=== block 1 ===
Block 1, the metal 3 layer:
Bar = 50 µm.
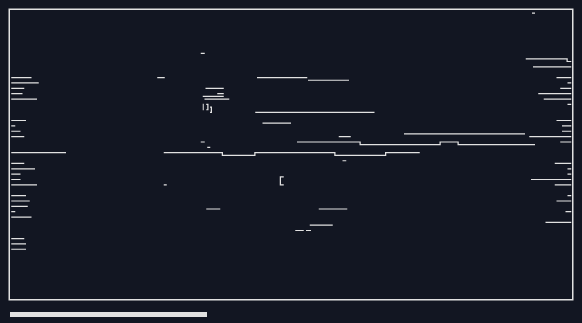
<file path="config.mk">
export PLATFORM = sky130hd
export DESIGN_NAME = bit_flip_injector
export DESIGN_NICKNAME = d
export VERILOG_FILES = /design/src/rtl/bit_flip_injector.sv
export SDC_FILE = /design/constraint.sdc
export NUM_CORES = 1
export LEC_CHECK = 0
export ABC_CLOCK_PERIOD_IN_PS = 5450
export CAP_MARGIN = 15
export CORE_ASPECT_RATIO = 0.5
export CORE_MARGIN = 2
export CORE_UTILIZATION = 40
export CTS_CLUSTER_DIAMETER = 60
export CTS_CLUSTER_SIZE = 12
export DETAILED_ROUTE_END_ITERATION = 6
export PLACE_DENSITY_LB_ADDON = 0.2
export REMOVE_ABC_BUFFERS = 1
export SLEW_MARGIN = 0
export SYNTH_ARGS = -nofsm -noshare
export SYNTH_HDL_FRONTEND = slang
export SYNTH_SLANG_ARGS = --single-unit
</file>
<file path="constraint.sdc">
create_clock -name clk -period 5.45 [get_ports clk]
set_input_delay 0.8175 -clock clk [delete_from_list [all_inputs] [get_ports clk]]
set_output_delay 0.8175 -clock clk [all_outputs]
set_load 0.005 [all_outputs]
</file>
<file path="src/rtl/bit_flip_injector.sv">
// ---------------------------------------------------------------------------
// BitFlipInjector
//
// Purpose:
//    Streaming fault injector. Each accepted word may be corrupted according
//    to a pseudo-random decision taken from a 16-bit Fibonacci LFSR. A single
//    output register stage gives one cycle of latency. The stage supports
//    full throughput and applies backpressure through in_ready.
//
// Ports:
//    clk          sole clock, all state updates on the rising edge
//    reset        synchronous, active-high reset
//    in_valid     upstream word present
//    in_ready     block accepts a word this cycle (combinational)
//    in_data      upstream word, W bits
//    out_valid    out_data holds a word
//    out_ready    downstream accepts the held word
//    out_data     processed word, W bits
//    out_faulted  out_data was corrupted
//    mode         00 pass, 01 single flip, 10 double flip, 11 stuck-at-0
//    threshold    injection rate, 0 never, 256 or more always
//    seed_load    one-cycle pulse that loads seed into the LFSR
//    seed         LFSR seed, 0 is replaced by 16'hACE1
//    fault_count  saturating count of corrupted words delivered downstream
// ---------------------------------------------------------------------------
module bit_flip_injector #(
    parameter int          W    = 16,
    parameter logic [15:0] SEED = 16'hACE1
) (
    input  logic         clk,
    input  logic         reset,
    input  logic         in_valid,
    output logic         in_ready,
    input  logic [W-1:0] in_data,
    output logic         out_valid,
    input  logic         out_ready,
    output logic [W-1:0] out_data,
    output logic         out_faulted,
    input  logic [1:0]   mode,
    input  logic [8:0]   threshold,
    input  logic         seed_load,
    input  logic [15:0]  seed,
    output logic [15:0]  fault_count
);

    // Position field width and one-bit-wider helpers, so that comparisons
    // against W never overflow when W is a power of two.
    localparam int          P          = $clog2(W);
    localparam int          PW         = P + 1;
    localparam logic [PW-1:0] W_EXT    = PW'(W);
    localparam logic [PW-1:0] LAST_POS = PW'(W - 1);

    // An all-zero LFSR would lock up, so zero seeds are replaced.
    localparam logic [15:0] FALLBACK_SEED = 16'hACE1;
    localparam logic [15:0] RESET_SEED    = (SEED == 16'h0000) ? FALLBACK_SEED : SEED;

    localparam logic [1:0] MODE_PASS   = 2'b00;
    localparam logic [1:0] MODE_SINGLE = 2'b01;
    localparam logic [1:0] MODE_DOUBLE = 2'b10;
    localparam logic [1:0] MODE_STUCK0 = 2'b11;

    // Registered state with next-state companions
    logic [15:0]  lfsr_q, lfsr_d;
    logic         outValid_q, outValid_d;
    logic [W-1:0] outData_q, outData_d;
    logic         outFaulted_q, outFaulted_d;
    logic [15:0]  faultCount_q, faultCount_d;

    // Combinational datapath signals
    logic          accept;
    logic          transfer;
    logic          inject;
    logic          feedback;
    logic [PW-1:0] fWide;
    logic [PW-1:0] posAWide;
    logic [PW-1:0] posBWide;
    logic [P-1:0]  posA;
    logic [P-1:0]  posB;
    logic [W-1:0]  maskA;
    logic [W-1:0]  maskB;
    logic [W-1:0]  corrupted;
    logic [15:0]  seedEffective;

    // The stage can take a new word whenever it is empty or its current
    // word leaves this same cycle, which gives back-to-back throughput.
    assign in_ready = !outValid_q || out_ready;

    assign accept   = in_valid && in_ready;
    assign transfer = outValid_q && out_ready;

    // Work out where to corrupt the incoming word. Everything here uses the
    // LFSR value from before this cycle's advance, so the decision for a word
    // depends only on how many words were accepted before it. The position
    // field can exceed W-1 when W is not a power of two. Folding it back by
    // subtracting W always lands in range because the field is below 2*W.
    always_comb begin
        fWide    = {1'b0, lfsr_q[8+P-1:8]};
        posAWide = (fWide >= W_EXT) ? (fWide - W_EXT) : fWide;
        posA     = posAWide[P-1:0];
        posBWide = ({1'b0, posA} < LAST_POS) ? ({1'b0, posA} + PW'(1)) : '0;
        posB     = posBWide[P-1:0];
        maskA    = {{(W-1){1'b0}}, 1'b1} << posA;
        maskB    = {{(W-1){1'b0}}, 1'b1} << posB;
        inject   = (mode != MODE_PASS) && ({1'b0, lfsr_q[7:0]} < threshold);
    end

    // Apply the selected corruption. Stuck-at-0 on a bit that is already
    // clear leaves the data unchanged, but the word still counts as faulted.
    always_comb begin
        corrupted = in_data;
        if (inject) begin
            case (mode)
                MODE_SINGLE: corrupted = in_data ^ maskA;
                MODE_DOUBLE: corrupted = in_data ^ maskA ^ maskB;
                MODE_STUCK0: corrupted = in_data & ~maskA;
                default:     corrupted = in_data;
            endcase
        end
    end

    // LFSR next state. The LFSR shifts left and feeds taps 15, 13, 12 and 10
    // into bit 0. It moves only when a word is accepted, so a stalled stream
    // keeps its random sequence. A seed load takes priority over the advance.
    always_comb begin
        feedback      = lfsr_q[15] ^ lfsr_q[13] ^ lfsr_q[12] ^ lfsr_q[10];
        seedEffective = (seed == 16'h0000) ? FALLBACK_SEED : seed;
        lfsr_d        = lfsr_q;
        if (seed_load) begin
            lfsr_d = seedEffective;
        end else if (accept) begin
            lfsr_d = {lfsr_q[14:0], feedback};
        end
    end

    // Output stage next state. A new word replaces the held word, including
    // when the held word drains in the same cycle. Otherwise the stage empties
    // on a transfer, or holds its contents steady while stalled.
    always_comb begin
        outValid_d   = outValid_q;
        outData_d    = outData_q;
        outFaulted_d = outFaulted_q;
        if (accept) begin
            outValid_d   = 1'b1;
            outData_d    = corrupted;
            outFaulted_d = inject;
        end else if (transfer) begin
            outValid_d = 1'b0;
        end
    end

    // The fault counter counts corrupted words when they are handed
    // downstream, not when they are accepted. It stops at all-ones.
    always_comb begin
        faultCount_d = faultCount_q;
        if (transfer && outFaulted_q && (faultCount_q != 16'hFFFF)) begin
            faultCount_d = faultCount_q + 16'd1;
        end
    end

    // State registers. Reset has priority over seed loads and handshakes, and
    // it discards any word that is being held.
    always_ff @(posedge clk) begin
        if (reset) begin
            lfsr_q       <= RESET_SEED;
            outValid_q   <= 1'b0;
            outData_q    <= '0;
            outFaulted_q <= 1'b0;
            faultCount_q <= 16'h0000;
        end else begin
            lfsr_q       <= lfsr_d;
            outValid_q   <= outValid_d;
            outData_q    <= outData_d;
            outFaulted_q <= outFaulted_d;
            faultCount_q <= faultCount_d;
        end
    end

    assign out_valid   = outValid_q;
    assign out_data    = outData_q;
    assign out_faulted = outFaulted_q;
    assign fault_count = faultCount_q;

endmodule

</file>
==> results.ini <==
[outcome]
outcome=completed

[pwr]
comb_power_share=0.248
swShare=0.287
switchingPower_uw=277
p_clk_uw=321

[sta]
finalSetupTns_ns=0
relSlewSlack=0.457
final_hold_viol_count=0
timing.hold.ws_ns=0.500

[route]
viasPerCell=5.57
drc=0

[place]
io_buffer_count=82
globalplace.congestion=0.868

[global_routing]
grt_use_met1=0.275
grt_pass1_vias=3270

[finish]
stdcell_area_um2=4800
seq_area_um2=1000
comb_area_um2=2600

[critical_path]
crit_path_top_delay_cell=clkdlybuf4s50_1
crit_start=mode[0]
cp_num_buf_inv=2

[yosys]
synth.top_cells.by_count=nand2_1, dfxtp_1, nand3b_1
synthFlopType=dfxtp_1
syn-instance-count=468
postSynthAreaPerCell_um2=8.19

[clocking]
htree_levels=2

Notes on 'the metal 3 layer' of block 1 above:
longest straight run: 30.4 µm
share of all routed wire: 4.6%
wire length on this layer: 456 µm
via count: 3612
grt met3 use: 0.0407


=== block 2 ===
Block 2, the metal 3 layer:
Bar = 50 µm.
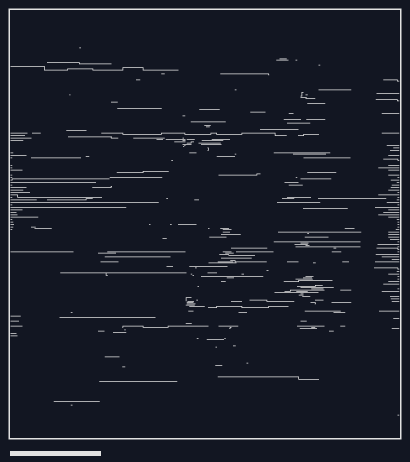
**config.mk**
```make
export PLATFORM = sky130hd
export DESIGN_NAME = multi_channel_reciprocal_counter_flat
export DESIGN_NICKNAME = d
export VERILOG_FILES = /design/src/rtl/multi_channel_reciprocal_counter_if.sv /design/src/rtl/multi_channel_reciprocal_counter.sv /design/src/flat_wrapper.sv
export SDC_FILE = /design/constraint.sdc
export NUM_CORES = 1
export LEC_CHECK = 0
export CAP_MARGIN = 20
export CORE_ASPECT_RATIO = 1.1
export CORE_MARGIN = 3
export CORE_UTILIZATION = 39
export DETAILED_ROUTE_END_ITERATION = 10
export PLACE_DENSITY = 0.61
export SLEW_MARGIN = 20
export SYNTH_ARGS = -nofsm -noshare
export SYNTH_HDL_FRONTEND = slang
export SYNTH_SLANG_ARGS = --single-unit
export TNS_END_PERCENT = 5
```
**constraint.sdc**
```tcl
create_clock -name sys_clk -period 10.8 [get_ports sys_clk]
set_clock_uncertainty 0.2 [all_clocks]
set_input_delay 2.7 -clock sys_clk [delete_from_list [all_inputs] [get_ports sys_clk]]
set_output_delay 2.7 -clock sys_clk [all_outputs]
set_load 0.05 [all_outputs]
```
**src/rtl/multi_channel_reciprocal_counter_if.sv**
```systemverilog
// Control and result bundle of the reciprocal counter.
// The counter is the slave; the CSR/readout side is the master.
interface multi_channel_reciprocal_counter_if #(
    parameter int NUM_CH = 2,
    parameter int CNT_W  = 32,
    parameter int GATE_W = 16
);
    logic                    enable;
    logic [GATE_W-1:0]       gate_periods;
    logic [CNT_W-1:0]        ref_sys_cnt;
    logic [NUM_CH*CNT_W-1:0] sig_cnt;
    logic [NUM_CH*CNT_W-1:0] sig_sys_cnt;
    logic [NUM_CH-1:0]       ch_stale;
    logic [NUM_CH:0]         ch_ovf;
    logic                    valid;

    modport master (
        output enable, gate_periods,
        input  ref_sys_cnt, sig_cnt, sig_sys_cnt, ch_stale, ch_ovf, valid
    );

    modport slave (
        input  enable, gate_periods,
        output ref_sys_cnt, sig_cnt, sig_sys_cnt, ch_stale, ch_ovf, valid
    );
endinterface

```
**src/rtl/multi_channel_reciprocal_counter.sv**
```systemverilog
// Multi-channel reciprocal frequency counter: ref-gated window,
// per-channel first/last edge time-stamping in sys_clk cycles.
module multi_channel_reciprocal_counter #(
    parameter int NUM_CH      = 2,
    parameter int CNT_W       = 32,
    parameter int GATE_W      = 16,
    parameter int SYNC_STAGES = 2,
    parameter int TIMEOUT     = 2**24
) (
    input  logic              sys_clk,
    input  logic              rst_n,
    input  logic              ref_clk,
    input  logic [NUM_CH-1:0] sig_clk,
    multi_channel_reciprocal_counter_if.slave bus
);
    localparam int TMO_W = $clog2(TIMEOUT + 1);

    typedef enum logic [2:0] {
        S_IDLE,
        S_ARM,
        S_GATE,
        S_CLOSE,
        S_DONE
    } state_t;

    typedef logic [NUM_CH-1:0][CNT_W-1:0] cnt_vec_t;

    logic [NUM_CH:0]                   pin;
    logic [SYNC_STAGES-1:0][NUM_CH:0]  sync_q;
    logic [NUM_CH:0]                   prev_q;
    logic [NUM_CH:0]                   pulse_q;
    logic                              ref_p;
    logic [NUM_CH-1:0]                 sig_p;

    state_t            state_q, state_d;
    logic [GATE_W-1:0] n_q, n_d;
    logic [GATE_W-1:0] seen_q, seen_d;
    logic [CNT_W-1:0]  ref_cnt_q, ref_cnt_d;
    logic [TMO_W-1:0]  tmo_q, tmo_d;
    logic [NUM_CH-1:0] started_q, started_d;
    logic [NUM_CH-1:0] stopped_q, stopped_d;
    cnt_vec_t          cnt_q, cnt_d;
    cnt_vec_t          sys_q, sys_d;
    logic              ld;

    cnt_vec_t          res_cnt, res_sys;
    logic [NUM_CH-1:0] res_stale;
    logic [NUM_CH:0]   res_ovf;

    logic [CNT_W-1:0]  out_ref_q;
    cnt_vec_t          out_cnt_q, out_sys_q;
    logic [NUM_CH-1:0] out_stale_q;
    logic [NUM_CH:0]   out_ovf_q;
    logic              valid_q;

    function automatic logic [CNT_W-1:0] sat_inc(input logic [CNT_W-1:0] v);
        return (&v) ? v : v + CNT_W'(1);
    endfunction

    assign pin   = {ref_clk, sig_clk};
    assign ref_p = pulse_q[NUM_CH];
    assign sig_p = pulse_q[NUM_CH-1:0];

    // Synchronise every async input and turn rising edges into pulses.
    always_ff @(posedge sys_clk or negedge rst_n) begin
        if (!rst_n) begin
            sync_q  <= '0;
            prev_q  <= '0;
            pulse_q <= '0;
        end else begin
            sync_q  <= {sync_q[SYNC_STAGES-2:0], pin};
            prev_q  <= sync_q[SYNC_STAGES-1];
            pulse_q <= sync_q[SYNC_STAGES-1] & ~prev_q;
        end
    end

    // Gate FSM and measurement counters, registered half.
    always_ff @(posedge sys_clk or negedge rst_n) begin
        if (!rst_n) begin
            state_q   <= S_IDLE;
            n_q       <= '0;
            seen_q    <= '0;
            ref_cnt_q <= '0;
            tmo_q     <= '0;
            started_q <= '0;
            stopped_q <= '0;
            cnt_q     <= '0;
            sys_q     <= '0;
        end else begin
            state_q   <= state_d;
            n_q       <= n_d;
            seen_q    <= seen_d;
            ref_cnt_q <= ref_cnt_d;
            tmo_q     <= tmo_d;
            started_q <= started_d;
            stopped_q <= stopped_d;
            cnt_q     <= cnt_d;
            sys_q     <= sys_d;
        end
    end

    // Next-state: gate sequencing, ref window count, channel start/stop.
    always_comb begin
        state_d   = state_q;
        n_d       = n_q;
        seen_d    = seen_q;
        ref_cnt_d = ref_cnt_q;
        tmo_d     = tmo_q;
        started_d = started_q;
        stopped_d = stopped_q;
        cnt_d     = cnt_q;
        sys_d     = sys_q;
        ld        = 1'b0;

        // Running channels tick in both the gate and the close window.
        if (state_q == S_GATE || state_q == S_CLOSE) begin
            for (int i = 0; i < NUM_CH; i++) begin
                if (started_q[i] && !stopped_q[i]) begin
                    sys_d[i] = sat_inc(sys_q[i]);
                    if (sig_p[i]) begin
                        cnt_d[i] = sat_inc(cnt_q[i]);
                        if (state_q == S_CLOSE) begin
                            stopped_d[i] = 1'b1;
                        end
                    end
                end else if (!started_q[i] && state_q == S_GATE && sig_p[i]) begin
                    started_d[i] = 1'b1;
                end
            end
        end

        unique case (state_q)
            S_IDLE: begin
                if (bus.enable) begin
                    state_d = S_ARM;
                end
            end
            S_ARM: begin
                n_d = (bus.gate_periods == '0) ? GATE_W'(1) : bus.gate_periods;
                if (!bus.enable) begin
                    state_d = S_IDLE;
                end else if (ref_p) begin
                    state_d   = S_GATE;
                    seen_d    = '0;
                    ref_cnt_d = '0;
                    tmo_d     = '0;
                    started_d = sig_p;
                    stopped_d = '0;
                    cnt_d     = '0;
                    sys_d     = '0;
                end
            end
            S_GATE: begin
                ref_cnt_d = sat_inc(ref_cnt_q);
                if (ref_p) begin
                    seen_d = seen_q + GATE_W'(1);
                    if (seen_q + GATE_W'(1) == n_q) begin
                        state_d = S_CLOSE;
                    end
                end
                if (!bus.enable) begin
                    state_d = S_IDLE;
                end
            end
            S_CLOSE: begin
                tmo_d = tmo_q + TMO_W'(1);
                if (!bus.enable) begin
                    state_d = S_IDLE;
                end else if ((&stopped_d) || tmo_q == TMO_W'(TIMEOUT - 1)) begin
                    state_d = S_DONE;
                    ld      = 1'b1;
                end
            end
            S_DONE: begin
                state_d = bus.enable ? S_ARM : S_IDLE;
            end
            default: begin
                state_d = S_IDLE;
            end
        endcase
    end

    // Form the result set; a channel missing either edge reports zeros.
    always_comb begin
        res_cnt   = '0;
        res_sys   = '0;
        res_stale = '0;
        res_ovf   = '0;
        for (int i = 0; i < NUM_CH; i++) begin
            if (started_d[i] && stopped_d[i]) begin
                res_cnt[i] = cnt_d[i];
                res_sys[i] = sys_d[i];
                res_ovf[i] = (&cnt_d[i]) | (&sys_d[i]);
            end else begin
                res_stale[i] = 1'b1;
            end
        end
        res_ovf[NUM_CH] = &ref_cnt_q;
    end

    // Output registers: update only with the valid pulse, else hold.
    always_ff @(posedge sys_clk or negedge rst_n) begin
        if (!rst_n) begin
            out_ref_q   <= '0;
            out_cnt_q   <= '0;
            out_sys_q   <= '0;
            out_stale_q <= '0;
            out_ovf_q   <= '0;
            valid_q     <= 1'b0;
        end else begin
            valid_q <= ld;
            if (ld) begin
                out_ref_q   <= ref_cnt_q;
                out_cnt_q   <= res_cnt;
                out_sys_q   <= res_sys;
                out_stale_q <= res_stale;
                out_ovf_q   <= res_ovf;
            end
        end
    end

    assign bus.ref_sys_cnt = out_ref_q;
    assign bus.sig_cnt     = out_cnt_q;
    assign bus.sig_sys_cnt = out_sys_q;
    assign bus.ch_stale    = out_stale_q;
    assign bus.ch_ovf      = out_ovf_q;
    assign bus.valid       = valid_q;
endmodule

```
**src/flat_wrapper.sv**
```systemverilog
// flat-port wrapper written by rule: the top's interface ports become plain ports
module multi_channel_reciprocal_counter_flat 
#(
    parameter int NUM_CH      = 2,
    parameter int CNT_W       = 32,
    parameter int GATE_W      = 16,
    parameter int SYNC_STAGES = 2,
    parameter int TIMEOUT     = 2**24
)
  (sys_clk, rst_n, ref_clk, sig_clk, bus_enable, bus_gate_periods, bus_ref_sys_cnt, bus_sig_cnt, bus_sig_sys_cnt, bus_ch_stale, bus_ch_ovf, bus_valid);
  multi_channel_reciprocal_counter_if #(.NUM_CH(NUM_CH), .CNT_W(CNT_W), .GATE_W(GATE_W)) bus_i ();
  input  logic sys_clk;
  input  logic rst_n;
  input  logic ref_clk;
  input  logic [NUM_CH-1:0] sig_clk;
  input wire logic [$bits(bus_i.enable)-1:0] bus_enable;
  input wire logic [$bits(bus_i.gate_periods)-1:0] bus_gate_periods;
  output wire logic [$bits(bus_i.ref_sys_cnt)-1:0] bus_ref_sys_cnt;
  output wire logic [$bits(bus_i.sig_cnt)-1:0] bus_sig_cnt;
  output wire logic [$bits(bus_i.sig_sys_cnt)-1:0] bus_sig_sys_cnt;
  output wire logic [$bits(bus_i.ch_stale)-1:0] bus_ch_stale;
  output wire logic [$bits(bus_i.ch_ovf)-1:0] bus_ch_ovf;
  output wire logic [$bits(bus_i.valid)-1:0] bus_valid;
  assign bus_i.enable = bus_enable;
  assign bus_i.gate_periods = bus_gate_periods;
  assign bus_ref_sys_cnt = bus_i.ref_sys_cnt;
  assign bus_sig_cnt = bus_i.sig_cnt;
  assign bus_sig_sys_cnt = bus_i.sig_sys_cnt;
  assign bus_ch_stale = bus_i.ch_stale;
  assign bus_ch_ovf = bus_i.ch_ovf;
  assign bus_valid = bus_i.valid;
  multi_channel_reciprocal_counter #(.NUM_CH(NUM_CH), .CNT_W(CNT_W), .GATE_W(GATE_W), .SYNC_STAGES(SYNC_STAGES), .TIMEOUT(TIMEOUT)) u_core (.sys_clk(sys_clk), .rst_n(rst_n), .ref_clk(ref_clk), .sig_clk(sig_clk), .bus(bus_i));
endmodule
```
==> results.ini <==
[outcome]
outcome=completed

[floorplan]
die_area_um2=50500
die_w_um=214

[sta]
drv_slew=0
setup_viol=0

[global_routing]
grt_max_degree=150

[critical_path]
required_ns=11.08

[yosys]
aoi_share=0.106
syn_nets=1901
synthFlopType=dfrtp_1
synth.distinct_cells=71

[pwr]
swShare=0.300

[finish]
antenna_cells=0
ff_count=402
seq_area_um2=10100

## Picture notes: 'the metal 3 layer' of block 2
main direction: horizontal
longest straight run: 81.2 µm
nets with wire on the layer: 219
share of all routed wire: 6.0%
grt met3 use: 0.0403
WL final: 50900 µm
via count: 14874


=== block 3 ===
==> src/rtl/led_sequencer_pkg.sv <==
// led_seq_pkg: mode encodings and helpers shared by the LED sequencer slice
package led_seq_pkg;
  localparam int MODE_W = 3;
  typedef enum logic [MODE_W-1:0] {
    MODE_ROT    = 3'd0,
    MODE_BOUNCE = 3'd1,
    MODE_FILL   = 3'd2,
    MODE_BLINK  = 3'd3,
    MODE_COUNT  = 3'd4
  } mode_e;
  // Encodings above MODE_COUNT run the rotate pattern
  function automatic mode_e eff_mode(input logic [MODE_W-1:0] m);
    return (m > MODE_W'(4)) ? MODE_ROT : mode_e'(m);
  endfunction
endpackage

==> src/rtl/led_sequencer_if.sv <==
// led_sequencer_if: control inputs and LED outputs of the sequencer
interface led_sequencer_if
  import led_seq_pkg::*;
#(
  parameter int WIDTH = 8,
  parameter int DIV_W = 4
);
  logic              i_en;
  logic [MODE_W-1:0] i_mode;
  logic              i_dir;
  logic [DIV_W-1:0]  i_step_div;
  logic [WIDTH-1:0]  o_led;
  logic              o_wrap;
  modport master (output i_en, i_mode, i_dir, i_step_div, input o_led, o_wrap);
  modport slave (input i_en, i_mode, i_dir, i_step_div, output o_led, o_wrap);
endinterface

==> src/rtl/led_sequencer_step_prescaler.sv <==
// step_prescaler: counts enabled clocks and strobes a step every step_div+1 of them
module step_prescaler #(
  parameter int DIV_W = 4
) (
  input  logic             clk1h,
  input  logic             rst,
  input  logic             i_en,
  input  logic [DIV_W-1:0] i_step_div,
  input  logic             i_clear,
  output logic             o_step
);
  logic [DIV_W-1:0] r_div;
  assign o_step = i_en && !i_clear && (r_div == i_step_div);
  // A div already past a lowered step_div wraps through zero before matching
  always_ff @(posedge clk1h or negedge rst) begin
    if (!rst) r_div <= '0;
    else if (i_clear) r_div <= '0;
    else if (i_en) r_div <= o_step ? '0 : r_div + DIV_W'(1);
  end
endmodule

==> src/rtl/led_sequencer.sv <==
// led_sequencer: multi-mode active-low LED pattern generator with wrap pulse
module led_sequencer
  import led_seq_pkg::*;
#(
  parameter int WIDTH = 8,
  parameter int DIV_W = 4
) (
  input logic             clk1h,
  input logic             rst,
  led_sequencer_if.slave  bus
);
  localparam int PW = $clog2(WIDTH);
  localparam int NW = $clog2(WIDTH + 1);
  localparam logic [PW-1:0] P_MAX = PW'(WIDTH - 1);
  localparam logic [NW-1:0] N_MAX = NW'(WIDTH);
  logic [MODE_W-1:0] r_mode_q;
  logic [PW-1:0]     r_pos, w_pos;
  logic [NW-1:0]     r_n, w_n;
  logic              r_ph, w_ph;
  logic [WIDTH-1:0]  r_cnt, w_cnt, w_pat, w_start, r_led;
  logic              r_wrap, w_wrap, w_chg, w_step;
  mode_e             w_mode, w_new_mode;
  assign w_chg      = bus.i_mode != r_mode_q;
  assign w_mode     = eff_mode(r_mode_q);
  assign w_new_mode = eff_mode(bus.i_mode);
  step_prescaler #(.DIV_W(DIV_W)) u_pre (
    .clk1h      (clk1h),
    .rst        (rst),
    .i_en       (bus.i_en),
    .i_step_div (bus.i_step_div),
    .i_clear    (w_chg),
    .o_step     (w_step)
  );
  // Candidate next state and its lit pattern; committed only on a step
  always_comb begin
    w_pos  = r_pos;
    w_n    = r_n;
    w_ph   = r_ph;
    w_cnt  = r_cnt;
    w_pat  = '0;
    w_wrap = 1'b0;
    case (w_mode)
      MODE_BOUNCE: begin
        w_pos  = r_ph ? r_pos - PW'(1) : r_pos + PW'(1);
        w_ph   = (w_pos == P_MAX || w_pos == '0) ? ~r_ph : r_ph;
        w_pat  = WIDTH'(1) << w_pos;
        w_wrap = r_ph && (w_pos == '0);
      end
      MODE_FILL: begin
        w_n    = (r_n == N_MAX) ? '0 : r_n + NW'(1);
        w_pat  = ~({WIDTH{1'b1}} << w_n);
        w_wrap = w_n == '0;
      end
      MODE_BLINK: begin
        w_ph   = ~r_ph;
        w_pat  = {WIDTH{r_ph}};
        w_wrap = r_ph;
      end
      MODE_COUNT: begin
        w_cnt  = bus.i_dir ? r_cnt - WIDTH'(1) : r_cnt + WIDTH'(1);
        w_pat  = w_cnt;
        w_wrap = w_cnt == '0;
      end
      default: begin
        w_pos  = bus.i_dir ? ((r_pos == P_MAX) ? '0 : r_pos + PW'(1))
                           : ((r_pos == '0) ? P_MAX : r_pos - PW'(1));
        w_pat  = WIDTH'(1) << w_pos;
        w_wrap = w_pos == '0;
      end
    endcase
  end
  assign w_start = (w_new_mode == MODE_ROT || w_new_mode == MODE_BOUNCE) ? ~WIDTH'(1) :
                   (w_new_mode == MODE_BLINK) ? '0 : '1;
  always_ff @(posedge clk1h or negedge rst) begin
    if (!rst) begin
      r_mode_q <= '0;
      r_pos    <= '0;
      r_n      <= '0;
      r_ph     <= 1'b0;
      r_cnt    <= '0;
      r_led    <= ~WIDTH'(1);
      r_wrap   <= 1'b0;
    end else if (w_chg) begin
      r_mode_q <= bus.i_mode;
      r_pos    <= '0;
      r_n      <= '0;
      r_ph     <= 1'b0;
      r_cnt    <= '0;
      r_led    <= w_start;
      r_wrap   <= 1'b0;
    end else begin
      r_wrap <= w_step && w_wrap;
      if (w_step) begin
        r_pos <= w_pos;
        r_n   <= w_n;
        r_ph  <= w_ph;
        r_cnt <= w_cnt;
        r_led <= ~w_pat;
      end
    end
  end
  assign bus.o_led  = r_led;
  assign bus.o_wrap = r_wrap;
endmodule

==> src/flat_wrapper.sv <==
// flat-port wrapper written by rule: the top's interface ports become plain ports
module led_sequencer_flat import led_seq_pkg::*;
#(
  parameter int WIDTH = 8,
  parameter int DIV_W = 4
)
  (clk1h, rst, bus_i_en, bus_i_mode, bus_i_dir, bus_i_step_div, bus_o_led, bus_o_wrap);
  led_sequencer_if #(.WIDTH(WIDTH), .DIV_W(DIV_W)) bus_i ();
  input logic clk1h;
  input logic rst;
  input wire logic [$bits(bus_i.i_en)-1:0] bus_i_en;
  input wire logic [$bits(bus_i.i_mode)-1:0] bus_i_mode;
  input wire logic [$bits(bus_i.i_dir)-1:0] bus_i_dir;
  input wire logic [$bits(bus_i.i_step_div)-1:0] bus_i_step_div;
  output wire logic [$bits(bus_i.o_led)-1:0] bus_o_led;
  output wire logic [$bits(bus_i.o_wrap)-1:0] bus_o_wrap;
  assign bus_i.i_en = bus_i_en;
  assign bus_i.i_mode = bus_i_mode;
  assign bus_i.i_dir = bus_i_dir;
  assign bus_i.i_step_div = bus_i_step_div;
  assign bus_o_led = bus_i.o_led;
  assign bus_o_wrap = bus_i.o_wrap;
  led_sequencer #(.WIDTH(WIDTH), .DIV_W(DIV_W)) u_core (.clk1h(clk1h), .rst(rst), .bus(bus_i));
endmodule
==> config.mk <==
export PLATFORM = sky130hd
export DESIGN_NAME = led_sequencer_flat
export DESIGN_NICKNAME = d
export VERILOG_FILES = /design/src/rtl/led_sequencer_pkg.sv /design/src/rtl/led_sequencer_if.sv /design/src/rtl/led_sequencer_step_prescaler.sv /design/src/rtl/led_sequencer.sv /design/src/flat_wrapper.sv
export SDC_FILE = /design/constraint.sdc
export NUM_CORES = 1
export LEC_CHECK = 0
export ABC_AREA = 0
export CAP_MARGIN = 30
export CELL_PAD_IN_SITES_DETAIL_PLACEMENT = 1
export CELL_PAD_IN_SITES_GLOBAL_PLACEMENT = 1
export CORE_MARGIN = 3
export CORE_UTILIZATION = 48
export CTS_CLUSTER_SIZE = 20
export DETAILED_ROUTE_END_ITERATION = 10
export GPL_ROUTABILITY_DRIVEN = 0
export HOLD_SLACK_MARGIN = 0.12
export PLACE_DENSITY_LB_ADDON = 0.1
export SLEW_MARGIN = 40
export SYNTH_ARGS = -nofsm -noshare
export SYNTH_HDL_FRONTEND = slang
export SYNTH_HIERARCHICAL = 1
export SYNTH_SLANG_ARGS = --single-unit
export TNS_END_PERCENT = 10
==> constraint.sdc <==
create_clock -name clk1h -period 6.7 [get_ports clk1h]
set_clock_uncertainty 0.2 [all_clocks]
set_input_delay 1.34 -clock clk1h [delete_from_list [all_inputs] [get_ports clk1h]]
set_output_delay 1.34 -clock clk1h [all_outputs]
set_load 0.02 [all_outputs]
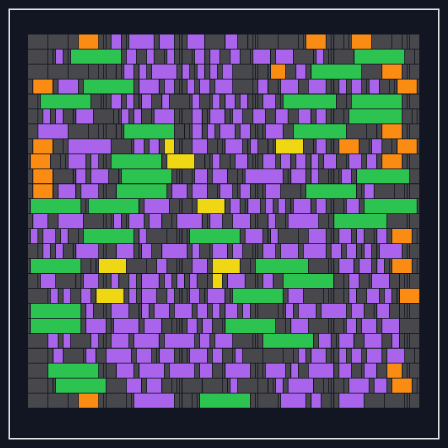
Block 3: cells coloured by class
Fill, decap, tap and diode cells in grey.
[flip-flops] green | cells: 32 | share of their area: 30%
[all other logic] purple | cells: 241 | share of their area: 59%
[clock drivers and dummy loads] yellow | cells: 8 | share of their area: 3.4%
[other buffers and delay cells] orange | cells: 21 | share of their area: 7.5%
Core Box Area: 4850 µm²
# rows: 25

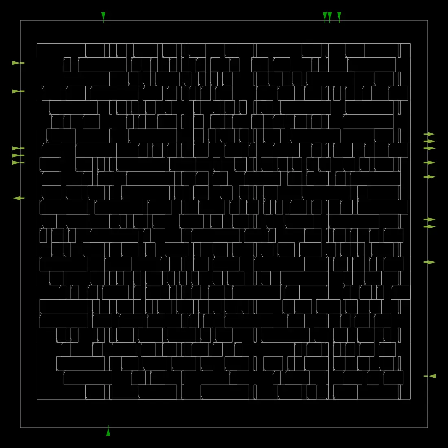
Block 3: placement view
Non-Filler Instances: 369
Seq/total area: 0.289
Fill cells: 589

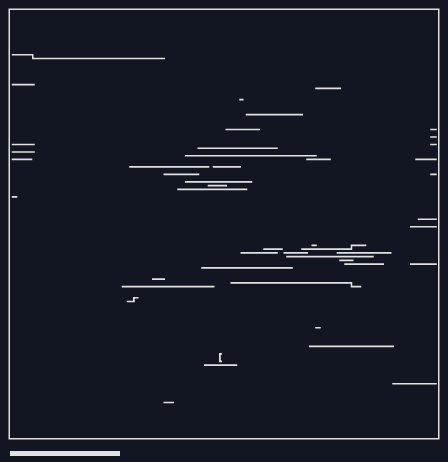
Block 3: the metal 3 layer
Bar = 20 µm.
nets with wire on the layer: 37
share of all routed wire: 4.7%
longest straight run: 23.9 µm
wire length on this layer: 334 µm
main direction: horizontal
via count: 2276
WL final: 7060 µm
grt met3 use: 0.0499

==> results.ini <==
[floorplan]
die_w_um=77.8
fp.dieH_um=77.8

[finish]
nClkBuffers=6
inv_count=9
ff_count=32

[place]
dpl_cell_area_um2=2710
dp_hpwl_um=5260

[outcome]
outcome=completed

[yosys]
synthFlopType=dfrtp_1
syn-instance-count=285
yosysWarnings=6
yosysMostFrequentCell=nand2_1

[pwr]
p_per_area_nw_per_um2=152
ir_drop_uv=104
comb_power_uw=70.5

[global_routing]
grt_util_met2=0.434
grt-busiest-layer=met2

[critical_path]
setup.worst_path.end=u_core/bus.o_wrap
reg2reg_from=u_core/r_mode_q[0]
cp.depth=8
crit_path_max_fanout=14

[sta]
period_minus_slack_ns=3.98
worst_slack_ns=2.72
finalSetupTns_ns=0

[route]
drc=0

[clocking]
cts_setup_buffers=0

[min_path]
min_path_type=reg2reg


=== block 4 ===
Block 4, the metal 3 layer:
Bar = 20 µm.
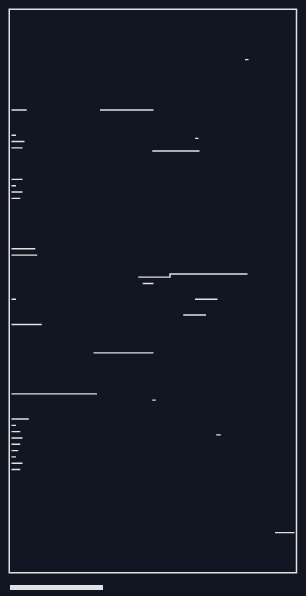
Block 4, metal 2:
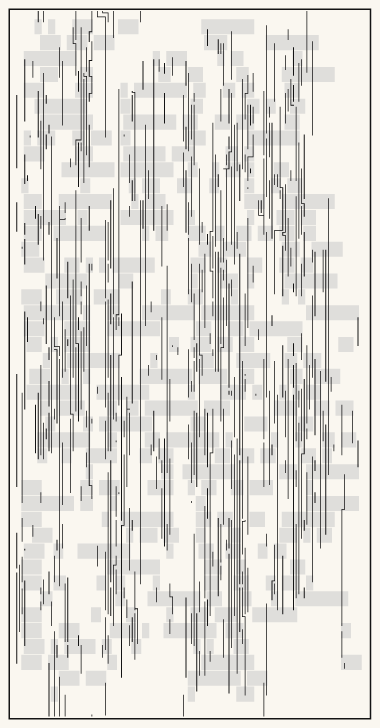
$ cat config.mk
export PLATFORM = sky130hd
export DESIGN_NAME = game_controller
export DESIGN_NICKNAME = d
export VERILOG_FILES = /design/src/rtl/game_pkg.sv /design/src/rtl/game_controller_strike_flash.sv /design/src/rtl/game_controller.sv
export SDC_FILE = /design/constraint.sdc
export NUM_CORES = 1
export LEC_CHECK = 0
export ABC_CLOCK_PERIOD_IN_PS = 2300
export CELL_PAD_IN_SITES_DETAIL_PLACEMENT = 1
export CELL_PAD_IN_SITES_GLOBAL_PLACEMENT = 2
export CORE_ASPECT_RATIO = 2
export CORE_UTILIZATION = 31
export CTS_BUF_LIST = sky130_fd_sc_hd__clkbuf_2
export CTS_CLUSTER_SIZE = 24
export DETAILED_ROUTE_END_ITERATION = 8
export PLACE_DENSITY_LB_ADDON = 0.1
export SLEW_MARGIN = 5
export SYNTH_ARGS = -nofsm -noshare
export SYNTH_HDL_FRONTEND = slang
export SYNTH_HIERARCHICAL = 1
export SYNTH_SLANG_ARGS = --single-unit
$ cat constraint.sdc
create_clock -name clk -period 2.3 [get_ports clk]
set_input_delay 0.23 -clock clk [delete_from_list [all_inputs] [get_ports clk]]
set_output_delay 0.23 -clock clk [all_outputs]
set_load 0.005 [all_outputs]
$ cat src/rtl/game_pkg.sv
// Shared encodings and widths for the bomb game sequencer, countdown and puzzle modules.
package game_pkg;

  localparam int unsigned STATE_W  = 8;
  localparam int unsigned DIGIT_W  = 4;
  localparam int unsigned STRIKE_W = 3;

  localparam logic [STATE_W-1:0] ST_IDLE     = 8'h00;
  localparam logic [STATE_W-1:0] ST_ACTIVE   = 8'h10;
  localparam logic [STATE_W-1:0] ST_DEFUSED  = 8'h20;
  localparam logic [STATE_W-1:0] ST_EXPLODED = 8'h30;

endpackage

$ cat src/rtl/game_controller_strike_flash.sv
// Retriggerable one-shot: holds strike_led high for FLASH_CYCLES clocks after the last trigger.
module strike_flash #(
  parameter int unsigned FLASH_CYCLES = 25000000
) (
  input  logic clk,
  input  logic reset,
  input  logic trigger,
  output logic strike_led
);

  localparam int unsigned CNT_W = (FLASH_CYCLES > 1) ? $clog2(FLASH_CYCLES) : 1;
  localparam logic [CNT_W-1:0] LOAD = CNT_W'(FLASH_CYCLES - 1);

  logic [CNT_W-1:0] count;
  logic [CNT_W-1:0] count_nxt;
  logic             led_nxt;

  // Reload on trigger, otherwise count down while lit and go dark after reaching zero.
  always_comb begin
    count_nxt = count;
    led_nxt   = strike_led;
    if (trigger) begin
      count_nxt = LOAD;
      led_nxt   = 1'b1;
    end else if (strike_led) begin
      if (count == '0) begin
        led_nxt = 1'b0;
      end else begin
        count_nxt = count - CNT_W'(1);
      end
    end
  end

  // Timer state register.
  always_ff @(posedge clk or negedge reset) begin
    if (!reset) begin
      count      <= '0;
      strike_led <= 1'b0;
    end else begin
      count      <= count_nxt;
      strike_led <= led_nxt;
    end
  end

endmodule

$ cat src/rtl/game_controller.sv
// Bomb game sequencer: IDLE -> ACTIVE -> DEFUSED/EXPLODED, with strike tally, solve tracking and flash.
module game_controller
  import game_pkg::*;
#(
  parameter int unsigned NUM_MODULES  = 4,
  parameter int unsigned MAX_STRIKES  = 3,
  parameter int unsigned FLASH_CYCLES = 25000000
) (
  input  logic                   clk,
  input  logic                   reset,
  input  logic                   start,
  input  logic [NUM_MODULES-1:0] module_solved,
  input  logic [NUM_MODULES-1:0] strike,
  input  logic [DIGIT_W-1:0]     value_three,
  input  logic [DIGIT_W-1:0]     value_two,
  input  logic [DIGIT_W-1:0]     value_one,
  output logic [STATE_W-1:0]     game_state,
  output logic [STRIKE_W-1:0]    strike_count,
  output logic [NUM_MODULES-1:0] solved_mask,
  output logic                   strike_led
);

  // Wide enough for strike_count plus a full-vector popcount.
  localparam int unsigned SUM_W = 8;
  localparam logic [SUM_W-1:0]       MAX_SUM    = SUM_W'(MAX_STRIKES);
  localparam logic [STRIKE_W-1:0]    MAX_CNT    = STRIKE_W'(MAX_STRIKES);
  localparam logic [NUM_MODULES-1:0] ALL_SOLVED = '1;
  localparam logic [1:0]             GUARD_MAX  = 2'd2;

  function automatic logic [SUM_W-1:0] popcount(input logic [NUM_MODULES-1:0] v);
    logic [SUM_W-1:0] c;
    c = '0;
    for (int i = 0; i < NUM_MODULES; i++) begin
      c = c + SUM_W'(v[i]);
    end
    return c;
  endfunction

  logic                   start_q;
  logic [1:0]             guard;
  logic [STATE_W-1:0]     state_nxt;
  logic [STRIKE_W-1:0]    count_nxt;
  logic [NUM_MODULES-1:0] mask_nxt;
  logic [1:0]             guard_nxt;
  logic                   start_rise_c;
  logic [SUM_W-1:0]       strike_n_c;
  logic [SUM_W-1:0]       strike_sum_c;
  logic [NUM_MODULES-1:0] merged_c;
  logic                   timeout_c;
  logic                   flash_trigger_c;

  assign start_rise_c = start & ~start_q;
  assign strike_n_c   = popcount(strike);
  assign strike_sum_c = SUM_W'(strike_count) + strike_n_c;
  assign merged_c     = solved_mask | module_solved;
  // Digits read 999 until the countdown loads, so zero is only trusted once guard saturates.
  assign timeout_c    = (guard == GUARD_MAX) && (value_three == '0) &&
                        (value_two == '0) && (value_one == '0);

  // Next-state and next-value logic for the game sequencer.
  always_comb begin
    state_nxt       = game_state;
    count_nxt       = strike_count;
    mask_nxt        = solved_mask;
    guard_nxt       = guard;
    flash_trigger_c = 1'b0;
    case (game_state)
      ST_IDLE: begin
        if (start_rise_c) begin
          state_nxt = ST_ACTIVE;
          count_nxt = '0;
          mask_nxt  = '0;
          guard_nxt = '0;
        end
      end
      ST_ACTIVE: begin
        mask_nxt        = merged_c;
        count_nxt       = (strike_sum_c >= MAX_SUM) ? MAX_CNT : STRIKE_W'(strike_sum_c);
        guard_nxt       = (guard == GUARD_MAX) ? guard : guard + 2'd1;
        flash_trigger_c = (strike_n_c != '0);
        if ((strike_sum_c >= MAX_SUM) || timeout_c) begin
          state_nxt = ST_EXPLODED;
        end else if (merged_c == ALL_SOLVED) begin
          state_nxt = ST_DEFUSED;
        end
      end
      ST_DEFUSED, ST_EXPLODED: begin
        if (start_rise_c) begin
          state_nxt = ST_IDLE;
          count_nxt = '0;
          mask_nxt  = '0;
        end
      end
      default: begin
        state_nxt = ST_IDLE;
        count_nxt = '0;
        mask_nxt  = '0;
      end
    endcase
  end

  // Sequencer state, tallies and start edge register.
  always_ff @(posedge clk or negedge reset) begin
    if (!reset) begin
      game_state   <= ST_IDLE;
      strike_count <= '0;
      solved_mask  <= '0;
      guard        <= '0;
      start_q      <= 1'b0;
    end else begin
      game_state   <= state_nxt;
      strike_count <= count_nxt;
      solved_mask  <= mask_nxt;
      guard        <= guard_nxt;
      start_q      <= start;
    end
  end

  strike_flash #(
    .FLASH_CYCLES(FLASH_CYCLES)
  ) u_strike_flash (
    .clk       (clk),
    .reset     (reset),
    .trigger   (flash_trigger_c),
    .strike_led(strike_led)
  );

endmodule

==> results.ini <==
[outcome]
outcome=finished, violations left
violations=setup timing

[pwr]
p_clk_uw=301

[global_routing]
grt_pass1_vias=2200
grt_max_degree=39

[place]
dpl_cell_area_um2=2930

[yosys]
mux_share=0.0239

[finish]
layout_top_cell=buf_4
inv_count=9
drive_gt1_frac=0.266
fin_cells=391

[sta]
worst_slack_ns=-0.0622
setup_viol=4

[floorplan]
fp_util=0.320

[route]
wl_per_cell_um=15.9

About 'the metal 3 layer' of block 4:
main direction: horizontal
share of all routed wire: 2.2%
longest straight run: 18.2 µm
wire length on this layer: 139 µm
via count: 1983
WL final: 6200 µm
grt met3 use: 0.0288

About 'metal 2' of block 4:
main direction: vertical
nets with wire on the layer: 312
met2 GRT Util: 0.371


=== block 5 ===
File: config.mk
export PLATFORM = sky130hd
export DESIGN_NAME = alu_sequencer
export DESIGN_NICKNAME = d
export VERILOG_FILES = /design/src/rtl/alu_pkg.sv /design/src/rtl/alu_op_class.sv /design/src/rtl/alu_sequencer.sv
export SDC_FILE = /design/constraint.sdc
export NUM_CORES = 1
export LEC_CHECK = 0
export ABC_AREA = 1
export ABC_CLOCK_PERIOD_IN_PS = 1600
export CAP_MARGIN = 20
export CORE_MARGIN = 2
export CORE_UTILIZATION = 38
export CTS_CLUSTER_DIAMETER = 150
export CTS_CLUSTER_SIZE = 10
export DETAILED_ROUTE_END_ITERATION = 10
export HOLD_SLACK_MARGIN = 0.06
export PLACE_DENSITY = 0.76
export SLEW_MARGIN = 10
export SYNTH_ARGS = -nofsm -noshare
export SYNTH_HDL_FRONTEND = slang
export SYNTH_SLANG_ARGS = --single-unit
File: constraint.sdc
create_clock -name clk -period 1.6 [get_ports clk]
set_input_delay 0.48 -clock clk [delete_from_list [all_inputs] [get_ports clk]]
set_output_delay 0.48 -clock clk [all_outputs]
set_load 0.005 [all_outputs]
File: src/rtl/alu_pkg.sv
// Shared definitions for the ALU issue sequencer.
//   - opcode numbering used by the control unit and the ALU
//   - {Z,N,C,V} flag bit positions
//   - done-select encoding from the opcode classifier
//   - sequencer state encoding
package alu_pkg;

  localparam int unsigned OP_AND  = 0;
  localparam int unsigned OP_DEC  = 1;
  localparam int unsigned OP_DIV  = 2;
  localparam int unsigned OP_INC  = 3;
  localparam int unsigned OP_LSH  = 4;
  localparam int unsigned OP_MOD  = 5;
  localparam int unsigned OP_MOV  = 6;
  localparam int unsigned OP_MUL  = 7;
  localparam int unsigned OP_NOT  = 8;
  localparam int unsigned OP_OR   = 9;
  localparam int unsigned OP_ADD  = 10;
  localparam int unsigned OP_RSH  = 11;
  localparam int unsigned OP_ROL  = 12;
  localparam int unsigned OP_ROR  = 13;
  localparam int unsigned OP_SUB  = 14;
  localparam int unsigned OP_TST  = 15;
  localparam int unsigned OP_XOR  = 16;
  localparam int unsigned OP_CMP  = 17;
  localparam int unsigned OP_LAST = 17;

  localparam int unsigned FLAG_Z = 3;
  localparam int unsigned FLAG_N = 2;
  localparam int unsigned FLAG_C = 1;
  localparam int unsigned FLAG_V = 0;

  // Which ALU done line a multi-cycle op completes on.
  localparam logic [1:0] DONE_DIV  = 2'd0;
  localparam logic [1:0] DONE_MOD  = 2'd1;
  localparam logic [1:0] DONE_MUL  = 2'd2;
  localparam logic [1:0] DONE_NONE = 2'd3;

  typedef enum logic [2:0] {
    StIdle,
    StExec,
    StStart,
    StWait,
    StResp
  } seq_state_e;

endpackage

File: src/rtl/alu_op_class.sv
// Combinational opcode classifier.
//   op           : opcode from the control unit
//   is_legal     : opcode is in 0..OP_LAST
//   is_multicycle: opcode is DIV, MOD or MUL (needs start/done handshake)
//   done_select  : which ALU done line completes the op (DONE_NONE otherwise)
module alu_op_class
  import alu_pkg::*;
#(
  parameter int unsigned OP_W = 5
) (
  input  logic [OP_W-1:0] op,
  output logic            is_legal,
  output logic            is_multicycle,
  output logic [1:0]      done_select
);

  logic [31:0] op_ext;

  always_comb begin
    op_ext        = 32'(op);
    is_legal      = (op_ext <= OP_LAST);
    is_multicycle = 1'b0;
    done_select   = DONE_NONE;
    case (op_ext)
      OP_DIV: begin
        is_multicycle = 1'b1;
        done_select   = DONE_DIV;
      end
      OP_MOD: begin
        is_multicycle = 1'b1;
        done_select   = DONE_MOD;
      end
      OP_MUL: begin
        is_multicycle = 1'b1;
        done_select   = DONE_MUL;
      end
      default: ;
    endcase
  end

endmodule

File: src/rtl/alu_sequencer.sv
// Issue controller between the control unit and the 16-bit ALU.
// Accepts one op at a time on the req_* valid/ready port, registers operands onto
// alu_op/alu_a/alu_b (held until the next accept), pulses alu_start for DIV/MOD/MUL
// and waits for the matching done, then presents the captured result/flags on the
// rsp_* valid/ready port. Illegal opcodes and watchdog expiry are reported there too.
//   clk, rst              : clock, asynchronous active-low reset
//   req_valid/ready/op/a/b: request port (ready only in IDLE)
//   alu_op/a/b/start      : registered ALU inputs and one-cycle start pulse
//   alu_result/_high/flags: ALU outputs; alu_done_div/mod/mul completion strobes
//   rsp_valid/ready       : response handshake
//   rsp_result/_high/flags: captured ALU outputs (high word only for MUL)
//   rsp_illegal/timeout   : rejected opcode / multi-cycle op aborted
//   busy                  : sequencer not in IDLE
module alu_sequencer
  import alu_pkg::*;
#(
  parameter int unsigned DATA_W         = 16,
  parameter int unsigned OP_W           = 5,
  parameter int unsigned TIMEOUT_CYCLES = 64
) (
  input  logic              clk,
  input  logic              rst,
  input  logic              req_valid,
  output logic              req_ready,
  input  logic [OP_W-1:0]   req_op,
  input  logic [DATA_W-1:0] req_a,
  input  logic [DATA_W-1:0] req_b,
  output logic [OP_W-1:0]   alu_op,
  output logic [DATA_W-1:0] alu_a,
  output logic [DATA_W-1:0] alu_b,
  output logic              alu_start,
  input  logic [DATA_W-1:0] alu_result,
  input  logic [DATA_W-1:0] alu_result_high,
  input  logic              alu_done_div,
  input  logic              alu_done_mod,
  input  logic              alu_done_mul,
  input  logic [3:0]        alu_flags,
  output logic              rsp_valid,
  input  logic              rsp_ready,
  output logic [DATA_W-1:0] rsp_result,
  output logic [DATA_W-1:0] rsp_result_high,
  output logic [3:0]        rsp_flags,
  output logic              rsp_illegal,
  output logic              rsp_timeout,
  output logic              busy
);

  localparam int unsigned WdW = (TIMEOUT_CYCLES > 2) ? $clog2(TIMEOUT_CYCLES) : 1;
  localparam logic [WdW-1:0] WdMax = WdW'(TIMEOUT_CYCLES - 1);

  seq_state_e state_q, state_d;

  logic [OP_W-1:0]   alu_op_q, alu_op_d;
  logic [DATA_W-1:0] alu_a_q, alu_a_d;
  logic [DATA_W-1:0] alu_b_q, alu_b_d;
  logic              alu_start_q, alu_start_d;
  logic [1:0]        sel_q, sel_d;
  logic [WdW-1:0]    wd_q, wd_d;
  logic              rsp_valid_q, rsp_valid_d;
  logic [DATA_W-1:0] rsp_result_q, rsp_result_d;
  logic [DATA_W-1:0] rsp_high_q, rsp_high_d;
  logic [3:0]        rsp_flags_q, rsp_flags_d;
  logic              rsp_illegal_q, rsp_illegal_d;
  logic              rsp_timeout_q, rsp_timeout_d;

  logic       req_legal;
  logic       req_multi;
  logic [1:0] req_sel;
  logic       done_hit;

  alu_op_class #(
    .OP_W (OP_W)
  ) u_op_class (
    .op            (req_op),
    .is_legal      (req_legal),
    .is_multicycle (req_multi),
    .done_select   (req_sel)
  );

  // Only the done line belonging to the op in flight counts.
  always_comb begin
    done_hit = 1'b0;
    unique case (sel_q)
      DONE_DIV: done_hit = alu_done_div;
      DONE_MOD: done_hit = alu_done_mod;
      DONE_MUL: done_hit = alu_done_mul;
      default:  done_hit = 1'b0;
    endcase
  end

  always_comb begin
    state_d       = state_q;
    alu_op_d      = alu_op_q;
    alu_a_d       = alu_a_q;
    alu_b_d       = alu_b_q;
    alu_start_d   = 1'b0;
    sel_d         = sel_q;
    wd_d          = wd_q;
    rsp_valid_d   = rsp_valid_q;
    rsp_result_d  = rsp_result_q;
    rsp_high_d    = rsp_high_q;
    rsp_flags_d   = rsp_flags_q;
    rsp_illegal_d = rsp_illegal_q;
    rsp_timeout_d = rsp_timeout_q;

    unique case (state_q)
      StIdle: begin
        if (req_valid) begin
          if (!req_legal) begin
            // ALU inputs keep the previous op's operands.
            state_d       = StResp;
            rsp_valid_d   = 1'b1;
            rsp_illegal_d = 1'b1;
            rsp_result_d  = '0;
            rsp_high_d    = '0;
            rsp_flags_d   = '0;
          end else begin
            alu_op_d = req_op;
            alu_a_d  = req_a;
            alu_b_d  = req_b;
            sel_d    = req_sel;
            if (req_multi) begin
              state_d     = StStart;
              alu_start_d = 1'b1;
            end else begin
              state_d = StExec;
            end
          end
        end
      end

      StExec: begin
        state_d      = StResp;
        rsp_valid_d  = 1'b1;
        rsp_result_d = alu_result;
        rsp_high_d   = '0;
        rsp_flags_d  = alu_flags;
      end

      // Done lines are not looked at here: they may still carry the previous op's done.
      StStart: begin
        state_d = StWait;
        wd_d    = '0;
      end

      StWait: begin
        if (done_hit) begin
          state_d      = StResp;
          rsp_valid_d  = 1'b1;
          rsp_result_d = alu_result;
          rsp_high_d   = (sel_q == DONE_MUL) ? alu_result_high : '0;
          rsp_flags_d  = alu_flags;
        end else if (wd_q == WdMax) begin
          state_d       = StResp;
          rsp_valid_d   = 1'b1;
          rsp_timeout_d = 1'b1;
          rsp_result_d  = '0;
          rsp_high_d    = '0;
          rsp_flags_d   = '0;
        end else begin
          wd_d = wd_q + 1'b1;
        end
      end

      StResp: begin
        if (rsp_ready) begin
          state_d       = StIdle;
          rsp_valid_d   = 1'b0;
          rsp_illegal_d = 1'b0;
          rsp_timeout_d = 1'b0;
        end
      end

      default: state_d = StIdle;
    endcase
  end

  always_ff @(posedge clk or negedge rst) begin
    if (!rst) begin
      state_q       <= StIdle;
      alu_op_q      <= '0;
      alu_a_q       <= '0;
      alu_b_q       <= '0;
      alu_start_q   <= 1'b0;
      sel_q         <= DONE_NONE;
      wd_q          <= '0;
      rsp_valid_q   <= 1'b0;
      rsp_result_q  <= '0;
      rsp_high_q    <= '0;
      rsp_flags_q   <= '0;
      rsp_illegal_q <= 1'b0;
      rsp_timeout_q <= 1'b0;
    end else begin
      state_q       <= state_d;
      alu_op_q      <= alu_op_d;
      alu_a_q       <= alu_a_d;
      alu_b_q       <= alu_b_d;
      alu_start_q   <= alu_start_d;
      sel_q         <= sel_d;
      wd_q          <= wd_d;
      rsp_valid_q   <= rsp_valid_d;
      rsp_result_q  <= rsp_result_d;
      rsp_high_q    <= rsp_high_d;
      rsp_flags_q   <= rsp_flags_d;
      rsp_illegal_q <= rsp_illegal_d;
      rsp_timeout_q <= rsp_timeout_d;
    end
  end

  assign req_ready       = (state_q == StIdle);
  assign busy            = (state_q != StIdle);
  assign alu_op          = alu_op_q;
  assign alu_a           = alu_a_q;
  assign alu_b           = alu_b_q;
  assign alu_start       = alu_start_q;
  assign rsp_valid       = rsp_valid_q;
  assign rsp_result      = rsp_result_q;
  assign rsp_result_high = rsp_high_q;
  assign rsp_flags       = rsp_flags_q;
  assign rsp_illegal     = rsp_illegal_q;
  assign rsp_timeout     = rsp_timeout_q;

endmodule

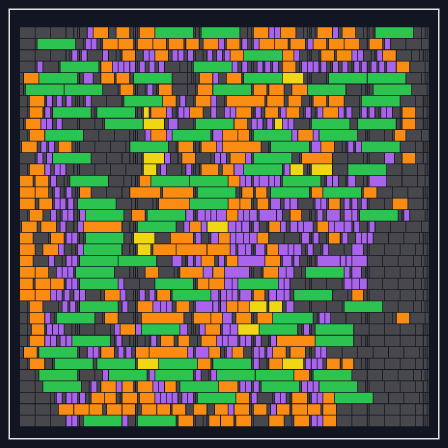
Block 5: cells coloured by class
Fill, decap, tap and diode cells in grey.
[other buffers and delay cells] orange | cells: 215 | share of their area: 36%
[flip-flops] green | cells: 88 | share of their area: 37%
[all other logic] purple | cells: 334 | share of their area: 24%
[clock drivers and dummy loads] yellow | cells: 16 | share of their area: 3.0%
Seq/total area: 0.362
post-route cell area: 6090 µm²
final core utilization: 0.656

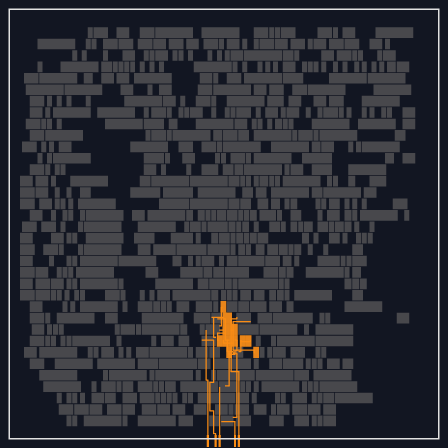
Block 5: port wiring
[req_op] orange | direction: input | end cells: 11 | buffers: 7 | wire: 192 µm
Boundary Pins: 159
# port buffers: 158

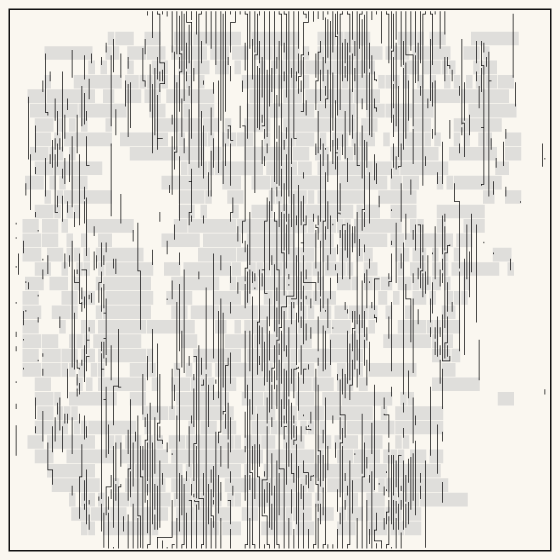
Block 5: metal 2
main direction: vertical
longest straight run: 34.8 µm
nets with wire on the layer: 604
WL final: 10800 µm
via count: 3623
met2 GRT Util: 0.352

==> results.ini <==
[yosys]
postSynthAreaPerCell_um2=8.34
top_cells_by_area=dfrtp_1, nand2_1, nand3_1
adder_share=0.00343
topCombFamilyByArea=simple AND/OR/NAND/NOR gates
aoi_share=0.0240
edf_count=0

[finish]
comb_area_frac=0.221
layout_top_cell=nand2_1
buffers=215
nClkBuffers=10
antenna_cells=0
seq_area_um2=2200

[route]
routed-wl-met3_um=378
met1_length_um=4410

[clocking]
cts_root_buffer=clkbuf_8
clock_latency_ns=0.37
cts_resized=100

[place]
post-place-ws_ns=-0.425

[outcome]
outcome=finished, violations left
violations=setup timing

[sta]
setup_viol=37
worst_slack_ns=-0.0758

[floorplan]
fp_util=0.393

[pwr]
internal_power_uw=5610
comb_power_uw=3880

[global_routing]
globalRouteOverflowTotal=0

[critical_path]
crit_path_top_delay_cell=dfrtp_1


=== block 6 ===
<file path="config.mk">
export PLATFORM = sky130hd
export DESIGN_NAME = conv_enc_213
export DESIGN_NICKNAME = d
export VERILOG_FILES = /design/src/rtl/conv_enc_213.sv
export SDC_FILE = /design/constraint.sdc
export NUM_CORES = 1
export LEC_CHECK = 0
export ABC_AREA = 1
export CELL_PAD_IN_SITES_DETAIL_PLACEMENT = 2
export CELL_PAD_IN_SITES_GLOBAL_PLACEMENT = 2
export CORE_ASPECT_RATIO = 1.25
export CORE_UTILIZATION = 26
export CTS_CLUSTER_SIZE = 12
export DETAILED_ROUTE_END_ITERATION = 10
export MAX_ROUTING_LAYER = met4
export PLACE_DENSITY = 0.72
export REMOVE_ABC_BUFFERS = 1
export SETUP_SLACK_MARGIN = 0.1
export SYNTH_ARGS = -nofsm -noshare
export SYNTH_HDL_FRONTEND = slang
export SYNTH_SLANG_ARGS = --single-unit
export TNS_END_PERCENT = 100
</file>
<file path="constraint.sdc">
create_clock -name clock -period 1.5 [get_ports clock]
set_clock_uncertainty 0.15 [all_clocks]
set_input_delay 0.225 -clock clock [delete_from_list [all_inputs] [get_ports clock]]
set_output_delay 0.225 -clock clock [all_outputs]
set_load 0.05 [all_outputs]
</file>
<file path="src/rtl/conv_enc_213.sv">
// Rate-1/2, constraint-length-3 convolutional encoder with framed input,
// two zero tail bits and a single-entry ready/valid output register.
module conv_enc_213 #(
  parameter logic [2:0] G0 = 3'b111,
  parameter logic [2:0] G1 = 3'b101
) (
  input  logic       clock,
  input  logic       reset,
  input  logic       start,
  input  logic [3:0] frame_len,
  input  logic       din,
  input  logic       din_valid,
  output logic       din_ready,
  output logic [1:0] sym,
  output logic       sym_valid,
  input  logic       sym_ready,
  output logic [3:0] stage,
  output logic       we,
  output logic       busy,
  output logic       done
);

  typedef enum logic [1:0] {IDLE, DATA, TAIL, DRAIN} state_t;

  state_t     state, state_nxt;
  logic [1:0] sr;
  logic [3:0] cnt;
  logic [3:0] len;
  logic       tcnt;
  logic       slot_free;
  logic       bit_xfer;
  logic       tail_load;
  logic       load;
  logic       u;
  logic       frame_go;

  function automatic logic encode(input logic [2:0] g, input logic ui,
                                  input logic [1:0] s);
    return ^(g & {ui, s});
  endfunction

  function automatic logic [3:0] clamp_len(input logic [3:0] l);
    return (l > 4'd13) ? 4'd13 : l;
  endfunction

  assign slot_free = !sym_valid || sym_ready;
  assign we        = sym_valid && sym_ready;
  assign din_ready = (state == DATA) && slot_free;
  assign busy      = (state != IDLE);
  // Only the final symbol can be in the register while draining.
  assign done      = (state == DRAIN) && we;
  assign bit_xfer  = din_valid && din_ready;
  assign tail_load = (state == TAIL) && slot_free;
  assign load      = bit_xfer || tail_load;
  assign u         = bit_xfer && din;
  assign frame_go  = (state == IDLE) && start && (frame_len != 4'd0);

  always_comb begin
    state_nxt = state;
    case (state)
      IDLE:    if (frame_go) state_nxt = DATA;
      DATA:    if (bit_xfer && (cnt + 4'd1 == len)) state_nxt = TAIL;
      TAIL:    if (tail_load && tcnt) state_nxt = DRAIN;
      DRAIN:   if (we) state_nxt = IDLE;
      default: state_nxt = IDLE;
    endcase
  end

  // output register stage: symbol, its valid and its frame index
  always_ff @(posedge clock or posedge reset) begin
    if (reset) begin
      state     <= IDLE;
      sr        <= 2'b00;
      cnt       <= 4'd0;
      len       <= 4'd0;
      tcnt      <= 1'b0;
      sym       <= 2'b00;
      sym_valid <= 1'b0;
      stage     <= 4'd0;
    end else begin
      state <= state_nxt;
      if (frame_go) begin
        sr    <= 2'b00;
        cnt   <= 4'd0;
        tcnt  <= 1'b0;
        stage <= 4'd0;
        len   <= clamp_len(frame_len);
      end else begin
        if (load) begin
          sr  <= {u, sr[1]};
          sym <= {encode(G0, u, sr), encode(G1, u, sr)};
        end
        if (bit_xfer)  cnt   <= cnt + 4'd1;
        if (tail_load) tcnt  <= 1'b1;
        if (we)        stage <= stage + 4'd1;
        if (done)      sr    <= 2'b00;
      end
      if (load)    sym_valid <= 1'b1;
      else if (we) sym_valid <= 1'b0;
    end
  end

endmodule

</file>
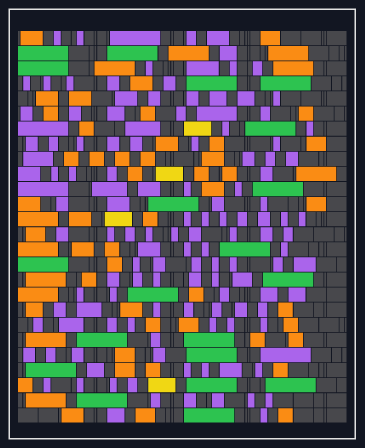
Block 6: cells coloured by class
Fill, decap, tap and diode cells in grey.
[flip-flops] green | cells: 20 | share of their area: 24%
[clock drivers and dummy loads] yellow | cells: 4 | share of their area: 2.7%
[other buffers and delay cells] orange | cells: 58 | share of their area: 31%
[all other logic] purple | cells: 130 | share of their area: 42%
Seq/total area: 0.235
Core Box Area: 4200 µm²
final core utilization: 0.507
post-route cell area: 2130 µm²
# rows: 26

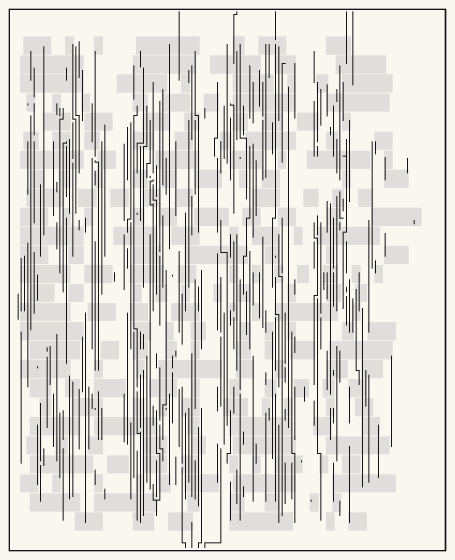
Block 6: metal 2
wire length on this layer: 2850 µm
share of all routed wire: 56%
nets with wire on the layer: 218
WL final: 5080 µm
met2 GRT Util: 0.414
via count: 1280

==> results.ini <==
[clocking]
clock_latency_ns=0.28

[route]
met1_length_um=1830
wl_per_cell_um=19.0
drc=0

[outcome]
outcome=finished, violations left
violations=setup timing

[finish]
lay_top_cells=buf_4, nand2_1, dfrtp_1
nonClkBufAreaFrac=0.300

[global_routing]
grt_antenna_before_repair=0

[pwr]
internal_power_uw=2570
power_frac_seq=0.206
comb_power_share=0.701

[sta]
period_minus_slack_ns=1.80
worst_slack_ns=-0.302
setup_viol=15
finalSetupTns_ns=-1.80
final_hold_viol_count=0

[critical_path]
crit_path_end_kind=flip-flop

[yosys]
ys_sh_simple=0.288
synth_top_area_share=0.426
ys_cells=151
synth_area_um2=1170
postSynthAreaPerCell_um2=7.78

[floorplan]
boundaryPins=21

[job]
warnings=30

[place]
post-place-ws_ns=-0.391
io_buffer_count=20


=== block 7 ===
Block 7, metal 2:
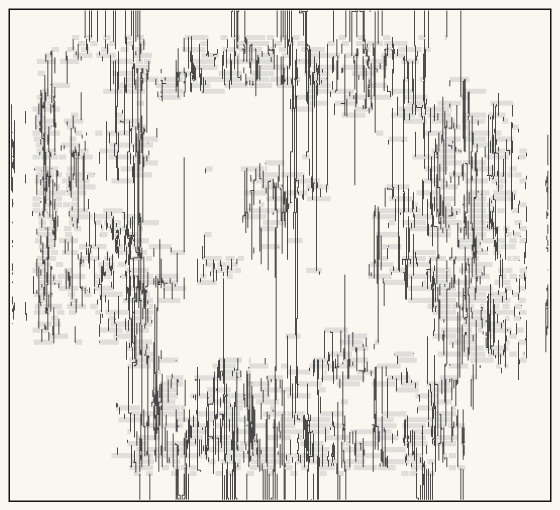
Block 7, cells coloured by class:
Fill, decap, tap and diode cells in grey.
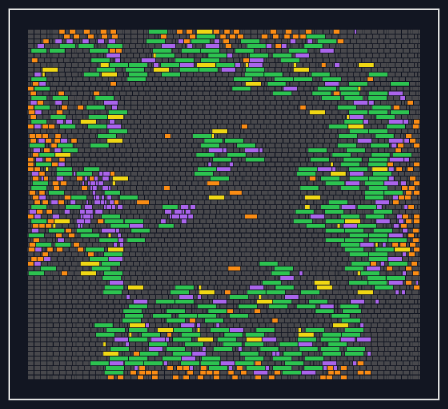
Block 7, placement view:
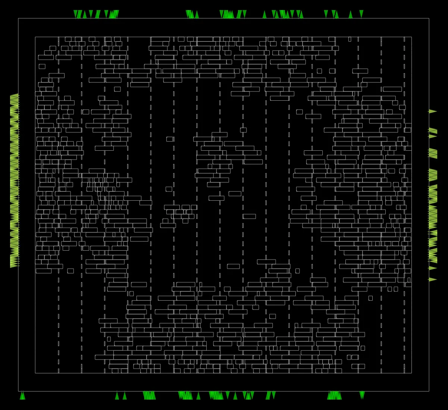
### config.mk
export PLATFORM = sky130hd
export DESIGN_NAME = dmem_bus_bridge
export DESIGN_NICKNAME = d
export VERILOG_FILES = /design/src/rtl/dmem_bus_bridge.sv
export SDC_FILE = /design/constraint.sdc
export NUM_CORES = 1
export LEC_CHECK = 0
export CORE_ASPECT_RATIO = 0.9
export CORE_MARGIN = 10
export CORE_UTILIZATION = 26
export DETAILED_ROUTE_END_ITERATION = 8
export SLEW_MARGIN = 20
export SYNTH_ARGS = -nofsm -noshare
export SYNTH_HDL_FRONTEND = slang
export SYNTH_SLANG_ARGS = --single-unit
### constraint.sdc
create_clock -name clk -period 4.63 [get_ports clk]
set_clock_uncertainty 0.15 [all_clocks]
set_input_delay 0.463 -clock clk [delete_from_list [all_inputs] [get_ports clk]]
set_output_delay 0.463 -clock clk [all_outputs]
set_load 0.005 [all_outputs]
### src/rtl/dmem_bus_bridge.sv
// Data-memory bridge between the core MEM stage and a valid/ready bus.
// Stores post into an in-order write buffer. Loads drain the buffer first,
// then issue the read and hold the pipeline until the response returns.
module dmem_bus_bridge #(
  parameter int WB_DEPTH = 4
) (
  input  logic                        clk,
  input  logic                        rst,
  input  logic [31:0]                 core_addr,
  input  logic [31:0]                 core_wdata,
  input  logic [3:0]                  core_wen,
  input  logic                        core_ren,
  output logic [31:0]                 core_rdata,
  output logic                        core_stall,
  output logic                        bus_req_valid,
  input  logic                        bus_req_ready,
  output logic                        bus_req_we,
  output logic [31:0]                 bus_req_addr,
  output logic [31:0]                 bus_req_wdata,
  output logic [3:0]                  bus_req_wstrb,
  input  logic                        bus_rsp_valid,
  input  logic [31:0]                 bus_rsp_rdata,
  output logic [$clog2(WB_DEPTH):0]   wb_count
);

  localparam int PW = $clog2(WB_DEPTH);
  localparam int CW = PW + 1;

  typedef enum logic [2:0] {IDLE, DRAIN, RD_REQ, RD_WAIT, RD_DONE} state_t;

  state_t state, state_nx;

  logic [31:0] wb_addr  [WB_DEPTH];
  logic [31:0] wb_wdata [WB_DEPTH];
  logic [3:0]  wb_wstrb [WB_DEPTH];
  logic [PW-1:0] wr_ptr, rd_ptr;
  logic [CW-1:0] count;

  logic store, full, empty, push, pop, wb_drive;

  assign store    = (core_wen != 4'b0000);
  assign full     = (count == CW'(WB_DEPTH));
  assign empty    = (count == '0);
  // Full is judged on the registered count, so a pop in the same cycle
  // does not let a blocked store slip in early.
  assign push     = store && !full;
  assign wb_drive = ((state == IDLE) || (state == DRAIN)) && !empty;
  assign pop      = wb_drive && bus_req_ready;
  assign wb_count = count;

  // Buffer storage has no reset; only the pointers define what is valid.
  always_ff @(posedge clk) begin
    if (push) begin
      wb_addr[wr_ptr]  <= core_addr;
      wb_wdata[wr_ptr] <= core_wdata;
      wb_wstrb[wr_ptr] <= core_wen;
    end
  end

  // Buffer pointers and occupancy; reset drops any buffered writes.
  always_ff @(posedge clk or posedge rst) begin
    if (rst) begin
      wr_ptr <= '0;
      rd_ptr <= '0;
      count  <= '0;
    end else begin
      if (push) wr_ptr <= wr_ptr + PW'(1);
      if (pop)  rd_ptr <= rd_ptr + PW'(1);
      if (push && !pop)      count <= count + CW'(1);
      else if (pop && !push) count <= count - CW'(1);
    end
  end

  // FSM state register; reset abandons any in-flight read.
  always_ff @(posedge clk or posedge rst) begin
    if (rst) state <= IDLE;
    else     state <= state_nx;
  end

  // Load data capture; only a response seen while waiting is accepted.
  always_ff @(posedge clk or posedge rst) begin
    if (rst)                                     core_rdata <= '0;
    else if (state == RD_WAIT && bus_rsp_valid)  core_rdata <= bus_rsp_rdata;
  end

  // Next state, stall and bus request; the write-buffer head owns the bus
  // in IDLE/DRAIN, the load owns it in RD_REQ.
  always_comb begin
    state_nx      = state;
    core_stall    = 1'b0;
    bus_req_valid = 1'b0;
    bus_req_we    = 1'b0;
    bus_req_addr  = '0;
    bus_req_wdata = '0;
    bus_req_wstrb = '0;
    if (wb_drive) begin
      bus_req_valid = 1'b1;
      bus_req_we    = 1'b1;
      bus_req_addr  = wb_addr[rd_ptr] & 32'hFFFF_FFFC;
      bus_req_wdata = wb_wdata[rd_ptr];
      bus_req_wstrb = wb_wstrb[rd_ptr];
    end
    case (state)
      IDLE: begin
        if (store) begin
          core_stall = full;
        end else if (core_ren) begin
          core_stall = 1'b1;
          state_nx   = empty ? RD_REQ : DRAIN;
        end
      end
      DRAIN: begin
        core_stall = 1'b1;
        if (empty || (count == CW'(1) && pop)) state_nx = RD_REQ;
      end
      RD_REQ: begin
        core_stall    = 1'b1;
        bus_req_valid = 1'b1;
        bus_req_we    = 1'b0;
        bus_req_addr  = core_addr & 32'hFFFF_FFFC;
        bus_req_wdata = '0;
        bus_req_wstrb = '0;
        if (bus_req_ready) state_nx = RD_WAIT;
      end
      RD_WAIT: begin
        core_stall = 1'b1;
        if (bus_rsp_valid) state_nx = RD_DONE;
      end
      RD_DONE: begin
        state_nx = IDLE;
      end
      default: begin
        state_nx = IDLE;
      end
    endcase
  end

endmodule

==> results.ini <==
[pwr]
swShare=0.295
p_per_area_nw_per_um2=736
power_frac_seq=0.385

[critical_path]
crit_path_top_delay_cell=and2_2
crit_path_max_fanout=40
crit_start=state[2]
crit_chain=nor2_4, buf_4, and2_2, a22o_1, clkdlybuf4s50_1

[yosys]
async_flop_share=0.137

[outcome]
outcome=completed

[finish]
antenna_cells=0
lay_top_cells=edfxtp_1, clkdlybuf4s50_1, mux4_2
regMostFlops=wb_wdata

[clocking]
max-clock-path-buffers=3

[sta]
timing.hold.ws_ns=0.240
drv_slew=0
relSlewSlack=0.393

[place]
io_buffer_count=206

[route]
drc=0

[floorplan]
die_area_um2=54900

## Picture notes: 'metal 2' of block 7
wire length on this layer: 13400 µm
share of all routed wire: 46%
WL final: 29100 µm
met2 GRT Util: 0.163

## Picture notes: 'cells coloured by class' of block 7
[all other logic] purple | cells: 225 | share of their area: 18%
[flip-flops] green | cells: 306 | share of their area: 60%
[clock drivers and dummy loads] yellow | cells: 62 | share of their area: 7.3%
[other buffers and delay cells] orange | cells: 217 | share of their area: 15%
Seq/total area: 0.567
# rows: 74

## Picture notes: 'placement view' of block 7
final core utilization: 0.349
Non-Filler Instances: 1418
Core Box Area: 45400 µm²
flip-flops: 306
Tap Cells: 608


=== block 8 ===
<file path="src/rtl/mem_stream_pkg.sv">
// Shared widths, stream word layout and FSM state codes for the memory stream writer.
package mem_stream_pkg;

    localparam int TAG_W   = 5;
    localparam int DATA_W  = 40;
    localparam int BX_W    = 3;
    localparam int ADDR_W  = 6;
    localparam int CNT_W   = 7;
    localparam int STATS_W = 16;

    localparam logic [TAG_W-1:0] HDR_TAG = 5'h1F;
    localparam logic [CNT_W-1:0] CNT_MAX = CNT_W'(1 << ADDR_W);

    localparam logic [0:0] WAIT_HDR = 1'b0;
    localparam logic [0:0] RUN      = 1'b1;

    typedef struct packed {
        logic [TAG_W-1:0]  tag;
        logic [DATA_W-1:0] payload;
    } stream_word_t;

    function automatic logic [STATS_W-1:0] sat_inc(input logic [STATS_W-1:0] v);
        return (&v) ? v : v + STATS_W'(1);
    endfunction

endpackage

</file>
<file path="src/rtl/mem_stream_dest_cnt.sv">
// Per-destination item counter with a sticky overflow flag; the count saturates at one full BX page.
module mem_stream_dest_cnt
    import mem_stream_pkg::*;
(
    input  logic             clk,
    input  logic             reset,
    input  logic             clear,
    input  logic             hit,
    output logic [CNT_W-1:0] count,
    output logic             full,
    output logic             overflow
);

    assign full = (count == CNT_MAX);

    always_ff @(posedge clk or posedge reset) begin
        if (reset) begin
            count    <= '0;
            overflow <= 1'b0;
        end else if (clear) begin
            count <= '0;
        end else if (hit) begin
            if (full) begin
                overflow <= 1'b1;
            end else begin
                count <= count + CNT_W'(1);
            end
        end
    end

endmodule

</file>
<file path="src/rtl/mem_stream_writer.sv">
// Writes the tagged readout stream into NDEST memories and publishes per-event item counts.
// Optional statistics outputs word_cnt/drop_cnt are enabled by MEM_STREAM_WRITER_STATS_EN.
module mem_stream_writer
    import mem_stream_pkg::*;
#(
    parameter int NDEST = 12
) (
    input  logic                    clk,
    input  logic                    reset,
    input  logic [TAG_W+DATA_W-1:0] mem_dat_stream,
    input  logic                    valid,
    input  logic                    send_BX,
    output logic [DATA_W-1:0]       wr_data,
    output logic [BX_W+ADDR_W-1:0]  wr_addr,
    output logic [NDEST-1:0]        wr_en,
    output logic [NDEST*CNT_W-1:0]  number_out,
    output logic [BX_W-1:0]         number_bx,
    output logic                    event_done,
    output logic [NDEST-1:0]        overflow,
    output logic                    bad_tag
`ifdef MEM_STREAM_WRITER_STATS_EN
    ,
    output logic [STATS_W-1:0]      word_cnt,
    output logic [STATS_W-1:0]      drop_cnt
`endif
);

    localparam logic [TAG_W-1:0] NDEST_TAG = TAG_W'(NDEST);

    stream_word_t           word;
    logic [0:0]             state;
    logic                   send_bx_q;
    logic [BX_W-1:0]        bx_cur;
    logic                   hdr;
    logic                   in_run;
    logic                   collision;
    logic                   bad_word;
    logic                   word_ok;
    logic [NDEST-1:0]       hit_vec;
    logic [NDEST-1:0]       full_vec;
    logic [NDEST-1:0]       accept_vec;
    logic [ADDR_W-1:0]      sel_addr;
    logic [CNT_W-1:0]       counts [NDEST];
    logic [NDEST*CNT_W-1:0] counts_flat;

    assign word      = mem_dat_stream;
    assign hdr       = send_BX & ~send_bx_q;
    assign in_run    = (state == RUN);
    // A data word that arrives alongside send_BX loses to the header
    assign collision = in_run & valid & send_BX;
    assign bad_word  = in_run & valid & ~send_BX & (word.tag >= NDEST_TAG);
    assign word_ok   = in_run & valid & ~send_BX & (word.tag < NDEST_TAG);

    always_comb begin
        hit_vec  = '0;
        sel_addr = '0;
        for (int i = 0; i < NDEST; i++) begin
            if (word.tag == TAG_W'(i)) begin
                hit_vec[i] = word_ok;
                sel_addr   = counts[i][ADDR_W-1:0];
            end
        end
    end

    assign accept_vec = hit_vec & ~full_vec;

    for (genvar g = 0; g < NDEST; g++) begin : g_dest
        mem_stream_dest_cnt u_cnt (
            .clk      (clk),
            .reset    (reset),
            .clear    (hdr),
            .hit      (hit_vec[g]),
            .count    (counts[g]),
            .full     (full_vec[g]),
            .overflow (overflow[g])
        );
        assign counts_flat[g*CNT_W +: CNT_W] = counts[g];
    end

    // The first header after reset only opens an event; later headers also close the previous one
    always_ff @(posedge clk or posedge reset) begin
        if (reset) begin
            state      <= WAIT_HDR;
            send_bx_q  <= 1'b0;
            bx_cur     <= '0;
            wr_en      <= '0;
            wr_data    <= '0;
            wr_addr    <= '0;
            number_out <= '0;
            number_bx  <= '0;
            event_done <= 1'b0;
            bad_tag    <= 1'b0;
        end else begin
            send_bx_q  <= send_BX;
            event_done <= 1'b0;
            wr_en      <= accept_vec;
            if (|accept_vec) begin
                wr_data <= word.payload;
                wr_addr <= {bx_cur, sel_addr};
            end
            if (hdr) begin
                bx_cur <= word.payload[BX_W-1:0];
                state  <= RUN;
                if (in_run) begin
                    number_out <= counts_flat;
                    number_bx  <= bx_cur;
                    event_done <= 1'b1;
                end
            end
            if (collision | bad_word) begin
                bad_tag <= 1'b1;
            end
        end
    end

`ifdef MEM_STREAM_WRITER_STATS_EN
    logic over_drop;
    assign over_drop = |(hit_vec & full_vec);

    always_ff @(posedge clk or posedge reset) begin
        if (reset) begin
            word_cnt <= '0;
            drop_cnt <= '0;
        end else begin
            if (|accept_vec) begin
                word_cnt <= sat_inc(word_cnt);
            end
            if (collision | bad_word | over_drop) begin
                drop_cnt <= sat_inc(drop_cnt);
            end
        end
    end
`endif

endmodule

</file>
<file path="config.mk">
export PLATFORM = sky130hd
export DESIGN_NAME = mem_stream_writer
export DESIGN_NICKNAME = d
export VERILOG_FILES = /design/src/rtl/mem_stream_pkg.sv /design/src/rtl/mem_stream_dest_cnt.sv /design/src/rtl/mem_stream_writer.sv
export SDC_FILE = /design/constraint.sdc
export NUM_CORES = 1
export LEC_CHECK = 0
export CORE_MARGIN = 2
export CORE_UTILIZATION = 50
export CTS_CLUSTER_SIZE = 8
export DETAILED_ROUTE_END_ITERATION = 10
export PLACE_DENSITY = 0.79
export REMOVE_ABC_BUFFERS = 1
export SLEW_MARGIN = 20
export SYNTH_ARGS = -nofsm -noshare
export SYNTH_HDL_FRONTEND = slang
export SYNTH_HIERARCHICAL = 1
export SYNTH_SLANG_ARGS = --single-unit
</file>
<file path="constraint.sdc">
create_clock -name clk -period 14.2 [get_ports clk]
set_input_delay 2.84 -clock clk [delete_from_list [all_inputs] [get_ports clk]]
set_output_delay 2.84 -clock clk [all_outputs]
set_load 0.01 [all_outputs]
</file>
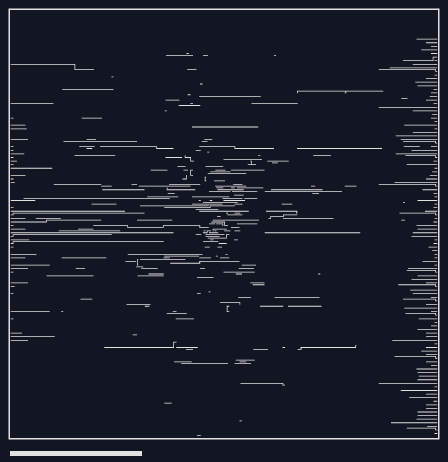
Block 8: the metal 3 layer
Bar = 50 µm.
longest straight run: 61.4 µm
wire length on this layer: 2790 µm
main direction: horizontal
WL final: 31900 µm
via count: 9595
grt met3 use: 0.0576

==> results.ini <==
[route]
route.met2.wl_um=14900
drc=0
top_layer=met5

[yosys]
aoi_share=0.0852
ys_cells=1055
synth-xor-area-share=0.0168

[global_routing]
grt_use_met1=0.327

[finish]
antenna_cells=2
drive_gt1_frac=0.215
inv_count=52
layout_top_cell=dfrtp_1
largest_class=flip-flops and latches
sh_seq_area=0.396

[sta]
tightest_slew_ns=1.10

[pwr]
swShare=0.231
comb_power_share=0.128
top_power_group=sequential cells

[critical_path]
cpPeakStageDelay_ns=0.77
cp.depth=7
critical_path_class=in2reg

[outcome]
outcome=completed

[place]
dp_cells=1544

[clocking]
cts_resized=0

[min_path]
holdPathStages=1
min_from=g_dest[11].u_cnt/overflow

[floorplan]
fp.coreArea_um2=24500


=== block 9 ===
### src/rtl/board_state_pkg.sv
// Shared definitions for the board keeper.
// Exports cell and game-status encodings, the board vector type,
// the eight winning lines, and a helper that reports who owns a line.
package board_pkg;

    localparam logic [1:0] MARK_NONE = 2'b00;
    localparam logic [1:0] MARK_X    = 2'b10;
    localparam logic [1:0] MARK_O    = 2'b01;

    localparam logic [1:0] GAME_PLAY = 2'b00;
    localparam logic [1:0] GAME_XWIN = 2'b10;
    localparam logic [1:0] GAME_OWIN = 2'b01;

    // Nine cells of two bits each; cell i lives in board[i].
    typedef logic [8:0][1:0] board_t;

    localparam logic [3:0] WIN_LINES [8][3] = '{
        '{4'd0, 4'd1, 4'd2},
        '{4'd3, 4'd4, 4'd5},
        '{4'd6, 4'd7, 4'd8},
        '{4'd0, 4'd3, 4'd6},
        '{4'd1, 4'd4, 4'd7},
        '{4'd2, 4'd5, 4'd8},
        '{4'd0, 4'd4, 4'd8},
        '{4'd2, 4'd4, 4'd6}
    };

    // Mark filling all three cells of the line, or MARK_NONE.
    function automatic logic [1:0] line_owner(input board_t b, input logic [2:0] line);
        logic [1:0] c0, c1, c2;
        c0 = b[WIN_LINES[line][0]];
        c1 = b[WIN_LINES[line][1]];
        c2 = b[WIN_LINES[line][2]];
        if (c0 != MARK_NONE && c0 == c1 && c1 == c2)
            return c0;
        return MARK_NONE;
    endfunction

endpackage

### src/rtl/board_state_fifo.sv
// mark_fifo: per-player circular FIFO of board locations, oldest first.
// Ports: clk, rst (async, active-high), push/din write a location,
// pop drops the oldest, dout shows the oldest, count = occupancy, full.
// A simultaneous push and pop keeps the occupancy unchanged.
module mark_fifo #(
    parameter int unsigned DEPTH = 3
) (
    input  logic       clk,
    input  logic       rst,
    input  logic       push,
    input  logic       pop,
    input  logic [3:0] din,
    output logic [3:0] dout,
    output logic [2:0] count,
    output logic       full
);
    import board_pkg::*;

    localparam logic [1:0] LAST    = 2'(DEPTH - 1);
    localparam logic [2:0] DEPTH_C = 3'(DEPTH);

    logic [3:0] mem [DEPTH];
    logic [1:0] rd_ptr, wr_ptr;

    always_ff @(posedge clk or posedge rst) begin
        if (rst) begin
            for (int unsigned i = 0; i < DEPTH; i++)
                mem[i] <= '0;
            rd_ptr <= '0;
            wr_ptr <= '0;
            count  <= '0;
        end else begin
            if (push) begin
                mem[wr_ptr] <= din;
                wr_ptr      <= (wr_ptr == LAST) ? 2'd0 : wr_ptr + 2'd1;
            end
            if (pop)
                rd_ptr <= (rd_ptr == LAST) ? 2'd0 : rd_ptr + 2'd1;
            case ({push, pop})
                2'b10:   count <= count + 3'd1;
                2'b01:   count <= count - 3'd1;
                default: count <= count;
            endcase
        end
    end

    assign dout = mem[rd_ptr];
    assign full = (count == DEPTH_C);

endmodule

### src/rtl/board_state.sv
// board_state: elimination tic-tac-toe board keeper.
// Inputs: clk, rst (async, active-high), location (cell 0..8), mark
// (10 = X, 01 = O, 00 = none), both held between moves.
// Outputs: a0..a8 registered cells, gameend (00 play, 10 X, 01 O, sticky),
// countX/countO marks currently on the board per player.
// A move is a change of the held {mark, location} pair with mark != 00.
// Placing beyond MAX_MARKS evicts that player's oldest mark on the same edge.
module board_state #(
    parameter int unsigned MAX_MARKS = 3
) (
    input  logic       clk,
    input  logic       rst,
    input  logic [3:0] location,
    input  logic [1:0] mark,
    output logic [1:0] a0,
    output logic [1:0] a1,
    output logic [1:0] a2,
    output logic [1:0] a3,
    output logic [1:0] a4,
    output logic [1:0] a5,
    output logic [1:0] a6,
    output logic [1:0] a7,
    output logic [1:0] a8,
    output logic [1:0] gameend,
    output logic [2:0] countX,
    output logic [2:0] countO
);
    import board_pkg::*;

    board_t     board, next_board;
    logic [5:0] prev_pair;
    logic [1:0] next_gameend;
    logic       move_req, loc_ok, target_empty, accept;
    logic       is_x, is_o, push_x, push_o, full_x, full_o, evict;
    logic [3:0] old_x, old_o, old_loc;
    logic       xwin, owin;

    assign is_x     = (mark == MARK_X);
    assign is_o     = (mark == MARK_O);
    assign loc_ok   = (location <= 4'd8);
    assign move_req = (mark != MARK_NONE) && ({mark, location} != prev_pair);

    always_comb begin
        target_empty = 1'b0;
        for (int unsigned i = 0; i < 9; i++)
            if (location == 4'(i))
                target_empty = (board[4'(i)] == MARK_NONE);
    end

    assign accept  = move_req && (gameend == GAME_PLAY) && loc_ok &&
                     target_empty && (is_x || is_o);
    assign push_x  = accept && is_x;
    assign push_o  = accept && is_o;
    assign evict   = (push_x && full_x) || (push_o && full_o);
    assign old_loc = is_x ? old_x : old_o;

    mark_fifo #(.DEPTH(MAX_MARKS)) u_fifo_x (
        .clk   (clk),
        .rst   (rst),
        .push  (push_x),
        .pop   (push_x && full_x),
        .din   (location),
        .dout  (old_x),
        .count (countX),
        .full  (full_x)
    );

    mark_fifo #(.DEPTH(MAX_MARKS)) u_fifo_o (
        .clk   (clk),
        .rst   (rst),
        .push  (push_o),
        .pop   (push_o && full_o),
        .din   (location),
        .dout  (old_o),
        .count (countO),
        .full  (full_o)
    );

    // Eviction and placement are applied before the win check so that a
    // line broken by eviction never reports a win.
    always_comb begin
        next_board = board;
        for (int unsigned i = 0; i < 9; i++) begin
            if (evict && old_loc == 4'(i))
                next_board[4'(i)] = MARK_NONE;
            if (accept && location == 4'(i))
                next_board[4'(i)] = mark;
        end
    end

    always_comb begin
        xwin = 1'b0;
        owin = 1'b0;
        for (int unsigned l = 0; l < 8; l++) begin
            if (line_owner(next_board, 3'(l)) == MARK_X) xwin = 1'b1;
            if (line_owner(next_board, 3'(l)) == MARK_O) owin = 1'b1;
        end
        next_gameend = GAME_PLAY;
        if (xwin)      next_gameend = GAME_XWIN;
        else if (owin) next_gameend = GAME_OWIN;
    end

    always_ff @(posedge clk or posedge rst) begin
        if (rst) begin
            board     <= '0;
            gameend   <= GAME_PLAY;
            prev_pair <= '0;
        end else begin
            prev_pair <= {mark, location};
            board     <= next_board;
            if (accept)
                gameend <= next_gameend;
        end
    end

    assign a0 = board[0];
    assign a1 = board[1];
    assign a2 = board[2];
    assign a3 = board[3];
    assign a4 = board[4];
    assign a5 = board[5];
    assign a6 = board[6];
    assign a7 = board[7];
    assign a8 = board[8];

endmodule

### config.mk
export PLATFORM = sky130hd
export DESIGN_NAME = board_state
export DESIGN_NICKNAME = d
export VERILOG_FILES = /design/src/rtl/board_state_pkg.sv /design/src/rtl/board_state_fifo.sv /design/src/rtl/board_state.sv
export SDC_FILE = /design/constraint.sdc
export NUM_CORES = 1
export LEC_CHECK = 0
export CORE_AREA = 3 3 78 87
export CTS_BUF_LIST = sky130_fd_sc_hd__clkbuf_4 sky130_fd_sc_hd__clkbuf_8
export CTS_CLUSTER_DIAMETER = 100
export DETAILED_ROUTE_END_ITERATION = 8
export DIE_AREA = 0 0 81 90
export GPL_TIMING_DRIVEN = 0
export PLACE_DENSITY = 0.82
export SLEW_MARGIN = 5
export SYNTH_ARGS = -nofsm -noshare
export SYNTH_HDL_FRONTEND = slang
export SYNTH_SLANG_ARGS = --single-unit
### constraint.sdc
create_clock -name clk -period 3.7 [get_ports clk]
set_input_delay 0.74 -clock clk [delete_from_list [all_inputs] [get_ports clk]]
set_output_delay 0.74 -clock clk [all_outputs]
set_load 0.03 [all_outputs]
==> results.ini <==
[outcome]
outcome=completed

[clocking]
cts_resized=27

[sta]
tightest_slew_ns=0.794
fin_crit_sh=0.956

[global_routing]
grt_pass1_wl_um=14600
grt_use_met1=0.323

[critical_path]
critical_path_class=in2reg
cp.arrival_ns=3.77
setup.worst_path.end=u_fifo_x.mem[4]
crit_top_cell=buf_4
crit_path_top_delay_cell=nor3b_1

[pwr]
pg_seq_uw=957
comb_power_uw=695
p_total_uw=2330

[floorplan]
fp.dieH_um=90
die_w_um=81

[route]
routed-wl-met3_um=544
route.met2.wl_um=4530
postRouteAntennaNets=0
viasPerCell=6.23

[yosys]
ys_cells=324
synth.distinct_cells=66
adder_share=0.0178
yosysChipArea_um2=3510

[finish]
largest_class=logic gates

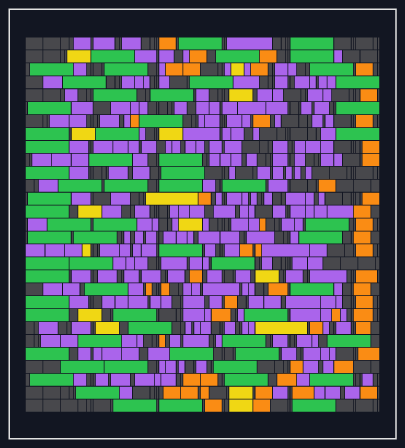
Block 9: cells coloured by class
Fill, decap, tap and diode cells in grey.
[flip-flops] green | cells: 64 | share of their area: 38%
[clock drivers and dummy loads] yellow | cells: 15 | share of their area: 5.3%
[all other logic] purple | cells: 246 | share of their area: 46%
[other buffers and delay cells] orange | cells: 51 | share of their area: 11%
final core utilization: 0.742
post-route cell area: 4360 µm²
Core Box Area: 5880 µm²
Seq/total area: 0.367
# rows: 29

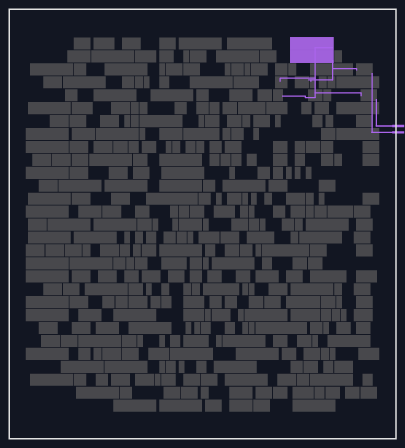
Block 9: port wiring
[a2] purple | direction: output | end cells: 2 | buffers: 2 | wire: 80.6 µm
# port buffers: 33
Boundary Pins: 34


=== block 10 ===
Block 10, placement view:
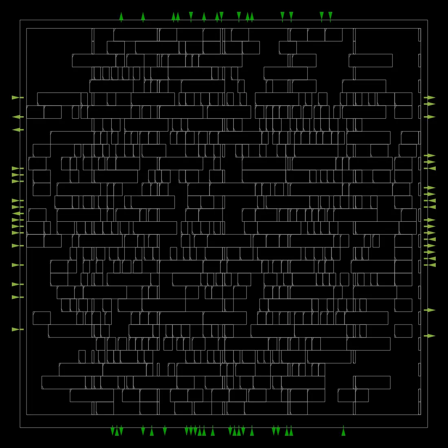
Block 10, metal 2:
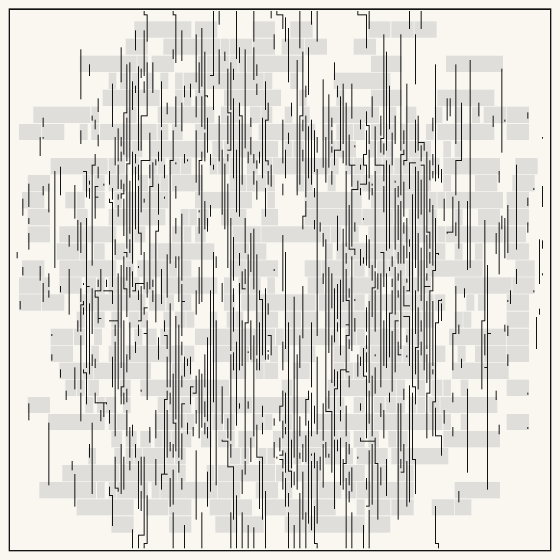
Block 10, cells coloured by class:
Fill, decap, tap and diode cells in grey.
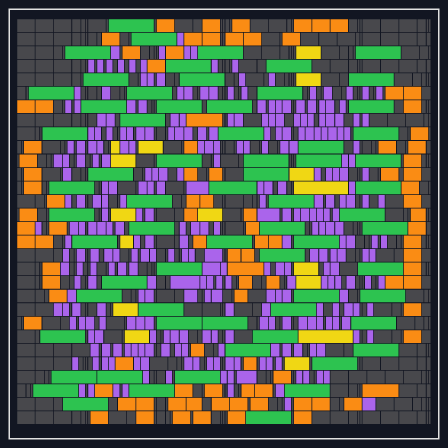
File: src/rtl/pipe_stage_if.sv
// Handshake bundle for one pipeline stage boundary: upstream/downstream
// payload handshake plus hazard freeze, branch flush and occupancy.
interface pipe_stage_if #(
    parameter int unsigned WIDTH = 32
);
    logic             in_valid;
    logic [WIDTH-1:0] in_data;
    logic             in_ready;
    logic             out_valid;
    logic [WIDTH-1:0] out_data;
    logic             out_ready;
    logic             freeze;
    logic             flush;
    logic [1:0]       count;

    // Environment side: feeds payload, consumes head, drives hazard controls
    modport master (
        output in_valid, in_data, out_ready, freeze, flush,
        input  in_ready, out_valid, out_data, count
    );

    // Stage side
    modport slave (
        input  in_valid, in_data, out_ready, freeze, flush,
        output in_ready, out_valid, out_data, count
    );
endinterface

File: src/rtl/pipe_stage_reg.sv
// Reusable pipeline stage register: valid/ready handshake, freeze, flush and
// an optional skid entry that breaks the out_ready -> in_ready path.
module pipe_stage_reg #(
    parameter int unsigned      WIDTH     = 32,
    parameter logic [WIDTH-1:0] FLUSH_VAL = {WIDTH{1'b0}},
    parameter bit               SKID_EN   = 1'b1
) (
    input  logic         clk,
    input  logic         rst,
    pipe_stage_if.slave  bus
);
    logic             main_valid, main_valid_n;
    logic [WIDTH-1:0] main_data,  main_data_n;
    logic             skid_valid, skid_valid_n;
    logic [WIDTH-1:0] skid_data,  skid_data_n;

    logic out_valid_c;
    logic out_fire;
    logic in_ready_c;
    logic in_fire;

    assign out_valid_c = main_valid & ~bus.freeze;
    assign out_fire    = out_valid_c & bus.out_ready;

    // With a skid entry, readiness depends only on local state
    assign in_ready_c = SKID_EN ? (~skid_valid & ~bus.freeze & ~bus.flush)
                                : ((~main_valid | bus.out_ready) & ~bus.freeze & ~bus.flush);
    assign in_fire    = bus.in_valid & in_ready_c;

    assign bus.in_ready  = in_ready_c;
    assign bus.out_valid = out_valid_c;
    assign bus.out_data  = main_data;
    assign bus.count     = 2'(main_valid) + 2'(skid_valid);

    // Next-state: flush > freeze > drain skid > refill main > fill skid
    always_comb begin
        main_valid_n = main_valid;
        main_data_n  = main_data;
        skid_valid_n = skid_valid;
        skid_data_n  = skid_data;
        if (bus.flush) begin
            main_valid_n = 1'b0;
            main_data_n  = FLUSH_VAL;
            skid_valid_n = 1'b0;
            skid_data_n  = FLUSH_VAL;
        end else if (bus.freeze) begin
            main_valid_n = main_valid;
        end else if (skid_valid) begin
            if (out_fire) begin
                main_valid_n = 1'b1;
                main_data_n  = skid_data;
                skid_valid_n = 1'b0;
            end
        end else if (~main_valid | out_fire) begin
            main_valid_n = in_fire;
            if (in_fire) begin
                main_data_n = bus.in_data;
            end
        end else if (in_fire) begin
            skid_valid_n = 1'b1;
            skid_data_n  = bus.in_data;
        end
    end

    // Skid registers collapse to constants when the skid is disabled
    always_ff @(posedge clk or posedge rst) begin
        if (rst) begin
            main_valid <= 1'b0;
            main_data  <= FLUSH_VAL;
            skid_valid <= 1'b0;
            skid_data  <= FLUSH_VAL;
        end else begin
            main_valid <= main_valid_n;
            main_data  <= main_data_n;
            skid_valid <= SKID_EN ? skid_valid_n : 1'b0;
            skid_data  <= SKID_EN ? skid_data_n  : FLUSH_VAL;
        end
    end
endmodule

File: src/flat_wrapper.sv
// flat-port wrapper written by rule: the top's interface ports become plain ports
module pipe_stage_reg_flat 
#(
    parameter int unsigned      WIDTH     = 32,
    parameter logic [WIDTH-1:0] FLUSH_VAL = {WIDTH{1'b0}},
    parameter bit               SKID_EN   = 1'b1
)
  (clk, rst, bus_in_valid, bus_in_data, bus_out_ready, bus_freeze, bus_flush, bus_in_ready, bus_out_valid, bus_out_data, bus_count);
  pipe_stage_if #(.WIDTH(WIDTH)) bus_i ();
  input  logic clk;
  input  logic rst;
  input wire logic [$bits(bus_i.in_valid)-1:0] bus_in_valid;
  input wire logic [$bits(bus_i.in_data)-1:0] bus_in_data;
  input wire logic [$bits(bus_i.out_ready)-1:0] bus_out_ready;
  input wire logic [$bits(bus_i.freeze)-1:0] bus_freeze;
  input wire logic [$bits(bus_i.flush)-1:0] bus_flush;
  output wire logic [$bits(bus_i.in_ready)-1:0] bus_in_ready;
  output wire logic [$bits(bus_i.out_valid)-1:0] bus_out_valid;
  output wire logic [$bits(bus_i.out_data)-1:0] bus_out_data;
  output wire logic [$bits(bus_i.count)-1:0] bus_count;
  assign bus_i.in_valid = bus_in_valid;
  assign bus_i.in_data = bus_in_data;
  assign bus_i.out_ready = bus_out_ready;
  assign bus_i.freeze = bus_freeze;
  assign bus_i.flush = bus_flush;
  assign bus_in_ready = bus_i.in_ready;
  assign bus_out_valid = bus_i.out_valid;
  assign bus_out_data = bus_i.out_data;
  assign bus_count = bus_i.count;
  pipe_stage_reg #(.WIDTH(WIDTH), .FLUSH_VAL(FLUSH_VAL), .SKID_EN(SKID_EN)) u_core (.clk(clk), .rst(rst), .bus(bus_i));
endmodule
File: config.mk
export PLATFORM = sky130hd
export DESIGN_NAME = pipe_stage_reg_flat
export DESIGN_NICKNAME = d
export VERILOG_FILES = /design/src/rtl/pipe_stage_if.sv /design/src/rtl/pipe_stage_reg.sv /design/src/flat_wrapper.sv
export SDC_FILE = /design/constraint.sdc
export NUM_CORES = 1
export LEC_CHECK = 0
export ABC_AREA = 1
export ABC_CLOCK_PERIOD_IN_PS = 2000
export CORE_UTILIZATION = 45
export DETAILED_ROUTE_END_ITERATION = 10
export PLACE_DENSITY = 0.76
export SLEW_MARGIN = 20
export SYNTH_ARGS = -nofsm -noshare
export SYNTH_HDL_FRONTEND = slang
export SYNTH_SLANG_ARGS = --single-unit
File: constraint.sdc
create_clock -name clk -period 2 [get_ports clk]
set_input_delay 0.4 -clock clk [delete_from_list [all_inputs] [get_ports clk]]
set_output_delay 0.4 -clock clk [all_outputs]
set_load 0.01 [all_outputs]
==> results.ini <==
[route]
routed-wl-met3_um=498
top_layer=met4

[yosys]
synth.distinct_cells=18
top_area_cell=dfrtp_1
async_flop_share=1.00
aoi_share=0.00826

[finish]
fin_cells=588
syn2layout_area_growth_pct=36.3
inv_count=7

[critical_path]
reg2reg_to=u_core.skid_data[0]
crit_chain=ha_1, clkdlybuf4s50_1
cp_num_buf_inv=1
cp.arrival_ns=1.52
crit_path_max_fanout=4
crit_path_start_kind=flip-flop

[sta]
timing.hold.ws_ns=0.469
final_hold_viol_count=0

[outcome]
outcome=completed

[pwr]
p_clk_uw=1310

[place]
dpl_cell_area_um2=4100

[clocking]
numCtsBuffers=9

[global_routing]
grt_pass1_wl_um=13600
globalRouteOverflowTotal=0
grt_pass1_vias=2944

## Picture notes: 'placement view' of block 10
flip-flops: 66
Tap Cells: 96

## Picture notes: 'metal 2' of block 10
longest straight run: 35.7 µm
nets with wire on the layer: 416
via count: 3058
WL final: 7990 µm
met2 GRT Util: 0.391

## Picture notes: 'cells coloured by class' of block 10
[clock drivers and dummy loads] yellow | cells: 16 | share of their area: 5.6%
[all other logic] purple | cells: 315 | share of their area: 33%
[other buffers and delay cells] orange | cells: 95 | share of their area: 22%
[flip-flops] green | cells: 66 | share of their area: 39%
Core Box Area: 6790 µm²
final core utilization: 0.638
Seq/total area: 0.381
post-route cell area: 4340 µm²
# rows: 30


=== block 11 ===
<file path="src/rtl/trap_arbiter_if.sv">
//==============================================================================
// Module   : trap_arbiter_if
// Purpose  : Sequencer-side bundle for trap_arbiter: the available/busy handshake,
//            the request lines and the decision result.
// Revision : 1.0  initial release
//==============================================================================
`default_nettype none

interface trap_arbiter_if #(
  parameter int NUM_IRQ = 4,
  parameter int IDX_W   = (NUM_IRQ > 1) ? $clog2(NUM_IRQ) : 1
);
  logic               available;
  logic               fault;
  logic [NUM_IRQ-1:0] irq;
  logic [NUM_IRQ-1:0] irq_en;
  logic               sw_int;
  logic [1:0]         op;
  logic [IDX_W-1:0]   cause;
  logic               busy;
  logic [NUM_IRQ-1:0] irq_claimed;

  // Sequencer and peripheral side: drives the requests and the handshake, consumes the decision.
  modport master (
    output available, fault, irq, irq_en, sw_int,
    input  op, cause, busy, irq_claimed
  );

  // Arbiter side.
  modport slave (
    input  available, fault, irq, irq_en, sw_int,
    output op, cause, busy, irq_claimed
  );
endinterface

`default_nettype wire

</file>
<file path="src/rtl/trap_arbiter.sv">
//==============================================================================
// Module   : trap_arbiter
// Purpose  : Fixed-priority arbiter between fault, external IRQs and software
//            interrupt. Edge lines are latched, level lines are used live, and
//            each taken IRQ produces a one-cycle claim pulse.
// Revision : 1.0  initial release
//==============================================================================
`default_nettype none

module trap_arbiter #(
  parameter int                 NUM_IRQ   = 4,
  parameter logic [NUM_IRQ-1:0] EDGE_MASK = '0,
  parameter int                 IDX_W     = (NUM_IRQ > 1) ? $clog2(NUM_IRQ) : 1
) (
  input  wire logic     clk,
  input  wire logic     reset,
  trap_arbiter_if.slave bus
);

  localparam logic [1:0] OP_TRAP   = 2'b00;
  localparam logic [1:0] OP_EXT    = 2'b01;
  localparam logic [1:0] OP_SW     = 2'b10;
  localparam logic [1:0] OP_NORMAL = 2'b11;

  typedef enum logic [1:0] {
    IDLE = 2'd0,
    BUSY = 2'd1,
    DONE = 2'd2
  } state_e;

  state_e             state_q;
  logic [NUM_IRQ-1:0] irq_prev_q;
  logic [NUM_IRQ-1:0] pend_q;
  logic [NUM_IRQ-1:0] pend_d;
  logic [1:0]         op_q;
  logic [IDX_W-1:0]   cause_q;
  logic               busy_q;
  logic [NUM_IRQ-1:0] claim_q;

  logic [NUM_IRQ-1:0] req;
  logic [NUM_IRQ-1:0] eligible;
  logic [IDX_W-1:0]   hit_idx_d;
  logic [1:0]         op_d;
  logic [IDX_W-1:0]   cause_d;
  logic [NUM_IRQ-1:0] claim_d;

  assign req      = (pend_q & EDGE_MASK) | (bus.irq & ~EDGE_MASK);
  assign eligible = req & bus.irq_en;

  // A new rising edge in the same cycle as the claim pulse keeps the bit set.
  assign pend_d = ((pend_q & ~claim_q) | (bus.irq & ~irq_prev_q)) & EDGE_MASK;

  always_comb begin
    hit_idx_d = '0;
    for (int i = NUM_IRQ - 1; i >= 0; i--) begin
      if (eligible[i]) begin
        hit_idx_d = IDX_W'(i);
      end
    end
  end

  always_comb begin
    op_d    = OP_NORMAL;
    cause_d = '0;
    claim_d = '0;
    if (bus.fault) begin
      op_d = OP_TRAP;
    end else if (|eligible) begin
      op_d    = OP_EXT;
      cause_d = hit_idx_d;
      claim_d = NUM_IRQ'(1) << hit_idx_d;
    end else if (bus.sw_int) begin
      op_d = OP_SW;
    end
  end

  always_ff @(posedge clk) begin
    // Edge history runs through reset so a line held high creates no edge on release.
    irq_prev_q <= bus.irq;
    if (reset) begin
      state_q <= IDLE;
      pend_q  <= '0;
      op_q    <= OP_NORMAL;
      cause_q <= '0;
      busy_q  <= 1'b0;
      claim_q <= '0;
    end else begin
      pend_q  <= pend_d;
      claim_q <= '0;
      case (state_q)
        IDLE: begin
          if (bus.available) begin
            state_q <= BUSY;
            busy_q  <= 1'b1;
          end
        end
        BUSY: begin
          state_q <= DONE;
          busy_q  <= 1'b0;
          op_q    <= op_d;
          cause_q <= cause_d;
          claim_q <= claim_d;
        end
        DONE: begin
          if (!bus.available) begin
            state_q <= IDLE;
          end
        end
        default: begin
          state_q <= IDLE;
          busy_q  <= 1'b0;
        end
      endcase
    end
  end

  assign bus.op          = op_q;
  assign bus.cause       = cause_q;
  assign bus.busy        = busy_q;
  assign bus.irq_claimed = claim_q;

endmodule

`default_nettype wire

</file>
<file path="src/flat_wrapper.sv">
// flat-port wrapper written by rule: the top's interface ports become plain ports
module trap_arbiter_flat 
#(
  parameter int                 NUM_IRQ   = 4,
  parameter logic [NUM_IRQ-1:0] EDGE_MASK = '0,
  parameter int                 IDX_W     = (NUM_IRQ > 1) ? $clog2(NUM_IRQ) : 1
)
  (clk, reset, bus_available, bus_fault, bus_irq, bus_irq_en, bus_sw_int, bus_op, bus_cause, bus_busy, bus_irq_claimed);
  trap_arbiter_if #(.NUM_IRQ(NUM_IRQ), .IDX_W(IDX_W)) bus_i ();
  input  wire logic clk;
  input  wire logic reset;
  input wire logic [$bits(bus_i.available)-1:0] bus_available;
  input wire logic [$bits(bus_i.fault)-1:0] bus_fault;
  input wire logic [$bits(bus_i.irq)-1:0] bus_irq;
  input wire logic [$bits(bus_i.irq_en)-1:0] bus_irq_en;
  input wire logic [$bits(bus_i.sw_int)-1:0] bus_sw_int;
  output wire logic [$bits(bus_i.op)-1:0] bus_op;
  output wire logic [$bits(bus_i.cause)-1:0] bus_cause;
  output wire logic [$bits(bus_i.busy)-1:0] bus_busy;
  output wire logic [$bits(bus_i.irq_claimed)-1:0] bus_irq_claimed;
  assign bus_i.available = bus_available;
  assign bus_i.fault = bus_fault;
  assign bus_i.irq = bus_irq;
  assign bus_i.irq_en = bus_irq_en;
  assign bus_i.sw_int = bus_sw_int;
  assign bus_op = bus_i.op;
  assign bus_cause = bus_i.cause;
  assign bus_busy = bus_i.busy;
  assign bus_irq_claimed = bus_i.irq_claimed;
  trap_arbiter #(.NUM_IRQ(NUM_IRQ), .EDGE_MASK(EDGE_MASK), .IDX_W(IDX_W)) u_core (.clk(clk), .reset(reset), .bus(bus_i));
endmodule
</file>
<file path="config.mk">
export PLATFORM = sky130hd
export DESIGN_NAME = trap_arbiter_flat
export DESIGN_NICKNAME = d
export VERILOG_FILES = /design/src/rtl/trap_arbiter_if.sv /design/src/rtl/trap_arbiter.sv /design/src/flat_wrapper.sv
export SDC_FILE = /design/constraint.sdc
export NUM_CORES = 1
export LEC_CHECK = 0
export CAP_MARGIN = 0
export CORE_AREA = 10 10 47 49
export CTS_CLUSTER_DIAMETER = 80
export CTS_CLUSTER_SIZE = 10
export DETAILED_ROUTE_END_ITERATION = 12
export DIE_AREA = 0 0 57 59
export GPL_TIMING_DRIVEN = 0
export PLACE_DENSITY = 0.78
export SLEW_MARGIN = 20
export SYNTH_ARGS = -nofsm -noshare
export SYNTH_HDL_FRONTEND = slang
export SYNTH_SLANG_ARGS = --single-unit
export TNS_END_PERCENT = 100
</file>
<file path="constraint.sdc">
create_clock -name clk -period 2.6 [get_ports clk]
set_input_delay 0.52 -clock clk [delete_from_list [all_inputs] [get_ports clk]]
set_output_delay 0.52 -clock clk [all_outputs]
set_load 0.01 [all_outputs]
</file>
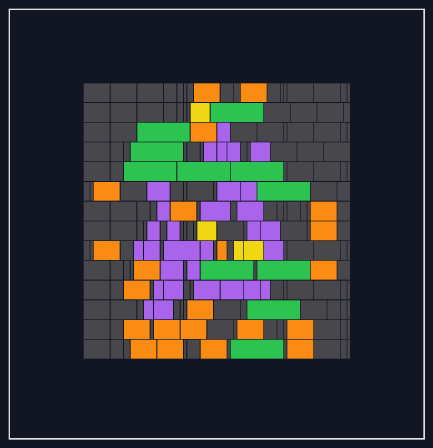
Block 11: cells coloured by class
Fill, decap, tap and diode cells in grey.
[other buffers and delay cells] orange | cells: 22 | share of their area: 32%
[flip-flops] green | cells: 11 | share of their area: 33%
[all other logic] purple | cells: 30 | share of their area: 30%
[clock drivers and dummy loads] yellow | cells: 4 | share of their area: 4.0%
post-route cell area: 681 µm²
# rows: 14
final core utilization: 0.486
Core Box Area: 1400 µm²

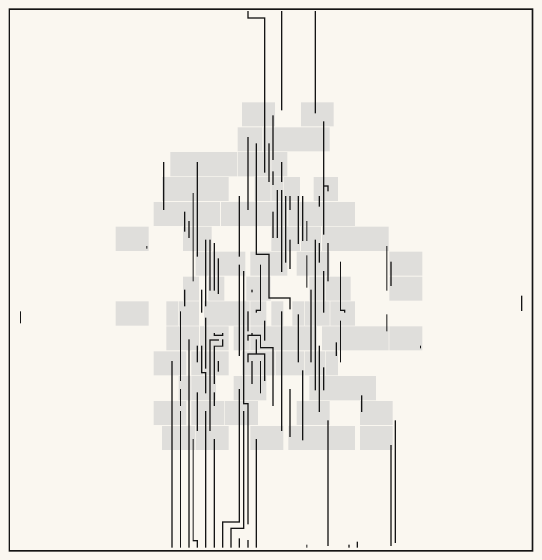
Block 11: metal 2
nets with wire on the layer: 70
longest straight run: 22.6 µm
main direction: vertical
met2 GRT Util: 0.118
WL final: 1090 µm
via count: 404

==> results.ini <==
[finish]
buffers=22
clock_area_frac=0.0386

[global_routing]
grt_pass1_vias=440
grt_pass1_wl_um=1880

[clocking]
cts_tree=yes
cts_setup_buffers=0

[critical_path]
crit_path_top_delay_cell=or4b_4
crit_path_max_fanout=5
crit_chain=clkdlybuf4s50_1, or3b_4, or4b_4, a21oi_2
cp_num_buf_inv=1

[pwr]
comb_power_uw=56.8
internal_power_uw=269

[min_path]
min_path_type=reg2reg

[place]
post-place-ws_ns=0.536
globalplace.congestion=0.803

[yosys]
top_cells_by_area=dfxtp_1, nand3b_1, a21oi_1
synth_top_area_share=0.519
ys_sh_simple=0.268

[outcome]
outcome=completed

[route]
drt_iter0_drc=2

[sta]
relSlewSlack=0.766


=== block 12 ===
**config.mk**
```make
export PLATFORM = sky130hd
export DESIGN_NAME = prog_loader_flat
export DESIGN_NICKNAME = d
export VERILOG_FILES = /design/src/rtl/prog_loader_if.sv /design/src/rtl/prog_loader.sv /design/src/flat_wrapper.sv
export SDC_FILE = /design/constraint.sdc
export NUM_CORES = 1
export LEC_CHECK = 0
export CAP_MARGIN = 15
export CORE_MARGIN = 2
export CORE_UTILIZATION = 30
export CTS_BUF_LIST = sky130_fd_sc_hd__clkbuf_8
export DETAILED_ROUTE_END_ITERATION = 6
export GPL_TIMING_DRIVEN = 0
export SLEW_MARGIN = 40
export SYNTH_ARGS = -nofsm -noshare
export SYNTH_HDL_FRONTEND = slang
export SYNTH_SLANG_ARGS = --single-unit
```
**constraint.sdc**
```tcl
create_clock -name clk -period 2.89 [get_ports clk]
set_input_delay 0.289 -clock clk [delete_from_list [all_inputs] [get_ports clk]]
set_output_delay 0.289 -clock clk [all_outputs]
set_load 0.05 [all_outputs]
```
**src/rtl/prog_loader_if.sv**
```systemverilog
// ============================================================================
// Module   : prog_loader_if
// Brief    : Byte-stream and instruction-memory write bundle for prog_loader.
// Revision : 1.0
// ============================================================================
`default_nettype none
`timescale 1ns/1ps

interface prog_loader_if;
  logic        start;
  logic [7:0]  byte_in;
  logic        byte_valid;
  logic        byte_ready;
  logic        wr_en;
  logic [31:0] wr_addr;
  logic [31:0] wr_data;
  logic        cpu_hold;
  logic        done;
  logic        err;

  modport master (
    output start, byte_in, byte_valid,
    input  byte_ready, wr_en, wr_addr, wr_data, cpu_hold, done, err
  );

  modport slave (
    input  start, byte_in, byte_valid,
    output byte_ready, wr_en, wr_addr, wr_data, cpu_hold, done, err
  );
endinterface

`default_nettype wire

```
**src/rtl/prog_loader.sv**
```systemverilog
// ============================================================================
// Module   : prog_loader
// Brief    : Length-prefixed byte-serial loader writing little-endian words
//            into instruction memory while holding the CPU.
// Revision : 1.0
// ============================================================================
`default_nettype none
`timescale 1ns/1ps

module prog_loader #(
  parameter int DEPTH_WORDS = 8
) (
  input  logic         clk,
  input  logic         rst,
  prog_loader_if.slave bus
);

  localparam int         IDX_W   = $clog2(DEPTH_WORDS + 1);
  localparam logic [7:0] c_depth = 8'(DEPTH_WORDS);

  typedef enum logic [2:0] {
    S_IDLE  = 3'd0,
    S_LEN   = 3'd1,
    S_DATA  = 3'd2,
    S_WRITE = 3'd3,
    S_DONE  = 3'd4,
    S_ERR   = 3'd5
  } state_t;

  state_t           r_state;
  logic [1:0]       r_byte_cnt;
  logic [IDX_W-1:0] r_word_idx;
  logic [7:0]       r_n;
  logic [31:0]      r_word_buf;

  logic             r_byte_ready;
  logic             r_wr_en;
  logic [31:0]      r_wr_addr;
  logic [31:0]      r_wr_data;
  logic             r_cpu_hold;
  logic             r_done;
  logic             r_err;

  logic             w_xfer;
  logic             w_len_bad;
  logic             w_last_word;
  logic [31:0]      w_merged;

  assign w_xfer      = bus.byte_valid & r_byte_ready;
  assign w_len_bad   = (bus.byte_in == 8'd0) || (bus.byte_in > c_depth);
  assign w_last_word = (8'(r_word_idx) == (r_n - 8'd1));

  // Word buffer with the incoming byte dropped into its little-endian lane,
  // so the fourth byte can go straight to wr_data on the same edge.
  always_comb begin
    w_merged = r_word_buf;
    w_merged[{r_byte_cnt, 3'b000} +: 8] = bus.byte_in;
  end

  always_ff @(posedge clk) begin
    if (rst) begin
      r_state      <= S_IDLE;
      r_byte_cnt   <= 2'd0;
      r_word_idx   <= '0;
      r_n          <= 8'd0;
      r_word_buf   <= 32'd0;
      r_byte_ready <= 1'b0;
      r_wr_en      <= 1'b0;
      r_wr_addr    <= 32'd0;
      r_wr_data    <= 32'd0;
      r_cpu_hold   <= 1'b0;
      r_done       <= 1'b0;
      r_err        <= 1'b0;
    end else begin
      r_wr_en <= 1'b0;
      r_done  <= 1'b0;
      case (r_state)
        S_IDLE, S_ERR: begin
          if (bus.start) begin
            r_state      <= S_LEN;
            r_byte_ready <= 1'b1;
            r_cpu_hold   <= 1'b1;
            r_err        <= 1'b0;
            r_word_idx   <= '0;
            r_byte_cnt   <= 2'd0;
          end
        end
        S_LEN: begin
          if (w_xfer) begin
            if (w_len_bad) begin
              r_state      <= S_ERR;
              r_byte_ready <= 1'b0;
              r_cpu_hold   <= 1'b0;
              r_err        <= 1'b1;
            end else begin
              r_state    <= S_DATA;
              r_n        <= bus.byte_in;
              r_byte_cnt <= 2'd0;
            end
          end
        end
        S_DATA: begin
          if (w_xfer) begin
            r_word_buf <= w_merged;
            r_byte_cnt <= r_byte_cnt + 2'd1;
            if (r_byte_cnt == 2'd3) begin
              r_state      <= S_WRITE;
              r_byte_ready <= 1'b0;
              r_wr_en      <= 1'b1;
              r_wr_addr    <= 32'({r_word_idx, 2'b00});
              r_wr_data    <= w_merged;
            end
          end
        end
        S_WRITE: begin
          r_word_idx <= r_word_idx + IDX_W'(1);
          if (w_last_word) begin
            r_state <= S_DONE;
            r_done  <= 1'b1;
          end else begin
            r_state      <= S_DATA;
            r_byte_ready <= 1'b1;
          end
        end
        S_DONE: begin
          r_state    <= S_IDLE;
          r_cpu_hold <= 1'b0;
        end
        default: begin
          r_state      <= S_IDLE;
          r_byte_ready <= 1'b0;
          r_cpu_hold   <= 1'b0;
        end
      endcase
    end
  end

  assign bus.byte_ready = r_byte_ready;
  assign bus.wr_en      = r_wr_en;
  assign bus.wr_addr    = r_wr_addr;
  assign bus.wr_data    = r_wr_data;
  assign bus.cpu_hold   = r_cpu_hold;
  assign bus.done       = r_done;
  assign bus.err        = r_err;

endmodule

`default_nettype wire

```
**src/flat_wrapper.sv**
```systemverilog
// flat-port wrapper written by rule: the top's interface ports become plain ports
module prog_loader_flat 
#(
  parameter int DEPTH_WORDS = 8
)
  (clk, rst, bus_start, bus_byte_in, bus_byte_valid, bus_byte_ready, bus_wr_en, bus_wr_addr, bus_wr_data, bus_cpu_hold, bus_done, bus_err);
  prog_loader_if bus_i ();
  input  logic clk;
  input  logic rst;
  input wire logic [$bits(bus_i.start)-1:0] bus_start;
  input wire logic [$bits(bus_i.byte_in)-1:0] bus_byte_in;
  input wire logic [$bits(bus_i.byte_valid)-1:0] bus_byte_valid;
  output wire logic [$bits(bus_i.byte_ready)-1:0] bus_byte_ready;
  output wire logic [$bits(bus_i.wr_en)-1:0] bus_wr_en;
  output wire logic [$bits(bus_i.wr_addr)-1:0] bus_wr_addr;
  output wire logic [$bits(bus_i.wr_data)-1:0] bus_wr_data;
  output wire logic [$bits(bus_i.cpu_hold)-1:0] bus_cpu_hold;
  output wire logic [$bits(bus_i.done)-1:0] bus_done;
  output wire logic [$bits(bus_i.err)-1:0] bus_err;
  assign bus_i.start = bus_start;
  assign bus_i.byte_in = bus_byte_in;
  assign bus_i.byte_valid = bus_byte_valid;
  assign bus_byte_ready = bus_i.byte_ready;
  assign bus_wr_en = bus_i.wr_en;
  assign bus_wr_addr = bus_i.wr_addr;
  assign bus_wr_data = bus_i.wr_data;
  assign bus_cpu_hold = bus_i.cpu_hold;
  assign bus_done = bus_i.done;
  assign bus_err = bus_i.err;
  prog_loader #(.DEPTH_WORDS(DEPTH_WORDS)) u_core (.clk(clk), .rst(rst), .bus(bus_i));
endmodule
```
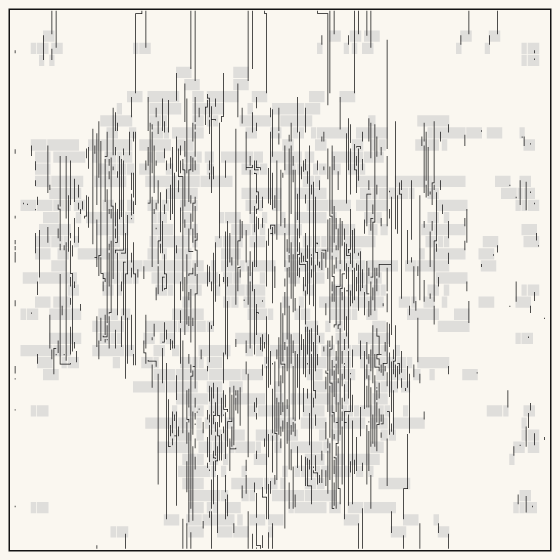
Block 12: metal 2
share of all routed wire: 45%
nets with wire on the layer: 482
longest straight run: 39.4 µm
WL final: 11400 µm
via count: 3729

==> results.ini <==
[route]
postRouteAntennaNets=0

[sta]
worst_slack_ns=0.353
grt_setup_unrepaired=false
fin_crit_sh=0.878

[clocking]
htree_levels=3
clock_sinks=90

[global_routing]
grt_pass1_vias=3544
grt_antenna_before_repair=0
grt-busiest-layer=met2
grt_max_degree=17
grt_util_met2=0.242
grt_pass1_wl_um=18100

[place]
globalplace.congestion=0.804

[critical_path]
setup.worst_path.end=u_core.r_n[2]
cpPeakStageDelay_ns=0.61
reg2reg_to=u_core.bus.wr_addr[5]
crit_chain=clkdlybuf4s50_1, or4_4, or3_4, nor4_4, mux2i_1, nor2_1
reg2reg_from=u_core.r_state[2]

[finish]
drive_gt1_frac=0.0966
comb_area_frac=0.399
fin_util=0.388

[yosys]
yosysChipArea_um2=4140
seq_area_frac_synth=0.435
postSynthAreaPerCell_um2=8.52

[pwr]
p_total_uw=2450

[outcome]
outcome=completed


=== block 13 ===
==> config.mk <==
export PLATFORM = sky130hd
export DESIGN_NAME = fetch_unit_flat
export DESIGN_NICKNAME = d
export VERILOG_FILES = /design/src/rtl/fetch_unit_pkg.sv /design/src/rtl/fetch_unit_if.sv /design/src/rtl/fetch_unit_buffer.sv /design/src/rtl/fetch_unit.sv /design/src/flat_wrapper.sv
export SDC_FILE = /design/constraint.sdc
export NUM_CORES = 1
export LEC_CHECK = 0
export CAP_MARGIN = 10
export CELL_PAD_IN_SITES_DETAIL_PLACEMENT = 1
export CELL_PAD_IN_SITES_GLOBAL_PLACEMENT = 1
export CORE_UTILIZATION = 25
export DETAILED_ROUTE_END_ITERATION = 8
export HOLD_SLACK_MARGIN = 0.1
export MAX_ROUTING_LAYER = met4
export PLACE_DENSITY_LB_ADDON = 0.3
export SLEW_MARGIN = 20
export SYNTH_ARGS = -nofsm -noshare
export SYNTH_HDL_FRONTEND = slang
export SYNTH_SLANG_ARGS = --single-unit
==> constraint.sdc <==
create_clock -name clk -period 2.6 [get_ports clk]
set_input_delay 0.39 -clock clk [delete_from_list [all_inputs] [get_ports clk]]
set_output_delay 0.39 -clock clk [all_outputs]
set_load 0.03 [all_outputs]
==> src/rtl/fetch_unit_pkg.sv <==
// Shared fetch-stage definitions: state encoding, reset PC and instruction size.
package fetch_unit_pkg;

  localparam int unsigned ADDR_W      = 32;
  localparam int unsigned DATA_W      = 32;
  // Instruction size in bytes; the PC block uses the same sequential increment.
  localparam int unsigned INSTR_BYTES = 4;
  localparam logic [ADDR_W-1:0] RESET_PC_DEFAULT = '0;

  typedef enum logic [1:0] {
    S_REQ   = 2'd0,
    S_WAIT  = 2'd1,
    S_HOLD  = 2'd2,
    S_DRAIN = 2'd3
  } fetch_state_e;

endpackage

==> src/rtl/fetch_unit_if.sv <==
// Instruction-memory request/response channel plus the decode hand-off channel.
// Optional FETCH_MISALIGN_EN adds dec_misaligned.
interface fetch_unit_if
  import fetch_unit_pkg::*;
#(
  parameter int unsigned ADDRESS_SIZE = ADDR_W,
  parameter int unsigned DATA_SIZE    = DATA_W
);
  logic                    imem_req_valid;
  logic [ADDRESS_SIZE-1:0] imem_req_addr;
  logic                    imem_req_ready;
  logic                    imem_resp_valid;
  logic [DATA_SIZE-1:0]    imem_resp_data;
  logic                    dec_valid;
  logic [DATA_SIZE-1:0]    dec_instr;
  logic [ADDRESS_SIZE-1:0] dec_pc;
  logic                    dec_ready;
`ifdef FETCH_MISALIGN_EN
  logic                    dec_misaligned;

  modport master (
    output imem_req_valid, imem_req_addr, dec_valid, dec_instr, dec_pc, dec_misaligned,
    input  imem_req_ready, imem_resp_valid, imem_resp_data, dec_ready
  );
  modport slave (
    input  imem_req_valid, imem_req_addr, dec_valid, dec_instr, dec_pc, dec_misaligned,
    output imem_req_ready, imem_resp_valid, imem_resp_data, dec_ready
  );
`else
  modport master (
    output imem_req_valid, imem_req_addr, dec_valid, dec_instr, dec_pc,
    input  imem_req_ready, imem_resp_valid, imem_resp_data, dec_ready
  );
  modport slave (
    input  imem_req_valid, imem_req_addr, dec_valid, dec_instr, dec_pc,
    output imem_req_ready, imem_resp_valid, imem_resp_data, dec_ready
  );
`endif
endinterface

==> src/rtl/fetch_unit_buffer.sv <==
// fetch_buffer: one-entry instruction/PC holding register.
// Load wins over flush/pop so a redirect can drop old contents and install a new entry together.
module fetch_buffer
  import fetch_unit_pkg::*;
#(
  parameter int unsigned ADDRESS_SIZE = ADDR_W,
  parameter int unsigned DATA_SIZE    = DATA_W
) (
  input  logic                    clk,
  input  logic                    reset,
  input  logic                    load,
  input  logic                    pop,
  input  logic                    flush,
  input  logic [DATA_SIZE-1:0]    load_instr,
  input  logic [ADDRESS_SIZE-1:0] load_pc,
`ifdef FETCH_MISALIGN_EN
  input  logic                    load_misaligned,
  output logic                    misaligned,
`endif
  output logic                    valid,
  output logic [DATA_SIZE-1:0]    instr,
  output logic [ADDRESS_SIZE-1:0] pc
);

  // Entry register with valid flag.
  always_ff @(posedge clk) begin
    if (reset) begin
      valid <= 1'b0;
      instr <= '0;
      pc    <= '0;
`ifdef FETCH_MISALIGN_EN
      misaligned <= 1'b0;
`endif
    end else if (load) begin
      valid <= 1'b1;
      instr <= load_instr;
      pc    <= load_pc;
`ifdef FETCH_MISALIGN_EN
      misaligned <= load_misaligned;
`endif
    end else if (flush || pop) begin
      valid <= 1'b0;
    end
  end

endmodule

==> src/rtl/fetch_unit.sv <==
// Instruction fetch stage: one outstanding imem request, one-entry buffer toward decode,
// PC_clear redirect that drains any in-flight wrong-path response.
// FETCH_MISALIGN_EN: misaligned redirects report a flagged entry and park fetch.
module fetch_unit
  import fetch_unit_pkg::*;
#(
  parameter int unsigned ADDRESS_SIZE     = ADDR_W,
  parameter int unsigned INSTRUCTION_SIZE = INSTR_BYTES,
  parameter int unsigned DATA_SIZE        = DATA_W,
  parameter logic [ADDRESS_SIZE-1:0] RESET_PC = ADDRESS_SIZE'(RESET_PC_DEFAULT)
) (
  input  logic                    clk,
  input  logic                    reset,
  input  logic [ADDRESS_SIZE-1:0] PC_next,
  input  logic                    PC_clear,
  fetch_unit_if.master            bus
);

  localparam logic [ADDRESS_SIZE-1:0] INCR        = ADDRESS_SIZE'(INSTRUCTION_SIZE);
  localparam logic [ADDRESS_SIZE-1:0] OFFSET_MASK = ADDRESS_SIZE'(INSTRUCTION_SIZE - 1);

  fetch_state_e            state, state_d;
  logic [ADDRESS_SIZE-1:0] fetch_pc, fetch_pc_d;
  logic                    req_fire, in_flight;
  logic                    buf_valid, buf_load, buf_flush, buf_pop;
  logic [DATA_SIZE-1:0]    load_instr;
  logic [ADDRESS_SIZE-1:0] load_pc;
`ifdef FETCH_MISALIGN_EN
  logic                    halted, halted_d, load_mis, redirect_misaligned;

  assign redirect_misaligned = |(PC_next & OFFSET_MASK);
  assign bus.imem_req_valid  = (state == S_REQ) && !halted;
`else
  assign bus.imem_req_valid  = (state == S_REQ);
`endif

  assign bus.imem_req_addr = fetch_pc;
  assign bus.dec_valid     = buf_valid & ~PC_clear;
  assign buf_pop           = bus.dec_valid & bus.dec_ready;
  assign req_fire          = bus.imem_req_valid & bus.imem_req_ready;
  // A response arriving in the redirect cycle itself leaves nothing outstanding to drain.
  assign in_flight = ((state == S_REQ) && req_fire) ||
                     (((state == S_WAIT) || (state == S_DRAIN)) && !bus.imem_resp_valid);

  // State register.
  always_ff @(posedge clk) begin
    if (reset) state <= S_REQ;
    else       state <= state_d;
  end

  // Fetch PC and park flag.
  always_ff @(posedge clk) begin
    if (reset) begin
      fetch_pc <= RESET_PC;
`ifdef FETCH_MISALIGN_EN
      halted   <= 1'b0;
`endif
    end else begin
      fetch_pc <= fetch_pc_d;
`ifdef FETCH_MISALIGN_EN
      halted   <= halted_d;
`endif
    end
  end

  // Next state, next PC and buffer controls; redirect overrides everything.
  always_comb begin
    state_d    = state;
    fetch_pc_d = fetch_pc;
    buf_load   = 1'b0;
    buf_flush  = 1'b0;
    load_instr = bus.imem_resp_data;
    load_pc    = fetch_pc;
`ifdef FETCH_MISALIGN_EN
    halted_d   = halted;
    load_mis   = 1'b0;
`endif
    if (PC_clear) begin
      buf_flush = 1'b1;
      state_d   = in_flight ? S_DRAIN : S_REQ;
`ifdef FETCH_MISALIGN_EN
      fetch_pc_d = PC_next;
      halted_d   = redirect_misaligned;
      if (redirect_misaligned) begin
        buf_load   = 1'b1;
        load_instr = '0;
        load_pc    = PC_next;
        load_mis   = 1'b1;
      end
`else
      fetch_pc_d = PC_next & ~OFFSET_MASK;
`endif
    end else begin
      case (state)
        S_REQ:   if (req_fire) state_d = S_WAIT;
        S_WAIT: begin
          if (bus.imem_resp_valid) begin
            buf_load   = 1'b1;
            fetch_pc_d = fetch_pc + INCR;
            state_d    = S_HOLD;
          end
        end
        S_HOLD:  if (buf_pop) state_d = S_REQ;
        S_DRAIN: if (bus.imem_resp_valid) state_d = S_REQ;
        default: state_d = S_REQ;
      endcase
    end
  end

  fetch_buffer #(
    .ADDRESS_SIZE (ADDRESS_SIZE),
    .DATA_SIZE    (DATA_SIZE)
  ) u_buffer (
    .clk             (clk),
    .reset           (reset),
    .load            (buf_load),
    .pop             (buf_pop),
    .flush           (buf_flush),
    .load_instr      (load_instr),
    .load_pc         (load_pc),
`ifdef FETCH_MISALIGN_EN
    .load_misaligned (load_mis),
    .misaligned      (bus.dec_misaligned),
`endif
    .valid           (buf_valid),
    .instr           (bus.dec_instr),
    .pc              (bus.dec_pc)
  );

endmodule

==> src/flat_wrapper.sv <==
// flat-port wrapper written by rule: the top's interface ports become plain ports
module fetch_unit_flat import fetch_unit_pkg::*;
#(
  parameter int unsigned ADDRESS_SIZE     = ADDR_W,
  parameter int unsigned INSTRUCTION_SIZE = INSTR_BYTES,
  parameter int unsigned DATA_SIZE        = DATA_W,
  parameter logic [ADDRESS_SIZE-1:0] RESET_PC = ADDRESS_SIZE'(RESET_PC_DEFAULT)
)
  (clk, reset, PC_next, PC_clear, bus_imem_req_valid, bus_imem_req_addr, bus_dec_valid, bus_dec_instr, bus_dec_pc, bus_imem_req_ready, bus_imem_resp_valid, bus_imem_resp_data, bus_dec_ready);
  fetch_unit_if #(.ADDRESS_SIZE(ADDRESS_SIZE), .DATA_SIZE(DATA_SIZE)) bus_i ();
  input  logic clk;
  input  logic reset;
  input  logic [ADDRESS_SIZE-1:0] PC_next;
  input  logic PC_clear;
  output wire logic [$bits(bus_i.imem_req_valid)-1:0] bus_imem_req_valid;
  output wire logic [$bits(bus_i.imem_req_addr)-1:0] bus_imem_req_addr;
  output wire logic [$bits(bus_i.dec_valid)-1:0] bus_dec_valid;
  output wire logic [$bits(bus_i.dec_instr)-1:0] bus_dec_instr;
  output wire logic [$bits(bus_i.dec_pc)-1:0] bus_dec_pc;
  input wire logic [$bits(bus_i.imem_req_ready)-1:0] bus_imem_req_ready;
  input wire logic [$bits(bus_i.imem_resp_valid)-1:0] bus_imem_resp_valid;
  input wire logic [$bits(bus_i.imem_resp_data)-1:0] bus_imem_resp_data;
  input wire logic [$bits(bus_i.dec_ready)-1:0] bus_dec_ready;
  assign bus_imem_req_valid = bus_i.imem_req_valid;
  assign bus_imem_req_addr = bus_i.imem_req_addr;
  assign bus_dec_valid = bus_i.dec_valid;
  assign bus_dec_instr = bus_i.dec_instr;
  assign bus_dec_pc = bus_i.dec_pc;
  assign bus_i.imem_req_ready = bus_imem_req_ready;
  assign bus_i.imem_resp_valid = bus_imem_resp_valid;
  assign bus_i.imem_resp_data = bus_imem_resp_data;
  assign bus_i.dec_ready = bus_dec_ready;
  fetch_unit #(.ADDRESS_SIZE(ADDRESS_SIZE), .INSTRUCTION_SIZE(INSTRUCTION_SIZE), .DATA_SIZE(DATA_SIZE), .RESET_PC(RESET_PC)) u_core (.clk(clk), .reset(reset), .PC_next(PC_next), .PC_clear(PC_clear), .bus(bus_i));
endmodule
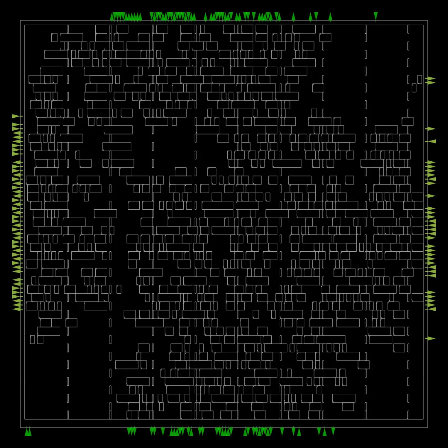
Block 13: placement view
# rows: 47
flip-flops: 95
Core Box Area: 16500 µm²

==> results.ini <==
[outcome]
outcome=completed

[global_routing]
grt_antenna_before_repair=0

[sta]
relSlewSlack=0.591
tightest_slew_ns=0.608
final_hold_viol_count=0

[critical_path]
crit_path_max_fanout=8
reg2reg_to=u_core.bus.imem_req_addr[29]
critPathTopFamily=simple AND/OR/NAND/NOR gates

[finish]
stdcell_area_um2=6440
inv_count=3
antenna_cells=0
regMostFlops=u_core.u_buffer.instr
seq_area_um2=1900
comb_area_frac=0.335
sh_seq_area=0.295
lay_top_cells=clkdlybuf4s50_1, nand2_1, dfxtp_1

[pwr]
swShare=0.281
p_total_uw=3370
p_clk_uw=1270

[job]
drv.max_cap_violation_count=0

[yosys]
synth_area_um2=4230
synth.distinct_cells=44
ys_cells=546
async_flop_share=0

[route]
wl_per_cell_um=16.6
drc=0
wirelength_um=15400

[floorplan]
nWellTaps=220

[clocking]
numCtsBuffers=9
htree_levels=3


=== block 14 ===
Block 14, placement view:
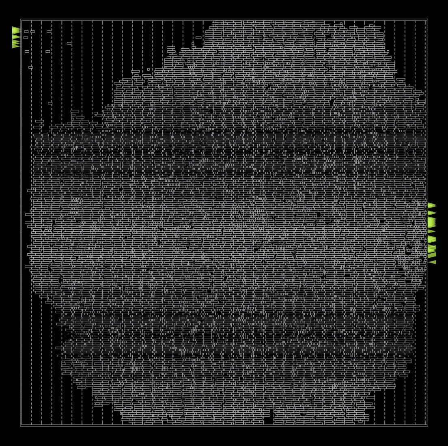
**config.mk**
```make
export PLATFORM = sky130hd
export DESIGN_NAME = fifo_dp_sync
export DESIGN_NICKNAME = d
export VERILOG_FILES = /design/src/rtl/fifo_dp_sync.sv
export SDC_FILE = /design/constraint.sdc
export NUM_CORES = 2
export LEC_CHECK = 0
export CAP_MARGIN = 25
export CORE_UTILIZATION = 59
export CTS_BUF_LIST = sky130_fd_sc_hd__clkbuf_2 sky130_fd_sc_hd__clkbuf_4 sky130_fd_sc_hd__clkbuf_8
export CTS_CLUSTER_SIZE = 20
export DETAILED_ROUTE_END_ITERATION = 12
export PLACE_DENSITY = 0.76
export SLEW_MARGIN = 20
export SYNTH_ARGS = -nofsm -noshare
export SYNTH_HDL_FRONTEND = slang
export SYNTH_MEMORY_MAX_BITS = 65536
export SYNTH_SLANG_ARGS = --single-unit
```
**constraint.sdc**
```tcl
create_clock -name clk -period 4 [get_ports clk]
set_clock_uncertainty 0.1 [all_clocks]
set_input_delay 1 -clock clk [delete_from_list [all_inputs] [get_ports clk]]
set_output_delay 1 -clock clk [all_outputs]
set_load 0.005 [all_outputs]
```
**src/rtl/fifo_dp_sync.sv**
```systemverilog
// ============================================================================
//  fifo_dp_sync : single-clock first-word-fall-through FIFO on simple dual-port RAM
//  Revision     : 1.0
// ============================================================================
`default_nettype none

module fifo_dp_sync #(
  parameter int WIDTH       = 9,
  parameter int ADDR_W      = 9,
  parameter int AFULL_LEVEL = (1 << ADDR_W) - 4
) (
  input  logic              clk,
  input  logic              reset_n,
  input  logic              flush,
  input  logic              wr_en,
  input  logic [WIDTH-1:0]  wr_data,
  output logic              full,
  output logic              almost_full,
  input  logic              rd_en,
  output logic [WIDTH-1:0]  rd_data,
  output logic              rd_valid,
  output logic [ADDR_W:0]   count,
  output logic              overflow,
  output logic              underflow
);

  localparam int              DEPTH    = 1 << ADDR_W;
  localparam logic [ADDR_W:0] DEPTH_C  = {1'b1, {ADDR_W{1'b0}}};
  localparam logic [ADDR_W:0] AFULL_C  = AFULL_LEVEL[ADDR_W:0];
  localparam logic [ADDR_W:0] PIPE_CAP = {{(ADDR_W-1){1'b0}}, 2'd2};
  localparam logic [ADDR_W-1:0] PTR_ONE = {{(ADDR_W-1){1'b0}}, 1'b1};

  logic [WIDTH-1:0]  mem [DEPTH];
  logic [WIDTH-1:0]  ram_rdata_q;

  logic [ADDR_W-1:0] wptr_q, wptr_d;
  logic [ADDR_W-1:0] rptr_q, rptr_d;
  logic [ADDR_W:0]   count_q, count_d;
  logic              ram_vld_q, ram_vld_d;
  logic              skid_vld_q, skid_vld_d;
  logic [WIDTH-1:0]  skid_data_q, skid_data_d;
  logic              out_vld_q, out_vld_d;
  logic [WIDTH-1:0]  out_data_q, out_data_d;
  logic              overflow_q, overflow_d;
  logic              underflow_q, underflow_d;

  logic              push, pop, issue;
  logic [ADDR_W:0]   pipe_cnt, ram_words;

  always_comb begin
    push      = wr_en && !full && !flush;
    pop       = rd_en && out_vld_q && !flush;
    pipe_cnt  = {{ADDR_W{1'b0}}, out_vld_q} + {{ADDR_W{1'b0}}, skid_vld_q}
              + {{ADDR_W{1'b0}}, ram_vld_q};
    ram_words = count_q - pipe_cnt;
    // Read ahead only if the word can still land in out/skid once it arrives.
    issue     = !flush && (ram_words != '0)
              && ((pipe_cnt - {{ADDR_W{1'b0}}, pop}) < PIPE_CAP);

    wptr_d      = push  ? wptr_q + PTR_ONE : wptr_q;
    rptr_d      = issue ? rptr_q + PTR_ONE : rptr_q;
    ram_vld_d   = issue;
    count_d     = count_q + {{ADDR_W{1'b0}}, push} - {{ADDR_W{1'b0}}, pop};
    overflow_d  = wr_en && full && !flush;
    underflow_d = rd_en && !out_vld_q && !flush;

    out_vld_d   = out_vld_q;
    out_data_d  = out_data_q;
    skid_vld_d  = skid_vld_q;
    skid_data_d = skid_data_q;

    // Oldest-first compaction of {out, skid, ram register} into {out, skid}.
    if (out_vld_q && !pop) begin
      if (!skid_vld_q && ram_vld_q) begin
        skid_vld_d  = 1'b1;
        skid_data_d = ram_rdata_q;
      end
    end else if (skid_vld_q) begin
      out_vld_d   = 1'b1;
      out_data_d  = skid_data_q;
      skid_vld_d  = ram_vld_q;
      skid_data_d = ram_rdata_q;
    end else begin
      out_vld_d = ram_vld_q;
      if (ram_vld_q) begin
        out_data_d = ram_rdata_q;
      end
    end

    if (flush) begin
      wptr_d     = '0;
      rptr_d     = '0;
      count_d    = '0;
      ram_vld_d  = 1'b0;
      skid_vld_d = 1'b0;
      out_vld_d  = 1'b0;
    end
  end

  always_ff @(posedge clk) begin
    if (push) begin
      mem[wptr_q] <= wr_data;
    end
    if (issue) begin
      ram_rdata_q <= mem[rptr_q];
    end
  end

  always_ff @(posedge clk or negedge reset_n) begin
    if (!reset_n) begin
      wptr_q      <= '0;
      rptr_q      <= '0;
      count_q     <= '0;
      ram_vld_q   <= 1'b0;
      skid_vld_q  <= 1'b0;
      skid_data_q <= '0;
      out_vld_q   <= 1'b0;
      out_data_q  <= '0;
      overflow_q  <= 1'b0;
      underflow_q <= 1'b0;
    end else begin
      wptr_q      <= wptr_d;
      rptr_q      <= rptr_d;
      count_q     <= count_d;
      ram_vld_q   <= ram_vld_d;
      skid_vld_q  <= skid_vld_d;
      skid_data_q <= skid_data_d;
      out_vld_q   <= out_vld_d;
      out_data_q  <= out_data_d;
      overflow_q  <= overflow_d;
      underflow_q <= underflow_d;
    end
  end

  assign full        = (count_q == DEPTH_C);
  assign almost_full = (count_q >= AFULL_C);
  assign count       = count_q;
  assign rd_valid    = out_vld_q;
  assign rd_data     = out_data_q;
  assign overflow    = overflow_q;
  assign underflow   = underflow_q;

endmodule

`default_nettype wire

```
==> results.ini <==
[outcome]
outcome=finished, violations left
violations=setup timing

[route]
wl_per_cell_um=34.5

[pwr]
p_per_area_nw_per_um2=559

[sta]
setup_viol=3
period_minus_slack_ns=4.16
worst_slack_ns=-0.165
drv_slew=0

[clocking]
cts_hold_buf=1
numCtsBuffers=709

[critical_path]
crit_chain=buf_4, inv_2, nor2_4, nand2_2, buf_4, o32ai_2, nor4_2, buf_4, o31ai_1, o22a_1
rrSetupSlack_ns=-0.16
crit_path_max_fanout=13

[yosys]
synth_top_area_share=0.762
synth_area_um2=182000
yosysMostFrequentCell=edfxtp_1

[place]
io_buffer_count=37

[global_routing]
grt_util_met2=0.494

[finish]
fillers=18226

## Picture notes: 'placement view' of block 14
Tap Cells: 4100
Non-Filler Instances: 14837


=== block 15 ===
Block 15, port wiring:
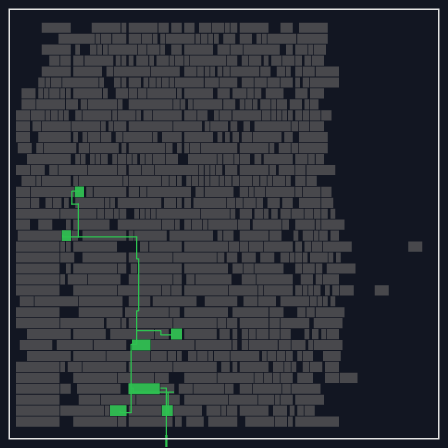
Block 15, metal 2:
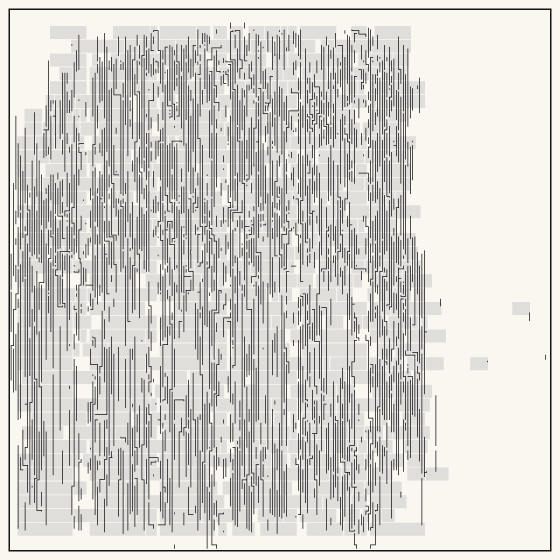
<file path="src/rtl/riscv_pkg.sv">
// Shared definitions for the riscv UART transmitter.
//   uart_state_e        : transmitter FSM states
//   UART_RESET_DIVISOR  : baud divisor after reset (100 MHz / 115200)
//   UART_PARITY_*_BIT   : bit positions inside the 2-bit parity-mode register
//   uart_parity_bit()   : parity bit for a data byte under a given mode
package riscv_pkg;

    typedef enum logic [2:0] {
        StIdle,
        StStart,
        StData,
        StParity,
        StStop
    } uart_state_e;

    localparam int unsigned UART_RESET_DIVISOR = 868;

    // Parity-mode encoding: bit 0 enables parity, bit 1 selects odd (1) / even (0).
    localparam int unsigned UART_PARITY_EN_BIT  = 0;
    localparam int unsigned UART_PARITY_ODD_BIT = 1;

    function automatic logic uart_parity_bit(input logic [7:0] data, input logic [1:0] mode);
        return (^data) ^ mode[UART_PARITY_ODD_BIT];
    endfunction

    function automatic logic uart_parity_enabled(input logic [1:0] mode);
        return mode[UART_PARITY_EN_BIT];
    endfunction

endpackage

</file>
<file path="src/rtl/riscv_sync_fifo.sv">
// Synchronous FIFO, WIDTH x DEPTH, first-word fall-through read port.
// Pointers carry one extra wrap bit so full and empty are distinguishable.
//   clk_i, rst_i     : clock, synchronous active-high reset (clears pointers)
//   push_i, wdata_i  : write request and data; ignored when full unless pop_i is also set
//   pop_i            : read request; ignored when empty
//   rdata_o          : head entry
//   full_o, empty_o  : occupancy flags
module riscv_sync_fifo #(
    parameter int unsigned WIDTH = 8,
    parameter int unsigned DEPTH = 8
) (
    input  logic             clk_i,
    input  logic             rst_i,
    input  logic             push_i,
    input  logic [WIDTH-1:0] wdata_i,
    input  logic             pop_i,
    output logic [WIDTH-1:0] rdata_o,
    output logic             full_o,
    output logic             empty_o
);

    localparam int unsigned AW = $clog2(DEPTH);

    logic [WIDTH-1:0] mem_q [DEPTH];
    logic [AW:0]      wptr_q, wptr_d;
    logic [AW:0]      rptr_q, rptr_d;
    logic             do_push, do_pop;

    assign empty_o = (wptr_q == rptr_q);
    assign full_o  = (wptr_q[AW] != rptr_q[AW]) && (wptr_q[AW-1:0] == rptr_q[AW-1:0]);
    assign rdata_o = mem_q[rptr_q[AW-1:0]];

    // A pop in the same cycle frees the slot, so a push while full still lands.
    assign do_pop  = pop_i && !empty_o;
    assign do_push = push_i && (!full_o || do_pop);

    always_comb begin
        wptr_d = wptr_q;
        rptr_d = rptr_q;
        if (do_push) wptr_d = wptr_q + 1'b1;
        if (do_pop)  rptr_d = rptr_q + 1'b1;
    end

    always_ff @(posedge clk_i) begin
        if (rst_i) begin
            wptr_q <= '0;
            rptr_q <= '0;
        end else begin
            wptr_q <= wptr_d;
            rptr_q <= rptr_d;
        end
    end

    always_ff @(posedge clk_i) begin
        if (do_push) mem_q[wptr_q[AW-1:0]] <= wdata_i;
    end

endmodule

</file>
<file path="src/rtl/riscv_uart_tx.sv">
// Memory-mapped UART transmitter driven by the execute-stage store path.
// Bytes are queued in a FIFO and sent LSB-first as 8-bit frames with an
// optional parity bit; each bit lasts exactly `divisor` core cycles.
// Build option: define RISCV_UART_TX_PARITY_EN to include the parity register
// and PARITY state; without it every frame is 8N1 and parity writes are ignored.
//   i_riscv_uart_tx_clk / _rst            : core clock, synchronous active-high reset
//   i_riscv_uart_tx_globstall             : blocks every write strobe
//   i_riscv_uart_tx_valid                 : push wdata[7:0] into the TX FIFO
//   i_riscv_uart_tx_baud_divisor_wren     : divisor <- wdata[DIV_WIDTH-1:0] (0 stored as 1)
//   i_riscv_uart_tx_parity_wren           : parity mode <- wdata[1:0]
//   i_riscv_uart_tx_wdata                 : forwarded store data
//   o_riscv_uart_tx_serial                : registered TX line, idle high
//   o_riscv_uart_tx_busy                  : FSM active or FIFO non-empty
//   o_riscv_uart_tx_fifo_full / _empty    : FIFO occupancy flags
module riscv_uart_tx
    import riscv_pkg::*;
#(
    parameter int unsigned FIFO_DEPTH    = 8,
    parameter int unsigned DIV_WIDTH     = 16,
    parameter int unsigned RESET_DIVISOR = UART_RESET_DIVISOR
) (
    input  logic        i_riscv_uart_tx_clk,
    input  logic        i_riscv_uart_tx_rst,
    input  logic        i_riscv_uart_tx_globstall,
    input  logic        i_riscv_uart_tx_valid,
    input  logic        i_riscv_uart_tx_baud_divisor_wren,
    input  logic        i_riscv_uart_tx_parity_wren,
    input  logic [63:0] i_riscv_uart_tx_wdata,
    output logic        o_riscv_uart_tx_serial,
    output logic        o_riscv_uart_tx_busy,
    output logic        o_riscv_uart_tx_fifo_full,
    output logic        o_riscv_uart_tx_fifo_empty
);

    localparam logic [DIV_WIDTH-1:0] DivReset = DIV_WIDTH'(RESET_DIVISOR);
    localparam logic [DIV_WIDTH-1:0] DivOne   = DIV_WIDTH'(1);

    logic       fifo_push;
    logic       fifo_full;
    logic       fifo_empty;
    logic [7:0] fifo_rdata;
    logic       frame_load;

    uart_state_e          state_q;
    logic                 serial_q;
    logic [DIV_WIDTH-1:0] cnt_q;
    logic [DIV_WIDTH-1:0] div_snap_q;
    logic [2:0]           bit_idx_q;
    logic [7:0]           shift_q;
    logic [DIV_WIDTH-1:0] div_q, div_d;

    logic unused_wdata;
    assign unused_wdata = ^i_riscv_uart_tx_wdata[63:DIV_WIDTH];

    assign fifo_push = i_riscv_uart_tx_valid && !i_riscv_uart_tx_globstall;

    riscv_sync_fifo #(
        .WIDTH (8),
        .DEPTH (FIFO_DEPTH)
    ) u_fifo (
        .clk_i   (i_riscv_uart_tx_clk),
        .rst_i   (i_riscv_uart_tx_rst),
        .push_i  (fifo_push),
        .wdata_i (i_riscv_uart_tx_wdata[7:0]),
        .pop_i   (frame_load),
        .rdata_o (fifo_rdata),
        .full_o  (fifo_full),
        .empty_o (fifo_empty)
    );

    // Baud divisor register; a zero divisor would stall the bit counter, so clamp to 1.
    always_comb begin
        div_d = div_q;
        if (i_riscv_uart_tx_baud_divisor_wren && !i_riscv_uart_tx_globstall) begin
            div_d = (i_riscv_uart_tx_wdata[DIV_WIDTH-1:0] == '0) ? DivOne
                                                                 : i_riscv_uart_tx_wdata[DIV_WIDTH-1:0];
        end
    end

    always_ff @(posedge i_riscv_uart_tx_clk) begin
        if (i_riscv_uart_tx_rst) div_q <= DivReset;
        else                     div_q <= div_d;
    end

`ifdef RISCV_UART_TX_PARITY_EN
    logic [1:0] par_mode_q, par_mode_d;
    logic       par_en_q;
    logic       par_bit_q;

    always_comb begin
        par_mode_d = par_mode_q;
        if (i_riscv_uart_tx_parity_wren && !i_riscv_uart_tx_globstall) begin
            par_mode_d = i_riscv_uart_tx_wdata[1:0];
        end
    end

    always_ff @(posedge i_riscv_uart_tx_clk) begin
        if (i_riscv_uart_tx_rst) par_mode_q <= 2'b00;
        else                     par_mode_q <= par_mode_d;
    end

    // Parity setting is frozen per frame together with the divisor.
    always_ff @(posedge i_riscv_uart_tx_clk) begin
        if (i_riscv_uart_tx_rst) begin
            par_en_q  <= 1'b0;
            par_bit_q <= 1'b0;
        end else if (frame_load) begin
            par_en_q  <= uart_parity_enabled(par_mode_q);
            par_bit_q <= uart_parity_bit(fifo_rdata, par_mode_q);
        end
    end
`else
    logic unused_parity;
    assign unused_parity = i_riscv_uart_tx_parity_wren;
`endif

    // A new frame starts from IDLE, or straight from the last STOP cycle to avoid an idle gap.
    assign frame_load = !fifo_empty &&
                        ((state_q == StIdle) || ((state_q == StStop) && (cnt_q == '0)));

    always_ff @(posedge i_riscv_uart_tx_clk) begin
        if (i_riscv_uart_tx_rst) begin
            state_q    <= StIdle;
            serial_q   <= 1'b1;
            cnt_q      <= '0;
            div_snap_q <= DivReset;
            bit_idx_q  <= '0;
            shift_q    <= '0;
        end else if (frame_load) begin
            state_q    <= StStart;
            serial_q   <= 1'b0;
            cnt_q      <= div_q - DivOne;
            div_snap_q <= div_q;
            bit_idx_q  <= '0;
            shift_q    <= fifo_rdata;
        end else begin
            unique case (state_q)
                StIdle: begin
                    serial_q <= 1'b1;
                end
                StStart: begin
                    if (cnt_q == '0) begin
                        state_q  <= StData;
                        serial_q <= shift_q[0];
                        cnt_q    <= div_snap_q - DivOne;
                    end else begin
                        cnt_q <= cnt_q - DivOne;
                    end
                end
                StData: begin
                    if (cnt_q == '0) begin
                        cnt_q <= div_snap_q - DivOne;
                        if (bit_idx_q == 3'd7) begin
`ifdef RISCV_UART_TX_PARITY_EN
                            if (par_en_q) begin
                                state_q  <= StParity;
                                serial_q <= par_bit_q;
                            end else begin
                                state_q  <= StStop;
                                serial_q <= 1'b1;
                            end
`else
                            state_q  <= StStop;
                            serial_q <= 1'b1;
`endif
                        end else begin
                            bit_idx_q <= bit_idx_q + 3'd1;
                            shift_q   <= {1'b0, shift_q[7:1]};
                            serial_q  <= shift_q[1];
                        end
                    end else begin
                        cnt_q <= cnt_q - DivOne;
                    end
                end
`ifdef RISCV_UART_TX_PARITY_EN
                StParity: begin
                    if (cnt_q == '0) begin
                        state_q  <= StStop;
                        serial_q <= 1'b1;
                        cnt_q    <= div_snap_q - DivOne;
                    end else begin
                        cnt_q <= cnt_q - DivOne;
                    end
                end
`endif
                StStop: begin
                    if (cnt_q == '0) begin
                        state_q <= StIdle;
                    end else begin
                        cnt_q <= cnt_q - DivOne;
                    end
                end
                default: begin
                    state_q  <= StIdle;
                    serial_q <= 1'b1;
                end
            endcase
        end
    end

    assign o_riscv_uart_tx_serial     = serial_q;
    assign o_riscv_uart_tx_busy       = (state_q != StIdle) || !fifo_empty;
    assign o_riscv_uart_tx_fifo_full  = fifo_full;
    assign o_riscv_uart_tx_fifo_empty = fifo_empty;

endmodule

</file>
<file path="config.mk">
export PLATFORM = sky130hd
export DESIGN_NAME = riscv_uart_tx
export DESIGN_NICKNAME = d
export VERILOG_FILES = /design/src/rtl/riscv_pkg.sv /design/src/rtl/riscv_sync_fifo.sv /design/src/rtl/riscv_uart_tx.sv
export SDC_FILE = /design/constraint.sdc
export NUM_CORES = 1
export LEC_CHECK = 0
export ABC_AREA = 0
export CAP_MARGIN = 20
export CORE_UTILIZATION = 60
export DETAILED_ROUTE_END_ITERATION = 8
export GPL_ROUTABILITY_DRIVEN = 0
export PLACE_DENSITY = 0.95
export SLEW_MARGIN = 25
export SYNTH_ARGS = -nofsm -noshare
export SYNTH_HDL_FRONTEND = slang
export SYNTH_SLANG_ARGS = --single-unit
</file>
<file path="constraint.sdc">
create_clock -name i_riscv_uart_tx_clk -period 8.98 [get_ports i_riscv_uart_tx_clk]
set_clock_uncertainty 0.05 [all_clocks]
set_input_delay 1.796 -clock i_riscv_uart_tx_clk [delete_from_list [all_inputs] [get_ports i_riscv_uart_tx_clk]]
set_output_delay 1.796 -clock i_riscv_uart_tx_clk [all_outputs]
set_load 0.02 [all_outputs]
</file>
==> results.ini <==
[finish]
fillers=627
nClkBuffers=22
antenna_cells=0
comb_area_frac=0.403
syn2layout_area_growth_pct=12.9
nonClkBufAreaFrac=0.0369

[clocking]
clock_latency_ns=0.54
cts_resized=0
clock_sinks=138

[yosys]
synthFlopType=dfxtp_1
seq_area_frac_synth=0.520

[floorplan]
die_w_um=106
nWellTaps=136
fp_util=0.625
fp.coreArea_um2=10500

[global_routing]
grt_use_met1=0.400
grt_pass1_vias=5192

[critical_path]
crit_path_max_fanout=11
critPathTopFamily=buffers and inverters

[pwr]
ir_drop_uv=208

[place]
dp_cells=738

[sta]
timing.fmax_ghz=0.236

[outcome]
outcome=completed

[route]
top_layer=met4

Notes on 'port wiring' of block 15 above:
[i_riscv_uart_tx_globstall] green | direction: input | end cells: 7 | buffers: 1 | wire: 123 µm
# port buffers: 24
Boundary Pins: 74

Notes on 'metal 2' of block 15 above:
longest straight run: 40.1 µm
main direction: vertical
wire length on this layer: 8590 µm
share of all routed wire: 48%
nets with wire on the layer: 604
met2 GRT Util: 0.542
via count: 5502
WL final: 17900 µm



==> notes/layouts.md <==
Pictures saved along the way, in no particular order.

Metal 2.
panel A
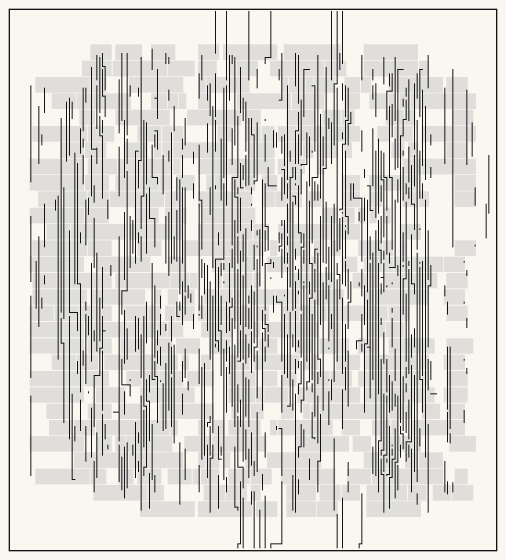
panel B
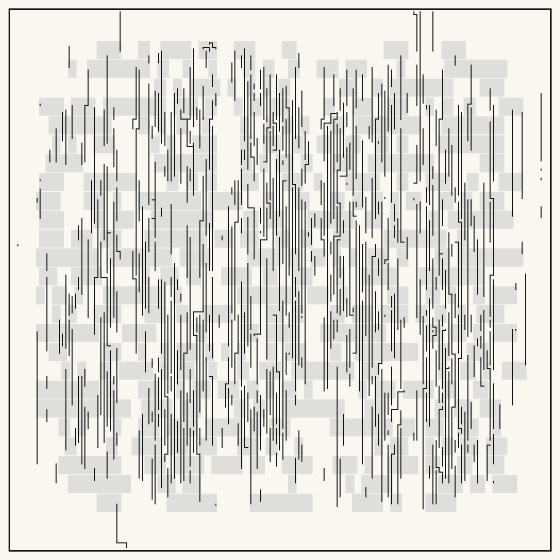
panel C
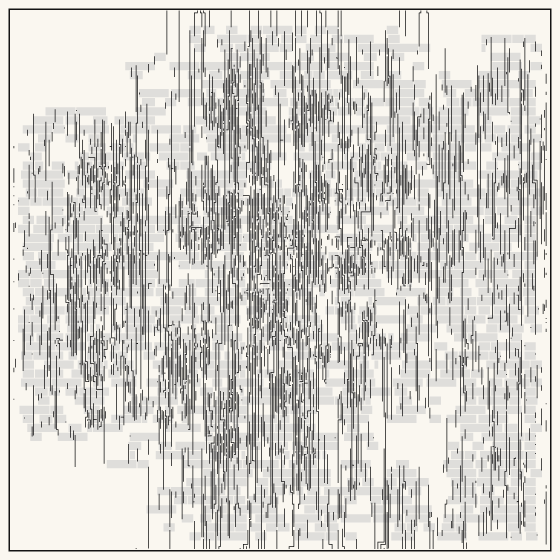
panel D
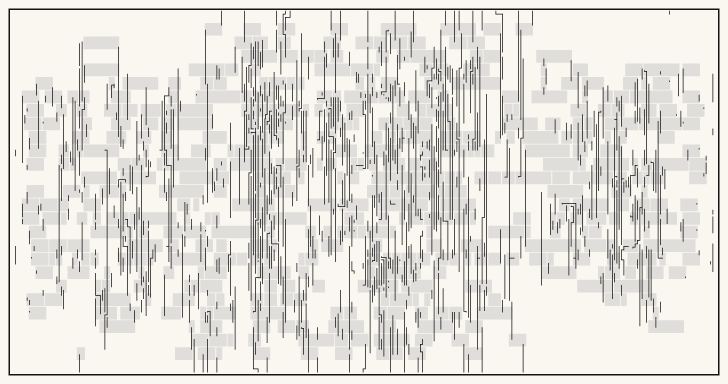
panel E
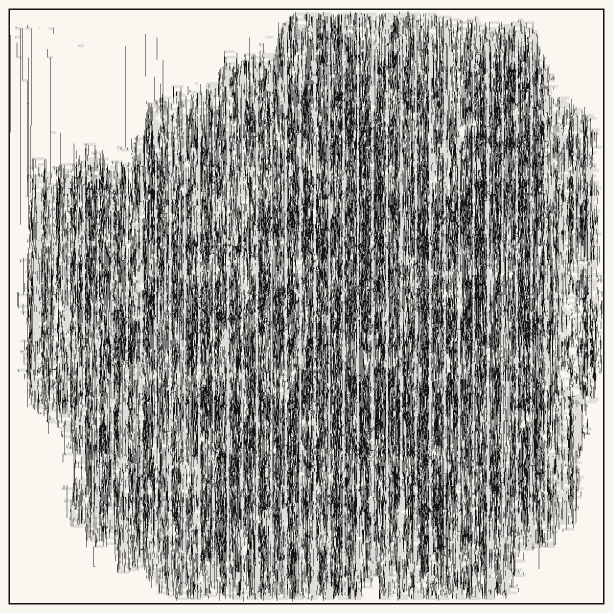
panel F
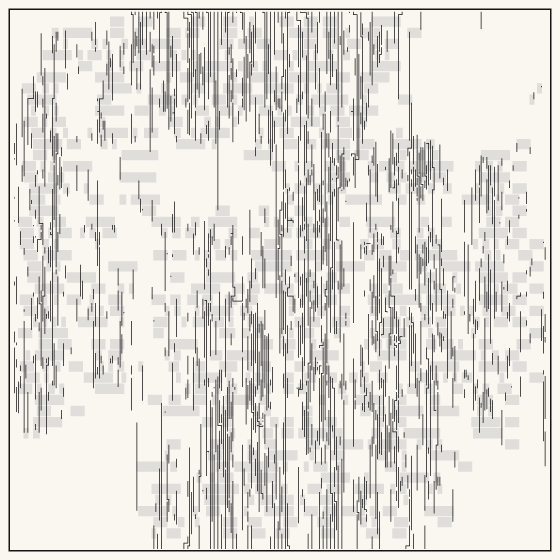
panel D: block 1
panel E: block 14
panel C: block 8
panel B: block 3
panel F: block 13
panel A: block 9


==> layout pictures side by side <==
The metal 3 layer.
picture 1
Bar = 20 µm.
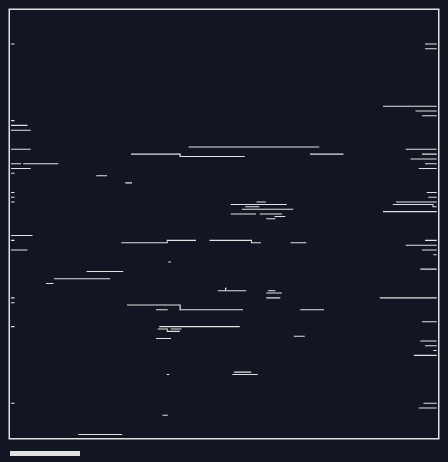
picture 2
Bar = 200 µm.
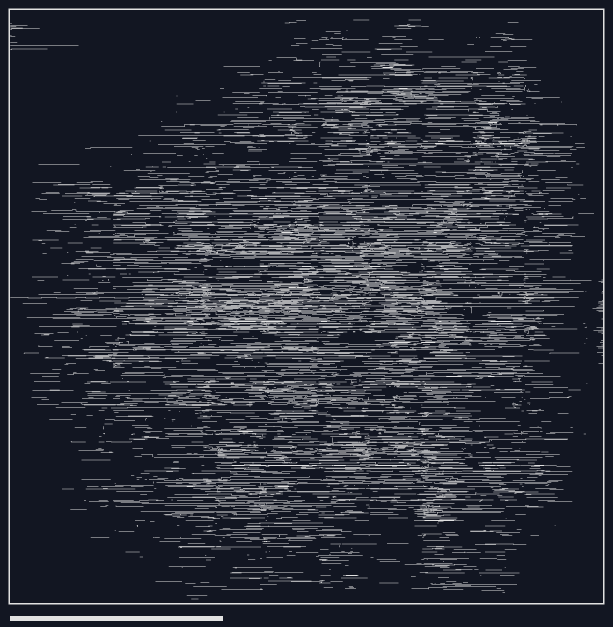
picture 3
Bar = 20 µm.
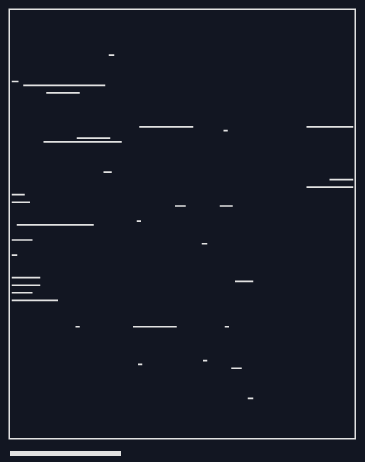
picture 4
Bar = 50 µm.
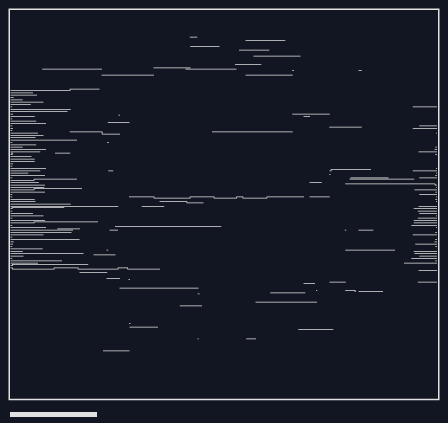
picture 5
Bar = 20 µm.
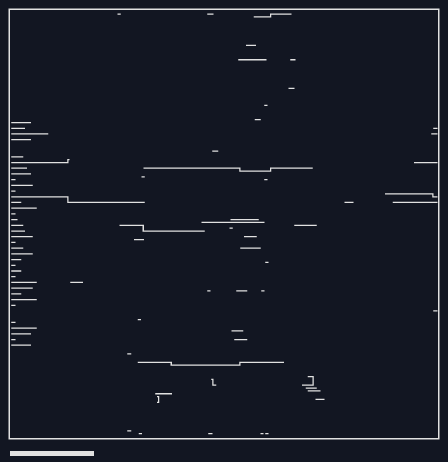
picture 6
Bar = 20 µm.
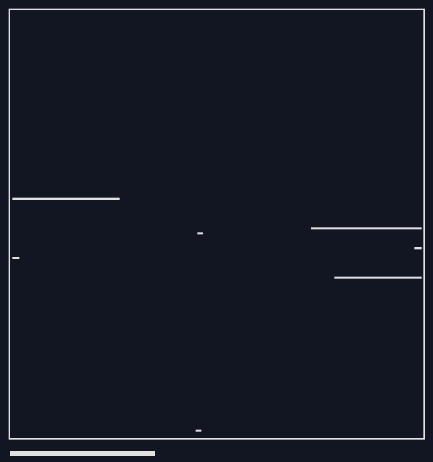
For block 14, see picture 2.
For block 7, see picture 4.
For block 12, see picture 1.
For block 5, see picture 5.
For block 11, see picture 6.
For block 6, see picture 3.
- smallest die: picture 6

